=== jpeg_stream_parser ===
**jpeg_stream_parser: clock wires, drivers and flops**

Bar = 20 microns.
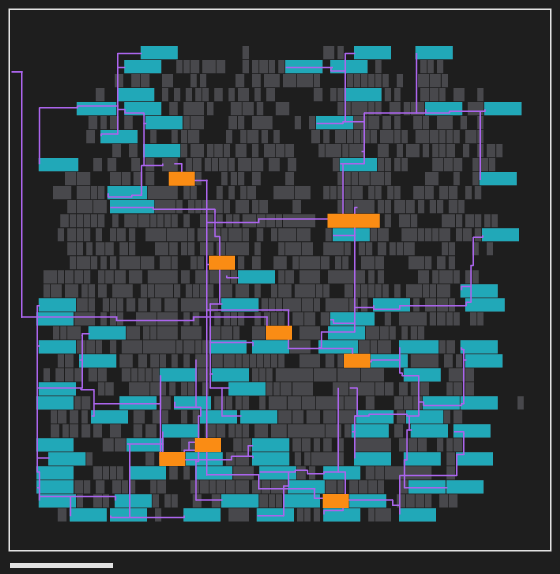

===== src/rtl/jpeg_pkg.sv =====
// Shared JPEG marker constants and parser state encodings.
package jpeg_pkg;

    // Marker byte values.
    localparam logic [7:0] MK_FILL  = 8'hFF;
    localparam logic [7:0] MK_STUFF = 8'h00;
    localparam logic [7:0] MK_SOI   = 8'hD8;
    localparam logic [7:0] MK_EOI   = 8'hD9;
    localparam logic [7:0] MK_SOF0  = 8'hC0;
    localparam logic [7:0] MK_SOS   = 8'hDA;
    localparam logic [7:0] MK_RST0  = 8'hD0;
    localparam logic [7:0] MK_RST7  = 8'hD7;

    // Parser state encodings.
    localparam logic [2:0] StHunt  = 3'd0;
    localparam logic [2:0] StMark  = 3'd1;
    localparam logic [2:0] StLenH  = 3'd2;
    localparam logic [2:0] StLenL  = 3'd3;
    localparam logic [2:0] StBody  = 3'd4;
    localparam logic [2:0] StEcs   = 3'd5;
    localparam logic [2:0] StEcsFf = 3'd6;

    // True for RST0..RST7 restart markers.
    function automatic logic is_rst_marker(input logic [7:0] b);
        return (b >= MK_RST0) && (b <= MK_RST7);
    endfunction

endpackage


===== src/rtl/jpeg_stream_parser.sv =====
// JPEG byte-stream parser: walks marker segments, captures SOF0 frame
// dimensions and emits the unstuffed entropy-coded segment bytes.
// Optional protocol checking is enabled by defining JPEG_PARSER_CHECK_EN;
// without it err is tied low and violations silently resync to HUNT.
module jpeg_stream_parser
    import jpeg_pkg::*;
#(
    parameter int unsigned DIM_W = 12
) (
    input  logic             clk,
    input  logic             rst,
    input  logic             jvalid,
    input  logic [7:0]       jpeg,
    output logic             dvalid,
    output logic [7:0]       data,
    output logic             frame_start,
    output logic             frame_end,
    output logic [DIM_W-1:0] width,
    output logic [DIM_W-1:0] height,
    output logic             hdr_valid,
    output logic             err
);

    logic [2:0]       state_q, state_d;
    logic [7:0]       marker_q, marker_d;
    logic [7:0]       len_hi_q, len_hi_d;
    logic [15:0]      cnt_q, cnt_d;
    logic [2:0]       off_q, off_d;
    logic [7:0]       h_hi_q, h_hi_d;
    logic [7:0]       h_lo_q, h_lo_d;
    logic [7:0]       w_hi_q, w_hi_d;
    logic [DIM_W-1:0] width_q, width_d;
    logic [DIM_W-1:0] height_q, height_d;
    logic             hdr_q, hdr_d;
    logic             dvalid_q, dvalid_d;
    logic [7:0]       data_q, data_d;
    logic             fs_q, fs_d;
    logic             fe_q, fe_d;
    logic [15:0]      seglen;

    assign seglen = {len_hi_q, jpeg};

    // Next-state decode; every transition is gated by jvalid, pulses self-clear.
    always_comb begin
        state_d  = state_q;
        marker_d = marker_q;
        len_hi_d = len_hi_q;
        cnt_d    = cnt_q;
        off_d    = off_q;
        h_hi_d   = h_hi_q;
        h_lo_d   = h_lo_q;
        w_hi_d   = w_hi_q;
        width_d  = width_q;
        height_d = height_q;
        hdr_d    = hdr_q;
        dvalid_d = 1'b0;
        data_d   = data_q;
        fs_d     = 1'b0;
        fe_d     = 1'b0;
        if (jvalid) begin
            case (state_q)
                StHunt: begin
                    if (jpeg == MK_FILL) state_d = StMark;
                end
                StMark: begin
                    if (jpeg == MK_FILL) begin
                        state_d = StMark;
                    end else if (jpeg == MK_SOI || jpeg == MK_EOI || jpeg == MK_STUFF ||
                                 is_rst_marker(jpeg)) begin
                        state_d = StHunt;
                    end else begin
                        marker_d = jpeg;
                        state_d  = StLenH;
                    end
                end
                StLenH: begin
                    len_hi_d = jpeg;
                    state_d  = StLenL;
                end
                StLenL: begin
                    off_d = 3'd0;
                    if (seglen < 16'd2) begin
                        state_d = StHunt;
                    end else if (seglen == 16'd2) begin
                        // Empty body: an SOS header completes right here.
                        if (marker_q == MK_SOS) begin
                            state_d = StEcs;
                            fs_d    = 1'b1;
                        end else begin
                            state_d = StHunt;
                        end
                    end else begin
                        cnt_d   = seglen - 16'd2;
                        state_d = StBody;
                    end
                end
                StBody: begin
                    if (marker_q == MK_SOF0) begin
                        case (off_q)
                            3'd1: h_hi_d = jpeg;
                            3'd2: h_lo_d = jpeg;
                            3'd3: w_hi_d = jpeg;
                            3'd4: begin
                                height_d = DIM_W'({h_hi_q, h_lo_q});
                                width_d  = DIM_W'({w_hi_q, jpeg});
                                hdr_d    = 1'b1;
                            end
                            default: ;
                        endcase
                    end
                    // Offset saturates; only offsets 0-4 matter.
                    if (off_q != 3'd5) off_d = off_q + 3'd1;
                    cnt_d = cnt_q - 16'd1;
                    if (cnt_q == 16'd1) begin
                        if (marker_q == MK_SOS) begin
                            state_d = StEcs;
                            fs_d    = 1'b1;
                        end else begin
                            state_d = StHunt;
                        end
                    end
                end
                StEcs: begin
                    if (jpeg == MK_FILL) begin
                        state_d = StEcsFf;
                    end else begin
                        dvalid_d = 1'b1;
                        data_d   = jpeg;
                    end
                end
                StEcsFf: begin
                    if (jpeg == MK_STUFF) begin
                        dvalid_d = 1'b1;
                        data_d   = MK_FILL;
                        state_d  = StEcs;
                    end else if (jpeg == MK_FILL) begin
                        state_d = StEcsFf;
                    end else if (is_rst_marker(jpeg)) begin
                        state_d = StEcs;
                    end else if (jpeg == MK_EOI || jpeg == MK_SOI) begin
                        // SOI without EOI starts the next frame from marker hunt.
                        fe_d    = 1'b1;
                        state_d = StHunt;
                    end else begin
                        fe_d     = 1'b1;
                        marker_d = jpeg;
                        state_d  = StLenH;
                    end
                end
                default: state_d = StHunt;
            endcase
        end
    end

    // State and output registers with synchronous reset.
    always_ff @(posedge clk) begin
        if (rst) begin
            state_q  <= StHunt;
            marker_q <= 8'h00;
            len_hi_q <= 8'h00;
            cnt_q    <= 16'h0000;
            off_q    <= 3'd0;
            h_hi_q   <= 8'h00;
            h_lo_q   <= 8'h00;
            w_hi_q   <= 8'h00;
            width_q  <= '0;
            height_q <= '0;
            hdr_q    <= 1'b0;
            dvalid_q <= 1'b0;
            data_q   <= 8'h00;
            fs_q     <= 1'b0;
            fe_q     <= 1'b0;
        end else begin
            state_q  <= state_d;
            marker_q <= marker_d;
            len_hi_q <= len_hi_d;
            cnt_q    <= cnt_d;
            off_q    <= off_d;
            h_hi_q   <= h_hi_d;
            h_lo_q   <= h_lo_d;
            w_hi_q   <= w_hi_d;
            width_q  <= width_d;
            height_q <= height_d;
            hdr_q    <= hdr_d;
            dvalid_q <= dvalid_d;
            data_q   <= data_d;
            fs_q     <= fs_d;
            fe_q     <= fe_d;
        end
    end

    assign dvalid      = dvalid_q;
    assign data        = data_q;
    assign frame_start = fs_q;
    assign frame_end   = fe_q;
    assign width       = width_q;
    assign height      = height_q;
    assign hdr_valid   = hdr_q;

`ifdef JPEG_PARSER_CHECK_EN
    logic seen_soi_q;
    logic err_q;
    logic viol;

    // Flag protocol violations on the byte being accepted.
    always_comb begin
        viol = 1'b0;
        if (jvalid) begin
            case (state_q)
                StHunt:  viol = (jpeg != MK_FILL) && seen_soi_q;
                StMark:  viol = (jpeg == MK_STUFF) || (jpeg == MK_SOS && !hdr_q);
                StLenL:  viol = (seglen < 16'd2);
                StEcsFf: viol = (jpeg == MK_SOS) && !hdr_q;
                default: viol = 1'b0;
            endcase
        end
    end

    // Sticky error flag and first-SOI tracker.
    always_ff @(posedge clk) begin
        if (rst) begin
            seen_soi_q <= 1'b0;
            err_q      <= 1'b0;
        end else begin
            if (viol) err_q <= 1'b1;
            if (jvalid && jpeg == MK_SOI && (state_q == StMark || state_q == StEcsFf)) begin
                seen_soi_q <= 1'b1;
            end
        end
    end

    assign err = err_q;
`else
    assign err = 1'b0;
`endif

endmodule


===== config.mk =====
export PLATFORM = sky130hd
export DESIGN_NAME = jpeg_stream_parser
export DESIGN_NICKNAME = d
export VERILOG_FILES = /design/src/rtl/jpeg_pkg.sv /design/src/rtl/jpeg_stream_parser.sv
export SDC_FILE = /design/constraint.sdc
export NUM_CORES = 1
export LEC_CHECK = 0
export ABC_AREA = 1
export CAP_MARGIN = 20
export CORE_MARGIN = 5
export CORE_UTILIZATION = 54
export DETAILED_ROUTE_END_ITERATION = 10
export DONT_BUFFER_PORTS = 1
export PLACE_DENSITY = 0.76
export SYNTH_ARGS = -nofsm -noshare
export SYNTH_HDL_FRONTEND = slang
export SYNTH_SLANG_ARGS = --single-unit

===== constraint.sdc =====
create_clock -name clk -period 1.52 [get_ports clk]
set_input_delay 0.304 -clock clk [delete_from_list [all_inputs] [get_ports clk]]
set_output_delay 0.304 -clock clk [all_outputs]
set_load 0.02 [all_outputs]

=== ch_bist_engine_flat ===
--- src/rtl/ch_bist_if.sv ---
// ============================================================================
// Module   : ch_bist_if
// Purpose  : Counter/SRAM/status bundle between the BIST engine and its world.
// Revision : 1.0
// ============================================================================
`default_nettype none

interface ch_bist_if #(
  parameter int ADDR_W = 8,
  parameter int DATA_W = 4,
  parameter int ERR_W  = ADDR_W + 2
);
  logic                start;
  logic [ADDR_W+1:0]   cnt_in;
  logic                cnt_cout;
  logic                cnt_cen;
  logic                cnt_rst;
  logic                sram_cs;
  logic                sram_we;
  logic [ADDR_W-1:0]   sram_addr;
  logic [DATA_W-1:0]   sram_wdata;
  logic [DATA_W-1:0]   sram_rdata;
  logic                busy;
  logic                done;
  logic                pass;
  logic [ERR_W-1:0]    err_cnt;
  logic                fail_valid;
  logic [ADDR_W-1:0]   fail_addr;

  // Engine side
  modport slave (
    input  start, cnt_in, cnt_cout, sram_rdata,
    output cnt_cen, cnt_rst, sram_cs, sram_we, sram_addr, sram_wdata,
           busy, done, pass, err_cnt, fail_valid, fail_addr
  );

  // Environment side: counter, SRAM and controller
  modport master (
    output start, cnt_in, cnt_cout, sram_rdata,
    input  cnt_cen, cnt_rst, sram_cs, sram_we, sram_addr, sram_wdata,
           busy, done, pass, err_cnt, fail_valid, fail_addr
  );
endinterface

`default_nettype wire

--- src/rtl/ch_bist_engine.sv ---
// ============================================================================
// Module   : ch_bist_engine
// Purpose  : Checkerboard BIST sequencer/comparator for a small SRAM.
// Revision : 1.0
// ============================================================================
`default_nettype none

module ch_bist_engine #(
  parameter int ADDR_W = 8,
  parameter int DATA_W = 4,
  parameter int RD_LAT = 1,
  parameter int ERR_W  = ADDR_W + 2
) (
  input  logic     clk,
  input  logic     rst,
  ch_bist_if.slave bus
);

  localparam logic [ADDR_W+1:0] c_LAST = {1'b1, 1'b0, {ADDR_W{1'b1}}};
  localparam logic [DATA_W-1:0] c_PAT0 = {(DATA_W/2){2'b01}};
  localparam logic [DATA_W-1:0] c_PAT1 = {(DATA_W/2){2'b10}};
  localparam logic [2:0]        c_DRAIN_END = 3'(RD_LAT - 1);

  typedef enum logic [2:0] {
    S_IDLE  = 3'd0,
    S_CLR   = 3'd1,
    S_RUN   = 3'd2,
    S_DRAIN = 3'd3,
    S_DONE  = 3'd4
  } state_t;

  state_t              r_state;
  state_t              w_state_nxt;
  logic [2:0]          r_drain_cnt;
  logic                r_pv    [RD_LAT];
  logic [DATA_W-1:0]   r_pexp  [RD_LAT];
  logic [ADDR_W-1:0]   r_paddr [RD_LAT];
  logic [ERR_W-1:0]    r_err_cnt;
  logic                r_fail_valid;
  logic [ADDR_W-1:0]   r_fail_addr;

  logic [DATA_W-1:0]   w_pat;
  logic                w_seq_err;
  logic                w_push;
  logic                w_mis;
  logic                w_clear;
  logic [ERR_W:0]      w_sum;
  logic [ERR_W-1:0]    w_err_nxt;

  assign w_pat     = bus.cnt_in[ADDR_W+1] ? c_PAT1 : c_PAT0;
  // Inverted-pass flag ahead of the pattern bit means the counter skipped ahead
  assign w_seq_err = (r_state == S_RUN) && bus.cnt_cout && !bus.cnt_in[ADDR_W+1];
  assign w_push    = (r_state == S_RUN) && !bus.cnt_in[ADDR_W] && !w_seq_err;
  assign w_mis     = r_pv[RD_LAT-1] && (bus.sram_rdata != r_pexp[RD_LAT-1]);
  assign w_clear   = bus.start && ((r_state == S_IDLE) || (r_state == S_DONE));
  assign w_sum     = {1'b0, r_err_cnt} + {{ERR_W{1'b0}}, w_mis} + {{ERR_W{1'b0}}, w_seq_err};
  assign w_err_nxt = w_sum[ERR_W] ? {ERR_W{1'b1}} : w_sum[ERR_W-1:0];

  always_ff @(posedge clk) begin
    if (rst) r_state <= S_IDLE;
    else     r_state <= w_state_nxt;
  end

  always_ff @(posedge clk) begin
    if (rst || (r_state != S_DRAIN)) r_drain_cnt <= 3'd0;
    else                             r_drain_cnt <= r_drain_cnt + 3'd1;
  end

  always_comb begin
    w_state_nxt    = r_state;
    bus.cnt_cen    = 1'b0;
    bus.cnt_rst    = 1'b0;
    bus.sram_cs    = 1'b0;
    bus.sram_we    = 1'b0;
    bus.sram_addr  = '0;
    bus.sram_wdata = '0;
    bus.busy       = 1'b0;
    bus.done       = 1'b0;
    case (r_state)
      S_IDLE: if (bus.start) w_state_nxt = S_CLR;
      S_CLR: begin
        bus.busy    = 1'b1;
        bus.cnt_rst = 1'b1;
        w_state_nxt = S_RUN;
      end
      S_RUN: begin
        bus.busy       = 1'b1;
        bus.cnt_cen    = 1'b1;
        bus.sram_cs    = 1'b1;
        bus.sram_we    = bus.cnt_in[ADDR_W];
        bus.sram_addr  = bus.cnt_in[ADDR_W-1:0];
        bus.sram_wdata = w_pat;
        if (bus.cnt_in == c_LAST) w_state_nxt = S_DRAIN;
      end
      S_DRAIN: begin
        bus.busy = 1'b1;
        if (r_drain_cnt == c_DRAIN_END) w_state_nxt = S_DONE;
      end
      S_DONE: begin
        bus.done = 1'b1;
        if (bus.start) w_state_nxt = S_CLR;
      end
      default: w_state_nxt = S_IDLE;
    endcase
  end

  // Expected-data pipeline aligned with the SRAM read latency
  always_ff @(posedge clk) begin
    if (rst) begin
      for (int i = 0; i < RD_LAT; i++) begin
        r_pv[i]    <= 1'b0;
        r_pexp[i]  <= '0;
        r_paddr[i] <= '0;
      end
    end else begin
      r_pv[0]    <= w_push;
      r_pexp[0]  <= w_pat;
      r_paddr[0] <= bus.cnt_in[ADDR_W-1:0];
      for (int i = 1; i < RD_LAT; i++) begin
        r_pv[i]    <= r_pv[i-1];
        r_pexp[i]  <= r_pexp[i-1];
        r_paddr[i] <= r_paddr[i-1];
      end
    end
  end

  always_ff @(posedge clk) begin
    if (rst || w_clear) begin
      r_err_cnt    <= '0;
      r_fail_valid <= 1'b0;
      r_fail_addr  <= '0;
    end else begin
      r_err_cnt <= w_err_nxt;
      if (w_mis && !r_fail_valid) begin
        r_fail_valid <= 1'b1;
        r_fail_addr  <= r_paddr[RD_LAT-1];
      end
    end
  end

  assign bus.err_cnt    = r_err_cnt;
  assign bus.fail_valid = r_fail_valid;
  assign bus.fail_addr  = r_fail_addr;
  assign bus.pass       = (r_state == S_DONE) && (r_err_cnt == '0);

endmodule

`default_nettype wire

--- src/flat_wrapper.sv ---
// flat-port wrapper written by rule: the top's interface ports become plain ports
module ch_bist_engine_flat 
#(
  parameter int ADDR_W = 8,
  parameter int DATA_W = 4,
  parameter int RD_LAT = 1,
  parameter int ERR_W  = ADDR_W + 2
)
  (clk, rst, bus_start, bus_cnt_in, bus_cnt_cout, bus_sram_rdata, bus_cnt_cen, bus_cnt_rst, bus_sram_cs, bus_sram_we, bus_sram_addr, bus_sram_wdata, bus_busy, bus_done, bus_pass, bus_err_cnt, bus_fail_valid, bus_fail_addr);
  ch_bist_if #(.ADDR_W(ADDR_W), .DATA_W(DATA_W), .ERR_W(ERR_W)) bus_i ();
  input  logic clk;
  input  logic rst;
  input wire logic [$bits(bus_i.start)-1:0] bus_start;
  input wire logic [$bits(bus_i.cnt_in)-1:0] bus_cnt_in;
  input wire logic [$bits(bus_i.cnt_cout)-1:0] bus_cnt_cout;
  input wire logic [$bits(bus_i.sram_rdata)-1:0] bus_sram_rdata;
  output wire logic [$bits(bus_i.cnt_cen)-1:0] bus_cnt_cen;
  output wire logic [$bits(bus_i.cnt_rst)-1:0] bus_cnt_rst;
  output wire logic [$bits(bus_i.sram_cs)-1:0] bus_sram_cs;
  output wire logic [$bits(bus_i.sram_we)-1:0] bus_sram_we;
  output wire logic [$bits(bus_i.sram_addr)-1:0] bus_sram_addr;
  output wire logic [$bits(bus_i.sram_wdata)-1:0] bus_sram_wdata;
  output wire logic [$bits(bus_i.busy)-1:0] bus_busy;
  output wire logic [$bits(bus_i.done)-1:0] bus_done;
  output wire logic [$bits(bus_i.pass)-1:0] bus_pass;
  output wire logic [$bits(bus_i.err_cnt)-1:0] bus_err_cnt;
  output wire logic [$bits(bus_i.fail_valid)-1:0] bus_fail_valid;
  output wire logic [$bits(bus_i.fail_addr)-1:0] bus_fail_addr;
  assign bus_i.start = bus_start;
  assign bus_i.cnt_in = bus_cnt_in;
  assign bus_i.cnt_cout = bus_cnt_cout;
  assign bus_i.sram_rdata = bus_sram_rdata;
  assign bus_cnt_cen = bus_i.cnt_cen;
  assign bus_cnt_rst = bus_i.cnt_rst;
  assign bus_sram_cs = bus_i.sram_cs;
  assign bus_sram_we = bus_i.sram_we;
  assign bus_sram_addr = bus_i.sram_addr;
  assign bus_sram_wdata = bus_i.sram_wdata;
  assign bus_busy = bus_i.busy;
  assign bus_done = bus_i.done;
  assign bus_pass = bus_i.pass;
  assign bus_err_cnt = bus_i.err_cnt;
  assign bus_fail_valid = bus_i.fail_valid;
  assign bus_fail_addr = bus_i.fail_addr;
  ch_bist_engine #(.ADDR_W(ADDR_W), .DATA_W(DATA_W), .RD_LAT(RD_LAT), .ERR_W(ERR_W)) u_core (.clk(clk), .rst(rst), .bus(bus_i));
endmodule
--- config.mk ---
export PLATFORM = sky130hd
export DESIGN_NAME = ch_bist_engine_flat
export DESIGN_NICKNAME = d
export VERILOG_FILES = /design/src/rtl/ch_bist_if.sv /design/src/rtl/ch_bist_engine.sv /design/src/flat_wrapper.sv
export SDC_FILE = /design/constraint.sdc
export NUM_CORES = 1
export LEC_CHECK = 0
export CELL_PAD_IN_SITES_DETAIL_PLACEMENT = 0
export CELL_PAD_IN_SITES_GLOBAL_PLACEMENT = 1
export CORE_ASPECT_RATIO = 2
export CORE_UTILIZATION = 29
export CTS_CLUSTER_DIAMETER = 120
export DETAILED_ROUTE_END_ITERATION = 12
export GPL_TIMING_DRIVEN = 0
export PLACE_DENSITY_LB_ADDON = 0.1
export RECOVER_POWER = 25
export SETUP_SLACK_MARGIN = 0.5
export SYNTH_ARGS = -nofsm -noshare
export SYNTH_HDL_FRONTEND = slang
export SYNTH_SLANG_ARGS = --single-unit
--- constraint.sdc ---
create_clock -name clk -period 2.7 [get_ports clk]
set_input_delay 0.675 -clock clk [delete_from_list [all_inputs] [get_ports clk]]
set_output_delay 0.675 -clock clk [all_outputs]
set_load 0.01 [all_outputs]
=== io_bus_controller_flat ===
$ cat config.mk
export PLATFORM = sky130hd
export DESIGN_NAME = io_bus_controller_flat
export DESIGN_NICKNAME = d
export VERILOG_FILES = /design/src/rtl/io_bus_pkg.sv /design/src/rtl/io_bus_controller_if.sv /design/src/rtl/io_slot_decode.sv /design/src/rtl/io_bus_controller.sv /design/src/flat_wrapper.sv
export SDC_FILE = /design/constraint.sdc
export NUM_CORES = 1
export LEC_CHECK = 0
export CAP_MARGIN = 30
export CORE_ASPECT_RATIO = 0.8
export CORE_MARGIN = 2
export CORE_UTILIZATION = 39
export DETAILED_ROUTE_END_ITERATION = 10
export GPL_TIMING_DRIVEN = 1
export PLACE_DENSITY = 0.78
export SETUP_SLACK_MARGIN = 0.15
export SLEW_MARGIN = 0
export SYNTH_ARGS = -nofsm -noshare
export SYNTH_HDL_FRONTEND = slang
export SYNTH_SLANG_ARGS = --single-unit
$ cat constraint.sdc
create_clock -name clk -period 1.9 [get_ports clk]
set_input_delay 0.38 -clock clk [delete_from_list [all_inputs] [get_ports clk]]
set_output_delay 0.38 -clock clk [all_outputs]
set_load 0.01 [all_outputs]
$ cat src/rtl/io_bus_pkg.sv
// Shared types and constants for the IO bus controller: FSM states, address field
// positions, and the data value returned on a failed access.
package io_bus_pkg;

  typedef enum logic [1:0] {
    ST_IDLE = 2'd0,
    ST_REQ  = 2'd1,
    ST_DONE = 2'd2
  } state_t;

  localparam int NUM_SLOTS_C        = 4;
  localparam int DATA_W             = 16;
  localparam int ADDR_W             = 16;
  localparam int OFFSET_W           = 12;
  localparam int SLOT_LSB           = 12;
  localparam int SLOT_W             = 2;
  localparam int UNMAPPED_BIT       = 14;
  localparam int TIMEOUT_CYCLES_DEF = 16;

  localparam logic [DATA_W-1:0] IO_ERR_DATA = 16'hFFFF;

endpackage

$ cat src/rtl/io_bus_controller_if.sv
// Core-side and peripheral-side signals of the IO bus controller.
// The master modport is the controller's view; slave is the core/peripheral side.
interface io_bus_controller_if;
  import io_bus_pkg::*;

  logic [ADDR_W-1:0]             io_address;
  logic [DATA_W-1:0]             io_write_value;
  logic                          io_read_en;
  logic                          io_write_en;
  logic [DATA_W-1:0]             io_read_value;
  logic                          stall;
  logic                          io_error;
  logic [NUM_SLOTS_C-1:0]        periph_sel;
  logic [OFFSET_W-1:0]           periph_addr;
  logic [DATA_W-1:0]             periph_wdata;
  logic                          periph_we;
  logic                          periph_req;
  logic [NUM_SLOTS_C-1:0]        periph_ack;
  logic [NUM_SLOTS_C*DATA_W-1:0] periph_rdata;

  modport master (
    input  io_address, io_write_value, io_read_en, io_write_en, periph_ack, periph_rdata,
    output io_read_value, stall, io_error, periph_sel, periph_addr, periph_wdata,
           periph_we, periph_req
  );

  modport slave (
    output io_address, io_write_value, io_read_en, io_write_en, periph_ack, periph_rdata,
    input  io_read_value, stall, io_error, periph_sel, periph_addr, periph_wdata,
           periph_we, periph_req
  );

endinterface

$ cat src/rtl/io_slot_decode.sv
// Combinational IO address decode: one-hot slot select, slot offset and unmapped flag.
module io_slot_decode
  import io_bus_pkg::*;
(
  input  logic [UNMAPPED_BIT:0]   addr,
  output logic [NUM_SLOTS_C-1:0]  sel,
  output logic [OFFSET_W-1:0]     offset,
  output logic                    unmapped
);

  logic [SLOT_W-1:0] slot;

  always_comb begin
    slot     = addr[SLOT_LSB +: SLOT_W];
    offset   = addr[OFFSET_W-1:0];
    unmapped = addr[UNMAPPED_BIT];
    sel      = '0;
    if (!unmapped) sel[slot] = 1'b1;
  end

endmodule

$ cat src/rtl/io_bus_controller.sv
// Bridges core IO strobes to a 4-slot peripheral request/ack bus with core stall.
// Optional ack timeout is enabled by defining IO_TIMEOUT_EN.
module io_bus_controller
  import io_bus_pkg::*;
#(
  parameter int NUM_SLOTS      = NUM_SLOTS_C,
  parameter int TIMEOUT_CYCLES = TIMEOUT_CYCLES_DEF
) (
  input logic               clk,
  input logic               rst,
  io_bus_controller_if.master bus
);

  if (NUM_SLOTS != NUM_SLOTS_C || TIMEOUT_CYCLES < 1) begin : g_cfg_check
    $error("io_bus_controller: unsupported NUM_SLOTS or TIMEOUT_CYCLES");
  end

  state_t                 state_q, state_d;
  logic [NUM_SLOTS_C-1:0] sel_q;
  logic [OFFSET_W-1:0]    addr_q;
  logic [DATA_W-1:0]      wdata_q;
  logic                   we_q;
  logic [DATA_W-1:0]      rdata_q;
  logic                   err_q;

  logic [NUM_SLOTS_C-1:0] dec_sel;
  logic [OFFSET_W-1:0]    dec_offset;
  logic                   dec_unmapped;
  logic                   access;
  logic                   ack_hit;
  logic                   load;
  logic                   capture;
  logic                   fail;
  logic                   tmo_hit;
  logic [DATA_W-1:0]      slot_rdata;

  io_slot_decode u_decode (
    .addr     (bus.io_address[UNMAPPED_BIT:0]),
    .sel      (dec_sel),
    .offset   (dec_offset),
    .unmapped (dec_unmapped)
  );

  assign access  = bus.io_read_en | bus.io_write_en;
  // Only the latched slot's ack counts; sel_q is zero for unmapped accesses.
  assign ack_hit = |(bus.periph_ack & sel_q);

  always_comb begin
    slot_rdata = '0;
    for (int i = 0; i < NUM_SLOTS; i++) begin
      if (sel_q[i]) slot_rdata = bus.periph_rdata[i*DATA_W +: DATA_W];
    end
  end

`ifdef IO_TIMEOUT_EN
  localparam int TMO_W = $clog2(TIMEOUT_CYCLES + 1);
  logic [TMO_W-1:0] tmo_cnt_q;

  assign tmo_hit = (tmo_cnt_q == TMO_W'(TIMEOUT_CYCLES - 1));

  // Count is held at zero outside REQ so every REQ entry starts fresh.
  always_ff @(posedge clk) begin
    if (rst) begin
      tmo_cnt_q <= '0;
    end else if (state_q != ST_REQ) begin
      tmo_cnt_q <= '0;
    end else if (!ack_hit) begin
      tmo_cnt_q <= tmo_cnt_q + 1'b1;
    end
  end
`else
  assign tmo_hit = 1'b0;
`endif

  always_comb begin
    state_d = state_q;
    load    = 1'b0;
    capture = 1'b0;
    fail    = 1'b0;
    case (state_q)
      ST_IDLE: begin
        if (access) begin
          load = 1'b1;
          if (dec_unmapped) begin
            state_d = ST_DONE;
            fail    = 1'b1;
          end else begin
            state_d = ST_REQ;
          end
        end
      end
      ST_REQ: begin
        // Ack takes priority over a timeout landing on the same cycle.
        if (ack_hit) begin
          state_d = ST_DONE;
          capture = 1'b1;
        end else if (tmo_hit) begin
          state_d = ST_DONE;
          fail    = 1'b1;
        end
      end
      ST_DONE: state_d = ST_IDLE;
      default: state_d = ST_IDLE;
    endcase
  end

  always_ff @(posedge clk) begin
    if (rst) begin
      state_q <= ST_IDLE;
      sel_q   <= '0;
      addr_q  <= '0;
      wdata_q <= '0;
      we_q    <= 1'b0;
      rdata_q <= '0;
      err_q   <= 1'b0;
    end else begin
      state_q <= state_d;
      err_q   <= fail;
      if (load) begin
        sel_q   <= dec_sel;
        addr_q  <= dec_offset;
        wdata_q <= bus.io_write_value;
        we_q    <= bus.io_write_en;
      end
      if (fail) begin
        rdata_q <= IO_ERR_DATA;
      end else if (capture && !we_q) begin
        rdata_q <= slot_rdata;
      end
    end
  end

  assign bus.stall         = ((state_q == ST_IDLE) && access) || (state_q == ST_REQ);
  assign bus.periph_req    = (state_q == ST_REQ);
  assign bus.periph_sel    = sel_q;
  assign bus.periph_addr   = addr_q;
  assign bus.periph_wdata  = wdata_q;
  assign bus.periph_we     = we_q;
  assign bus.io_read_value = rdata_q;
  assign bus.io_error      = err_q;

endmodule

$ cat src/flat_wrapper.sv
// flat-port wrapper written by rule: the top's interface ports become plain ports
module io_bus_controller_flat import io_bus_pkg::*;
#(
  parameter int NUM_SLOTS      = NUM_SLOTS_C,
  parameter int TIMEOUT_CYCLES = TIMEOUT_CYCLES_DEF
)
  (clk, rst, bus_io_address, bus_io_write_value, bus_io_read_en, bus_io_write_en, bus_periph_ack, bus_periph_rdata, bus_io_read_value, bus_stall, bus_io_error, bus_periph_sel, bus_periph_addr, bus_periph_wdata, bus_periph_we, bus_periph_req);
  io_bus_controller_if bus_i ();
  input logic clk;
  input logic rst;
  input wire logic [$bits(bus_i.io_address)-1:0] bus_io_address;
  input wire logic [$bits(bus_i.io_write_value)-1:0] bus_io_write_value;
  input wire logic [$bits(bus_i.io_read_en)-1:0] bus_io_read_en;
  input wire logic [$bits(bus_i.io_write_en)-1:0] bus_io_write_en;
  input wire logic [$bits(bus_i.periph_ack)-1:0] bus_periph_ack;
  input wire logic [$bits(bus_i.periph_rdata)-1:0] bus_periph_rdata;
  output wire logic [$bits(bus_i.io_read_value)-1:0] bus_io_read_value;
  output wire logic [$bits(bus_i.stall)-1:0] bus_stall;
  output wire logic [$bits(bus_i.io_error)-1:0] bus_io_error;
  output wire logic [$bits(bus_i.periph_sel)-1:0] bus_periph_sel;
  output wire logic [$bits(bus_i.periph_addr)-1:0] bus_periph_addr;
  output wire logic [$bits(bus_i.periph_wdata)-1:0] bus_periph_wdata;
  output wire logic [$bits(bus_i.periph_we)-1:0] bus_periph_we;
  output wire logic [$bits(bus_i.periph_req)-1:0] bus_periph_req;
  assign bus_i.io_address = bus_io_address;
  assign bus_i.io_write_value = bus_io_write_value;
  assign bus_i.io_read_en = bus_io_read_en;
  assign bus_i.io_write_en = bus_io_write_en;
  assign bus_i.periph_ack = bus_periph_ack;
  assign bus_i.periph_rdata = bus_periph_rdata;
  assign bus_io_read_value = bus_i.io_read_value;
  assign bus_stall = bus_i.stall;
  assign bus_io_error = bus_i.io_error;
  assign bus_periph_sel = bus_i.periph_sel;
  assign bus_periph_addr = bus_i.periph_addr;
  assign bus_periph_wdata = bus_i.periph_wdata;
  assign bus_periph_we = bus_i.periph_we;
  assign bus_periph_req = bus_i.periph_req;
  io_bus_controller #(.NUM_SLOTS(NUM_SLOTS), .TIMEOUT_CYCLES(TIMEOUT_CYCLES)) u_core (.clk(clk), .rst(rst), .bus(bus_i));
endmodule

==> notes/layouts.md <==
Pictures saved along the way, in no particular order.

Clock wiring as the flow saved it.
image #1
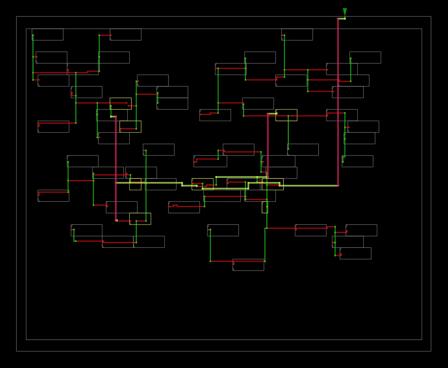
image #2
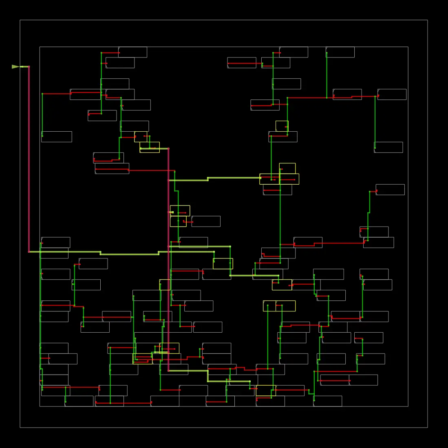
image #3
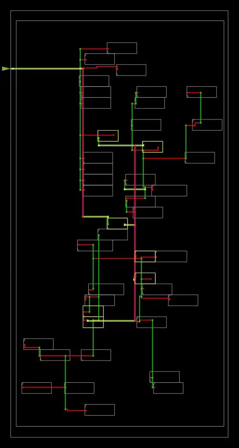
- ch_bist_engine_flat = image #3
- jpeg_stream_parser = image #2
- io_bus_controller_flat = image #1

**jpeg_stream_parser: sequential cells grouped by signal name**

Other sequential cells in the stronger gray, the rest of the logic in the fainter gray.
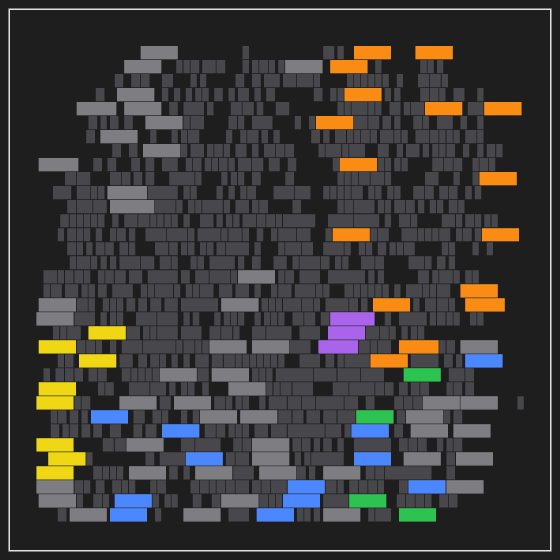
[`data`] yellow | sequential cells: 8
[`off_q`] purple | sequential cells: 3
[`cnt_q`] orange | sequential cells: 16
[`height`] blue | sequential cells: 12
[`h_hi_q`] green | sequential cells: 4

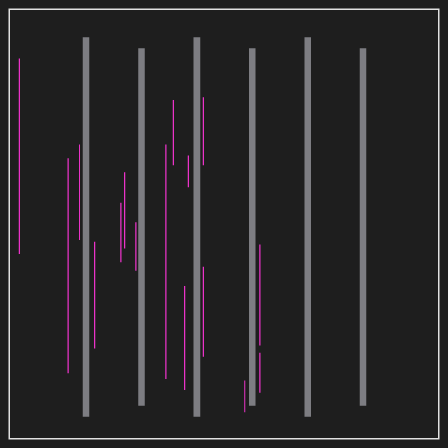
**Above:** jpeg_stream_parser (M4 wires).
Supply wires on this layer in gray.
main direction: vertical
longest straight run: 57.1 microns
wire length on this layer: 378 microns
share of all routed wire: 2.6%
nets with wire on the layer: 15
DR vias: 5,202
Post-Route WL: 14,400 microns

About 'clock wires, drivers and flops' of jpeg_stream_parser:
[clock wires] purple | length: 1,090 microns
[flip-flops] cyan | count: 90
[clock-net drivers] orange | count: 9
flops lie: spread over the die
clock-net power: 1.64 mW
clock power share: 0.389

==> impl_metrics.env, jpeg_stream_parser <==
# source this file to load flow results
export IMPL_status="complete, no violations"
export IMPL_path_delay_family="simple AND/OR/NAND/NOR gates"
export IMPL_antenna_found_initial=0
export IMPL_num_clock_buffers=10
export IMPL_ant_nets=0
export IMPL_clock_path_buffers=2
export IMPL_simple_gate_share=0.375
export IMPL_top_area_cell="dfxtp_1"
export IMPL_yosys_area_sq_mm=0.00486
export IMPL_fin_ws_ps=20.9
export IMPL_grt_pass1_vias=4628
export IMPL_min_period_ps=1500
export IMPL_taps=108
export IMPL_power_leader="registers"
export IMPL_final_core_util=0.681
export IMPL_mux_area_frac=0
export IMPL_fin_setup_tns_ps=0
export IMPL_criticalPathCategory="reg2reg"
export IMPL_rsz0062_at_grt="yes"
export IMPL_place_inst=898
export IMPL_synth_warnings=0
==> jpeg_stream_parser: layer usage <==
metal,vias up,global-route usage,share of wire,wire length (microns)
met5,-,0,0,0
met4,0,0.0694,0.026,378
met3,39,0.0561,0.085,1230
met2,212,0.393,0.47,6730
met1,2391,0.326,0.42,6090
li1,2560,-,-,-
==> jpeg_stream_parser: worst paths after layout <==
check	start	end	slack [ps]	cells past startpoint
worst max-delay path	state_q[0]	state_q[0]	20	10
worst min register to register	h_hi_q[3]	h_hi_q[3]	460	2
worst min-delay path	jpeg[4]	data[4]	70	2
worst max register to register	state_q[0]	state_q[0]	20	10
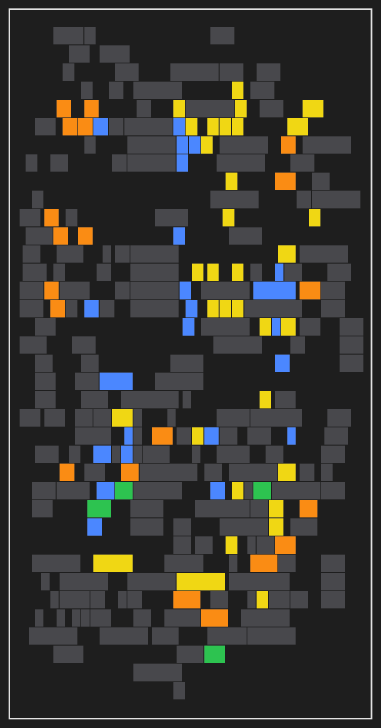
**Above:** ch_bist_engine_flat (selected gate families).
[aoi and oai cells] yellow | cells: 33
[nand cells] blue | cells: 23
[and/or cells] orange | cells: 20 | where: spread over the die
[non-inverting ao/oa cells] green | cells: 4

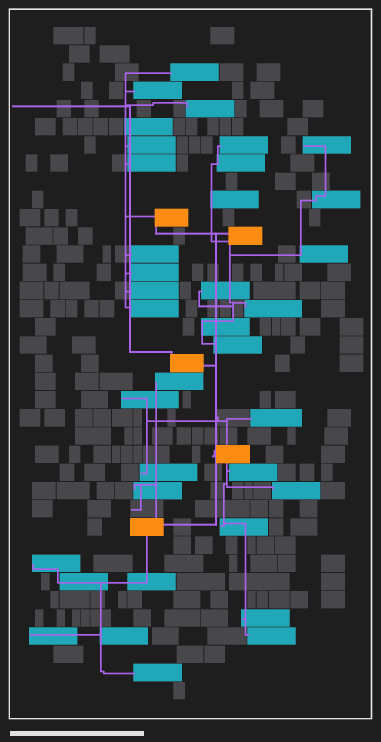
**Above:** ch_bist_engine_flat (clock wires, drivers and flops).
Bar = 20 microns.
[flip-flops] cyan | count: 36
[clock wires] purple | length: 461 microns
[clock-net drivers] orange | count: 5
routed clock nets: 6
clk_skew: 5.68 ps
clock-net power: 0.408 mW
Late-Pin Clk Latency: 280 ps
clock power share: 0.371

==> impl_metrics.env, ch_bist_engine_flat <==
# source this file to load flow results
export IMPL_status="complete, no violations"
export IMPL_min_delay_start="u_core.r_paddr[0][6]"
export IMPL_r2r_start="u_core.r_state[2]"
export IMPL_grt_pass1_wl_microns=6920
export IMPL_ff_type="dfxtp_1"
export IMPL_fin_area_sq_mm=0.00250
export IMPL_gr_usage_all_layers=0.167
export IMPL_dieHeight_microns=106
export IMPL_critPathLaunch="bus_sram_rdata[2]"
export IMPL_antenna_found_initial=0
export IMPL_cts_resized=81
export IMPL_chipArea_sq_mm=0.00571
export IMPL_ir_drop_uv=258
export IMPL_power_leader="registers"
export IMPL_drive_above_1_share=0.283
export IMPL_dr_pass1_iters=4
export IMPL_fin_ws_ps=495
export IMPL_grt_pass1_vias=1607
ch_bist_engine_flat: area by class of cell:
class                   count  area, sq um
fillers                   515         2690
multi-input cells         121          883
flip-flops and latches     36          733
repair buffers             70          613
clock buffers               7         96.3
plain buffers              10         72.6
well taps                  58         72.6
inverters                   7         26.3
ch_bist_engine_flat: worst paths after layout:
kind                                   to  slack [ps]  depth (start not counted)
setup / recovery    u_core.bus.err_cnt[8]         490                         11
hold reg to reg   u_core.bus.fail_addr[6]         440                          2
hold / removal    u_core.bus.fail_addr[6]         440                          2
setup reg to reg    u_core.bus.err_cnt[8]         620                         11
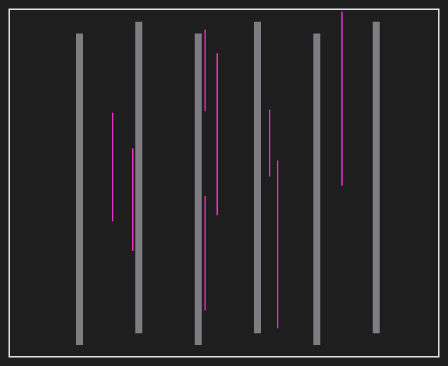
**Above:** io_bus_controller_flat (M4 wires).
Supply wires on this layer in gray.
wire length on this layer: 221 microns
main direction: vertical
share of all routed wire: 2.2%
nets with wire on the layer: 7

==> impl_metrics.env, io_bus_controller_flat <==
# source this file to load flow results
export IMPL_status="complete, no violations"
export IMPL_top_area_cell="dfxtp_1"
export IMPL_reg2reg_to="u_core.bus.io_read_value[14]"
export IMPL_synth_area_sq_mm=0.00275
export IMPL_r2r_slack_ps=290
export IMPL_io_pins=156
export IMPL_path_cells="clkdlybuf4s50_1"
export IMPL_critPathCapture="bus_periph_sel[0]"
export IMPL_combPwrFrac=0.324
export IMPL_areaGrowthSynthToFinish_pct=64.8
export IMPL_worstRegToRegCells=4
export IMPL_cp_data_arrival_time_ps=1340
export IMPL_maxCapViolations=0
export IMPL_drtIter0Drc=190
export IMPL_p_int_mw=2.02
export IMPL_cts_hold_buf=0
export IMPL_critical_path_slowest_cell="clkdlybuf4s50_1"
export IMPL_synthXorXnorAreaFrac=0
export IMPL_dr_pass1_iters=4
export IMPL_core_util_floorplan=0.401
export IMPL_p_leak_nw=1.65
export IMPL_min_path_type="reg2reg"
export IMPL_crit_required_ps=1520
export IMPL_max_stage_delay_ps=570
export IMPL_power_switching_mw=0.840
export IMPL_end_kind="output pin"
export IMPL_post_dp_cell_area_sq_mm=0.00440
export IMPL_gp_congestion=0.845
export IMPL_clock_path_buffers=2
export IMPL_maxSlewHeadroom=0.602
export IMPL_syn_avg_cell_area_sq_um=8.30
export IMPL_power_leader="registers"
export IMPL_coreArea_sq_mm=0.00686
export IMPL_mux_area_frac=0
export IMPL_synth_cell_types=26
export IMPL_ff_type="dfxtp_1"
export IMPL_numCtsBuffers=5
export IMPL_nets=574
export IMPL_setup_viol=0
export IMPL_syn_num_nets=435
export IMPL_place_inst=548
export IMPL_overflow=0
export IMPL_yosys_area_sq_mm=0.00275
export IMPL_dieHeight_microns=79.1
export IMPL_post_cts_buffers=2
export IMPL_crit_cells=1
export IMPL_fill_cells=603
export IMPL_grt_pass1_vias=3151
export IMPL_cp_num_buf_inv=1
export IMPL_simple_gate_share=0.136
export IMPL_ys_top_cells_by_count="a21oi_1 (52), dfxtp_1 (52), clkbuf_1 (39), o21ai_0 (33), nand3_1 (29)"
export IMPL_topCombFamilyByArea="AND-OR/OR-AND gates"
export IMPL_cts_max_level=2
export IMPL_compound_area_frac=0.395
export IMPL_ant_nets=0
export IMPL_worst_pin_slew_ps=595
==> io_bus_controller_flat: routing by layer <==
metal / GRT usage / part of all wire / up-vias
met2: 0.428 / 0.50 / 118
met5: 0 / 0 / -
met1: 0.328 / 0.42 / 1571
met4: 0.0792 / 0.022 / 0
met3: 0.0484 / 0.058 / 17
li1: - / - / 1543
==> io_bus_controller_flat: final cells by class <==
cell class              instances  area (sq um)  area share
multi-input cells             216          1470       0.325
inverters                      19          75.1      0.0166
flip-flops and latches         52          1050       0.232
clock inverters                 1          7.51     0.00166
well taps                      87           109      0.0240
repair buffers                176          1730       0.382
clock buffers                   7          86.3      0.0191

=== ufp_write_merge_flat ===
**ufp_write_merge_flat: sequential cells grouped by signal name**

Other sequential cells in the stronger gray, the rest of the logic in the fainter gray.
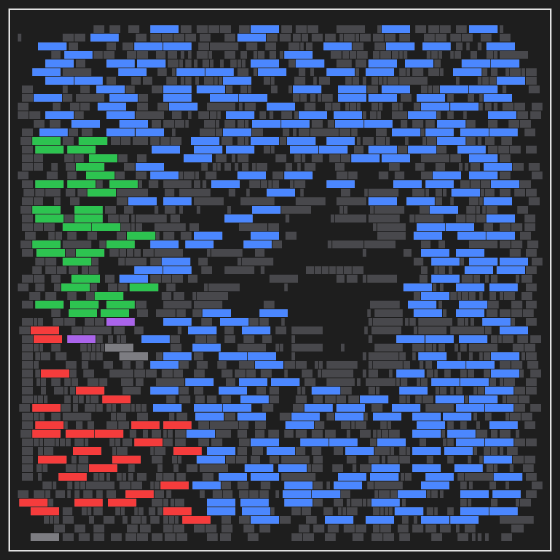

$ cat src/rtl/ufp_write_merge_if.sv
// ufp_write_merge_if: UFP store port, flush handshake and DFP line-write port of the write-merge buffer.
interface ufp_write_merge_if;
  logic [31:0]  ufp_addr;
  logic [3:0]   ufp_wmask;
  logic [31:0]  ufp_wdata;
  logic         ufp_write;
  logic         ufp_resp;
  logic         flush;
  logic         flush_done;
  logic [31:0]  dfp_addr;
  logic [255:0] dfp_wdata;
  logic [31:0]  dfp_bmask;
  logic         dfp_write;
  logic         dfp_resp;
  modport slave (
    input  ufp_addr, ufp_wmask, ufp_wdata, ufp_write, flush, dfp_resp,
    output ufp_resp, flush_done, dfp_addr, dfp_wdata, dfp_bmask, dfp_write
  );
  modport master (
    output ufp_addr, ufp_wmask, ufp_wdata, ufp_write, flush, dfp_resp,
    input  ufp_resp, flush_done, dfp_addr, dfp_wdata, dfp_bmask, dfp_write
  );
endinterface

$ cat src/rtl/ufp_write_merge.sv
// ufp_write_merge: merges byte-masked word stores into one line, written back on conflict, flush
// or, with UFP_WMERGE_IDLE_FLUSH_EN defined, after FLUSH_IDLE idle cycles.
module ufp_write_merge #(
  parameter int FLUSH_IDLE = 16
) (
  input logic clk,
  input logic rst,
  ufp_write_merge_if.slave u
);
  typedef enum logic [1:0] {EMPTY, VALID, WB} state_t;
  state_t state, nstate;
  logic [26:0] tag;
  logic [7:0][3:0][7:0] data, mdata;
  logic [7:0][3:0] bmask, mmask;
  logic live, hit, accept, wb_go, wb_end, fdone, wbf, idle_hit;
  logic unused;
  assign unused = ^u.ufp_addr[1:0];
  // a line holding no valid bytes behaves exactly like an empty buffer
  assign live = state == VALID && |bmask;
  assign hit = u.ufp_addr[31:5] == tag;
  assign u.dfp_write = state == WB;
  assign u.dfp_addr = {tag, 5'b0};
  assign u.dfp_wdata = data;
  assign u.dfp_bmask = bmask;
  always_comb begin
    mdata = live ? data : '0;
    mmask = live ? bmask : '0;
    for (int k = 0; k < 4; k++)
      if (u.ufp_wmask[k]) begin
        mdata[u.ufp_addr[4:2]][k] = u.ufp_wdata[8*k +: 8];
        mmask[u.ufp_addr[4:2]][k] = 1'b1;
      end
  end
  always_comb begin
    nstate = state;
    accept = 1'b0;
    wb_go = 1'b0;
    wb_end = 1'b0;
    fdone = 1'b0;
    if (state == WB) begin
      wb_end = u.dfp_resp;
      nstate = u.dfp_resp ? EMPTY : WB;
    end else if (u.ufp_write) begin
      accept = !live || hit;
      wb_go = !accept;
      nstate = accept ? VALID : WB;
    end else if (u.flush || idle_hit) begin
      wb_go = live;
      fdone = u.flush && !live;
      nstate = live ? WB : EMPTY;
    end
  end
  always_ff @(posedge clk or posedge rst)
    if (rst) state <= EMPTY;
    else state <= nstate;
  always_ff @(posedge clk or posedge rst)
    if (rst) begin
      tag <= '0;
      data <= '0;
      bmask <= '0;
      wbf <= 1'b0;
      u.ufp_resp <= 1'b0;
      u.flush_done <= 1'b0;
    end else begin
      u.ufp_resp <= accept;
      u.flush_done <= fdone || (wb_end && wbf);
      if (wb_go) wbf <= u.flush && !u.ufp_write;
      if (accept) begin
        tag <= u.ufp_addr[31:5];
        data <= mdata;
        bmask <= mmask;
      end else if (wb_end) begin
        tag <= '0;
        data <= '0;
        bmask <= '0;
      end
    end
`ifdef UFP_WMERGE_IDLE_FLUSH_EN
  logic [7:0] idle;
  always_ff @(posedge clk or posedge rst)
    if (rst) idle <= '0;
    else idle <= (live && !u.ufp_write && !u.flush) ? idle + 8'd1 : '0;
  assign idle_hit = live && (9'(idle) + 9'd1 >= 9'(FLUSH_IDLE));
`else
  assign idle_hit = 1'b0 & (FLUSH_IDLE != 0);
`endif
endmodule
$ cat src/flat_wrapper.sv
// flat-port wrapper written by rule: the top's interface ports become plain ports
module ufp_write_merge_flat 
#(
  parameter int FLUSH_IDLE = 16
)
  (clk, rst, u_ufp_addr, u_ufp_wmask, u_ufp_wdata, u_ufp_write, u_flush, u_dfp_resp, u_ufp_resp, u_flush_done, u_dfp_addr, u_dfp_wdata, u_dfp_bmask, u_dfp_write);
  ufp_write_merge_if u_i ();
  input logic clk;
  input logic rst;
  input wire logic [$bits(u_i.ufp_addr)-1:0] u_ufp_addr;
  input wire logic [$bits(u_i.ufp_wmask)-1:0] u_ufp_wmask;
  input wire logic [$bits(u_i.ufp_wdata)-1:0] u_ufp_wdata;
  input wire logic [$bits(u_i.ufp_write)-1:0] u_ufp_write;
  input wire logic [$bits(u_i.flush)-1:0] u_flush;
  input wire logic [$bits(u_i.dfp_resp)-1:0] u_dfp_resp;
  output wire logic [$bits(u_i.ufp_resp)-1:0] u_ufp_resp;
  output wire logic [$bits(u_i.flush_done)-1:0] u_flush_done;
  output wire logic [$bits(u_i.dfp_addr)-1:0] u_dfp_addr;
  output wire logic [$bits(u_i.dfp_wdata)-1:0] u_dfp_wdata;
  output wire logic [$bits(u_i.dfp_bmask)-1:0] u_dfp_bmask;
  output wire logic [$bits(u_i.dfp_write)-1:0] u_dfp_write;
  assign u_i.ufp_addr = u_ufp_addr;
  assign u_i.ufp_wmask = u_ufp_wmask;
  assign u_i.ufp_wdata = u_ufp_wdata;
  assign u_i.ufp_write = u_ufp_write;
  assign u_i.flush = u_flush;
  assign u_i.dfp_resp = u_dfp_resp;
  assign u_ufp_resp = u_i.ufp_resp;
  assign u_flush_done = u_i.flush_done;
  assign u_dfp_addr = u_i.dfp_addr;
  assign u_dfp_wdata = u_i.dfp_wdata;
  assign u_dfp_bmask = u_i.dfp_bmask;
  assign u_dfp_write = u_i.dfp_write;
  ufp_write_merge #(.FLUSH_IDLE(FLUSH_IDLE)) u_core (.clk(clk), .rst(rst), .u(u_i));
endmodule
$ cat config.mk
export PLATFORM = sky130hd
export DESIGN_NAME = ufp_write_merge_flat
export DESIGN_NICKNAME = d
export VERILOG_FILES = /design/src/rtl/ufp_write_merge_if.sv /design/src/rtl/ufp_write_merge.sv /design/src/flat_wrapper.sv
export SDC_FILE = /design/constraint.sdc
export NUM_CORES = 1
export LEC_CHECK = 0
export CORE_MARGIN = 2
export CORE_UTILIZATION = 48
export CTS_CLUSTER_DIAMETER = 120
export DETAILED_ROUTE_END_ITERATION = 7
export PLACE_DENSITY_LB_ADDON = 0.15
export SLEW_MARGIN = 25
export SYNTH_ARGS = -nofsm -noshare
export SYNTH_HDL_FRONTEND = slang
export SYNTH_SLANG_ARGS = --single-unit
$ cat constraint.sdc
create_clock -name clk -period 15.25 [get_ports clk]
set_input_delay 4.575 -clock clk [delete_from_list [all_inputs] [get_ports clk]]
set_output_delay 4.575 -clock clk [all_outputs]
set_load 0.005 [all_outputs]
=== dram_rd_arbiter ===
--- src/rtl/arb_pkg.sv ---
// Shared types and constants for the two-master DRAM read-channel arbiter.
package arb_pkg;

    localparam int AXI_ID_BITS   = 4;
    localparam int AXI_IDS_BITS  = 8;
    localparam int AXI_ADDR_BITS = 32;
    localparam int AXI_DATA_BITS = 32;
    localparam int AXI_LEN_BITS  = 4;

    localparam logic M0 = 1'b0;
    localparam logic M1 = 1'b1;

    typedef enum logic [1:0] {
        IDLE = 2'd0,
        ADDR = 2'd1,
        DATA = 2'd2
    } state_t;

    typedef struct packed {
        logic [AXI_ID_BITS-1:0]   id;
        logic [AXI_ADDR_BITS-1:0] addr;
        logic [AXI_LEN_BITS-1:0]  len;
        logic [2:0]               size;
        logic [1:0]               burst;
    } ar_req_t;

endpackage

--- src/rtl/rr_arb2.sv ---
// Two-way round-robin picker: a lone requester always wins, a tie goes to prio.
module rr_arb2
    import arb_pkg::*;
(
    input  logic [1:0] req,
    input  logic       prio,
    output logic [1:0] gnt
);

    always_comb begin
        if (&req) gnt = (prio == M1) ? 2'b10 : 2'b01;
        else      gnt = req;
    end

endmodule

--- src/rtl/dram_rd_arbiter.sv ---
// Two-master AXI read arbiter: one burst at a time, grant locked until RLAST,
// owner bit tagged into ARID_S and R beats steered back by the latched owner.
module dram_rd_arbiter
    import arb_pkg::*;
#(
    parameter int IDW  = AXI_ID_BITS,
    parameter int IDSW = AXI_IDS_BITS,
    parameter int AW   = AXI_ADDR_BITS,
    parameter int DW   = AXI_DATA_BITS,
    parameter int LW   = AXI_LEN_BITS
) (
    input  logic            ACLK,
    input  logic            ARESET,

    input  logic [IDW-1:0]  ARID_M0,
    input  logic [AW-1:0]   ARADDR_M0,
    input  logic [LW-1:0]   ARLEN_M0,
    input  logic [2:0]      ARSIZE_M0,
    input  logic [1:0]      ARBURST_M0,
    input  logic            ARVALID_M0,
    output logic            ARREADY_M0,
    output logic [IDW-1:0]  RID_M0,
    output logic [DW-1:0]   RDATA_M0,
    output logic [1:0]      RRESP_M0,
    output logic            RLAST_M0,
    output logic            RVALID_M0,
    input  logic            RREADY_M0,

    input  logic [IDW-1:0]  ARID_M1,
    input  logic [AW-1:0]   ARADDR_M1,
    input  logic [LW-1:0]   ARLEN_M1,
    input  logic [2:0]      ARSIZE_M1,
    input  logic [1:0]      ARBURST_M1,
    input  logic            ARVALID_M1,
    output logic            ARREADY_M1,
    output logic [IDW-1:0]  RID_M1,
    output logic [DW-1:0]   RDATA_M1,
    output logic [1:0]      RRESP_M1,
    output logic            RLAST_M1,
    output logic            RVALID_M1,
    input  logic            RREADY_M1,

    output logic [IDSW-1:0] ARID_S,
    output logic [AW-1:0]   ARADDR_S,
    output logic [LW-1:0]   ARLEN_S,
    output logic [2:0]      ARSIZE_S,
    output logic [1:0]      ARBURST_S,
    output logic            ARVALID_S,
    input  logic            ARREADY_S,
    input  logic [IDSW-1:0] RID_S,
    input  logic [DW-1:0]   RDATA_S,
    input  logic [1:0]      RRESP_S,
    input  logic            RLAST_S,
    input  logic            RVALID_S,
    output logic            RREADY_S,

    output logic            PROT_ERR
);

    state_t        state_q, state_d;
    logic          rr_prio_q;
    logic          owner_q;
    logic [LW-1:0] beat_q;
    ar_req_t       req_q;
    ar_req_t       win_req;
    logic          prot_err_q;

    logic [1:0]    gnt;
    logic          owner_rready;
    logic          r_hs;
    logic          rid_bad;
    logic          len_bad;
    logic          unused_rid_hi;

    rr_arb2 u_rr_arb2 (
        .req  ({ARVALID_M1, ARVALID_M0}),
        .prio (rr_prio_q),
        .gnt  (gnt)
    );

    always_comb begin
        win_req = '{id: ARID_M0, addr: ARADDR_M0, len: ARLEN_M0,
                    size: ARSIZE_M0, burst: ARBURST_M0};
        if (gnt[1])
            win_req = '{id: ARID_M1, addr: ARADDR_M1, len: ARLEN_M1,
                        size: ARSIZE_M1, burst: ARBURST_M1};
    end

    assign owner_rready = (owner_q == M1) ? RREADY_M1 : RREADY_M0;
    assign r_hs         = (state_q == DATA) && RVALID_S && owner_rready;
    assign rid_bad      = (RID_S[IDW] != owner_q);
    // An early RLAST and a missing RLAST on the final beat are both length errors.
    assign len_bad      = RLAST_S ? (beat_q != req_q.len) : (beat_q == req_q.len);

    // NOTE: every output of this block gets a default first, so no path can infer a latch.
    always_comb begin
        state_d    = state_q;
        ARREADY_M0 = 1'b0;
        ARREADY_M1 = 1'b0;
        ARVALID_S  = 1'b0;
        RVALID_M0  = 1'b0;
        RVALID_M1  = 1'b0;
        RREADY_S   = 1'b0;
        case (state_q)
            IDLE: begin
                ARREADY_M0 = gnt[0];
                ARREADY_M1 = gnt[1];
                if (|gnt) state_d = ADDR;
            end
            ADDR: begin
                ARVALID_S = 1'b1;
                if (ARREADY_S) state_d = DATA;
            end
            DATA: begin
                RVALID_M0 = RVALID_S && (owner_q == M0);
                RVALID_M1 = RVALID_S && (owner_q == M1);
                RREADY_S  = owner_rready;
                if (r_hs && RLAST_S) state_d = IDLE;
            end
            default: state_d = IDLE;
        endcase
    end

    // NOTE: sequential state uses non-blocking assignments so every register samples pre-edge values.
    always_ff @(posedge ACLK) begin
        if (ARESET) begin
            state_q    <= IDLE;
            rr_prio_q  <= M0;
            owner_q    <= M0;
            beat_q     <= '0;
            req_q      <= '0;
            prot_err_q <= 1'b0;
        end else begin
            state_q <= state_d;
            if (state_q == IDLE && (|gnt)) begin
                owner_q <= gnt[1];
                req_q   <= win_req;
                beat_q  <= '0;
            end
            if (r_hs) begin
                beat_q <= beat_q + 1'b1;
                if (RLAST_S)            rr_prio_q  <= ~owner_q;
                if (rid_bad || len_bad) prot_err_q <= 1'b1;
            end
        end
    end

    assign ARID_S    = {{(IDSW-IDW-1){1'b0}}, owner_q, req_q.id};
    assign ARADDR_S  = req_q.addr;
    assign ARLEN_S   = req_q.len;
    assign ARSIZE_S  = req_q.size;
    assign ARBURST_S = req_q.burst;

    // R payload fans out to both masters; only the owner's RVALID qualifies it.
    assign RID_M0   = RID_S[IDW-1:0];
    assign RDATA_M0 = RDATA_S;
    assign RRESP_M0 = RRESP_S;
    assign RLAST_M0 = RLAST_S;
    assign RID_M1   = RID_S[IDW-1:0];
    assign RDATA_M1 = RDATA_S;
    assign RRESP_M1 = RRESP_S;
    assign RLAST_M1 = RLAST_S;

    assign PROT_ERR      = prot_err_q;
    assign unused_rid_hi = ^RID_S[IDSW-1:IDW+1];

endmodule

--- config.mk ---
export PLATFORM = sky130hd
export DESIGN_NAME = dram_rd_arbiter
export DESIGN_NICKNAME = d
export VERILOG_FILES = /design/src/rtl/arb_pkg.sv /design/src/rtl/rr_arb2.sv /design/src/rtl/dram_rd_arbiter.sv
export SDC_FILE = /design/constraint.sdc
export NUM_CORES = 1
export LEC_CHECK = 0
export ABC_AREA = 1
export CORE_AREA = 3 3 105 107
export CTS_CLUSTER_DIAMETER = 200
export DETAILED_ROUTE_END_ITERATION = 10
export DIE_AREA = 0 0 108 110
export PLACE_DENSITY_LB_ADDON = 0.3
export SETUP_SLACK_MARGIN = 0.2
export SLEW_MARGIN = 40
export SYNTH_ARGS = -nofsm -noshare
export SYNTH_HDL_FRONTEND = slang
export SYNTH_SLANG_ARGS = --single-unit
--- constraint.sdc ---
create_clock -name ACLK -period 3.2 [get_ports ACLK]
set_clock_uncertainty 0.05 [all_clocks]
set_input_delay 0.64 -clock ACLK [delete_from_list [all_inputs] [get_ports ACLK]]
set_output_delay 0.64 -clock ACLK [all_outputs]
set_load 0.005 [all_outputs]
=== pipe_stage_buf ===
**config.mk**
```make
export PLATFORM = sky130hd
export DESIGN_NAME = pipe_stage_buf
export DESIGN_NICKNAME = d
export VERILOG_FILES = /design/src/rtl/pipe_stage_buf.sv
export SDC_FILE = /design/constraint.sdc
export NUM_CORES = 1
export LEC_CHECK = 0
export CAP_MARGIN = 20
export CORE_ASPECT_RATIO = 1.2
export CORE_MARGIN = 5
export CORE_UTILIZATION = 39
export DETAILED_ROUTE_END_ITERATION = 10
export GPL_TIMING_DRIVEN = 0
export PLACE_DENSITY = 0.81
export SLEW_MARGIN = 20
export SYNTH_ARGS = -nofsm -noshare
export SYNTH_HDL_FRONTEND = slang
export SYNTH_SLANG_ARGS = --single-unit
```
**constraint.sdc**
```tcl
create_clock -name clk -period 1.4 [get_ports clk]
set_input_delay 0.21 -clock clk [delete_from_list [all_inputs] [get_ports clk]]
set_output_delay 0.21 -clock clk [all_outputs]
set_load 0.03 [all_outputs]
```
**src/rtl/pipe_stage_buf.sv**
```systemverilog
// pipe_stage_buf - inter-stage pipeline register for the fetch/decode front end.
//
// Holds one payload bundle (PC, prediction bits, metadata) between two adjacent
// front-end stages, using a valid/ready handshake. Each entry carries an exception
// bit. When that bit is set, the downstream cache request (out_req) is suppressed.
//
// Build option PIPE_SKID_EN:
//   defined   : main + skid entry. in_ready is a flop (~skid_valid), so there is no
//               combinational path from out_ready. occupancy spans 0..2.
//   undefined : single entry. in_ready = ~out_valid | out_ready (combinational).
//               occupancy spans 0..1.
//
// Parameters:
//   DW           payload width
//   CLR_ON_FLUSH 1: flush also zeroes held payload/excp; 0: flush only invalidates
//
// Ports:
//   clk, rst_n            clock, synchronous active-low reset
//   flush                 drop all held entries and any same-cycle input
//   in_valid/in_ready     upstream handshake; in_excp, in_data travel with it
//   out_valid/out_ready   downstream handshake for the head entry
//   out_excp, out_data    head entry contents
//   out_req               out_valid & ~out_excp
//   out_flushed           last state-changing event was a flush (not an accept)
//   occupancy             number of held entries
module pipe_stage_buf #(
  parameter int DW           = 64,
  parameter bit CLR_ON_FLUSH = 1'b1
) (
  input  logic          clk,
  input  logic          rst_n,
  input  logic          flush,
  input  logic          in_valid,
  output logic          in_ready,
  input  logic          in_excp,
  input  logic [DW-1:0] in_data,
  output logic          out_valid,
  input  logic          out_ready,
  output logic          out_excp,
  output logic          out_req,
  output logic [DW-1:0] out_data,
  output logic          out_flushed,
  output logic [1:0]    occupancy
);

  logic          main_valid_q, main_valid_d;
  logic          main_excp_q,  main_excp_d;
  logic [DW-1:0] main_data_q,  main_data_d;
  logic          flushed_q,    flushed_d;
  logic          in_fire, out_fire;

  assign out_fire = main_valid_q & out_ready;
  assign in_fire  = in_valid & in_ready & ~flush;

`ifdef PIPE_SKID_EN
  logic          skid_valid_q, skid_valid_d;
  logic          skid_excp_q,  skid_excp_d;
  logic [DW-1:0] skid_data_q,  skid_data_d;
  logic          in_ready_q,   in_ready_d;

  always_comb begin
    main_valid_d = main_valid_q;
    main_excp_d  = main_excp_q;
    main_data_d  = main_data_q;
    skid_valid_d = skid_valid_q;
    skid_excp_d  = skid_excp_q;
    skid_data_d  = skid_data_q;
    flushed_d    = flushed_q;
    if (flush) begin
      main_valid_d = 1'b0;
      skid_valid_d = 1'b0;
      flushed_d    = 1'b1;
      if (CLR_ON_FLUSH) begin
        main_excp_d = 1'b0;
        main_data_d = '0;
        skid_excp_d = 1'b0;
        skid_data_d = '0;
      end
    end else begin
      if (skid_valid_q) begin
        // in_ready is low here, so no new entry can arrive alongside the drain
        if (out_fire) begin
          main_excp_d  = skid_excp_q;
          main_data_d  = skid_data_q;
          skid_valid_d = 1'b0;
        end
      end else if (main_valid_q) begin
        if (out_fire) begin
          if (in_fire) begin
            main_excp_d = in_excp;
            main_data_d = in_data;
          end else begin
            main_valid_d = 1'b0;
          end
        end else if (in_fire) begin
          skid_valid_d = 1'b1;
          skid_excp_d  = in_excp;
          skid_data_d  = in_data;
        end
      end else if (in_fire) begin
        main_valid_d = 1'b1;
        main_excp_d  = in_excp;
        main_data_d  = in_data;
      end
      if (in_fire) flushed_d = 1'b0;
    end
    in_ready_d = ~skid_valid_d;
  end

  always_ff @(posedge clk) begin
    if (!rst_n) begin
      skid_valid_q <= 1'b0;
      skid_excp_q  <= 1'b0;
      skid_data_q  <= '0;
      in_ready_q   <= 1'b1;
    end else begin
      skid_valid_q <= skid_valid_d;
      skid_excp_q  <= skid_excp_d;
      skid_data_q  <= skid_data_d;
      in_ready_q   <= in_ready_d;
    end
  end

  assign in_ready  = in_ready_q;
  assign occupancy = {1'b0, main_valid_q} + {1'b0, skid_valid_q};
`else
  always_comb begin
    main_valid_d = main_valid_q;
    main_excp_d  = main_excp_q;
    main_data_d  = main_data_q;
    flushed_d    = flushed_q;
    if (flush) begin
      main_valid_d = 1'b0;
      flushed_d    = 1'b1;
      if (CLR_ON_FLUSH) begin
        main_excp_d = 1'b0;
        main_data_d = '0;
      end
    end else if (in_fire) begin
      main_valid_d = 1'b1;
      main_excp_d  = in_excp;
      main_data_d  = in_data;
      flushed_d    = 1'b0;
    end else if (out_fire) begin
      main_valid_d = 1'b0;
    end
  end

  assign in_ready  = ~main_valid_q | out_ready;
  assign occupancy = {1'b0, main_valid_q};
`endif

  always_ff @(posedge clk) begin
    if (!rst_n) begin
      main_valid_q <= 1'b0;
      main_excp_q  <= 1'b0;
      main_data_q  <= '0;
      flushed_q    <= 1'b1;
    end else begin
      main_valid_q <= main_valid_d;
      main_excp_q  <= main_excp_d;
      main_data_q  <= main_data_d;
      flushed_q    <= flushed_d;
    end
  end

  assign out_valid   = main_valid_q;
  assign out_excp    = main_excp_q;
  assign out_data    = main_data_q;
  assign out_req     = main_valid_q & ~main_excp_q;
  assign out_flushed = flushed_q;

endmodule

```
=== pipeline_stall_ctrl ===
## config.mk

```make
export PLATFORM = sky130hd
export DESIGN_NAME = pipeline_stall_ctrl
export DESIGN_NICKNAME = d
export VERILOG_FILES = /design/src/rtl/pipeline_stall_ctrl.sv
export SDC_FILE = /design/constraint.sdc
export NUM_CORES = 1
export LEC_CHECK = 0
export CAP_MARGIN = 20
export CORE_AREA = 2 2 39 41
export DETAILED_ROUTE_END_ITERATION = 8
export DIE_AREA = 0 0 41 43
export PLACE_DENSITY_LB_ADDON = 0.25
export SLEW_MARGIN = 20
export SYNTH_ARGS = -nofsm -noshare
export SYNTH_HDL_FRONTEND = slang
export SYNTH_SLANG_ARGS = --single-unit
```

## constraint.sdc

```tcl
create_clock -name clk -period 4.87 [get_ports clk]
set_input_delay 0.974 -clock clk [delete_from_list [all_inputs] [get_ports clk]]
set_output_delay 0.974 -clock clk [all_outputs]
set_load 0.05 [all_outputs]
```

## src/rtl/pipeline_stall_ctrl.sv

```systemverilog
// pipeline_stall_ctrl: stall/flush sequencer for the 5-stage pipeline.
// Handles load-use bubbles, taken-branch flushes and mul/div occupancy.
// Inputs: clk, reset (sync, active-high), F/D source regs, D/X load/md/rd,
//   md_ready, branch_taken.
// Outputs: PC/F/D/D/X/X/M/M/W write enables, F/D/D/X/X/M flushes,
//   md_start, md_busy, md_timeout.
// Optional: define MD_WATCHDOG_EN to bound MD_RUN to MD_CYCLES cycles.
module pipeline_stall_ctrl #(
  parameter int MD_CYCLES = 34,
  parameter int CNT_W     = 6
) (
  input  logic       clk,
  input  logic       reset,
  input  logic [4:0] fd_rs1,
  input  logic [4:0] fd_rs2,
  input  logic       fd_uses_rs2,
  input  logic       dx_is_load,
  input  logic [4:0] dx_rd,
  input  logic       dx_is_md,
  input  logic       md_ready,
  input  logic       branch_taken,
  output logic       pc_we,
  output logic       fd_we,
  output logic       dx_we,
  output logic       xm_we,
  output logic       mw_we,
  output logic       fd_flush,
  output logic       dx_flush,
  output logic       xm_flush,
  output logic       md_start,
  output logic       md_busy,
  output logic       md_timeout
);

  if ((2 ** CNT_W) <= MD_CYCLES) begin : gBadCfg
    $error("CNT_W too narrow for MD_CYCLES");
  end

  typedef enum logic [1:0] {
    IDLE,
    MD_RUN,
    MD_DONE
  } state_t;

  state_t           state;
  state_t           stateNext;
  logic [CNT_W-1:0] cnt;
  logic [CNT_W-1:0] cntNext;
  logic             loadUse;
  logic             wdFire;

  assign loadUse = dx_is_load && (dx_rd != 5'd0) &&
                   ((dx_rd == fd_rs1) ||
                    (fd_uses_rs2 && (dx_rd == fd_rs2)));

`ifdef MD_WATCHDOG_EN
  localparam logic [CNT_W-1:0] WdLast = CNT_W'(MD_CYCLES - 1);

  logic timeoutQ;

  assign wdFire = (state == MD_RUN) && !md_ready &&
                  (cnt == WdLast);

  always_ff @(posedge clk) begin
    if (reset) begin
      timeoutQ <= 1'b0;
    end else if (wdFire) begin
      timeoutQ <= 1'b1;
    end
  end

  // Masked during reset so the flag reads 0 in the reset cycle itself.
  assign md_timeout = timeoutQ & ~reset;
`else
  assign wdFire     = 1'b0;
  assign md_timeout = 1'b0;
`endif

  always_ff @(posedge clk) begin
    state <= stateNext;
    cnt   <= cntNext;
  end

  always_comb begin
    pc_we     = 1'b1;
    fd_we     = 1'b1;
    dx_we     = 1'b1;
    xm_we     = 1'b1;
    mw_we     = 1'b1;
    fd_flush  = 1'b0;
    dx_flush  = 1'b0;
    xm_flush  = 1'b0;
    md_start  = 1'b0;
    md_busy   = 1'b0;
    stateNext = state;
    cntNext   = cnt;
    if (reset) begin
      pc_we     = 1'b0;
      fd_we     = 1'b0;
      dx_we     = 1'b0;
      xm_we     = 1'b0;
      mw_we     = 1'b0;
      stateNext = IDLE;
      cntNext   = '0;
    end else begin
      unique case (state)
        IDLE: begin
          if (dx_is_md) begin
            // Freeze the front end; X/M gets nops while the unit works.
            md_start  = 1'b1;
            pc_we     = 1'b0;
            fd_we     = 1'b0;
            dx_we     = 1'b0;
            xm_flush  = 1'b1;
            stateNext = MD_RUN;
            cntNext   = '0;
          end else if (branch_taken) begin
            fd_flush = 1'b1;
            dx_flush = 1'b1;
          end else if (loadUse) begin
            pc_we    = 1'b0;
            fd_we    = 1'b0;
            dx_flush = 1'b1;
          end
        end
        MD_RUN: begin
          md_busy  = 1'b1;
          pc_we    = 1'b0;
          fd_we    = 1'b0;
          dx_we    = 1'b0;
          xm_flush = 1'b1;
          if (cnt != '1) begin
            cntNext = cnt + 1'b1;
          end
          if (md_ready || wdFire) begin
            stateNext = MD_DONE;
          end
        end
        MD_DONE: begin
          // Result latches into X/M; hazard inputs are ignored here.
          stateNext = IDLE;
        end
        default: begin
          stateNext = IDLE;
        end
      endcase
    end
  end

endmodule

```

**pipe_stage_buf: sizing map**

Bar = 20 microns.
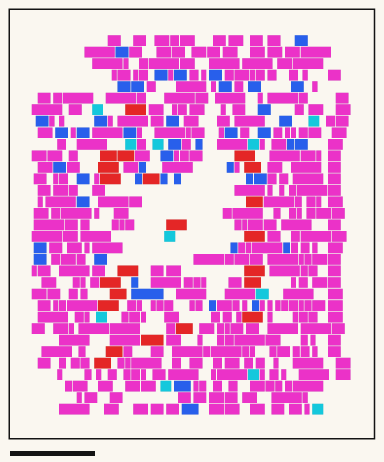
[x2] blue | cells: 46 | most used: o21ai_2
[x1 and smaller] magenta | cells: 382 | most used: clkdlybuf4s50_1
[x3 and x4] cyan | cells: 11
[x6 and larger] red | cells: 22 | most used: clkbuf_8
final setup margin: 43.3 ps
Buffers, non-clock: 178

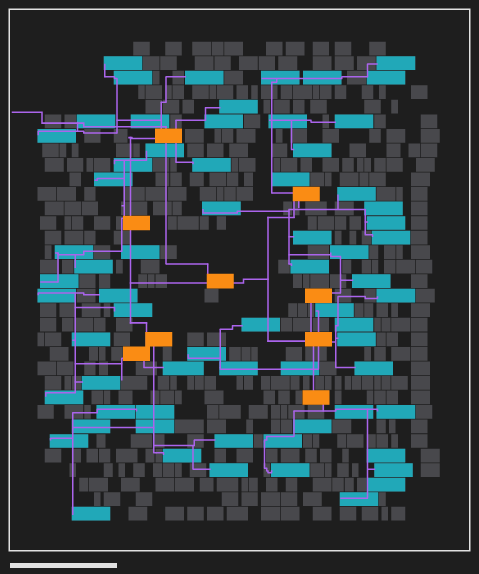
**Above:** pipe_stage_buf (clock wires, drivers and flops).
Bar = 20 microns.
[flip-flops] cyan | count: 67
[clock-net drivers] orange | count: 9
[clock wires] purple | length: 810 microns
routed clock nets: 10
flops lie: spread over the die
Late-Pin Clk Latency: 320 ps
clock-net power: 1.34 mW
clk_skew: 3.39 ps
clock power share: 0.329

==> impl_metrics.env, pipe_stage_buf <==
# source this file to load flow results
export IMPL_critPathCapture="in_ready"
export IMPL_numCtsBuffers=9
export IMPL_warnings=27
export IMPL_cts_tree="yes"
export IMPL_cts_resized=86
export IMPL_min_delay_start="in_data[46]"
export IMPL_p_int_mw=3.01
export IMPL_io_pins=141
export IMPL_ff_type="dfxtp_1"
export IMPL_power_switching_mw=1.07
export IMPL_cp_common_cell="buf_6"
export IMPL_core_util_floorplan=0.398
export IMPL_sh_seq_area=0.310
export IMPL_clk_pin_slew_ps=70
export IMPL_min_period_ps=1360
export IMPL_flop_count=67
export IMPL_num_antenna_cells=0
export IMPL_grt_pass1_vias=2828
export IMPL_drive_above_1_share=0.171
export IMPL_cp_data_arrival_time_ps=1150
export IMPL_critPathLaunch="out_ready"
export IMPL_switching_share=0.262
export IMPL_yosys_stat_seqShare=0.498
export IMPL_largest_reg_flops=64
export IMPL_crit_cells=5
export IMPL_grt_pass1_wl_microns=13600
export IMPL_r2r_start="out_valid"
export IMPL_register_area_sq_mm=0.00134
export IMPL_power_frac_seq=0.491
export IMPL_gr_usage_all_layers=0.194
export IMPL_fin_setup_tns_ps=0
export IMPL_num_rows=33
export IMPL_critical_path_slowest_cell="clkdlybuf4s50_1"
export IMPL_syn_num_nets=380
export IMPL_top_area_cell="dfxtp_1"
export IMPL_worstRegToRegCells=6
export IMPL_crit_fanout=10
export IMPL_num_clock_buffers=12
export IMPL_lay_top_count="clkdlybuf4s50_1"
export IMPL_ys_cells=310
export IMPL_hpwl_microns=6320
export IMPL_comb_area_share=0.261
export IMPL_status="complete, no violations"
export IMPL_cp_start_kind="input port"
export IMPL_reg2reg_to="out_data[33]"
export IMPL_pg_comb_mw=0.737
export IMPL_final_cell_mix="clkdlybuf4s50_1 (69), dlygate4sd2_1 (67), dfxtp_1 (66)"
export IMPL_p_leak_nw=1.86
export IMPL_slew_violations=0
export IMPL_area_share_clock_buf_inv=0.0358
export IMPL_antenna_found_initial=0
export IMPL_min_path_type="in2reg"
export IMPL_nonClkBufAreaFrac=0.367
export IMPL_fill_cells=622
export IMPL_max_stage_delay_ps=390
export IMPL_dr_pass1_iters=4
export IMPL_clock_path_buffers=2
export IMPL_logic_area_sq_mm=0.00113
export IMPL_wl_per_cell_microns=15.7
pipe_stage_buf: cells by family (layout without fill, tap and decap cells):
group                  after synthesis  count (layout)  share of synthesized area
AOI/OAI and AO/OA                   67              67                      0.167
DFF                                 67              67                      0.498
other                                1               1                    0.00139
and+or+nand+nor                    134             134                      0.252
buffers and inverters               41             192                     0.0822
pipe_stage_buf: metal layers:
layer,GRT usage,vias to the layer above,routed length (microns)
li1,-,1399,-
met1,0.233,1328,3520
met2,0.329,110,4290
met3,0.0572,11,674
met4,0.0658,0,103
met5,0,-,0
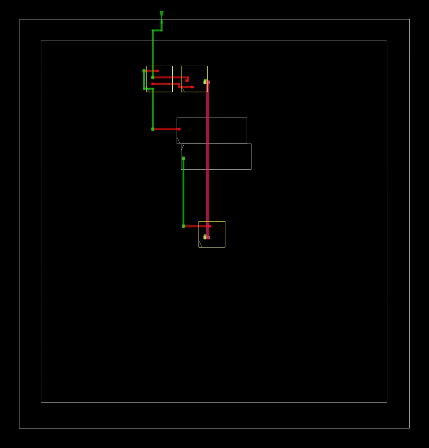
**Above:** pipeline_stall_ctrl (clock wiring as the flow saved it).
sequential cell count: 2
clock-net power: 0.0369 mW
Late-Pin Clk Latency: 220 ps
clock sinks: 2

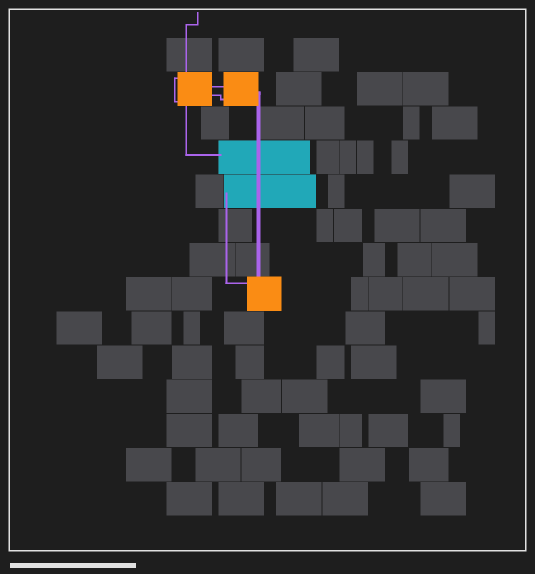
**Above:** pipeline_stall_ctrl (clock wires, drivers and flops).
Bar = 10 microns.
[clock-net drivers] orange | count: 3
[clock wires] purple | length: 53.6 microns
[flip-flops] cyan | count: 2
routed clock nets: 4

==> impl_metrics.env, pipeline_stall_ctrl <==
# source this file to load flow results
export IMPL_port_buffers=31
export IMPL_fin_setup_tns_ps=0
export IMPL_nets=94
export IMPL_ys_sh_adder=0
export IMPL_taps=16
export IMPL_num_clock_buffers=3
export IMPL_fmax_mhz=239
export IMPL_min_delay_start="state[0]"
export IMPL_min_path_type="reg2reg"
export IMPL_registers_top_by_ff_count="state"
export IMPL_total_power_mw=0.121
export IMPL_syn_num_nets=61
export IMPL_min_path_cells=1
export IMPL_mux_area_frac=0
export IMPL_cp_num_buf_inv=2
export IMPL_place_ws_ps=679
export IMPL_wl_per_cell_microns=9.74
export IMPL_clk_pin_slew_ps=30
export IMPL_syn_inst=39
export IMPL_gp_congestion=0.661
export IMPL_ant_nets=0
export IMPL_cp_start_kind="input port"
export IMPL_cp_common_cell="clkdlybuf4s50_1"
export IMPL_nonClkBufAreaFrac=0.507
export IMPL_synth_cell_types=19
export IMPL_warnings=26
export IMPL_status="complete, no violations"
export IMPL_logic_area_sq_um=215
export IMPL_power_leader="combinational logic"
export IMPL_gr_usage_all_layers=0.101
export IMPL_largest_reg_flops=2
export IMPL_fin_ws_ps=683
export IMPL_coreArea_sq_mm=0.00138
export IMPL_critPathCapture="pc_we"
export IMPL_drc=0
export IMPL_topCombFamilyByArea="XOR/XNOR gates"
export IMPL_numCtsBuffers=3
export IMPL_synthXorXnorAreaFrac=0.311
export IMPL_topCellsByArea="xnor2_1 (31%), dfxtp_1 (14%), buf_4 (8.0%)"
export IMPL_place_inst=83
export IMPL_power_frac_seq=0.155
export IMPL_ys_cells=39
export IMPL_syn_avg_cell_area_sq_um=7.22
export IMPL_area_share_clock_buf_inv=0.0368
export IMPL_r2r_slack_ps=3930
export IMPL_pg_seq_mw=0.0187
export IMPL_overflow=0
export IMPL_largest_class="buffers"
export IMPL_hold_viol=0
export IMPL_fin_cells=86
export IMPL_slew_violations=0
export IMPL_worstRegToRegCells=3
==> pipeline_stall_ctrl: placed cells by master (no fill, tap or decap), drive strengths merged <==
master         count
xnor2             10
clkdlybuf4s50     31
nand3              1
or4                1
a21boi             2
and3               2
nand4              1
conb               1
a21o               1
nor4b              1
inv                1
clkbuf             3
nand2              3
o21ai              1
o22ai              1
dfxtp              2
nor2               5
nor3               2
and2               1
==> pipeline_stall_ctrl: per-layer routing <==
layer	wire length, microns	part of all wire
met5	0	0
met4	16	0.019
met3	40	0.048
met2	443	0.53
met1	338	0.40
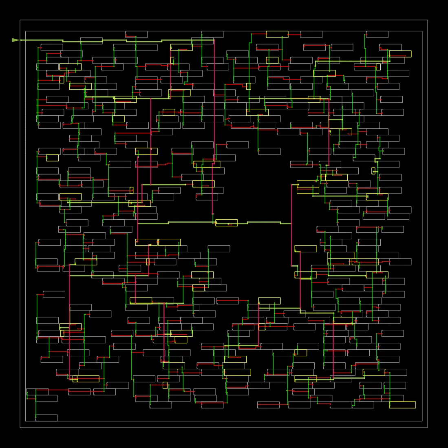
**Above:** ufp_write_merge_flat (clock wiring as the flow saved it).
clock sinks: 320
sequential cell count: 320

## Picture notes: 'sequential cells grouped by signal name' of ufp_write_merge_flat
[`u_core.u.dfp_wdata`] blue | sequential cells: 256 | where: spread over the die
[`u_core.u.dfp_bmask`] green | sequential cells: 32
[`u_core.tag`] red | sequential cells: 27 | where: south-west
[`u_core.state`] purple | sequential cells: 2

==> impl_metrics.env, ufp_write_merge_flat <==
# source this file to load flow results
export IMPL_warnings=30
export IMPL_crit_fanout=34
export IMPL_simple_gate_share=0.0718
export IMPL_grt_max_degree=106
export IMPL_crit_required_ps=15660
export IMPL_clk_latency_ps=510
export IMPL_synthXorXnorAreaFrac=0.0178
export IMPL_fin_ws_ps=7620
export IMPL_grt_use_met2=0.440
export IMPL_rsz0062_at_grt="no"
export IMPL_r2r_start="u_core.tag[24]"
export IMPL_clock_skew_ps=11.3
export IMPL_grt_busiest_layer="met2"
export IMPL_comb_multi_input_count=596
export IMPL_port_buffers=388
export IMPL_synthArstFlopShare=1.00
export IMPL_ir_drop_uv=100
export IMPL_synth_warnings=0
export IMPL_critPathCapture="u_core.u.dfp_wdata[188]"
export IMPL_fmax_mhz=131
export IMPL_synth_cell_types=36
export IMPL_syn_inst=1122
export IMPL_core_util_floorplan=0.492
export IMPL_path_delay_family="simple AND/OR/NAND/NOR gates"
export IMPL_cts_tree="yes"
export IMPL_post_cts_buffers=0
export IMPL_top_cell_area_share=0.601
export IMPL_status="complete, no violations"
export IMPL_critPathLaunch="u_ufp_addr[29]"
export IMPL_cts_resized=0
export IMPL_cp_data_arrival_time_ps=8040
export IMPL_place_inst=1821
export IMPL_wl_met1_microns=17100
export IMPL_via_per_inst=5.63
export IMPL_hold_end="u_core.u.dfp_wdata[81]"
export IMPL_area_share_clock_buf_inv=0.0664
export IMPL_wl_met3_microns=3350
export IMPL_min_period_ps=7630
export IMPL_dr_pass1_iters=5
export IMPL_die_width_microns=171
export IMPL_register_area_sq_mm=0.00801
export IMPL_antenna_found_initial=3
export IMPL_dieHeight_microns=171
export IMPL_gr_usage_all_layers=0.281
export IMPL_max_stage_delay_ps=740
export IMPL_finalClockPeriodUsage=0.500
export IMPL_comb_area_share=0.240
export IMPL_sh_seq_area=0.428
export IMPL_num_antenna_cells=3
export IMPL_num_rows=60
export IMPL_grt_pass1_wl_microns=62700
export IMPL_drive_above_1_share=0.0768
export IMPL_ant_nets=0
export IMPL_n_all_inverters=131
[ufp_write_merge_flat: cells in the mapped netlist (all sizes together) (2+ instances only)]
cell       n
o21ai     30
nand2    126
buf       29
dfrtp    320
a22o      33
nand3     32
and2       7
nor2       4
o21bai     2
a2bb2oi   16
nand4      4
nor2b      8
o2bb2ai  145
a21oi      2
nor4      17
xor2      27
and3       4
o22ai    128
clkbuf    50
inv      131
[ufp_write_merge_flat: power breakdown]
part           total [mW]  switching [mW]  leakage, nW  internal [mW]
clock               0.902           0.337        0.614          0.565
combinational       0.894           0.480         2.67          0.414
sequential           1.05          0.0869         4.39          0.964
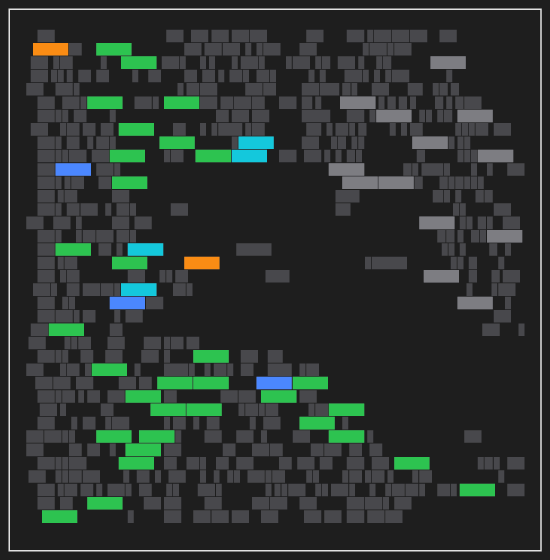
**Above:** dram_rd_arbiter (sequential cells grouped by signal name).
Other sequential cells in the stronger gray, the rest of the logic in the fainter gray.
[`ARSIZE_S`] blue | sequential cells: 3
[`ARADDR_S`] green | sequential cells: 32
[`ARID_S`] cyan | sequential cells: 4
[`ARBURST_S`] orange | sequential cells: 2
fin util: 0.442
area occupied by registers: 0.00108 sq mm

==> impl_metrics.env, dram_rd_arbiter <==
# source this file to load flow results
export IMPL_status="complete, no violations"
export IMPL_critPathLaunch="ARVALID_M1"
export IMPL_top_cell_area_share=0.323
export IMPL_end_kind="output pin"
export IMPL_dr_pass1_iters=5
export IMPL_finalClockPeriodUsage=0.845
export IMPL_synthXorXnorAreaFrac=0.00261
export IMPL_r2r_start="state_q[1]"
export IMPL_pg_comb_mw=0.557
export IMPL_grt_max_degree=91
export IMPL_topCombFamilyByArea="buffers and inverters"
export IMPL_dieHeight_microns=110
export IMPL_power_frac_seq=0.451
export IMPL_num_antenna_cells=0
export IMPL_ir_drop_uv=211
export IMPL_synth_area_sq_mm=0.00335
export IMPL_min_period_ps=2700
export IMPL_flop_count=54
export IMPL_min_path_type="reg2reg"
export IMPL_syn_inst=473
export IMPL_worst_pin_slew_ps=672
export IMPL_fin_cells=673
export IMPL_power_leader="registers"
export IMPL_area_share_clock_buf_inv=0.0207
export IMPL_reg2reg_to="ARID_S[0]"
export IMPL_clock_path_buffers=2
export IMPL_hold_viol=0
export IMPL_cp_num_buf_inv=3
export IMPL_fill_cells=1045
export IMPL_via_per_inst=4.40
export IMPL_combPwrFrac=0.318
export IMPL_warnings=29
export IMPL_drtIter0Drc=89
export IMPL_cts_resized=0
export IMPL_cp_start_kind="input port"
export IMPL_min_delay_start="PROT_ERR"
export IMPL_pg_clk_mw=0.405
export IMPL_num_clock_buffers=5
export IMPL_mux_area_frac=0
export IMPL_clock_sinks=54
export IMPL_maxCapViolations=0
export IMPL_rsz0062_at_grt="no"
export IMPL_cts_hold_buf=0
export IMPL_worstRegToRegCells=8
export IMPL_power_switching_mw=0.516
export IMPL_nonClkBufAreaFrac=0.355
export IMPL_chipArea_sq_mm=0.0119
export IMPL_sh_seq_area=0.239
export IMPL_p_leak_nw=2.06
export IMPL_hpwl_microns=6500
export IMPL_p_int_mw=1.24
export IMPL_antenna_found_initial=0
export IMPL_crit_required_ps=2510
export IMPL_ys_ff=54
==> dram_rd_arbiter: Yosys cell counts, drive strengths merged <==
library cell and instances:
inv 111, buf 93, o211ai 82, nand2 75, dfxtp 54, a21oi 12, clkbuf 12, o21ai 12
nor2 8, nand3 6, a211oi 1, a31oi 1, and3 1, clkinv 1, conb 1, ha 1
nor3 1, xnor2 1
==> dram_rd_arbiter: routing by layer <==
layer / GRT usage / share of wire
met4: 0.0595 / 0.025
met3: 0.0670 / 0.12
met2: 0.241 / 0.48
met1: 0.152 / 0.38
met5: 0 / 0

=== lock_sweep_ctrl_flat ===
**lock_sweep_ctrl_flat: clock wires, drivers and flops**

Bar = 50 microns.
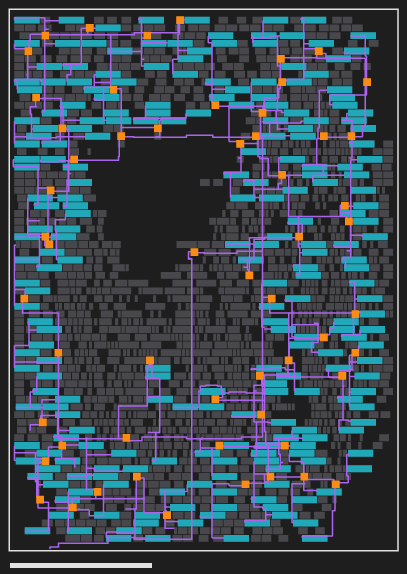

===== src/rtl/lock_sweep_ctrl_if.sv =====
// Report port of lock_sweep_ctrl: per-key mismatch summary over valid/ready.
// LOCK_SWEEP_FIRST_FAIL_EN adds the first-failing-vector capture fields.
interface lock_sweep_ctrl_if #(
  parameter int DATA_W   = 32,
  parameter int NUM_VECT = 10000,
  parameter int NUM_KEYS = 16
);
  localparam int KA_W  = (NUM_KEYS > 1) ? $clog2(NUM_KEYS) : 1;
  localparam int VI_W  = (NUM_VECT > 1) ? $clog2(NUM_VECT) : 1;
  localparam int ERR_W = $clog2(NUM_VECT + 1);
  localparam int BIT_W = $clog2(NUM_VECT * (DATA_W + 1) + 1);
  localparam int RES_W = DATA_W + 1;

  logic             res_valid_o;
  logic             res_ready_i;
  logic [KA_W-1:0]  res_key_idx_o;
  logic [ERR_W-1:0] res_err_cnt_o;
  logic [BIT_W-1:0] res_bit_cnt_o;
`ifdef LOCK_SWEEP_FIRST_FAIL_EN
  logic             res_ff_valid_o;
  logic [VI_W-1:0]  res_ff_idx_o;
  logic [RES_W-1:0] res_ff_xor_o;

  modport master (output res_valid_o, res_key_idx_o, res_err_cnt_o, res_bit_cnt_o,
                         res_ff_valid_o, res_ff_idx_o, res_ff_xor_o,
                  input  res_ready_i);
  modport slave  (input  res_valid_o, res_key_idx_o, res_err_cnt_o, res_bit_cnt_o,
                         res_ff_valid_o, res_ff_idx_o, res_ff_xor_o,
                  output res_ready_i);
`else
  modport master (output res_valid_o, res_key_idx_o, res_err_cnt_o, res_bit_cnt_o,
                  input  res_ready_i);
  modport slave  (input  res_valid_o, res_key_idx_o, res_err_cnt_o, res_bit_cnt_o,
                  output res_ready_i);
`endif
endinterface


===== src/rtl/lock_sweep_ctrl.sv =====
// Key-sweep sequencer for the key-locked adder: for every key in the key table,
// streams NUM_VECT operand pairs into the adder, compares against a golden sum
// and reports mismatching vectors / bits per key on the report interface.
// Optional: LOCK_SWEEP_FIRST_FAIL_EN captures index and xor of the first
// mismatching vector of each key.
module lock_sweep_ctrl #(
  parameter int DATA_W   = 32,
  parameter int KEY_W    = 64,
  parameter int NUM_VECT = 10000,
  parameter int NUM_KEYS = 16,
  localparam int KA_W    = (NUM_KEYS > 1) ? $clog2(NUM_KEYS) : 1,
  localparam int VA_W    = $clog2(2 * NUM_VECT),
  localparam int RES_W   = DATA_W + 1
) (
  input  logic              clk_i,
  input  logic              rst_ni,
  input  logic              start_i,
  input  logic              abort_i,
  output logic [KA_W-1:0]   key_addr_o,
  input  logic [KEY_W-1:0]  key_data_i,
  output logic [VA_W-1:0]   vec_addr_o,
  input  logic [DATA_W-1:0] vec_data_i,
  output logic [DATA_W-1:0] add1_o,
  output logic [DATA_W-1:0] add2_o,
  output logic [KEY_W-1:0]  key_o,
  input  logic [RES_W-1:0]  result_i,
  output logic              busy_o,
  output logic              done_o,
  lock_sweep_ctrl_if.master res
);
  localparam int VI_W  = (NUM_VECT > 1) ? $clog2(NUM_VECT) : 1;
  localparam int ERR_W = $clog2(NUM_VECT + 1);
  localparam int BIT_W = $clog2(NUM_VECT * (DATA_W + 1) + 1);

  typedef enum logic [2:0] {IDLE, LDKEY, KWAIT, FA, FB, AP, CK, RPT_DONE_SPLIT} unused_t;
  typedef enum logic [3:0] {
    S_IDLE, S_LDKEY, S_KWAIT, S_FA, S_FB, S_AP, S_CK, S_RPT, S_DONE
  } state_t;

  state_t            state;
  logic [KA_W-1:0]   key_idx;
  logic [VI_W-1:0]   v_idx;
  logic [ERR_W-1:0]  err_cnt;
  logic [BIT_W-1:0]  bit_cnt;
  logic [DATA_W-1:0] a_reg, b_reg;
  logic              res_valid;

  logic [RES_W-1:0]  golden, x;
  logic [VI_W-1:0]   v_nxt;
  logic [KA_W-1:0]   k_nxt;
  logic              last_vec, last_key;

  // golden sum of the operands currently presented to the adder, and the error pattern
  assign golden   = {1'b0, a_reg} + {1'b0, b_reg};
  assign x        = result_i ^ golden;
  assign v_nxt    = v_idx + VI_W'(1);
  assign k_nxt    = key_idx + KA_W'(1);
  assign last_vec = (v_idx == VI_W'(NUM_VECT - 1));
  assign last_key = (key_idx == KA_W'(NUM_KEYS - 1));

`ifdef LOCK_SWEEP_FIRST_FAIL_EN
  logic             ff_valid;
  logic [VI_W-1:0]  ff_idx;
  logic [RES_W-1:0] ff_xor;
  assign res.res_ff_valid_o = ff_valid;
  assign res.res_ff_idx_o   = ff_idx;
  assign res.res_ff_xor_o   = ff_xor;
`endif

  assign res.res_valid_o   = res_valid;
  assign res.res_key_idx_o = key_idx;
  assign res.res_err_cnt_o = err_cnt;
  assign res.res_bit_cnt_o = bit_cnt;

  // Sweep FSM. Memory addresses are registered on entry to the state that
  // presents them, so read data lands in the following state.
  always_ff @(posedge clk_i or negedge rst_ni) begin
    if (!rst_ni) begin
      state      <= S_IDLE;
      key_idx    <= '0;
      v_idx      <= '0;
      err_cnt    <= '0;
      bit_cnt    <= '0;
      a_reg      <= '0;
      b_reg      <= '0;
      key_addr_o <= '0;
      vec_addr_o <= '0;
      add1_o     <= '0;
      add2_o     <= '0;
      key_o      <= '0;
      res_valid  <= 1'b0;
      busy_o     <= 1'b0;
      done_o     <= 1'b0;
`ifdef LOCK_SWEEP_FIRST_FAIL_EN
      ff_valid   <= 1'b0;
      ff_idx     <= '0;
      ff_xor     <= '0;
`endif
    end else begin
      done_o <= 1'b0;
      if (abort_i) begin
        // abort beats every transition; DUT-facing operand/key regs hold
        state     <= S_IDLE;
        busy_o    <= 1'b0;
        res_valid <= 1'b0;
        key_idx   <= '0;
        v_idx     <= '0;
        err_cnt   <= '0;
        bit_cnt   <= '0;
`ifdef LOCK_SWEEP_FIRST_FAIL_EN
        ff_valid  <= 1'b0;
        ff_idx    <= '0;
        ff_xor    <= '0;
`endif
      end else begin
        case (state)
          S_IDLE: if (start_i) begin
            key_idx    <= '0;
            v_idx      <= '0;
            err_cnt    <= '0;
            bit_cnt    <= '0;
            key_addr_o <= '0;
            busy_o     <= 1'b1;
            state      <= S_LDKEY;
`ifdef LOCK_SWEEP_FIRST_FAIL_EN
            ff_valid   <= 1'b0;
            ff_idx     <= '0;
            ff_xor     <= '0;
`endif
          end
          S_LDKEY: state <= S_KWAIT;
          S_KWAIT: begin
            key_o      <= key_data_i;
            vec_addr_o <= VA_W'({v_idx, 1'b0});
            state      <= S_FA;
          end
          S_FA: begin
            vec_addr_o <= VA_W'({v_idx, 1'b1});
            state      <= S_FB;
          end
          S_FB: begin
            a_reg <= vec_data_i;
            state <= S_AP;
          end
          S_AP: begin
            add1_o <= a_reg;
            add2_o <= vec_data_i;
            b_reg  <= vec_data_i;
            state  <= S_CK;
          end
          S_CK: begin
            if (x != '0) begin
              err_cnt <= err_cnt + ERR_W'(1);
              bit_cnt <= bit_cnt + BIT_W'($countones(x));
`ifdef LOCK_SWEEP_FIRST_FAIL_EN
              if (!ff_valid) begin
                ff_valid <= 1'b1;
                ff_idx   <= v_idx;
                ff_xor   <= x;
              end
`endif
            end
            if (last_vec) begin
              res_valid <= 1'b1;
              state     <= S_RPT;
            end else begin
              v_idx      <= v_nxt;
              vec_addr_o <= VA_W'({v_nxt, 1'b0});
              state      <= S_FA;
            end
          end
          S_RPT: if (res.res_ready_i) begin
            res_valid <= 1'b0;
            if (last_key) begin
              done_o <= 1'b1;
              state  <= S_DONE;
            end else begin
              key_idx    <= k_nxt;
              key_addr_o <= k_nxt;
              v_idx      <= '0;
              err_cnt    <= '0;
              bit_cnt    <= '0;
              state      <= S_LDKEY;
`ifdef LOCK_SWEEP_FIRST_FAIL_EN
              ff_valid   <= 1'b0;
              ff_idx     <= '0;
              ff_xor     <= '0;
`endif
            end
          end
          S_DONE: begin
            busy_o <= 1'b0;
            state  <= S_IDLE;
          end
          default: state <= S_IDLE;
        endcase
      end
    end
  end

endmodule


===== src/flat_wrapper.sv =====
// flat-port wrapper written by rule: the top's interface ports become plain ports
module lock_sweep_ctrl_flat 
#(
  parameter int DATA_W   = 32,
  parameter int KEY_W    = 64,
  parameter int NUM_VECT = 10000,
  parameter int NUM_KEYS = 16,
  localparam int KA_W    = (NUM_KEYS > 1) ? $clog2(NUM_KEYS) : 1,
  localparam int VA_W    = $clog2(2 * NUM_VECT),
  localparam int RES_W   = DATA_W + 1
)
  (clk_i, rst_ni, start_i, abort_i, key_addr_o, key_data_i, vec_addr_o, vec_data_i, add1_o, add2_o, key_o, result_i, busy_o, done_o, res_res_valid_o, res_res_key_idx_o, res_res_err_cnt_o, res_res_bit_cnt_o, res_res_ready_i);
  lock_sweep_ctrl_if #(.DATA_W(DATA_W), .NUM_VECT(NUM_VECT), .NUM_KEYS(NUM_KEYS)) res_i ();
  input  logic clk_i;
  input  logic rst_ni;
  input  logic start_i;
  input  logic abort_i;
  output logic [KA_W-1:0] key_addr_o;
  input  logic [KEY_W-1:0] key_data_i;
  output logic [VA_W-1:0] vec_addr_o;
  input  logic [DATA_W-1:0] vec_data_i;
  output logic [DATA_W-1:0] add1_o;
  output logic [DATA_W-1:0] add2_o;
  output logic [KEY_W-1:0] key_o;
  input  logic [RES_W-1:0] result_i;
  output logic busy_o;
  output logic done_o;
  output wire logic [$bits(res_i.res_valid_o)-1:0] res_res_valid_o;
  output wire logic [$bits(res_i.res_key_idx_o)-1:0] res_res_key_idx_o;
  output wire logic [$bits(res_i.res_err_cnt_o)-1:0] res_res_err_cnt_o;
  output wire logic [$bits(res_i.res_bit_cnt_o)-1:0] res_res_bit_cnt_o;
  input wire logic [$bits(res_i.res_ready_i)-1:0] res_res_ready_i;
  assign res_res_valid_o = res_i.res_valid_o;
  assign res_res_key_idx_o = res_i.res_key_idx_o;
  assign res_res_err_cnt_o = res_i.res_err_cnt_o;
  assign res_res_bit_cnt_o = res_i.res_bit_cnt_o;
  assign res_i.res_ready_i = res_res_ready_i;
  lock_sweep_ctrl #(.DATA_W(DATA_W), .KEY_W(KEY_W), .NUM_VECT(NUM_VECT), .NUM_KEYS(NUM_KEYS)) u_core (.clk_i(clk_i), .rst_ni(rst_ni), .start_i(start_i), .abort_i(abort_i), .key_addr_o(key_addr_o), .key_data_i(key_data_i), .vec_addr_o(vec_addr_o), .vec_data_i(vec_data_i), .add1_o(add1_o), .add2_o(add2_o), .key_o(key_o), .result_i(result_i), .busy_o(busy_o), .done_o(done_o), .res(res_i));
endmodule

===== config.mk =====
export PLATFORM = sky130hd
export DESIGN_NAME = lock_sweep_ctrl_flat
export DESIGN_NICKNAME = d
export VERILOG_FILES = /design/src/rtl/lock_sweep_ctrl_if.sv /design/src/rtl/lock_sweep_ctrl.sv /design/src/flat_wrapper.sv
export SDC_FILE = /design/constraint.sdc
export NUM_CORES = 1
export LEC_CHECK = 0
export CAP_MARGIN = 20
export CORE_ASPECT_RATIO = 1.4
export CORE_UTILIZATION = 54
export CTS_BUF_LIST = sky130_fd_sc_hd__clkbuf_4
export DETAILED_ROUTE_END_ITERATION = 10
export GPL_TIMING_DRIVEN = 0
export PLACE_DENSITY = 0.93
export SETUP_SLACK_MARGIN = 0.2
export SYNTH_ARGS = -nofsm -noshare
export SYNTH_HDL_FRONTEND = slang
export SYNTH_SLANG_ARGS = --single-unit

===== constraint.sdc =====
create_clock -name clk_i -period 18.15 [get_ports clk_i]
set_input_delay 3.63 -clock clk_i [delete_from_list [all_inputs] [get_ports clk_i]]
set_output_delay 3.63 -clock clk_i [all_outputs]
set_load 0.1 [all_outputs]

=== frame_sequencer ===
File: config.mk
export PLATFORM = sky130hd
export DESIGN_NAME = frame_sequencer
export DESIGN_NICKNAME = d
export VERILOG_FILES = /design/src/rtl/frame_sequencer.sv
export SDC_FILE = /design/constraint.sdc
export NUM_CORES = 1
export LEC_CHECK = 0
export CORE_MARGIN = 2
export CORE_UTILIZATION = 47
export CTS_CLUSTER_SIZE = 8
export DETAILED_ROUTE_END_ITERATION = 12
export PLACE_DENSITY = 0.73
export REMOVE_ABC_BUFFERS = 1
export SETUP_SLACK_MARGIN = 0.1
export SLEW_MARGIN = 10
export SYNTH_ARGS = -nofsm -noshare
export SYNTH_HDL_FRONTEND = slang
export SYNTH_SLANG_ARGS = --single-unit
File: constraint.sdc
create_clock -name clk -period 8.41 [get_ports clk]
set_clock_uncertainty 0.2 [all_clocks]
set_input_delay 1.682 -clock clk [delete_from_list [all_inputs] [get_ports clk]]
set_output_delay 1.682 -clock clk [all_outputs]
set_load 0.05 [all_outputs]
File: src/rtl/frame_sequencer.sv
// frame_sequencer: walks NUM_CH packed operand frames in lock-step depth order,
// issuing one read per channel per depth step, with bounded in-flight reads,
// programmable frame replay and a per-depth-step engine strobe.
// Optional feature: define FRAME_SEQ_BOUNDS_EN to enable the cfg_limit address
// bound check (fault reporting); otherwise cfg_limit is ignored and fault is 0.
//
// Handshake: a request transfers on a rising clk edge where req_valid and
// req_ready are both high; once raised, req_valid/req_addr/req_ch/req_last hold
// until that transfer, except that abort (or a bounds fault) withdraws it.
// rsp_valid is a one-cycle, always-accepted, in-order response notification.
module frame_sequencer #(
   parameter int ADDR_WIDTH      = 32,
   parameter int LANE_COUNT      = 15,
   parameter int NUM_CH          = 2,
   parameter int DEPTH_WIDTH     = 16,
   parameter int MAX_OUTSTANDING = 4,
   localparam int CH_W           = (NUM_CH > 1) ? $clog2(NUM_CH) : 1
) (
   input  logic                         clk,
   input  logic                         reset,
   input  logic [NUM_CH*ADDR_WIDTH-1:0] cfg_base,
   input  logic [NUM_CH*8-1:0]          cfg_stride,
   input  logic [DEPTH_WIDTH-1:0]       cfg_depth,
   input  logic [7:0]                   cfg_repeat,
   input  logic [ADDR_WIDTH-1:0]        cfg_limit,
   input  logic                         start,
   input  logic                         abort,
   output logic                         busy,
   output logic                         done,
   output logic                         aborted,
   output logic                         fault,
   output logic                         req_valid,
   input  logic                         req_ready,
   output logic [ADDR_WIDTH-1:0]        req_addr,
   output logic [CH_W-1:0]              req_ch,
   output logic                         req_last,
   input  logic                         rsp_valid,
   output logic                         step,
   output logic [1:0]                   dbg_state
);

   localparam int CNT_W = $clog2(MAX_OUTSTANDING + 1);
   localparam int BYTES = LANE_COUNT / 5;

   typedef enum logic [1:0] {IDLE = 2'd0, ISSUE = 2'd1, DRAIN = 2'd2} state_t;

   state_t                  state_q, state_d;
   logic [ADDR_WIDTH-1:0]   base_q   [NUM_CH];
   logic [ADDR_WIDTH-1:0]   addr_q   [NUM_CH];
   logic [7:0]              stride_q [NUM_CH];
   logic [DEPTH_WIDTH-1:0]  depth_cfg_q, depth_q;
   logic [7:0]              repeat_q, pass_q;
   logic [CH_W-1:0]         ch_q, rsp_ch_q;
   logic [CNT_W-1:0]        out_cnt_q;
   logic [ADDR_WIDTH-1:0]   inc;
   logic                    last_ch, last_depth, last_pass, at_max;
   logic                    accept, rsp_take, viol;

   // Position flags and the request bus, all derived from registered state.
   always_comb begin
      last_ch    = (ch_q == CH_W'(NUM_CH - 1));
      last_depth = (depth_q == depth_cfg_q - DEPTH_WIDTH'(1));
      last_pass  = (pass_q == repeat_q);
      at_max     = (out_cnt_q == CNT_W'(MAX_OUTSTANDING));
      inc        = ADDR_WIDTH'(BYTES) * ADDR_WIDTH'(stride_q[ch_q]);
      req_addr   = addr_q[ch_q];
      req_ch     = ch_q;
      req_valid  = (state_q == ISSUE) && !abort && !viol && !at_max;
      req_last   = req_valid && last_ch && last_depth && last_pass;
      accept     = req_valid && req_ready;
      rsp_take   = rsp_valid && (out_cnt_q != '0);
      busy       = (state_q != IDLE);
      dbg_state  = state_q;
   end

`ifdef FRAME_SEQ_BOUNDS_EN
   logic [ADDR_WIDTH-1:0] limit_q;
   logic                  fault_q;

   // A read whose last byte would land past the limit is never presented.
   assign viol  = (state_q == ISSUE) &&
                  (({1'b0, req_addr} + (ADDR_WIDTH + 1)'(BYTES)) > {1'b0, limit_q});
   assign fault = fault_q;

   // Limit capture and sticky fault flag, cleared by the next accepted start.
   always_ff @(posedge clk or posedge reset) begin
      if (reset) begin
         limit_q <= '0;
         fault_q <= 1'b0;
      end else if (state_q == IDLE && start) begin
         limit_q <= cfg_limit;
         fault_q <= 1'b0;
      end else if (state_q == ISSUE && !abort && viol) begin
         fault_q <= 1'b1;
      end
   end
`else
   logic unused_limit;
   assign unused_limit = ^cfg_limit;
   assign viol         = 1'b0;
   assign fault        = 1'b0;
`endif

   // State register.
   always_ff @(posedge clk or posedge reset) begin
      if (reset) state_q <= IDLE;
      else       state_q <= state_d;
   end

   // Next-state: issue until the final request, abort or fault, then drain.
   always_comb begin
      state_d = state_q;
      case (state_q)
         IDLE:    if (start && cfg_depth != '0) state_d = ISSUE;
         ISSUE:   if (abort || viol || (accept && req_last)) state_d = DRAIN;
         DRAIN:   if (out_cnt_q == '0) state_d = IDLE;
         default: state_d = IDLE;
      endcase
   end

   // Sequence position, addresses, credit counter, step strobe and status.
   always_ff @(posedge clk or posedge reset) begin
      if (reset) begin
         for (int c = 0; c < NUM_CH; c++) begin
            base_q[c]   <= '0;
            addr_q[c]   <= '0;
            stride_q[c] <= '0;
         end
         depth_cfg_q <= '0;
         depth_q     <= '0;
         repeat_q    <= '0;
         pass_q      <= '0;
         ch_q        <= '0;
         rsp_ch_q    <= '0;
         out_cnt_q   <= '0;
         step        <= 1'b0;
         done        <= 1'b0;
         aborted     <= 1'b0;
      end else begin
         step <= 1'b0;
         if (accept && !rsp_take)      out_cnt_q <= out_cnt_q + CNT_W'(1);
         else if (!accept && rsp_take) out_cnt_q <= out_cnt_q - CNT_W'(1);
         if (rsp_take) begin
            step     <= (rsp_ch_q == CH_W'(NUM_CH - 1));
            rsp_ch_q <= (rsp_ch_q == CH_W'(NUM_CH - 1)) ? '0 : rsp_ch_q + CH_W'(1);
         end
         case (state_q)
            IDLE: begin
               if (start) begin
                  for (int c = 0; c < NUM_CH; c++) begin
                     base_q[c]   <= cfg_base[c*ADDR_WIDTH +: ADDR_WIDTH];
                     addr_q[c]   <= cfg_base[c*ADDR_WIDTH +: ADDR_WIDTH];
                     stride_q[c] <= cfg_stride[c*8 +: 8];
                  end
                  depth_cfg_q <= cfg_depth;
                  repeat_q    <= cfg_repeat;
                  depth_q     <= '0;
                  pass_q      <= '0;
                  ch_q        <= '0;
                  rsp_ch_q    <= '0;
                  done        <= (cfg_depth == '0);
                  aborted     <= 1'b0;
               end
            end
            ISSUE: begin
               if (abort) aborted <= 1'b1;
               if (accept) begin
                  addr_q[ch_q] <= addr_q[ch_q] + inc;
                  if (last_ch) begin
                     ch_q <= '0;
                     if (last_depth) begin
                        // End of a pass: replay from the latched bases.
                        depth_q <= '0;
                        pass_q  <= pass_q + 8'd1;
                        for (int c = 0; c < NUM_CH; c++) addr_q[c] <= base_q[c];
                     end else begin
                        depth_q <= depth_q + DEPTH_WIDTH'(1);
                     end
                  end else begin
                     ch_q <= ch_q + CH_W'(1);
                  end
               end
            end
            DRAIN: if (out_cnt_q == '0) done <= 1'b1;
            default: ;
         endcase
      end
   end

endmodule

=== fetch_unit ===
**src/rtl/fetch_unit_pkg.sv**
```systemverilog
// Shared encodings for the instruction-fetch stage: opcode values, field bounds,
// the halt sentinel and the fetch FSM states.
package fetch_unit_pkg;

    localparam logic [5:0]  OPCODE_JUMP = 6'b000000;
    localparam logic [5:0]  OPCODE_ADD  = 6'b000001;
    localparam logic [5:0]  OPCODE_LW   = 6'b010001;

    localparam int OPCODE_HI = 31;
    localparam int OPCODE_LO = 26;
    localparam int TARGET_HI = 25;
    localparam int TARGET_LO = 0;

    localparam logic [31:0] HALT_WORD = 32'hFFFF_FFFF;

    typedef enum logic {
        RUN  = 1'b0,
        HALT = 1'b1
    } fetch_state_t;

endpackage

```
**src/rtl/fetch_unit_predecode.sv**
```systemverilog
// Combinational predecode of the fetched word: flags JUMP and the halt sentinel
// and forms the in-region jump target.
module fetch_predecode
    import fetch_unit_pkg::*;
#(
    parameter logic [31:0] HALT_VALUE = fetch_unit_pkg::HALT_WORD
) (
    input  logic [31:0] instr_in,
    input  logic [5:0]  pc_hi,
    output logic        is_jump,
    output logic        is_halt,
    output logic [31:0] jump_target
);

    always_comb begin
        is_jump     = (instr_in[OPCODE_HI:OPCODE_LO] == OPCODE_JUMP);
        is_halt     = (instr_in == HALT_VALUE);
        // Target keeps the current 64M-word region of the PC.
        jump_target = {pc_hi, instr_in[TARGET_HI:TARGET_LO]};
    end

endmodule

```
**src/rtl/fetch_unit.sv**
```systemverilog
// Instruction-fetch stage: owns the PC, captures code-memory words into IF/ID,
// resolves JUMPs early and stops on the halt sentinel or an out-of-range PC.
//
// state | meaning
// ------+--------------------------------------------------------------
// RUN   | fetching; redirect > stall > range/halt check > jump > fetch
// HALT  | fetch stopped; only a redirect restarts, stall ignored
module fetch_unit #(
    parameter int          MEM_DEPTH = 256,
    parameter logic [31:0] RESET_PC  = 32'd0,
    parameter logic [31:0] HALT_WORD = fetch_unit_pkg::HALT_WORD
) (
    input  logic        clk,
    input  logic        rst,
    input  logic        stall,
    input  logic        redirect_valid,
    input  logic [31:0] redirect_pc,
    input  logic [31:0] instr_in,
    output logic [31:0] pc_out,
    output logic [31:0] if_id_instr,
    output logic [31:0] if_id_pc,
    output logic        if_id_valid,
    output logic        halted,
    output logic [31:0] fetch_count
);
    import fetch_unit_pkg::*;

    localparam logic [31:0] MEM_LIMIT = 32'(MEM_DEPTH);

    fetch_state_t state;
    logic [31:0]  pc;
    logic         is_jump;
    logic         is_halt;
    logic [31:0]  jump_target;

    fetch_predecode #(
        .HALT_VALUE (HALT_WORD)
    ) u_predecode (
        .instr_in    (instr_in),
        .pc_hi       (pc[31:26]),
        .is_jump     (is_jump),
        .is_halt     (is_halt),
        .jump_target (jump_target)
    );

    assign pc_out = pc;

    always_ff @(posedge clk or posedge rst) begin
        if (rst) begin
            state       <= RUN;
            pc          <= RESET_PC;
            if_id_instr <= 32'd0;
            if_id_pc    <= 32'd0;
            if_id_valid <= 1'b0;
            halted      <= 1'b0;
            fetch_count <= 32'd0;
        end else begin
            case (state)
                RUN: begin
                    if (redirect_valid) begin
                        pc          <= redirect_pc;
                        if_id_valid <= 1'b0;
                    end else if (stall) begin
                        pc          <= pc;
                    end else if ((pc >= MEM_LIMIT) || is_halt) begin
                        // Range check precedes the fetch, so a wrapped PC never issues.
                        state       <= HALT;
                        halted      <= 1'b1;
                        if_id_valid <= 1'b0;
                    end else if (is_jump) begin
                        pc          <= jump_target;
                        if_id_valid <= 1'b0;
                    end else begin
                        if_id_instr <= instr_in;
                        if_id_pc    <= pc;
                        if_id_valid <= 1'b1;
                        pc          <= pc + 32'd1;
                        fetch_count <= fetch_count + 32'd1;
                    end
                end
                HALT: begin
                    if_id_valid <= 1'b0;
                    if (redirect_valid) begin
                        state  <= RUN;
                        halted <= 1'b0;
                        pc     <= redirect_pc;
                    end
                end
                default: begin
                    state <= RUN;
                end
            endcase
        end
    end

endmodule

```
**config.mk**
```make
export PLATFORM = sky130hd
export DESIGN_NAME = fetch_unit
export DESIGN_NICKNAME = d
export VERILOG_FILES = /design/src/rtl/fetch_unit_pkg.sv /design/src/rtl/fetch_unit_predecode.sv /design/src/rtl/fetch_unit.sv
export SDC_FILE = /design/constraint.sdc
export NUM_CORES = 1
export LEC_CHECK = 0
export CAP_MARGIN = 20
export CORE_MARGIN = 4
export CORE_UTILIZATION = 51
export CTS_BUF_LIST = sky130_fd_sc_hd__clkbuf_16
export CTS_CLUSTER_DIAMETER = 80
export DETAILED_ROUTE_END_ITERATION = 6
export HOLD_SLACK_MARGIN = 0.1
export PLACE_DENSITY = 0.91
export RECOVER_POWER = 100
export REMOVE_ABC_BUFFERS = 1
export SETUP_SLACK_MARGIN = 0.05
export SLEW_MARGIN = 5
export SYNTH_ARGS = -nofsm -noshare
export SYNTH_HDL_FRONTEND = slang
export SYNTH_SLANG_ARGS = --single-unit
```
**constraint.sdc**
```tcl
create_clock -name clk -period 11.9 [get_ports clk]
set_input_delay 2.38 -clock clk [delete_from_list [all_inputs] [get_ports clk]]
set_output_delay 2.38 -clock clk [all_outputs]
set_load 0.02 [all_outputs]
```

==> gallery <==
Clock wiring as the flow saved it.
panel A
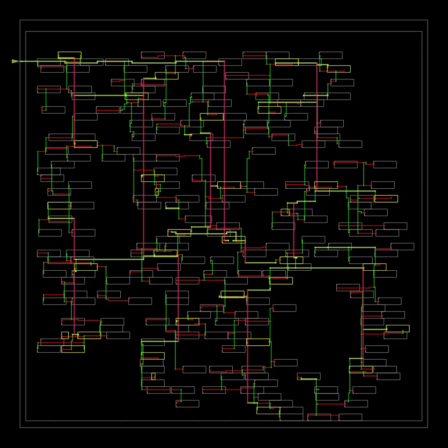
panel B
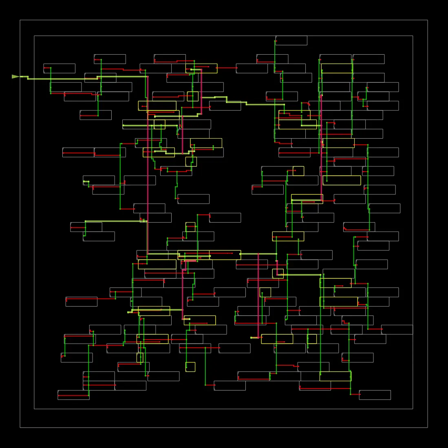
panel C
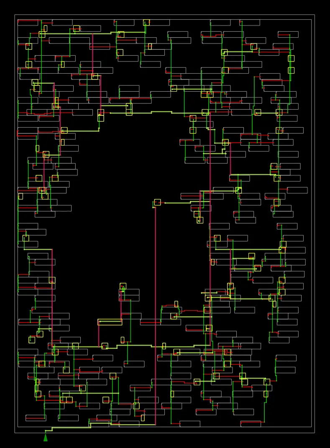
Panel A is frame_sequencer.
Panel C is lock_sweep_ctrl_flat.
Panel B is fetch_unit.
- fewest clock buffers: panel B
- most sequential cells: panel C

**fetch_unit: sizing map**

Bar = 20 microns.
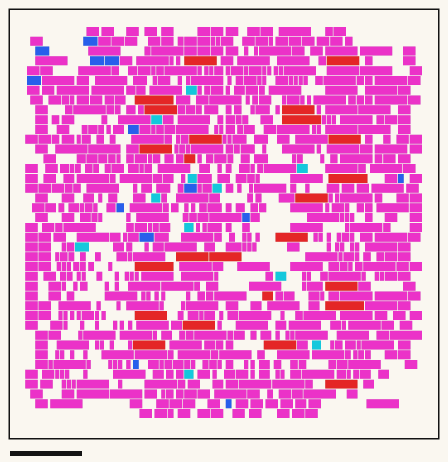
[x3 and x4] cyan | cells: 11 | most used: clkinv_4
[x6 and larger] red | cells: 24 | most used: clkbuf_16
[x1 and smaller] magenta | cells: 797 | most used: nand2_1
[x2] blue | cells: 13 | most used: mux2_2

==> impl_metrics.env, fetch_unit <==
# source this file to load flow results
export IMPL_grt_pass1_wl_microns=31800
export IMPL_dieHeight_microns=119
export IMPL_clock_path_buffers=2
export IMPL_fmax_mhz=130
export IMPL_worstRegToRegCells=6
export IMPL_cts_hold_buf=0
export IMPL_ff_type="dfrtp_1"
export IMPL_wl_met1_microns=7890
export IMPL_wl_met3_microns=1710
export IMPL_hold_viol=0
export IMPL_path_cells="dlygate4sd3_1 > nand4_1 > or4_1 > o2111ai_1 > clkbuf_1 > nor4_1 > xor2_1"
export IMPL_num_antenna_cells=0
export IMPL_port_buffers=197
export IMPL_overflow=0
export IMPL_core_util_floorplan=0.522
export IMPL_maxCapViolations=5
export IMPL_reg2reg_to="fetch_count[15]"
export IMPL_drtIter0Drc=684
export IMPL_top_cell_area_share=0.523
export IMPL_synth_area_sq_mm=0.00627
export IMPL_slew_violations=275
export IMPL_final_core_util=0.741
export IMPL_cts_root_buf="clkbuf_16"
export IMPL_comb_multi_input_count=467
export IMPL_violations="capacitance limit, slew limit"
export IMPL_status="finished with violations"
export IMPL_fin_ws_ps=4230
export IMPL_comb_area_share=0.306
export IMPL_post_dp_cell_area_sq_mm=0.00832
export IMPL_synth_warnings=0
export IMPL_ys_ff=131
export IMPL_synthArstFlopShare=1.00
export IMPL_area_share_clock_buf_inv=0.0737
export IMPL_nonClkBufAreaFrac=0.226
export IMPL_maxSlewHeadroom=-1.41
export IMPL_syn_avg_cell_area_sq_um=9.76
fetch_unit: cells by family (layout without fill, tap and decap cells):
kind of cell / Yosys count / after routing / share of synthesized area
AND/OR/NAND/NOR: 325 / 325 / 0.252
flip-flops: 131 / 131 / 0.523
multiplexers: 19 / 19 / 0.0403
buffers and inverters: 44 / 247 / 0.0309
AND-OR/OR-AND: 83 / 83 / 0.0962
adder cells (fa/ha/maj): 3 / 3 / 0.00599
XOR/XNOR: 37 / 37 / 0.0517
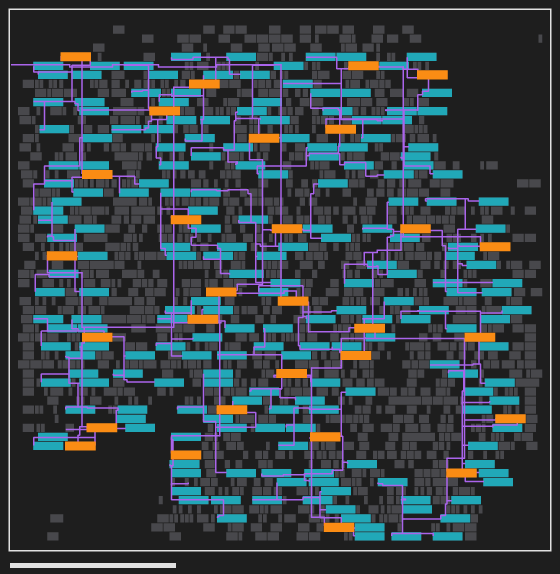
**Above:** frame_sequencer (clock wires, drivers and flops).
Bar = 50 microns.
[clock wires] purple | length: 2,870 microns
[flip-flops] cyan | count: 202
[clock-net drivers] orange | count: 29
flops lie: spread over the die
routed clock nets: 30

==> impl_metrics.env, frame_sequencer <==
# source this file to load flow results
export IMPL_drive_above_1_share=0.0723
export IMPL_critPathCapture="req_last"
export IMPL_dieHeight_microns=162
export IMPL_coreArea_sq_mm=0.0245
export IMPL_register_area_sq_mm=0.00506
export IMPL_min_path_cells=2
export IMPL_top_cell_area_share=0.429
export IMPL_num_rows=57
export IMPL_n_all_inverters=30
export IMPL_wl_per_cell_microns=19.8
export IMPL_comb_area_share=0.442
export IMPL_fill_cells=2130
export IMPL_ys_ff=202
export IMPL_reg_top3="addr_q: 64 flops, base_q: 64 flops"
export IMPL_crit_fanout=9
export IMPL_fin_cells=1791
export IMPL_io_pins=184
export IMPL_topCombFamilyByArea="simple AND/OR/NAND/NOR gates"
export IMPL_numCtsBuffers=29
export IMPL_hold_ws_ps=263
export IMPL_highest_layer="met4"
export IMPL_wl_met2_microns=15900
export IMPL_clock_sinks=202
export IMPL_core_util_floorplan=0.482
export IMPL_yosys_area_sq_mm=0.0118
export IMPL_slew_violations=0
export IMPL_gr_usage_all_layers=0.270
export IMPL_status="complete, no violations"
export IMPL_logic_area_sq_mm=0.00631
export IMPL_grt_pass1_vias=10500
export IMPL_min_period_ps=6390
export IMPL_r2r_start="req_ch"
export IMPL_syn_avg_cell_area_sq_um=8.76
export IMPL_synthArstFlopShare=1.00
export IMPL_drtIter0Drc=923
export IMPL_num_clock_buffers=31
export IMPL_worst_pin_slew_ps=1030
export IMPL_cts_resized=0
export IMPL_topCellsByArea="dfrtp_1 (43%), nand2_1 (12%), mux2_2 (3.2%)"
export IMPL_antenna_found_initial=0
export IMPL_chipArea_sq_mm=0.0263
export IMPL_max_stage_delay_ps=870
export IMPL_yosys_stat_seqShare=0.429
export IMPL_area_share_clock_buf_inv=0.0524
export IMPL_ys_cells=1345
export IMPL_gp_congestion=0.957
export IMPL_nonClkBufAreaFrac=0.115
export IMPL_post_cts_buffers=0
export IMPL_worstRegToRegCells=13
export IMPL_ant_nets=0
export IMPL_wirelength_microns=35400
export IMPL_cts_tree="yes"
export IMPL_synth_cell_types=75
export IMPL_syn_inst=1345
export IMPL_compound_area_frac=0.164
export IMPL_grt_pass1_wl_microns=56400
export IMPL_edf_count=0
export IMPL_num_antenna_cells=0
frame_sequencer: worst min-delay path: cells and delay by family (launching register included):
family	cells	cell delay, ps
AND/OR/NAND/NOR	2	100
flip-flops	1	330
frame_sequencer: per-layer routing:
metal,GRT usage,vias up
met5,0,-
met4,0.0889,0
met3,0.0429,78
met2,0.423,483
met1,0.385,5137
li1,-,4953
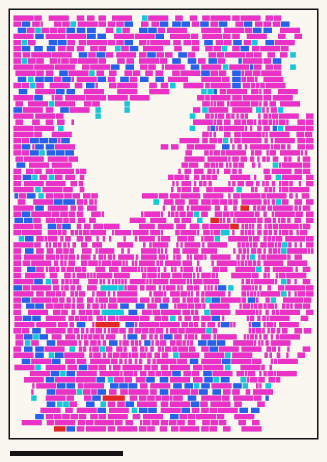
**Above:** lock_sweep_ctrl_flat (sizing map).
Bar = 50 microns.
[x1 and smaller] magenta | cells: 1,395 | most used: clkdlybuf4s50_1
[x2] blue | cells: 175 | most used: mux2_2
[x3 and x4] cyan | cells: 84 | most used: clkbuf_4
[x6 and larger] red | cells: 6 | most used: buf_6

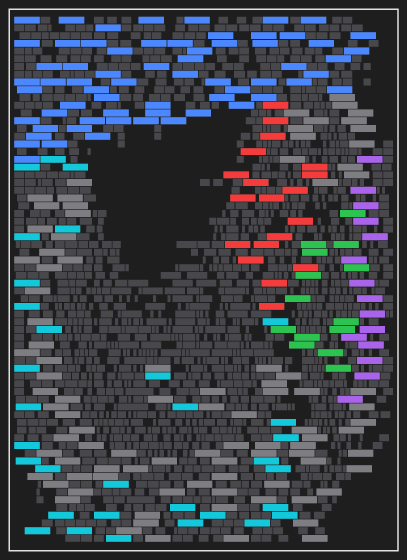
**Above:** lock_sweep_ctrl_flat (sequential cells grouped by signal name).
Other sequential cells in the stronger gray, the rest of the logic in the fainter gray.
[`u_core.res.res_bit_cnt_o`] red | sequential cells: 19
[`u_core.vec_addr_o`] purple | sequential cells: 15 | where: east
[`u_core.v_idx`] green | sequential cells: 14 | where: east
[`u_core.key_o`] blue | sequential cells: 64 | where: a band across the top
[`u_core.add1_o`] cyan | sequential cells: 32
not colored: 93

Notes on 'clock wires, drivers and flops' of lock_sweep_ctrl_flat above:
[clock-net drivers] orange | count: 57
[flip-flops] cyan | count: 237
[clock wires] purple | length: 3,350 microns
routed clock nets: 58
Late-Pin Clk Latency: 720 ps
clk_skew: 21.9 ps

==> impl_metrics.env, lock_sweep_ctrl_flat <==
# source this file to load flow results
export IMPL_status="complete, no violations"
export IMPL_max_stage_delay_ps=580
export IMPL_wl_met1_microns=13500
export IMPL_flop_count=237
export IMPL_synth_most_common_cell="dfrtp_1"
export IMPL_io_pins=321
export IMPL_grt_pass1_wl_microns=60000
export IMPL_post_dp_cell_area_sq_mm=0.0172
export IMPL_dieHeight_microns=190
export IMPL_overflow=0
export IMPL_syn_inst=1240
export IMPL_drtIter0Drc=586
export IMPL_r2r_slack_ps=8590
export IMPL_clk_pin_slew_ps=70
export IMPL_place_inst=1875
export IMPL_min_delay_start="u_core.vec_addr_o[10]"
export IMPL_numCtsBuffers=57
export IMPL_fill_cells=1652
export IMPL_largest_class="logic gates"
export IMPL_final_cell_mix="clkdlybuf4s50_1 (318), dfrtp_1 (237), mux2_2 (163)"
export IMPL_warnings=47
export IMPL_ys_sh_adder=0.124
export IMPL_synth_area_sq_mm=0.0136
export IMPL_ys_top_cells_by_count="dfrtp_1 (237), mux2_2 (163), inv_1 (98), ha_1 (87), nand2_1 (69)"
export IMPL_antenna_found_initial=4
export IMPL_chipArea_sq_mm=0.0259
export IMPL_min_path_type="reg2reg"
export IMPL_criticalPathCategory="in2reg"
export IMPL_worstRegToRegCells=33
export IMPL_dr_pass1_iters=7
export IMPL_worst_pin_slew_ps=1140
export IMPL_hold_ws_ps=480
export IMPL_highest_layer="met4"
export IMPL_sh_seq_area=0.330
export IMPL_final_core_util=0.728
export IMPL_ant_nets=0
export IMPL_grt_max_degree=120
export IMPL_simple_gate_share=0.101
export IMPL_fin_area_sq_mm=0.0180
export IMPL_via_per_inst=5.75
export IMPL_cts_max_level=2
export IMPL_clock_sinks=237
export IMPL_largest_reg_flops=64
export IMPL_fin_setup_tns_ps=0
export IMPL_gp_congestion=0.937
export IMPL_critPathCapture="u_core.res.res_bit_cnt_o[17]"
export IMPL_hold_viol=0
export IMPL_r2r_start="u_core.b_reg[0]"
export IMPL_top_cell_area_share=0.436
export IMPL_syn_avg_cell_area_sq_um=11.0
export IMPL_drive_above_1_share=0.160
export IMPL_nets=1870
## lock_sweep_ctrl_flat: critical path, delay by kind of cell
| family | cells | cell delay, ps |
|---|---|---|
| AOI/OAI and AO/OA | 7 | 1930 |
| xor gates and xnor gates | 1 | 380 |
| adders and majority gates | 9 | 3760 |
| buffers and inverters | 6 | 770 |
| and+or+nand+nor | 4 | 710 |
## lock_sweep_ctrl_flat: layer usage
layer	up-vias	track usage
met4	0	0.179
li1	5150	-
met5	-	0
met1	5620	0.319
met3	128	0.0608
met2	472	0.525

=== ram_access_arbiter ===
**ram_access_arbiter: selected gate families**

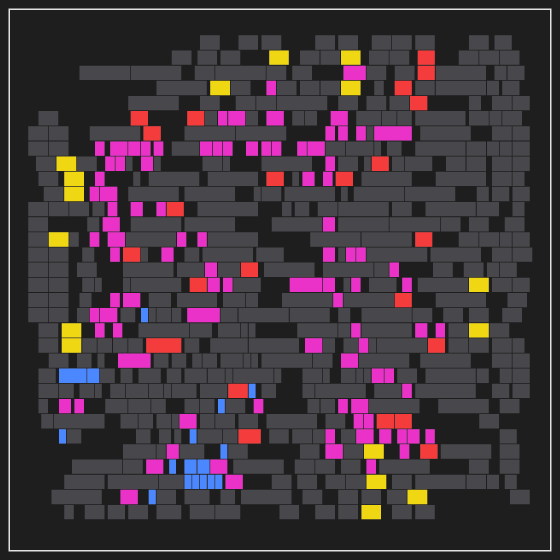

## src/rtl/ram_arb_pkg.sv

```systemverilog
// Shared widths, strobe codes and write-FSM encoding for the RAM access arbiter.
package ram_arb_pkg;
    localparam int ADDR_W = 4;
    localparam int HALF_W = 16;
    localparam int NREQ   = 2;

    localparam logic [ADDR_W-1:0] LAST_ADDR = 4'd15;

    localparam logic [1:0] STRB_NONE = 2'b00;
    localparam logic [1:0] STRB_LO   = 2'b01;
    localparam logic [1:0] STRB_HI   = 2'b10;
    localparam logic [1:0] STRB_BOTH = 2'b11;

    typedef enum logic {
        W_IDLE  = 1'b0,
        W_SPLIT = 1'b1
    } wr_state_e;
endpackage

```

## src/rtl/rr_arb2.sv

```systemverilog
// Two-input arbiter with one-hot grant and a registered round-robin pointer.
// Defining RAM_ARB_FIXED_PRIO_EN replaces round-robin with fixed A-over-B priority.
module rr_arb2
    import ram_arb_pkg::*;
(
    input  logic            clk,
    input  logic            rst_n,
    input  logic [NREQ-1:0] req,
    input  logic            advance,
    output logic [NREQ-1:0] gnt
);

`ifdef RAM_ARB_FIXED_PRIO_EN
    logic unused_rr;
    assign unused_rr = clk ^ rst_n ^ advance;

    always_comb begin
        gnt = 2'b00;
        if (req[0]) begin
            gnt = 2'b01;
        end else if (req[1]) begin
            gnt = 2'b10;
        end
    end
`else
    // ptr_q names the requester that wins a tie (0 = A)
    logic ptr_q;
    logic ptr_d;

    always_comb begin
        case (req)
            2'b01:   gnt = 2'b01;
            2'b10:   gnt = 2'b10;
            2'b11:   gnt = ptr_q ? 2'b10 : 2'b01;
            default: gnt = 2'b00;
        endcase
        ptr_d = ptr_q;
        if (advance && (gnt != 2'b00)) begin
            ptr_d = ~gnt[1];
        end
    end

    always_ff @(posedge clk or negedge rst_n) begin
        if (!rst_n) begin
            ptr_q <= 1'b0;
        end else begin
            ptr_q <= ptr_d;
        end
    end
`endif

endmodule

```

## src/rtl/ram_access_arbiter.sv

```systemverilog
// Shares a 16x16 dual-port RAM between requesters A and B; a write straddling word 15
// is split so its upper half lands in word 0. RAM_ARB_FIXED_PRIO_EN selects fixed priority.
//
// state   | meaning
// W_IDLE  | accept one write from the arbitration winner
// W_SPLIT | drive the captured upper half to word 0; no write accepted
module ram_access_arbiter
    import ram_arb_pkg::*;
(
    input  logic                       clk,
    input  logic                       rst_n,
    input  logic [NREQ-1:0]            wr_valid,
    output logic [NREQ-1:0]            wr_ready,
    input  logic [NREQ*ADDR_W-1:0]     wr_addr,
    input  logic [NREQ*2-1:0]          wr_strb,
    input  logic [NREQ*2*HALF_W-1:0]   wr_data,
    input  logic [NREQ-1:0]            rd_valid,
    output logic [NREQ-1:0]            rd_ready,
    input  logic [NREQ*ADDR_W-1:0]     rd_addr,
    output logic                       rsp_valid,
    output logic                       rsp_id,
    output logic [HALF_W-1:0]          rsp_data,
    output logic                       ram_wr_en,
    output logic [1:0]                 ram_wr_strb,
    output logic [ADDR_W-1:0]          ram_waddr,
    output logic [2*HALF_W-1:0]        ram_wdata,
    output logic                       ram_rd_en,
    output logic [ADDR_W-1:0]          ram_raddr,
    input  logic [HALF_W-1:0]          ram_rdata
);

    logic [NREQ-1:0]     wr_gnt;
    logic [NREQ-1:0]     rd_gnt;
    logic                wr_hs;
    logic                rd_hs;
    logic                wr_sel;
    logic [ADDR_W-1:0]   sel_waddr;
    logic [1:0]          sel_strb;
    logic [2*HALF_W-1:0] sel_wdata;
    logic [ADDR_W-1:0]   sel_raddr;

    wr_state_e           wr_state_q, wr_state_d;
    logic [HALF_W-1:0]   upper_q, upper_d;
    logic                ram_wr_en_q, ram_wr_en_d;
    logic [1:0]          ram_wr_strb_q, ram_wr_strb_d;
    logic [ADDR_W-1:0]   ram_waddr_q, ram_waddr_d;
    logic [2*HALF_W-1:0] ram_wdata_q, ram_wdata_d;
    logic                ram_rd_en_q, ram_rd_en_d;
    logic [ADDR_W-1:0]   ram_raddr_q, ram_raddr_d;
    logic                rd_id_q, rd_id_d;
    logic                rsp_valid_q, rsp_valid_d;
    logic                rsp_id_q, rsp_id_d;

    rr_arb2 u_wr_arb (
        .clk     (clk),
        .rst_n   (rst_n),
        .req     (wr_valid),
        .advance (wr_hs),
        .gnt     (wr_gnt)
    );

    rr_arb2 u_rd_arb (
        .clk     (clk),
        .rst_n   (rst_n),
        .req     (rd_valid),
        .advance (rd_hs),
        .gnt     (rd_gnt)
    );

    assign wr_ready  = (wr_state_q == W_IDLE) ? wr_gnt : '0;
    assign wr_hs     = |(wr_valid & wr_ready);
    assign wr_sel    = wr_gnt[1];
    assign sel_waddr = wr_sel ? wr_addr[2*ADDR_W-1:ADDR_W] : wr_addr[ADDR_W-1:0];
    assign sel_strb  = wr_sel ? wr_strb[3:2] : wr_strb[1:0];
    assign sel_wdata = wr_sel ? wr_data[4*HALF_W-1:2*HALF_W] : wr_data[2*HALF_W-1:0];

    assign rd_ready  = rd_gnt;
    assign rd_hs     = |(rd_valid & rd_gnt);
    assign sel_raddr = rd_gnt[1] ? rd_addr[2*ADDR_W-1:ADDR_W] : rd_addr[ADDR_W-1:0];

    // Writes never let the RAM address waddr+1 past word 15.
    always_comb begin
        wr_state_d    = wr_state_q;
        upper_d       = upper_q;
        ram_wr_en_d   = 1'b0;
        ram_wr_strb_d = STRB_NONE;
        ram_waddr_d   = '0;
        ram_wdata_d   = '0;
        case (wr_state_q)
            W_IDLE: begin
                if (wr_hs) begin
                    if ((sel_waddr == LAST_ADDR) && (sel_strb == STRB_BOTH)) begin
                        ram_wr_en_d   = 1'b1;
                        ram_wr_strb_d = STRB_LO;
                        ram_waddr_d   = LAST_ADDR;
                        ram_wdata_d   = {{HALF_W{1'b0}}, sel_wdata[HALF_W-1:0]};
                        upper_d       = sel_wdata[2*HALF_W-1:HALF_W];
                        wr_state_d    = W_SPLIT;
                    end else if ((sel_waddr == LAST_ADDR) && (sel_strb == STRB_HI)) begin
                        ram_wr_en_d   = 1'b1;
                        ram_wr_strb_d = STRB_LO;
                        ram_waddr_d   = '0;
                        ram_wdata_d   = {{HALF_W{1'b0}}, sel_wdata[2*HALF_W-1:HALF_W]};
                    end else if (sel_strb != STRB_NONE) begin
                        ram_wr_en_d   = 1'b1;
                        ram_wr_strb_d = sel_strb;
                        ram_waddr_d   = sel_waddr;
                        ram_wdata_d   = sel_wdata;
                    end
                end
            end
            W_SPLIT: begin
                ram_wr_en_d   = 1'b1;
                ram_wr_strb_d = STRB_LO;
                ram_waddr_d   = '0;
                ram_wdata_d   = {{HALF_W{1'b0}}, upper_q};
                wr_state_d    = W_IDLE;
            end
            default: wr_state_d = W_IDLE;
        endcase
    end

    always_comb begin
        ram_rd_en_d = rd_hs;
        ram_raddr_d = rd_hs ? sel_raddr : '0;
        rd_id_d     = rd_gnt[1];
        rsp_valid_d = ram_rd_en_q;
        rsp_id_d    = rd_id_q;
    end

    always_ff @(posedge clk or negedge rst_n) begin
        if (!rst_n) begin
            wr_state_q    <= W_IDLE;
            upper_q       <= '0;
            ram_wr_en_q   <= 1'b0;
            ram_wr_strb_q <= '0;
            ram_waddr_q   <= '0;
            ram_wdata_q   <= '0;
            ram_rd_en_q   <= 1'b0;
            ram_raddr_q   <= '0;
            rd_id_q       <= 1'b0;
            rsp_valid_q   <= 1'b0;
            rsp_id_q      <= 1'b0;
        end else begin
            wr_state_q    <= wr_state_d;
            upper_q       <= upper_d;
            ram_wr_en_q   <= ram_wr_en_d;
            ram_wr_strb_q <= ram_wr_strb_d;
            ram_waddr_q   <= ram_waddr_d;
            ram_wdata_q   <= ram_wdata_d;
            ram_rd_en_q   <= ram_rd_en_d;
            ram_raddr_q   <= ram_raddr_d;
            rd_id_q       <= rd_id_d;
            rsp_valid_q   <= rsp_valid_d;
            rsp_id_q      <= rsp_id_d;
        end
    end

    assign ram_wr_en   = ram_wr_en_q;
    assign ram_wr_strb = ram_wr_strb_q;
    assign ram_waddr   = ram_waddr_q;
    assign ram_wdata   = ram_wdata_q;
    assign ram_rd_en   = ram_rd_en_q;
    assign ram_raddr   = ram_raddr_q;
    assign rsp_valid   = rsp_valid_q;
    assign rsp_id      = rsp_id_q;
    // RAM data arrives in the response cycle itself, so it is passed through, not registered.
    assign rsp_data    = rsp_valid_q ? ram_rdata : '0;

endmodule

```

## config.mk

```make
export PLATFORM = sky130hd
export DESIGN_NAME = ram_access_arbiter
export DESIGN_NICKNAME = d
export VERILOG_FILES = /design/src/rtl/ram_arb_pkg.sv /design/src/rtl/rr_arb2.sv /design/src/rtl/ram_access_arbiter.sv
export SDC_FILE = /design/constraint.sdc
export NUM_CORES = 1
export LEC_CHECK = 0
export CORE_MARGIN = 3
export CORE_UTILIZATION = 39
export DETAILED_ROUTE_END_ITERATION = 6
export HOLD_SLACK_MARGIN = 0.08
export PLACE_DENSITY = 0.76
export SLEW_MARGIN = 20
export SYNTH_ARGS = -nofsm -noshare
export SYNTH_HDL_FRONTEND = slang
export SYNTH_SLANG_ARGS = --single-unit
```

## constraint.sdc

```tcl
create_clock -name clk -period 1.7 [get_ports clk]
set_input_delay 0.34 -clock clk [delete_from_list [all_inputs] [get_ports clk]]
set_output_delay 0.34 -clock clk [all_outputs]
set_load 0.01 [all_outputs]
```

=== mac_alu ===
File: src/rtl/mac_alu.sv
// Multiply-accumulate ALU: signed accumulator with LOAD/ADD/MUL/MAC.
// Multiplies run on an iterative shift-add engine behind a Start/Busy/Done handshake.
module mac_alu #(
    parameter int WIDTH = 8,
    parameter int FRAC  = 0,
    parameter int SAT   = 1
) (
    input  logic                    Clock,
    input  logic                    nReset,
    input  logic                    Start,
    input  logic                    Clr,
    input  logic [1:0]              Op,
    input  logic                    UseA,
    input  logic signed [WIDTH-1:0] DataA,
    input  logic signed [WIDTH-1:0] DataB,
    output logic signed [WIDTH-1:0] ACC,
    output logic                    Busy,
    output logic                    Done,
    output logic                    Zero,
    output logic                    Neg,
    output logic                    Ovf
);

    typedef enum logic [1:0] {IDLE, MULT, WB} state_t;
    typedef enum logic [1:0] {OP_LOAD, OP_ADD, OP_MUL, OP_MAC} op_t;

    localparam int PW = 2 * WIDTH;
    localparam int XW = 2 * WIDTH + 2;
    localparam int CW = $clog2(WIDTH);
    localparam logic signed [WIDTH-1:0] MAX_V = {1'b0, {(WIDTH-1){1'b1}}};
    localparam logic signed [WIDTH-1:0] MIN_V = {1'b1, {(WIDTH-1){1'b0}}};

    state_t                  state, state_next;
    op_t                     op_q;
    logic signed [PW-1:0]    prod;
    logic signed [PW-1:0]    mcand;
    logic        [WIDTH-1:0] mplier;
    logic        [CW-1:0]    cnt;

    logic                    accept;
    logic                    last_step;
    logic signed [WIDTH-1:0] x_sel;
    logic signed [PW-1:0]    shifted;
    logic signed [XW-1:0]    wide;
    logic                    res_ovf;
    logic signed [WIDTH-1:0] res;

    assign accept    = (state == IDLE) && Start && !Clr;
    assign last_step = (cnt == CW'(WIDTH - 1));
    // MAC always multiplies DataA; UseA only selects X for LOAD/ADD/MUL.
    assign x_sel     = (Op == OP_MAC || !UseA) ? DataA : ACC;

    assign Busy = (state != IDLE);
    assign Zero = (ACC == '0);
    assign Neg  = ACC[WIDTH-1];

    // Exact wide result: ADD/LOAD straight from the inputs, MUL/MAC from the product.
    always_comb begin
        shifted = prod >>> FRAC;
        wide    = '0;
        if (state == WB) begin
            if (op_q == OP_MAC) wide = XW'(ACC) + XW'(shifted);
            else                wide = XW'(shifted);
        end else if (Op == OP_LOAD) begin
            wide = XW'(DataB);
        end else begin
            wide = XW'(x_sel) + XW'(DataB);
        end
    end

    // In range only if every bit above the sign position matches the sign.
    assign res_ovf = !((&wide[XW-1:WIDTH-1]) || !(|wide[XW-1:WIDTH-1]));
    assign res     = (res_ovf && SAT != 0) ? (wide[XW-1] ? MIN_V : MAX_V)
                                           : wide[WIDTH-1:0];

    always_ff @(posedge Clock or negedge nReset) begin
        if (!nReset) state <= IDLE;
        else         state <= state_next;
    end

    always_comb begin
        state_next = state;
        case (state)
            IDLE:    if (accept && Op[1]) state_next = MULT;
            MULT:    if (last_step)       state_next = WB;
            WB:      state_next = IDLE;
            default: state_next = IDLE;
        endcase
        if (Clr) state_next = IDLE;
    end

    // NOTE: sequential state uses non-blocking assignments so every register
    // samples pre-edge values regardless of statement order.
    always_ff @(posedge Clock or negedge nReset) begin
        if (!nReset) begin
            ACC    <= '0;
            Ovf    <= 1'b0;
            Done   <= 1'b0;
            op_q   <= OP_LOAD;
            prod   <= '0;
            mcand  <= '0;
            mplier <= '0;
            cnt    <= '0;
        end else if (Clr) begin
            ACC  <= '0;
            Ovf  <= 1'b0;
            Done <= 1'b0;
        end else begin
            Done <= 1'b0;
            case (state)
                IDLE: begin
                    if (accept) begin
                        op_q <= op_t'(Op);
                        if (Op[1]) begin
                            prod   <= '0;
                            mcand  <= PW'(x_sel);
                            mplier <= DataB;
                            cnt    <= '0;
                        end else begin
                            ACC  <= res;
                            Ovf  <= res_ovf;
                            Done <= 1'b1;
                        end
                    end
                end
                MULT: begin
                    // The sign bit of B carries negative weight, so the last step subtracts.
                    if (mplier[0]) prod <= last_step ? prod - mcand : prod + mcand;
                    mcand  <= mcand <<< 1;
                    mplier <= mplier >> 1;
                    cnt    <= cnt + CW'(1);
                end
                WB: begin
                    ACC  <= res;
                    Ovf  <= res_ovf;
                    Done <= 1'b1;
                end
                default: ;
            endcase
        end
    end

endmodule

File: config.mk
export PLATFORM = sky130hd
export DESIGN_NAME = mac_alu
export DESIGN_NICKNAME = d
export VERILOG_FILES = /design/src/rtl/mac_alu.sv
export SDC_FILE = /design/constraint.sdc
export NUM_CORES = 1
export LEC_CHECK = 0
export CAP_MARGIN = 20
export CORE_MARGIN = 8
export CORE_UTILIZATION = 25
export DETAILED_ROUTE_END_ITERATION = 12
export PLACE_DENSITY_LB_ADDON = 0.15
export SLEW_MARGIN = 25
export SYNTH_ARGS = -nofsm -noshare
export SYNTH_HDL_FRONTEND = slang
export SYNTH_SLANG_ARGS = --single-unit
export TNS_END_PERCENT = 10
File: constraint.sdc
create_clock -name Clock -period 6 [get_ports Clock]
set_clock_uncertainty 0.15 [all_clocks]
set_input_delay 0.9 -clock Clock [delete_from_list [all_inputs] [get_ports Clock]]
set_output_delay 0.9 -clock Clock [all_outputs]
set_load 0.02 [all_outputs]
=== bicubic_hpass_accum ===
File: config.mk
export PLATFORM = sky130hd
export DESIGN_NAME = bicubic_hpass_accum
export DESIGN_NICKNAME = d
export VERILOG_FILES = /design/src/rtl/bicubic_hpass_accum.sv
export SDC_FILE = /design/constraint.sdc
export NUM_CORES = 2
export LEC_CHECK = 0
export ABC_AREA = 1
export CAP_MARGIN = 20
export CORE_ASPECT_RATIO = 1.4
export CORE_MARGIN = 2
export CORE_UTILIZATION = 61
export CTS_CLUSTER_DIAMETER = 50
export DETAILED_ROUTE_END_ITERATION = 8
export PLACE_DENSITY = 0.76
export SETUP_SLACK_MARGIN = 0.4
export SYNTH_ARGS = -nofsm -noshare
export SYNTH_HDL_FRONTEND = slang
export SYNTH_SLANG_ARGS = --single-unit
File: constraint.sdc
create_clock -name clk -period 16.2 [get_ports clk]
set_clock_uncertainty 0.2 [all_clocks]
set_input_delay 3.24 -clock clk [delete_from_list [all_inputs] [get_ports clk]]
set_output_delay 3.24 -clock clk [all_outputs]
set_load 0.02 [all_outputs]
File: src/rtl/bicubic_hpass_accum.sv
// Horizontal pass of a bicubic scaler: weights four vertical-pass columns, rounds,
// clamps to a pixel channel, and tracks line position and saturation events.
module bicubic_hpass_accum #(
  parameter int CHANNEL_WIDTH       = 8,
  parameter int INTER_PRODUCT_WIDTH = 24,
  parameter int LINE_PIXELS         = 3840
) (
  input  logic                                  clk,
  input  logic                                  rst_n,
  input  logic                                  in_valid,
  output logic                                  in_ready,
  input  logic [2:0]                            w1,
  input  logic [2:0]                            w2,
  input  logic [2:0]                            w3,
  input  logic [2:0]                            w4,
  input  logic signed [INTER_PRODUCT_WIDTH-1:0] inner_product1,
  input  logic signed [INTER_PRODUCT_WIDTH-1:0] inner_product2,
  input  logic signed [INTER_PRODUCT_WIDTH-1:0] inner_product3,
  input  logic signed [INTER_PRODUCT_WIDTH-1:0] inner_product4,
  output logic                                  out_valid,
  input  logic                                  out_ready,
  output logic [CHANNEL_WIDTH-1:0]              out_pixel,
  output logic                                  out_last,
  output logic [15:0]                           sat_cnt
);

  localparam int PW = INTER_PRODUCT_WIDTH + 8;
  localparam int SW = INTER_PRODUCT_WIDTH + 10;
  localparam int VW = SW - 14;
  localparam logic [11:0] LAST_POS = 12'(LINE_PIXELS - 1);
  localparam logic signed [VW-1:0] PIX_MAX = VW'((1 << CHANNEL_WIDTH) - 1);

  // Coefficients are in units of 1/128; the four taps of a phase sum to 128.
  function automatic logic signed [7:0] coef(input logic [2:0] code);
    case (code)
      3'd0:    coef = 8'sd0;
      3'd1:    coef = -8'sd1;
      3'd2:    coef = -8'sd6;
      3'd3:    coef = -8'sd9;
      3'd4:    coef = 8'sd12;
      3'd5:    coef = 8'sd50;
      3'd6:    coef = 8'sd93;
      default: coef = 8'sd123;
    endcase
  endfunction

  logic [2:0]                            codes [4];
  logic signed [INTER_PRODUCT_WIDTH-1:0] ips [4];
  logic signed [PW-1:0]                  prod_next [4];
  logic signed [PW-1:0]                  prod_reg [4];

  assign codes[0] = w1;
  assign codes[1] = w2;
  assign codes[2] = w3;
  assign codes[3] = w4;
  assign ips[0]   = inner_product1;
  assign ips[1]   = inner_product2;
  assign ips[2]   = inner_product3;
  assign ips[3]   = inner_product4;

  genvar gi;
  generate
    for (gi = 0; gi < 4; gi++) begin : g_lane
      assign prod_next[gi] = PW'(ips[gi]) * PW'(coef(codes[gi]));
    end
  endgenerate

  logic s1_valid;
  logic s1_advance;
  logic s2_advance;
  logic beat_done;

  assign s2_advance = !out_valid || out_ready;
  assign s1_advance = !s1_valid || s2_advance;
  assign in_ready   = s1_advance;
  assign beat_done  = out_valid && out_ready;

  always_ff @(posedge clk) begin
    if (!rst_n) begin
      s1_valid <= 1'b0;
      for (int i = 0; i < 4; i++) prod_reg[i] <= '0;
    end else if (s1_advance) begin
      s1_valid <= in_valid;
      if (in_valid) begin
        for (int i = 0; i < 4; i++) prod_reg[i] <= prod_next[i];
      end
    end
  end

  // Sum width leaves two guard bits, so four worst-case products cannot overflow.
  logic signed [SW-1:0]        sum_next;
  logic signed [SW-1:0]        rounded_next;
  logic signed [VW-1:0]        shifted_next;
  logic [CHANNEL_WIDTH-1:0]    pixel_next;
  logic                        sat_next;

  assign sum_next     = SW'(prod_reg[0]) + SW'(prod_reg[1]) + SW'(prod_reg[2]) + SW'(prod_reg[3]);
  assign rounded_next = sum_next + SW'(8192);
  assign shifted_next = rounded_next[SW-1:14];

  always_comb begin
    pixel_next = shifted_next[CHANNEL_WIDTH-1:0];
    sat_next   = 1'b0;
    if (shifted_next < 0) begin
      pixel_next = '0;
      sat_next   = 1'b1;
    end else if (shifted_next > PIX_MAX) begin
      pixel_next = '1;
      sat_next   = 1'b1;
    end
  end

  logic        sat_flag_reg;
  logic [11:0] line_cnt_reg;

  always_ff @(posedge clk) begin
    if (!rst_n) begin
      out_valid    <= 1'b0;
      out_pixel    <= '0;
      sat_flag_reg <= 1'b0;
    end else if (s2_advance) begin
      out_valid <= s1_valid;
      if (s1_valid) begin
        out_pixel    <= pixel_next;
        sat_flag_reg <= sat_next;
      end
    end
  end

  // Position and saturation are charged only when the downstream takes the beat.
  always_ff @(posedge clk) begin
    if (!rst_n) begin
      line_cnt_reg <= '0;
      sat_cnt      <= '0;
    end else if (beat_done) begin
      line_cnt_reg <= (line_cnt_reg == LAST_POS) ? 12'd0 : line_cnt_reg + 12'd1;
      if (sat_flag_reg && sat_cnt != 16'hFFFF) sat_cnt <= sat_cnt + 16'd1;
    end
  end

  assign out_last = out_valid && (line_cnt_reg == LAST_POS);

endmodule

=== sdram_line_reader_flat ===
File: src/rtl/sdram_cache_pkg.sv
// rtl/sdram_cache_pkg.sv - shared constants, state encoding and helpers for the cache line reader
package sdram_cache_pkg;

    localparam int DEF_ADDR_W     = 10;
    localparam int DEF_LINE_WORDS = 4;
    localparam int WORD_W         = 32;
    localparam int BEAT_W         = 16;

    typedef enum logic [1:0] {
        ST_IDLE  = 2'd0,
        ST_FETCH = 2'd1,
        ST_DRAIN = 2'd2
    } line_state_t;

    // Low halfword goes out first, matching the SDRAM beat order.
    function automatic logic [BEAT_W-1:0] word_half(input logic [WORD_W-1:0] word, input logic upper);
        return upper ? word[WORD_W-1:BEAT_W] : word[BEAT_W-1:0];
    endfunction

endpackage

File: src/rtl/sdram_line_reader_if.sv
// rtl/sdram_line_reader_if.sv - request, RAM read and beat stream signals of the line reader
interface sdram_line_reader_if #(
    parameter int ADDR_W     = sdram_cache_pkg::DEF_ADDR_W,
    parameter int LINE_WORDS = sdram_cache_pkg::DEF_LINE_WORDS
);
    logic                                 req_valid;
    logic                                 req_ready;
    logic [ADDR_W-$clog2(LINE_WORDS)-1:0] req_line;
    logic [ADDR_W-1:0]                    ram_addr;
    logic                                 ram_rd;
    logic [31:0]                          ram_q;
    logic                                 out_valid;
    logic                                 out_ready;
    logic [15:0]                          out_data;
    logic                                 out_last;
    logic                                 busy;

    modport master (
        output req_valid, req_line, ram_q, out_ready,
        input  req_ready, ram_addr, ram_rd, out_valid, out_data, out_last, busy
    );

    modport slave (
        input  req_valid, req_line, ram_q, out_ready,
        output req_ready, ram_addr, ram_rd, out_valid, out_data, out_last, busy
    );
endinterface

File: src/rtl/line_word_fifo.sv
// rtl/line_word_fifo.sv - two-entry 32-bit word buffer between RAM reads and the beat output
module line_word_fifo
    import sdram_cache_pkg::*;
(
    input  logic              clock,
    input  logic              reset_n,
    input  logic              push,
    input  logic [WORD_W-1:0] push_data,
    input  logic              pop,
    output logic [WORD_W-1:0] pop_data,
    output logic              full,
    output logic              empty,
    output logic [1:0]        count
);
    logic [WORD_W-1:0] mem [2];
    logic              wr_ptr;
    logic              rd_ptr;
    logic              do_push;
    logic              do_pop;

    assign full     = (count == 2'd2);
    assign empty    = (count == 2'd0);
    assign do_push  = push && !full;
    assign do_pop   = pop && !empty;
    assign pop_data = mem[rd_ptr];

    // Entries are cleared on reset so the head reads as zero while idle.
    always_ff @(posedge clock) begin
        if (!reset_n) begin
            mem[0] <= '0;
            mem[1] <= '0;
            wr_ptr <= 1'b0;
            rd_ptr <= 1'b0;
            count  <= 2'd0;
        end else begin
            if (do_push) begin
                mem[wr_ptr] <= push_data;
                wr_ptr      <= ~wr_ptr;
            end
            if (do_pop) begin
                rd_ptr <= ~rd_ptr;
            end
            case ({do_push, do_pop})
                2'b10:   count <= count + 2'd1;
                2'b01:   count <= count - 2'd1;
                default: count <= count;
            endcase
        end
    end
endmodule

File: src/rtl/sdram_line_reader.sv
// rtl/sdram_line_reader.sv - reads one cache line from RAM port b and streams it as halfword beats
module sdram_line_reader
    import sdram_cache_pkg::*;
#(
    parameter int ADDR_W     = DEF_ADDR_W,
    parameter int LINE_WORDS = DEF_LINE_WORDS
) (
    input  logic                clock,
    input  logic                reset_n,
    sdram_line_reader_if.slave  bus
);
    localparam int WB = $clog2(LINE_WORDS);
    localparam int BB = WB + 1;
    localparam logic [WB-1:0] LAST_WORD = WB'(LINE_WORDS - 1);
    localparam logic [BB-1:0] LAST_BEAT = BB'(2 * LINE_WORDS - 1);

    line_state_t          state;
    logic [ADDR_W-WB-1:0] line_q;
    logic [WB-1:0]        rd_idx;
    logic [BB-1:0]        beat_cnt;
    logic [ADDR_W-1:0]    ram_addr_q;
    logic                 ram_rd_q;
    logic                 rd_d;
    logic                 req_ready_q;
    logic                 busy_q;

    logic [WORD_W-1:0]    head;
    logic                 fifo_full;
    logic                 fifo_empty;
    logic [1:0]           fifo_count;

    logic                 out_valid;
    logic                 out_last;
    logic                 out_fire;
    logic                 pop;
    logic [2:0]           occupancy;
    logic                 can_issue;
    logic                 accept;

    assign out_valid = !fifo_empty;
    assign out_fire  = out_valid && bus.out_ready;
    assign out_last  = out_valid && (beat_cnt == LAST_BEAT);
    assign pop       = out_fire && beat_cnt[0];
    assign accept    = bus.req_valid && req_ready_q;

    // Words buffered after this edge plus the read still on the RAM pipe; a pop frees a slot now.
    assign occupancy = {1'b0, fifo_count} + {2'b00, rd_d} + {2'b00, ram_rd_q} - {2'b00, pop};
    assign can_issue = (state == ST_FETCH) && (occupancy < 3'd2) && !fifo_full;

    line_word_fifo u_fifo (
        .clock     (clock),
        .reset_n   (reset_n),
        .push      (rd_d),
        .push_data (bus.ram_q),
        .pop       (pop),
        .pop_data  (head),
        .full      (fifo_full),
        .empty     (fifo_empty),
        .count     (fifo_count)
    );

    always_ff @(posedge clock) begin
        if (!reset_n) begin
            state       <= ST_IDLE;
            line_q      <= '0;
            rd_idx      <= '0;
            beat_cnt    <= '0;
            ram_addr_q  <= '0;
            ram_rd_q    <= 1'b0;
            rd_d        <= 1'b0;
            req_ready_q <= 1'b0;
            busy_q      <= 1'b0;
        end else begin
            rd_d     <= ram_rd_q;
            ram_rd_q <= 1'b0;
            if (out_fire) begin
                beat_cnt <= beat_cnt + 1'b1;
            end
            case (state)
                ST_IDLE: begin
                    req_ready_q <= 1'b1;
                    if (accept) begin
                        line_q      <= bus.req_line;
                        ram_addr_q  <= {bus.req_line, {WB{1'b0}}};
                        ram_rd_q    <= 1'b1;
                        rd_idx      <= WB'(1);
                        req_ready_q <= 1'b0;
                        busy_q      <= 1'b1;
                        state       <= ST_FETCH;
                    end
                end
                ST_FETCH: begin
                    if (can_issue) begin
                        ram_addr_q <= {line_q, rd_idx};
                        ram_rd_q   <= 1'b1;
                        rd_idx     <= rd_idx + 1'b1;
                        if (rd_idx == LAST_WORD) begin
                            state <= ST_DRAIN;
                        end
                    end
                end
                ST_DRAIN: begin
                    if (out_fire && out_last) begin
                        req_ready_q <= 1'b1;
                        busy_q      <= 1'b0;
                        state       <= ST_IDLE;
                    end
                end
                default: state <= ST_IDLE;
            endcase
        end
    end

    assign bus.req_ready = req_ready_q;
    assign bus.ram_addr  = ram_addr_q;
    assign bus.ram_rd    = ram_rd_q;
    assign bus.out_valid = out_valid;
    assign bus.out_data  = word_half(head, beat_cnt[0]);
    assign bus.out_last  = out_last;
    assign bus.busy      = busy_q;
endmodule

File: src/flat_wrapper.sv
// flat-port wrapper written by rule: the top's interface ports become plain ports
module sdram_line_reader_flat import sdram_cache_pkg::*;
#(
    parameter int ADDR_W     = DEF_ADDR_W,
    parameter int LINE_WORDS = DEF_LINE_WORDS
)
  (clock, reset_n, bus_req_valid, bus_req_line, bus_ram_q, bus_out_ready, bus_req_ready, bus_ram_addr, bus_ram_rd, bus_out_valid, bus_out_data, bus_out_last, bus_busy);
  sdram_line_reader_if #(.ADDR_W(ADDR_W), .LINE_WORDS(LINE_WORDS)) bus_i ();
  input  logic clock;
  input  logic reset_n;
  input wire logic [$bits(bus_i.req_valid)-1:0] bus_req_valid;
  input wire logic [$bits(bus_i.req_line)-1:0] bus_req_line;
  input wire logic [$bits(bus_i.ram_q)-1:0] bus_ram_q;
  input wire logic [$bits(bus_i.out_ready)-1:0] bus_out_ready;
  output wire logic [$bits(bus_i.req_ready)-1:0] bus_req_ready;
  output wire logic [$bits(bus_i.ram_addr)-1:0] bus_ram_addr;
  output wire logic [$bits(bus_i.ram_rd)-1:0] bus_ram_rd;
  output wire logic [$bits(bus_i.out_valid)-1:0] bus_out_valid;
  output wire logic [$bits(bus_i.out_data)-1:0] bus_out_data;
  output wire logic [$bits(bus_i.out_last)-1:0] bus_out_last;
  output wire logic [$bits(bus_i.busy)-1:0] bus_busy;
  assign bus_i.req_valid = bus_req_valid;
  assign bus_i.req_line = bus_req_line;
  assign bus_i.ram_q = bus_ram_q;
  assign bus_i.out_ready = bus_out_ready;
  assign bus_req_ready = bus_i.req_ready;
  assign bus_ram_addr = bus_i.ram_addr;
  assign bus_ram_rd = bus_i.ram_rd;
  assign bus_out_valid = bus_i.out_valid;
  assign bus_out_data = bus_i.out_data;
  assign bus_out_last = bus_i.out_last;
  assign bus_busy = bus_i.busy;
  sdram_line_reader #(.ADDR_W(ADDR_W), .LINE_WORDS(LINE_WORDS)) u_core (.clock(clock), .reset_n(reset_n), .bus(bus_i));
endmodule
File: config.mk
export PLATFORM = sky130hd
export DESIGN_NAME = sdram_line_reader_flat
export DESIGN_NICKNAME = d
export VERILOG_FILES = /design/src/rtl/sdram_cache_pkg.sv /design/src/rtl/sdram_line_reader_if.sv /design/src/rtl/line_word_fifo.sv /design/src/rtl/sdram_line_reader.sv /design/src/flat_wrapper.sv
export SDC_FILE = /design/constraint.sdc
export NUM_CORES = 1
export LEC_CHECK = 0
export CAP_MARGIN = 20
export CORE_MARGIN = 2
export CORE_UTILIZATION = 40
export CTS_CLUSTER_DIAMETER = 120
export DETAILED_ROUTE_END_ITERATION = 10
export GPL_ROUTABILITY_DRIVEN = 0
export PLACE_DENSITY = 0.67
export SLEW_MARGIN = 10
export SYNTH_ARGS = -nofsm -noshare
export SYNTH_HDL_FRONTEND = slang
export SYNTH_HIERARCHICAL = 1
export SYNTH_SLANG_ARGS = --single-unit
File: constraint.sdc
create_clock -name clock -period 4.16 [get_ports clock]
set_input_delay 0.832 -clock clock [delete_from_list [all_inputs] [get_ports clock]]
set_output_delay 0.832 -clock clock [all_outputs]
set_load 0.1 [all_outputs]
**ram_access_arbiter: sequential cells grouped by signal name**

Other sequential cells in the stronger gray, the rest of the logic in the fainter gray.
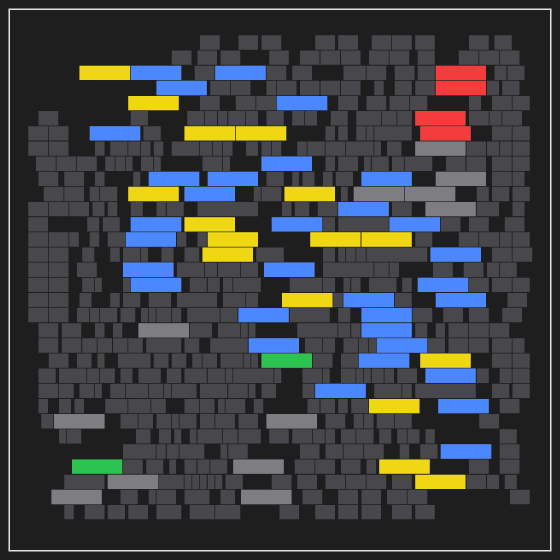
[`ram_wdata`] blue | sequential cells: 32
[`upper_q`] yellow | sequential cells: 16
[`ram_wr_strb`] green | sequential cells: 2
[`ram_raddr`] red | sequential cells: 4 | where: north-east

Notes on 'selected gate families' of ram_access_arbiter above:
[mux cells] yellow | cells: 16 | where: spread over the die
[non-inverting ao/oa cells] red | cells: 23
[aoi and oai cells] magenta | cells: 94
[nand cells] blue | cells: 17
Post-Layout Cell Count: 636
Comb area share: 0.259
most numerous logic cell after layout: clkdlybuf4s50_1

==> impl_metrics.env, ram_access_arbiter <==
# source this file to load flow results
export IMPL_grt_pass1_vias=3365
export IMPL_drive_above_1_share=0.176
export IMPL_crit_fanout=10
export IMPL_num_rows=32
export IMPL_grt_busiest_layer="met2"
export IMPL_synth_area_sq_mm=0.00323
export IMPL_max_stage_delay_ps=490
export IMPL_wl_met3_microns=777
export IMPL_r2r_slack_ps=0
export IMPL_criticalPathCategory="in2reg"
export IMPL_wl_met2_microns=6130
export IMPL_grt_max_degree=67
export IMPL_use_met3=0.0541
export IMPL_fmax_mhz=577
export IMPL_status="finished with violations"
export IMPL_fin_ws_ps=-34.2
export IMPL_largest_reg_flops=32
export IMPL_coreArea_sq_mm=0.00789
export IMPL_synth_cell_types=33
export IMPL_syn_inst=318
export IMPL_setup_viol=1
export IMPL_sh_seq_area=0.286
export IMPL_cp_num_buf_inv=3
export IMPL_taps=102
export IMPL_use_met1=0.270
export IMPL_crit_required_ps=1920
export IMPL_cts_hold_buf=1
export IMPL_largest_class="buffers"
export IMPL_min_path_type="in2reg"
export IMPL_place_ws_ps=-461
export IMPL_port_buffers=171
export IMPL_synth_warnings=0
export IMPL_n_all_inverters=4
export IMPL_critical_path_slowest_cell="clkdlybuf4s50_1"
export IMPL_comb_multi_input_count=222
export IMPL_num_clock_buffers=10
export IMPL_violations="setup timing"
-- ram_access_arbiter: logic make-up after synthesis --
logic type             Yosys count  synth area share
buffers and inverters           30            0.0446
and+or+nand+nor                 89             0.148
DFF                             66             0.512
AOI/OAI and AO/OA              117             0.246
muxes                           16            0.0496
-- ram_access_arbiter: through the flow --
stage               cell area [sq um]   util  TNS, ps
floorplan                        3230      -        0
global placement                 5350  0.678   -21110
detailed placement               5350  0.678   -23540
CTS                              5600  0.711    -1.91
global route                     5770  0.732    -54.2
finish                           5770  0.732    -34.2
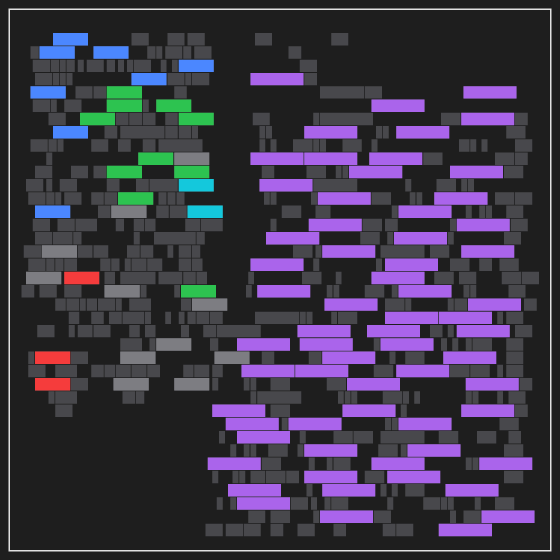
**Above:** sdram_line_reader_flat (sequential cells grouped by signal name).
Other sequential cells in the stronger gray, the rest of the logic in the fainter gray.
[`u_core/rd_idx`] cyan | sequential cells: 2
[`u_core/beat_cnt`] red | sequential cells: 3
[`u_core/bus.ram_addr`] green | sequential cells: 10 | where: north-west
[`u_core/line_q`] blue | sequential cells: 8 | where: north-west
[`u_core/u_fifo/mem`] purple | sequential cells: 64
not colored: 11
fin util: 0.512
Seq area share: 0.463
area occupied by registers: 0.00260 sq mm

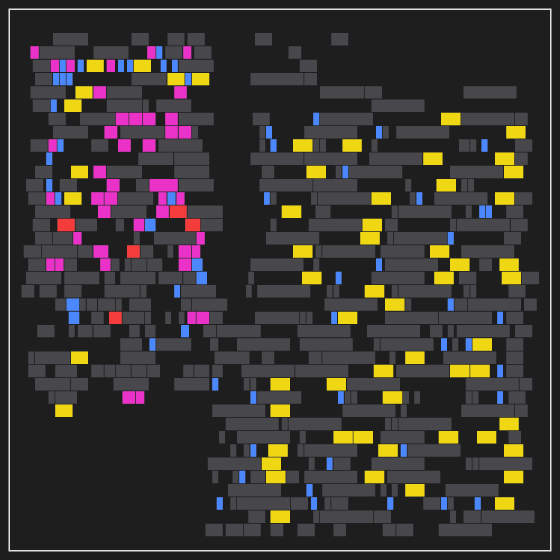
**Above:** sdram_line_reader_flat (selected gate families).
[aoi and oai cells] magenta | cells: 42
[non-inverting ao/oa cells] red | cells: 5 | where: west
[nand cells] blue | cells: 58 | where: spread over the die
[mux cells] yellow | cells: 58 | where: spread over the die

==> impl_metrics.env, sdram_line_reader_flat <==
# source this file to load flow results
export IMPL_syn_avg_cell_area_sq_um=11.5
export IMPL_lay_top_count="nor2_1"
export IMPL_min_period_ps=3560
export IMPL_r2r_start="u_core/u_fifo/count[1]"
export IMPL_warnings=26
export IMPL_r2r_slack_ps=880
export IMPL_clock_sinks=98
export IMPL_drc=0
export IMPL_path_delay_family="adder cells"
export IMPL_vias=3140
export IMPL_antenna_found_initial=0
export IMPL_n_all_inverters=8
export IMPL_finalClockPeriodUsage=0.855
export IMPL_core_util_floorplan=0.415
export IMPL_yosys_area_sq_mm=0.00456
export IMPL_yosys_stat_seqShare=0.571
export IMPL_clock_path_buffers=2
export IMPL_comb_multi_input_count=264
export IMPL_taps=140
export IMPL_ff_type="edfxtp_1"
export IMPL_cts_max_level=3
export IMPL_crit_required_ps=4360
export IMPL_drive_above_1_share=0.201
export IMPL_synth_most_common_cell="nor2_1"
export IMPL_die_width_microns=111
export IMPL_grt_pass1_wl_microns=15900
export IMPL_end_kind="flip-flop"
export IMPL_grt_max_degree=43
export IMPL_status="complete, no violations"
export IMPL_ant_nets=0
export IMPL_min_path_cells=2
export IMPL_cp_start_kind="input port"
export IMPL_highest_layer="met4"
export IMPL_largest_class="flip-flops and latches"
export IMPL_ys_sh_adder=0.0209
export IMPL_topCellsByArea="edfxtp_1 (42%), dfxtp_1 (15%), mux2_2 (12%)"
export IMPL_ys_cells=397
export IMPL_clock_skew_ps=6.61
export IMPL_synthArstFlopShare=0
export IMPL_syn_inst=397
export IMPL_maxCapViolations=0
export IMPL_num_antenna_cells=0
export IMPL_path_cells="clkdlybuf4s50_1 > and3_1 > ha_1 > inv_1 > ha_1 > a21o_1 > fa_1 > or4b_4 > o21ai_4 > a211oi_1"
export IMPL_overflow=0
sdram_line_reader_flat: through the flow:
step | hold WS, ps | worst slack (ps)
after global placement | 442 | 339
final | 455 | 605
after detailed placement | 448 | 241
after global routing | 468 | 482
after floorplan | 436 | 592
after CTS | 457 | 611
sdram_line_reader_flat: metal layers:
layer  track usage  up-vias
li1              -     1521
met1         0.212     1530
met2         0.273       79
met3        0.0465       10
met4        0.0425        0
met5             0        -
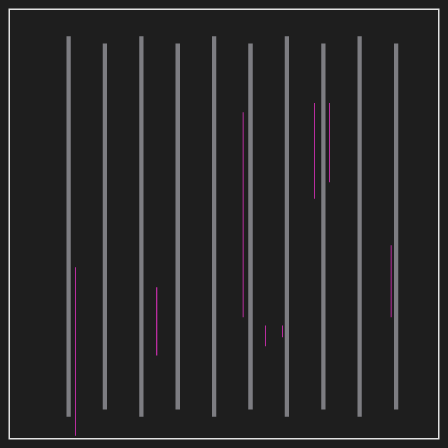
**Above:** mac_alu (M4 wires).
Supply wires on this layer in gray.
share of all routed wire: 1.7%
longest straight run: 76.2 microns
wire length on this layer: 267 microns

==> impl_metrics.env, mac_alu <==
# source this file to load flow results
export IMPL_syn_num_nets=701
export IMPL_wl_per_cell_microns=16.8
export IMPL_maxSlewHeadroom=0.392
export IMPL_min_delay_start="mplier[7]"
export IMPL_num_rows=52
export IMPL_criticalPathCategory="in2reg"
export IMPL_fmax_mhz=213
export IMPL_post_cts_buffers=0
export IMPL_hold_viol=0
export IMPL_worstRegToRegCells=10
export IMPL_post_dp_cell_area_sq_mm=0.00575
export IMPL_synth_most_common_cell="nand2_1"
export IMPL_core_util_floorplan=0.255
export IMPL_status="complete, no violations"
export IMPL_dieHeight_microns=160
export IMPL_topCellsByArea="dfrtp_1 (28%), ha_1 (10%), o21ai_0 (6.7%)"
export IMPL_fin_ws_ps=1300
export IMPL_antenna_found_initial=0
export IMPL_dr_pass1_iters=4
export IMPL_maxCapViolations=0
export IMPL_via_per_inst=5.13
export IMPL_synth_cell_types=65
export IMPL_hpwl_microns=12300
export IMPL_gr_usage_all_layers=0.123
-- mac_alu: registers in the layout (all words and copies together) (netlist names) --
| register | flops |
|---|---|
| mplier | 8 |
| ACC | 8 |
| op_q | 2 |
| prod | 16 |
| state | 2 |
| cnt | 3 |
| Done | 1 |
| Ovf | 1 |
| mcand | 16 |
-- mac_alu: cell type report --
class / instances / area (sq um) / area share
inverter: 21 / 78.8 / 0.0131
multi-input combinational: 525 / 3520 / 0.584
timing repair buffer: 41 / 390 / 0.0648
clock buffer: 10 / 229 / 0.0380
sequential: 57 / 1430 / 0.237
clock inverter: 6 / 45.0 / 0.00747
tap: 270 / 338 / 0.0560
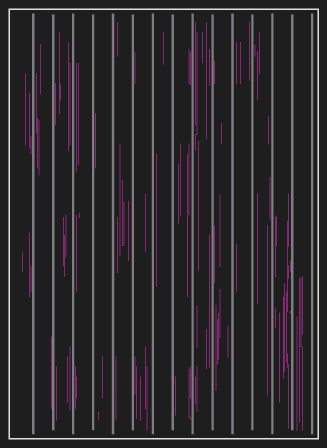
**Above:** bicubic_hpass_accum (M4 wires).
Supply wires on this layer in gray.
main direction: vertical
share of all routed wire: 4.7%

==> impl_metrics.env, bicubic_hpass_accum <==
# source this file to load flow results
export IMPL_status="complete, no violations"
export IMPL_place_ws_ps=5690
export IMPL_register_area_sq_mm=0.00462
export IMPL_port_buffers=138
export IMPL_maxSlewHeadroom=0.349
export IMPL_nets=5714
export IMPL_grt_pass1_vias=30500
export IMPL_core_util_floorplan=0.616
export IMPL_hpwl_microns=78200
export IMPL_setup_viol=0
export IMPL_hold_viol=0
export IMPL_compound_area_frac=0.0796
export IMPL_topCombFamilyByArea="adder cells"
export IMPL_drc=0
export IMPL_wl_per_cell_microns=16.7
export IMPL_finalClockPeriodUsage=0.632
export IMPL_worstRegToRegCells=20
export IMPL_ant_nets=0
export IMPL_cts_resized=0
export IMPL_vias=28900
export IMPL_clock_sinks=167
export IMPL_r2r_slack_ps=11810
export IMPL_hold_ws_ps=295
export IMPL_yosys_area_sq_mm=0.0360
export IMPL_worst_pin_slew_ps=976
export IMPL_syn_num_nets=5604
export IMPL_ys_top_cells_by_count="inv_1 (1,276), fa_1 (668), nor2_1 (666), nand2_1 (613), ha_1 (310)"
==> bicubic_hpass_accum: routing by layer <==
layer  vias up  routed length, microns  track usage
met2       873                   48800        0.588
met5         -                       0            0
met1     14100                   33400        0.358
li1      13700                       -            -
met3       235                    3700       0.0270
met4         0                    4200        0.131
==> bicubic_hpass_accum: area by class of cell <==
cell class              count  share of cell area
multi-input cells        2995               0.678
flip-flops and latches    167               0.119
clock inverters            15             0.00419
well taps                 749              0.0241
repair buffers            158              0.0396
clock buffers              17              0.0110
inverters                1285               0.124

==> screenshots <==
Sizing map.
picture 1
Bar = 20 microns.
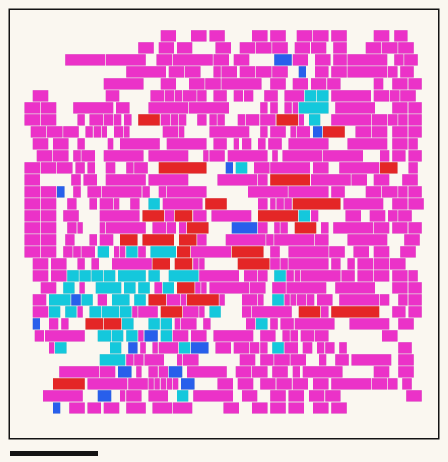
picture 2
Bar = 20 microns.
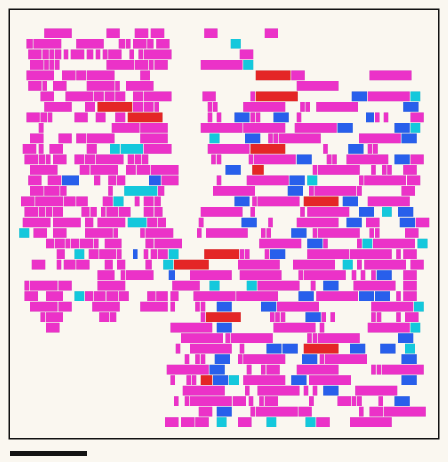
picture 3
Bar = 50 microns.
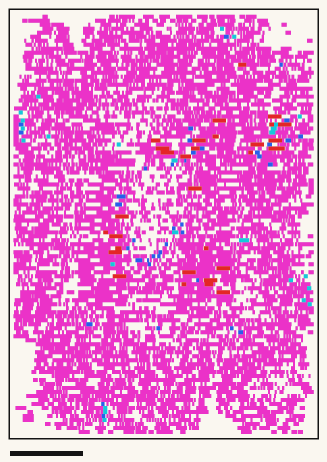
picture 4
Bar = 50 microns.
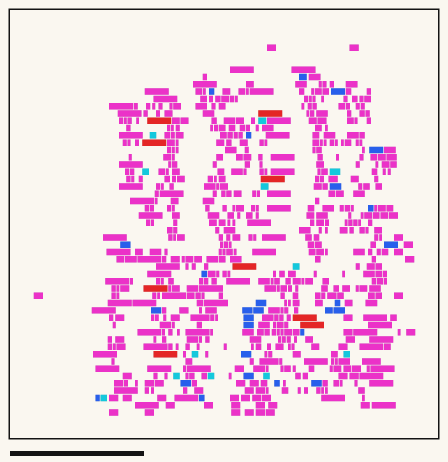
Picture 1 is ram_access_arbiter.
Picture 4 is mac_alu.
Picture 3 is bicubic_hpass_accum.
Picture 2 is sdram_line_reader_flat.

Key to picture 1:
[x6 and larger] red | cells: 30 | most used: buf_6
[x2] blue | cells: 16 | most used: a21oi_2
[x3 and x4] cyan | cells: 48 | most used: buf_4
[x1 and smaller] magenta | cells: 440 | most used: clkdlybuf4s50_1



==> gallery <==
Clock wiring as the flow saved it.
shot_01.png
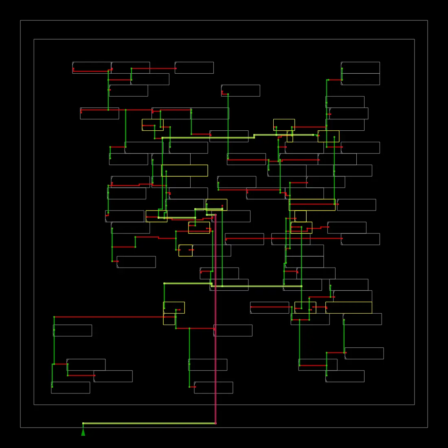
shot_02.png
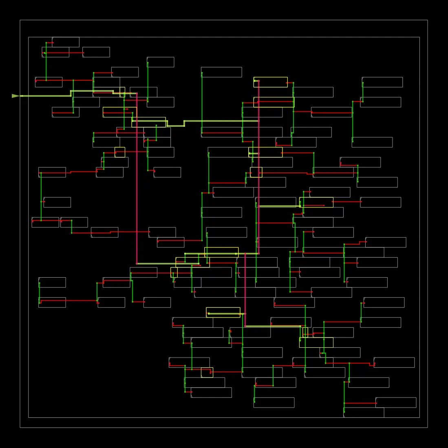
shot_03.png
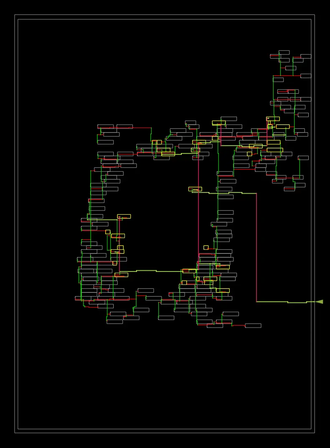
shot_04.png
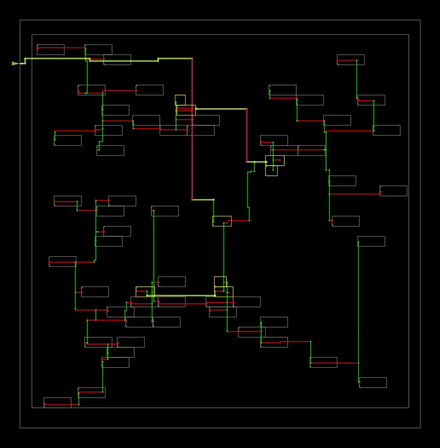
shot_05.png
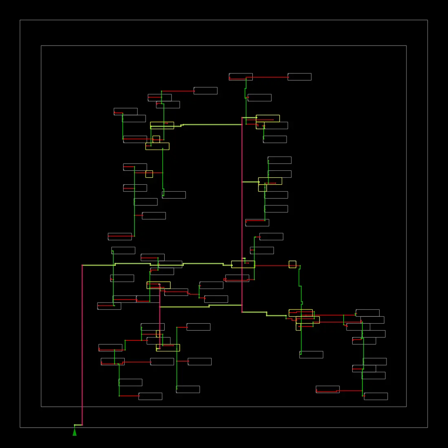
shot_06.png
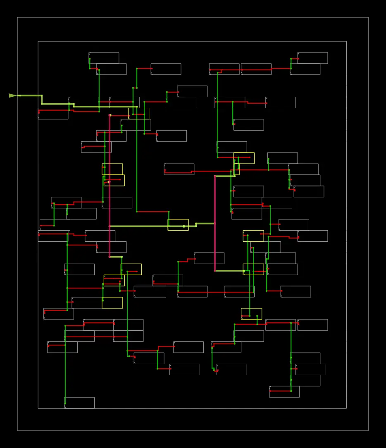
shot_02.png is sdram_line_reader_flat.
shot_06.png is pipe_stage_buf.
shot_05.png is mac_alu.
shot_01.png is ram_access_arbiter.
shot_04.png is dram_rd_arbiter.
shot_03.png is bicubic_hpass_accum.
Of these, fewest clock buffers: shot_04.png
Of these, most sequential cells: shot_03.png


==> layout pictures side by side <==
Sequential cells grouped by signal name.
Other sequential cells in the stronger gray, the rest of the logic in the fainter gray.
(a)
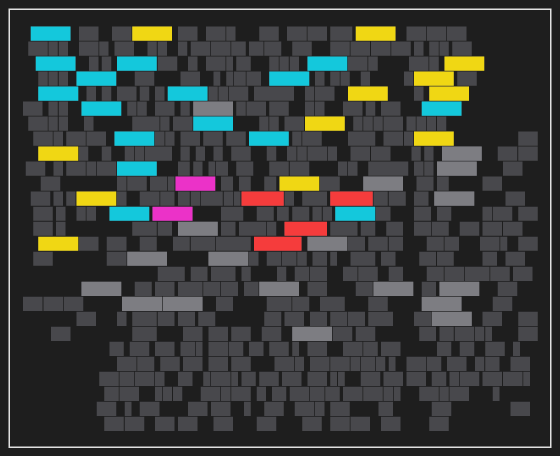
(b)
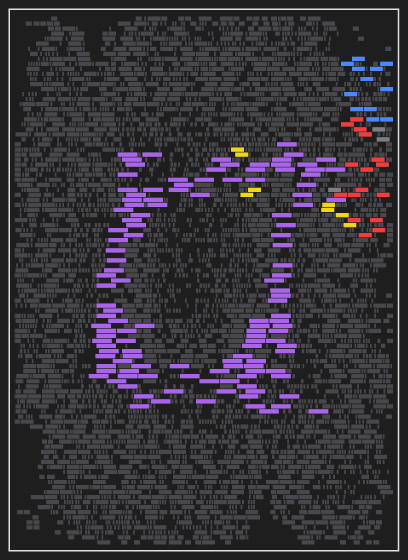
(c)
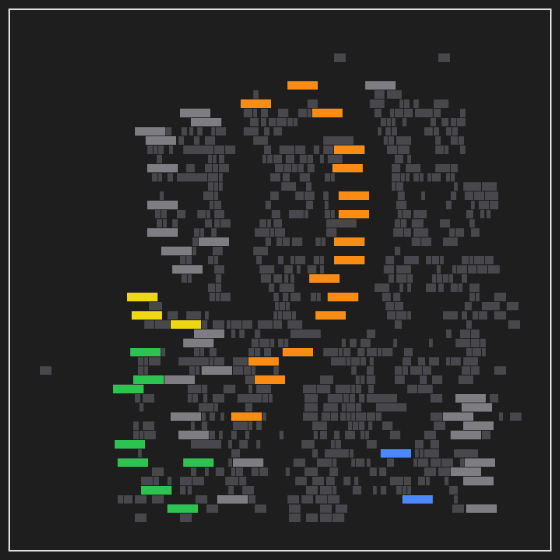
(d)
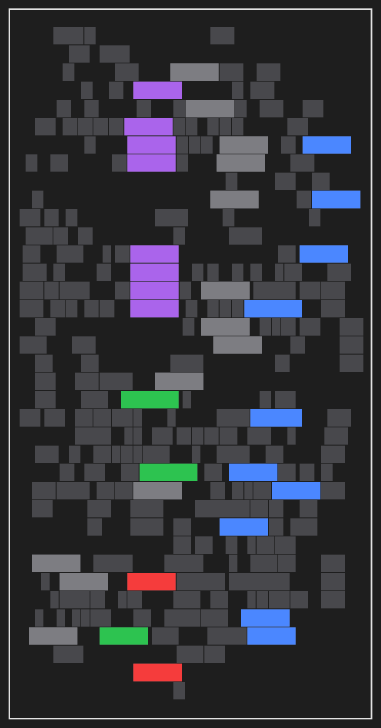
(e)
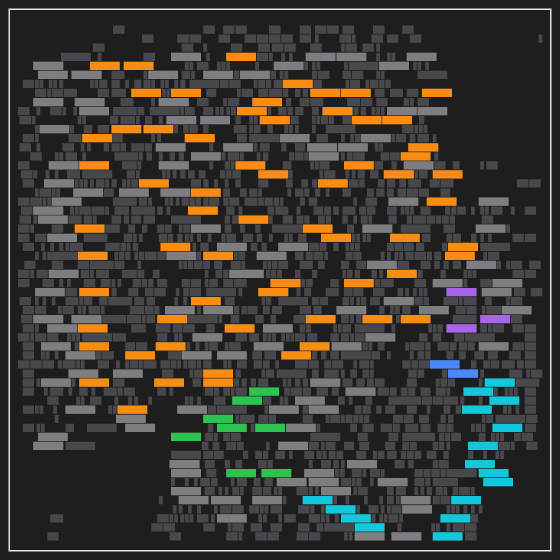
The one with the most sequential cells is (e).
The one with the most cells is (b).
(c) comes from mac_alu.
(b) comes from bicubic_hpass_accum.
(a) comes from io_bus_controller_flat.
(e) comes from frame_sequencer.
(d) comes from ch_bist_engine_flat.

Power and IR drop assume default switching activity.
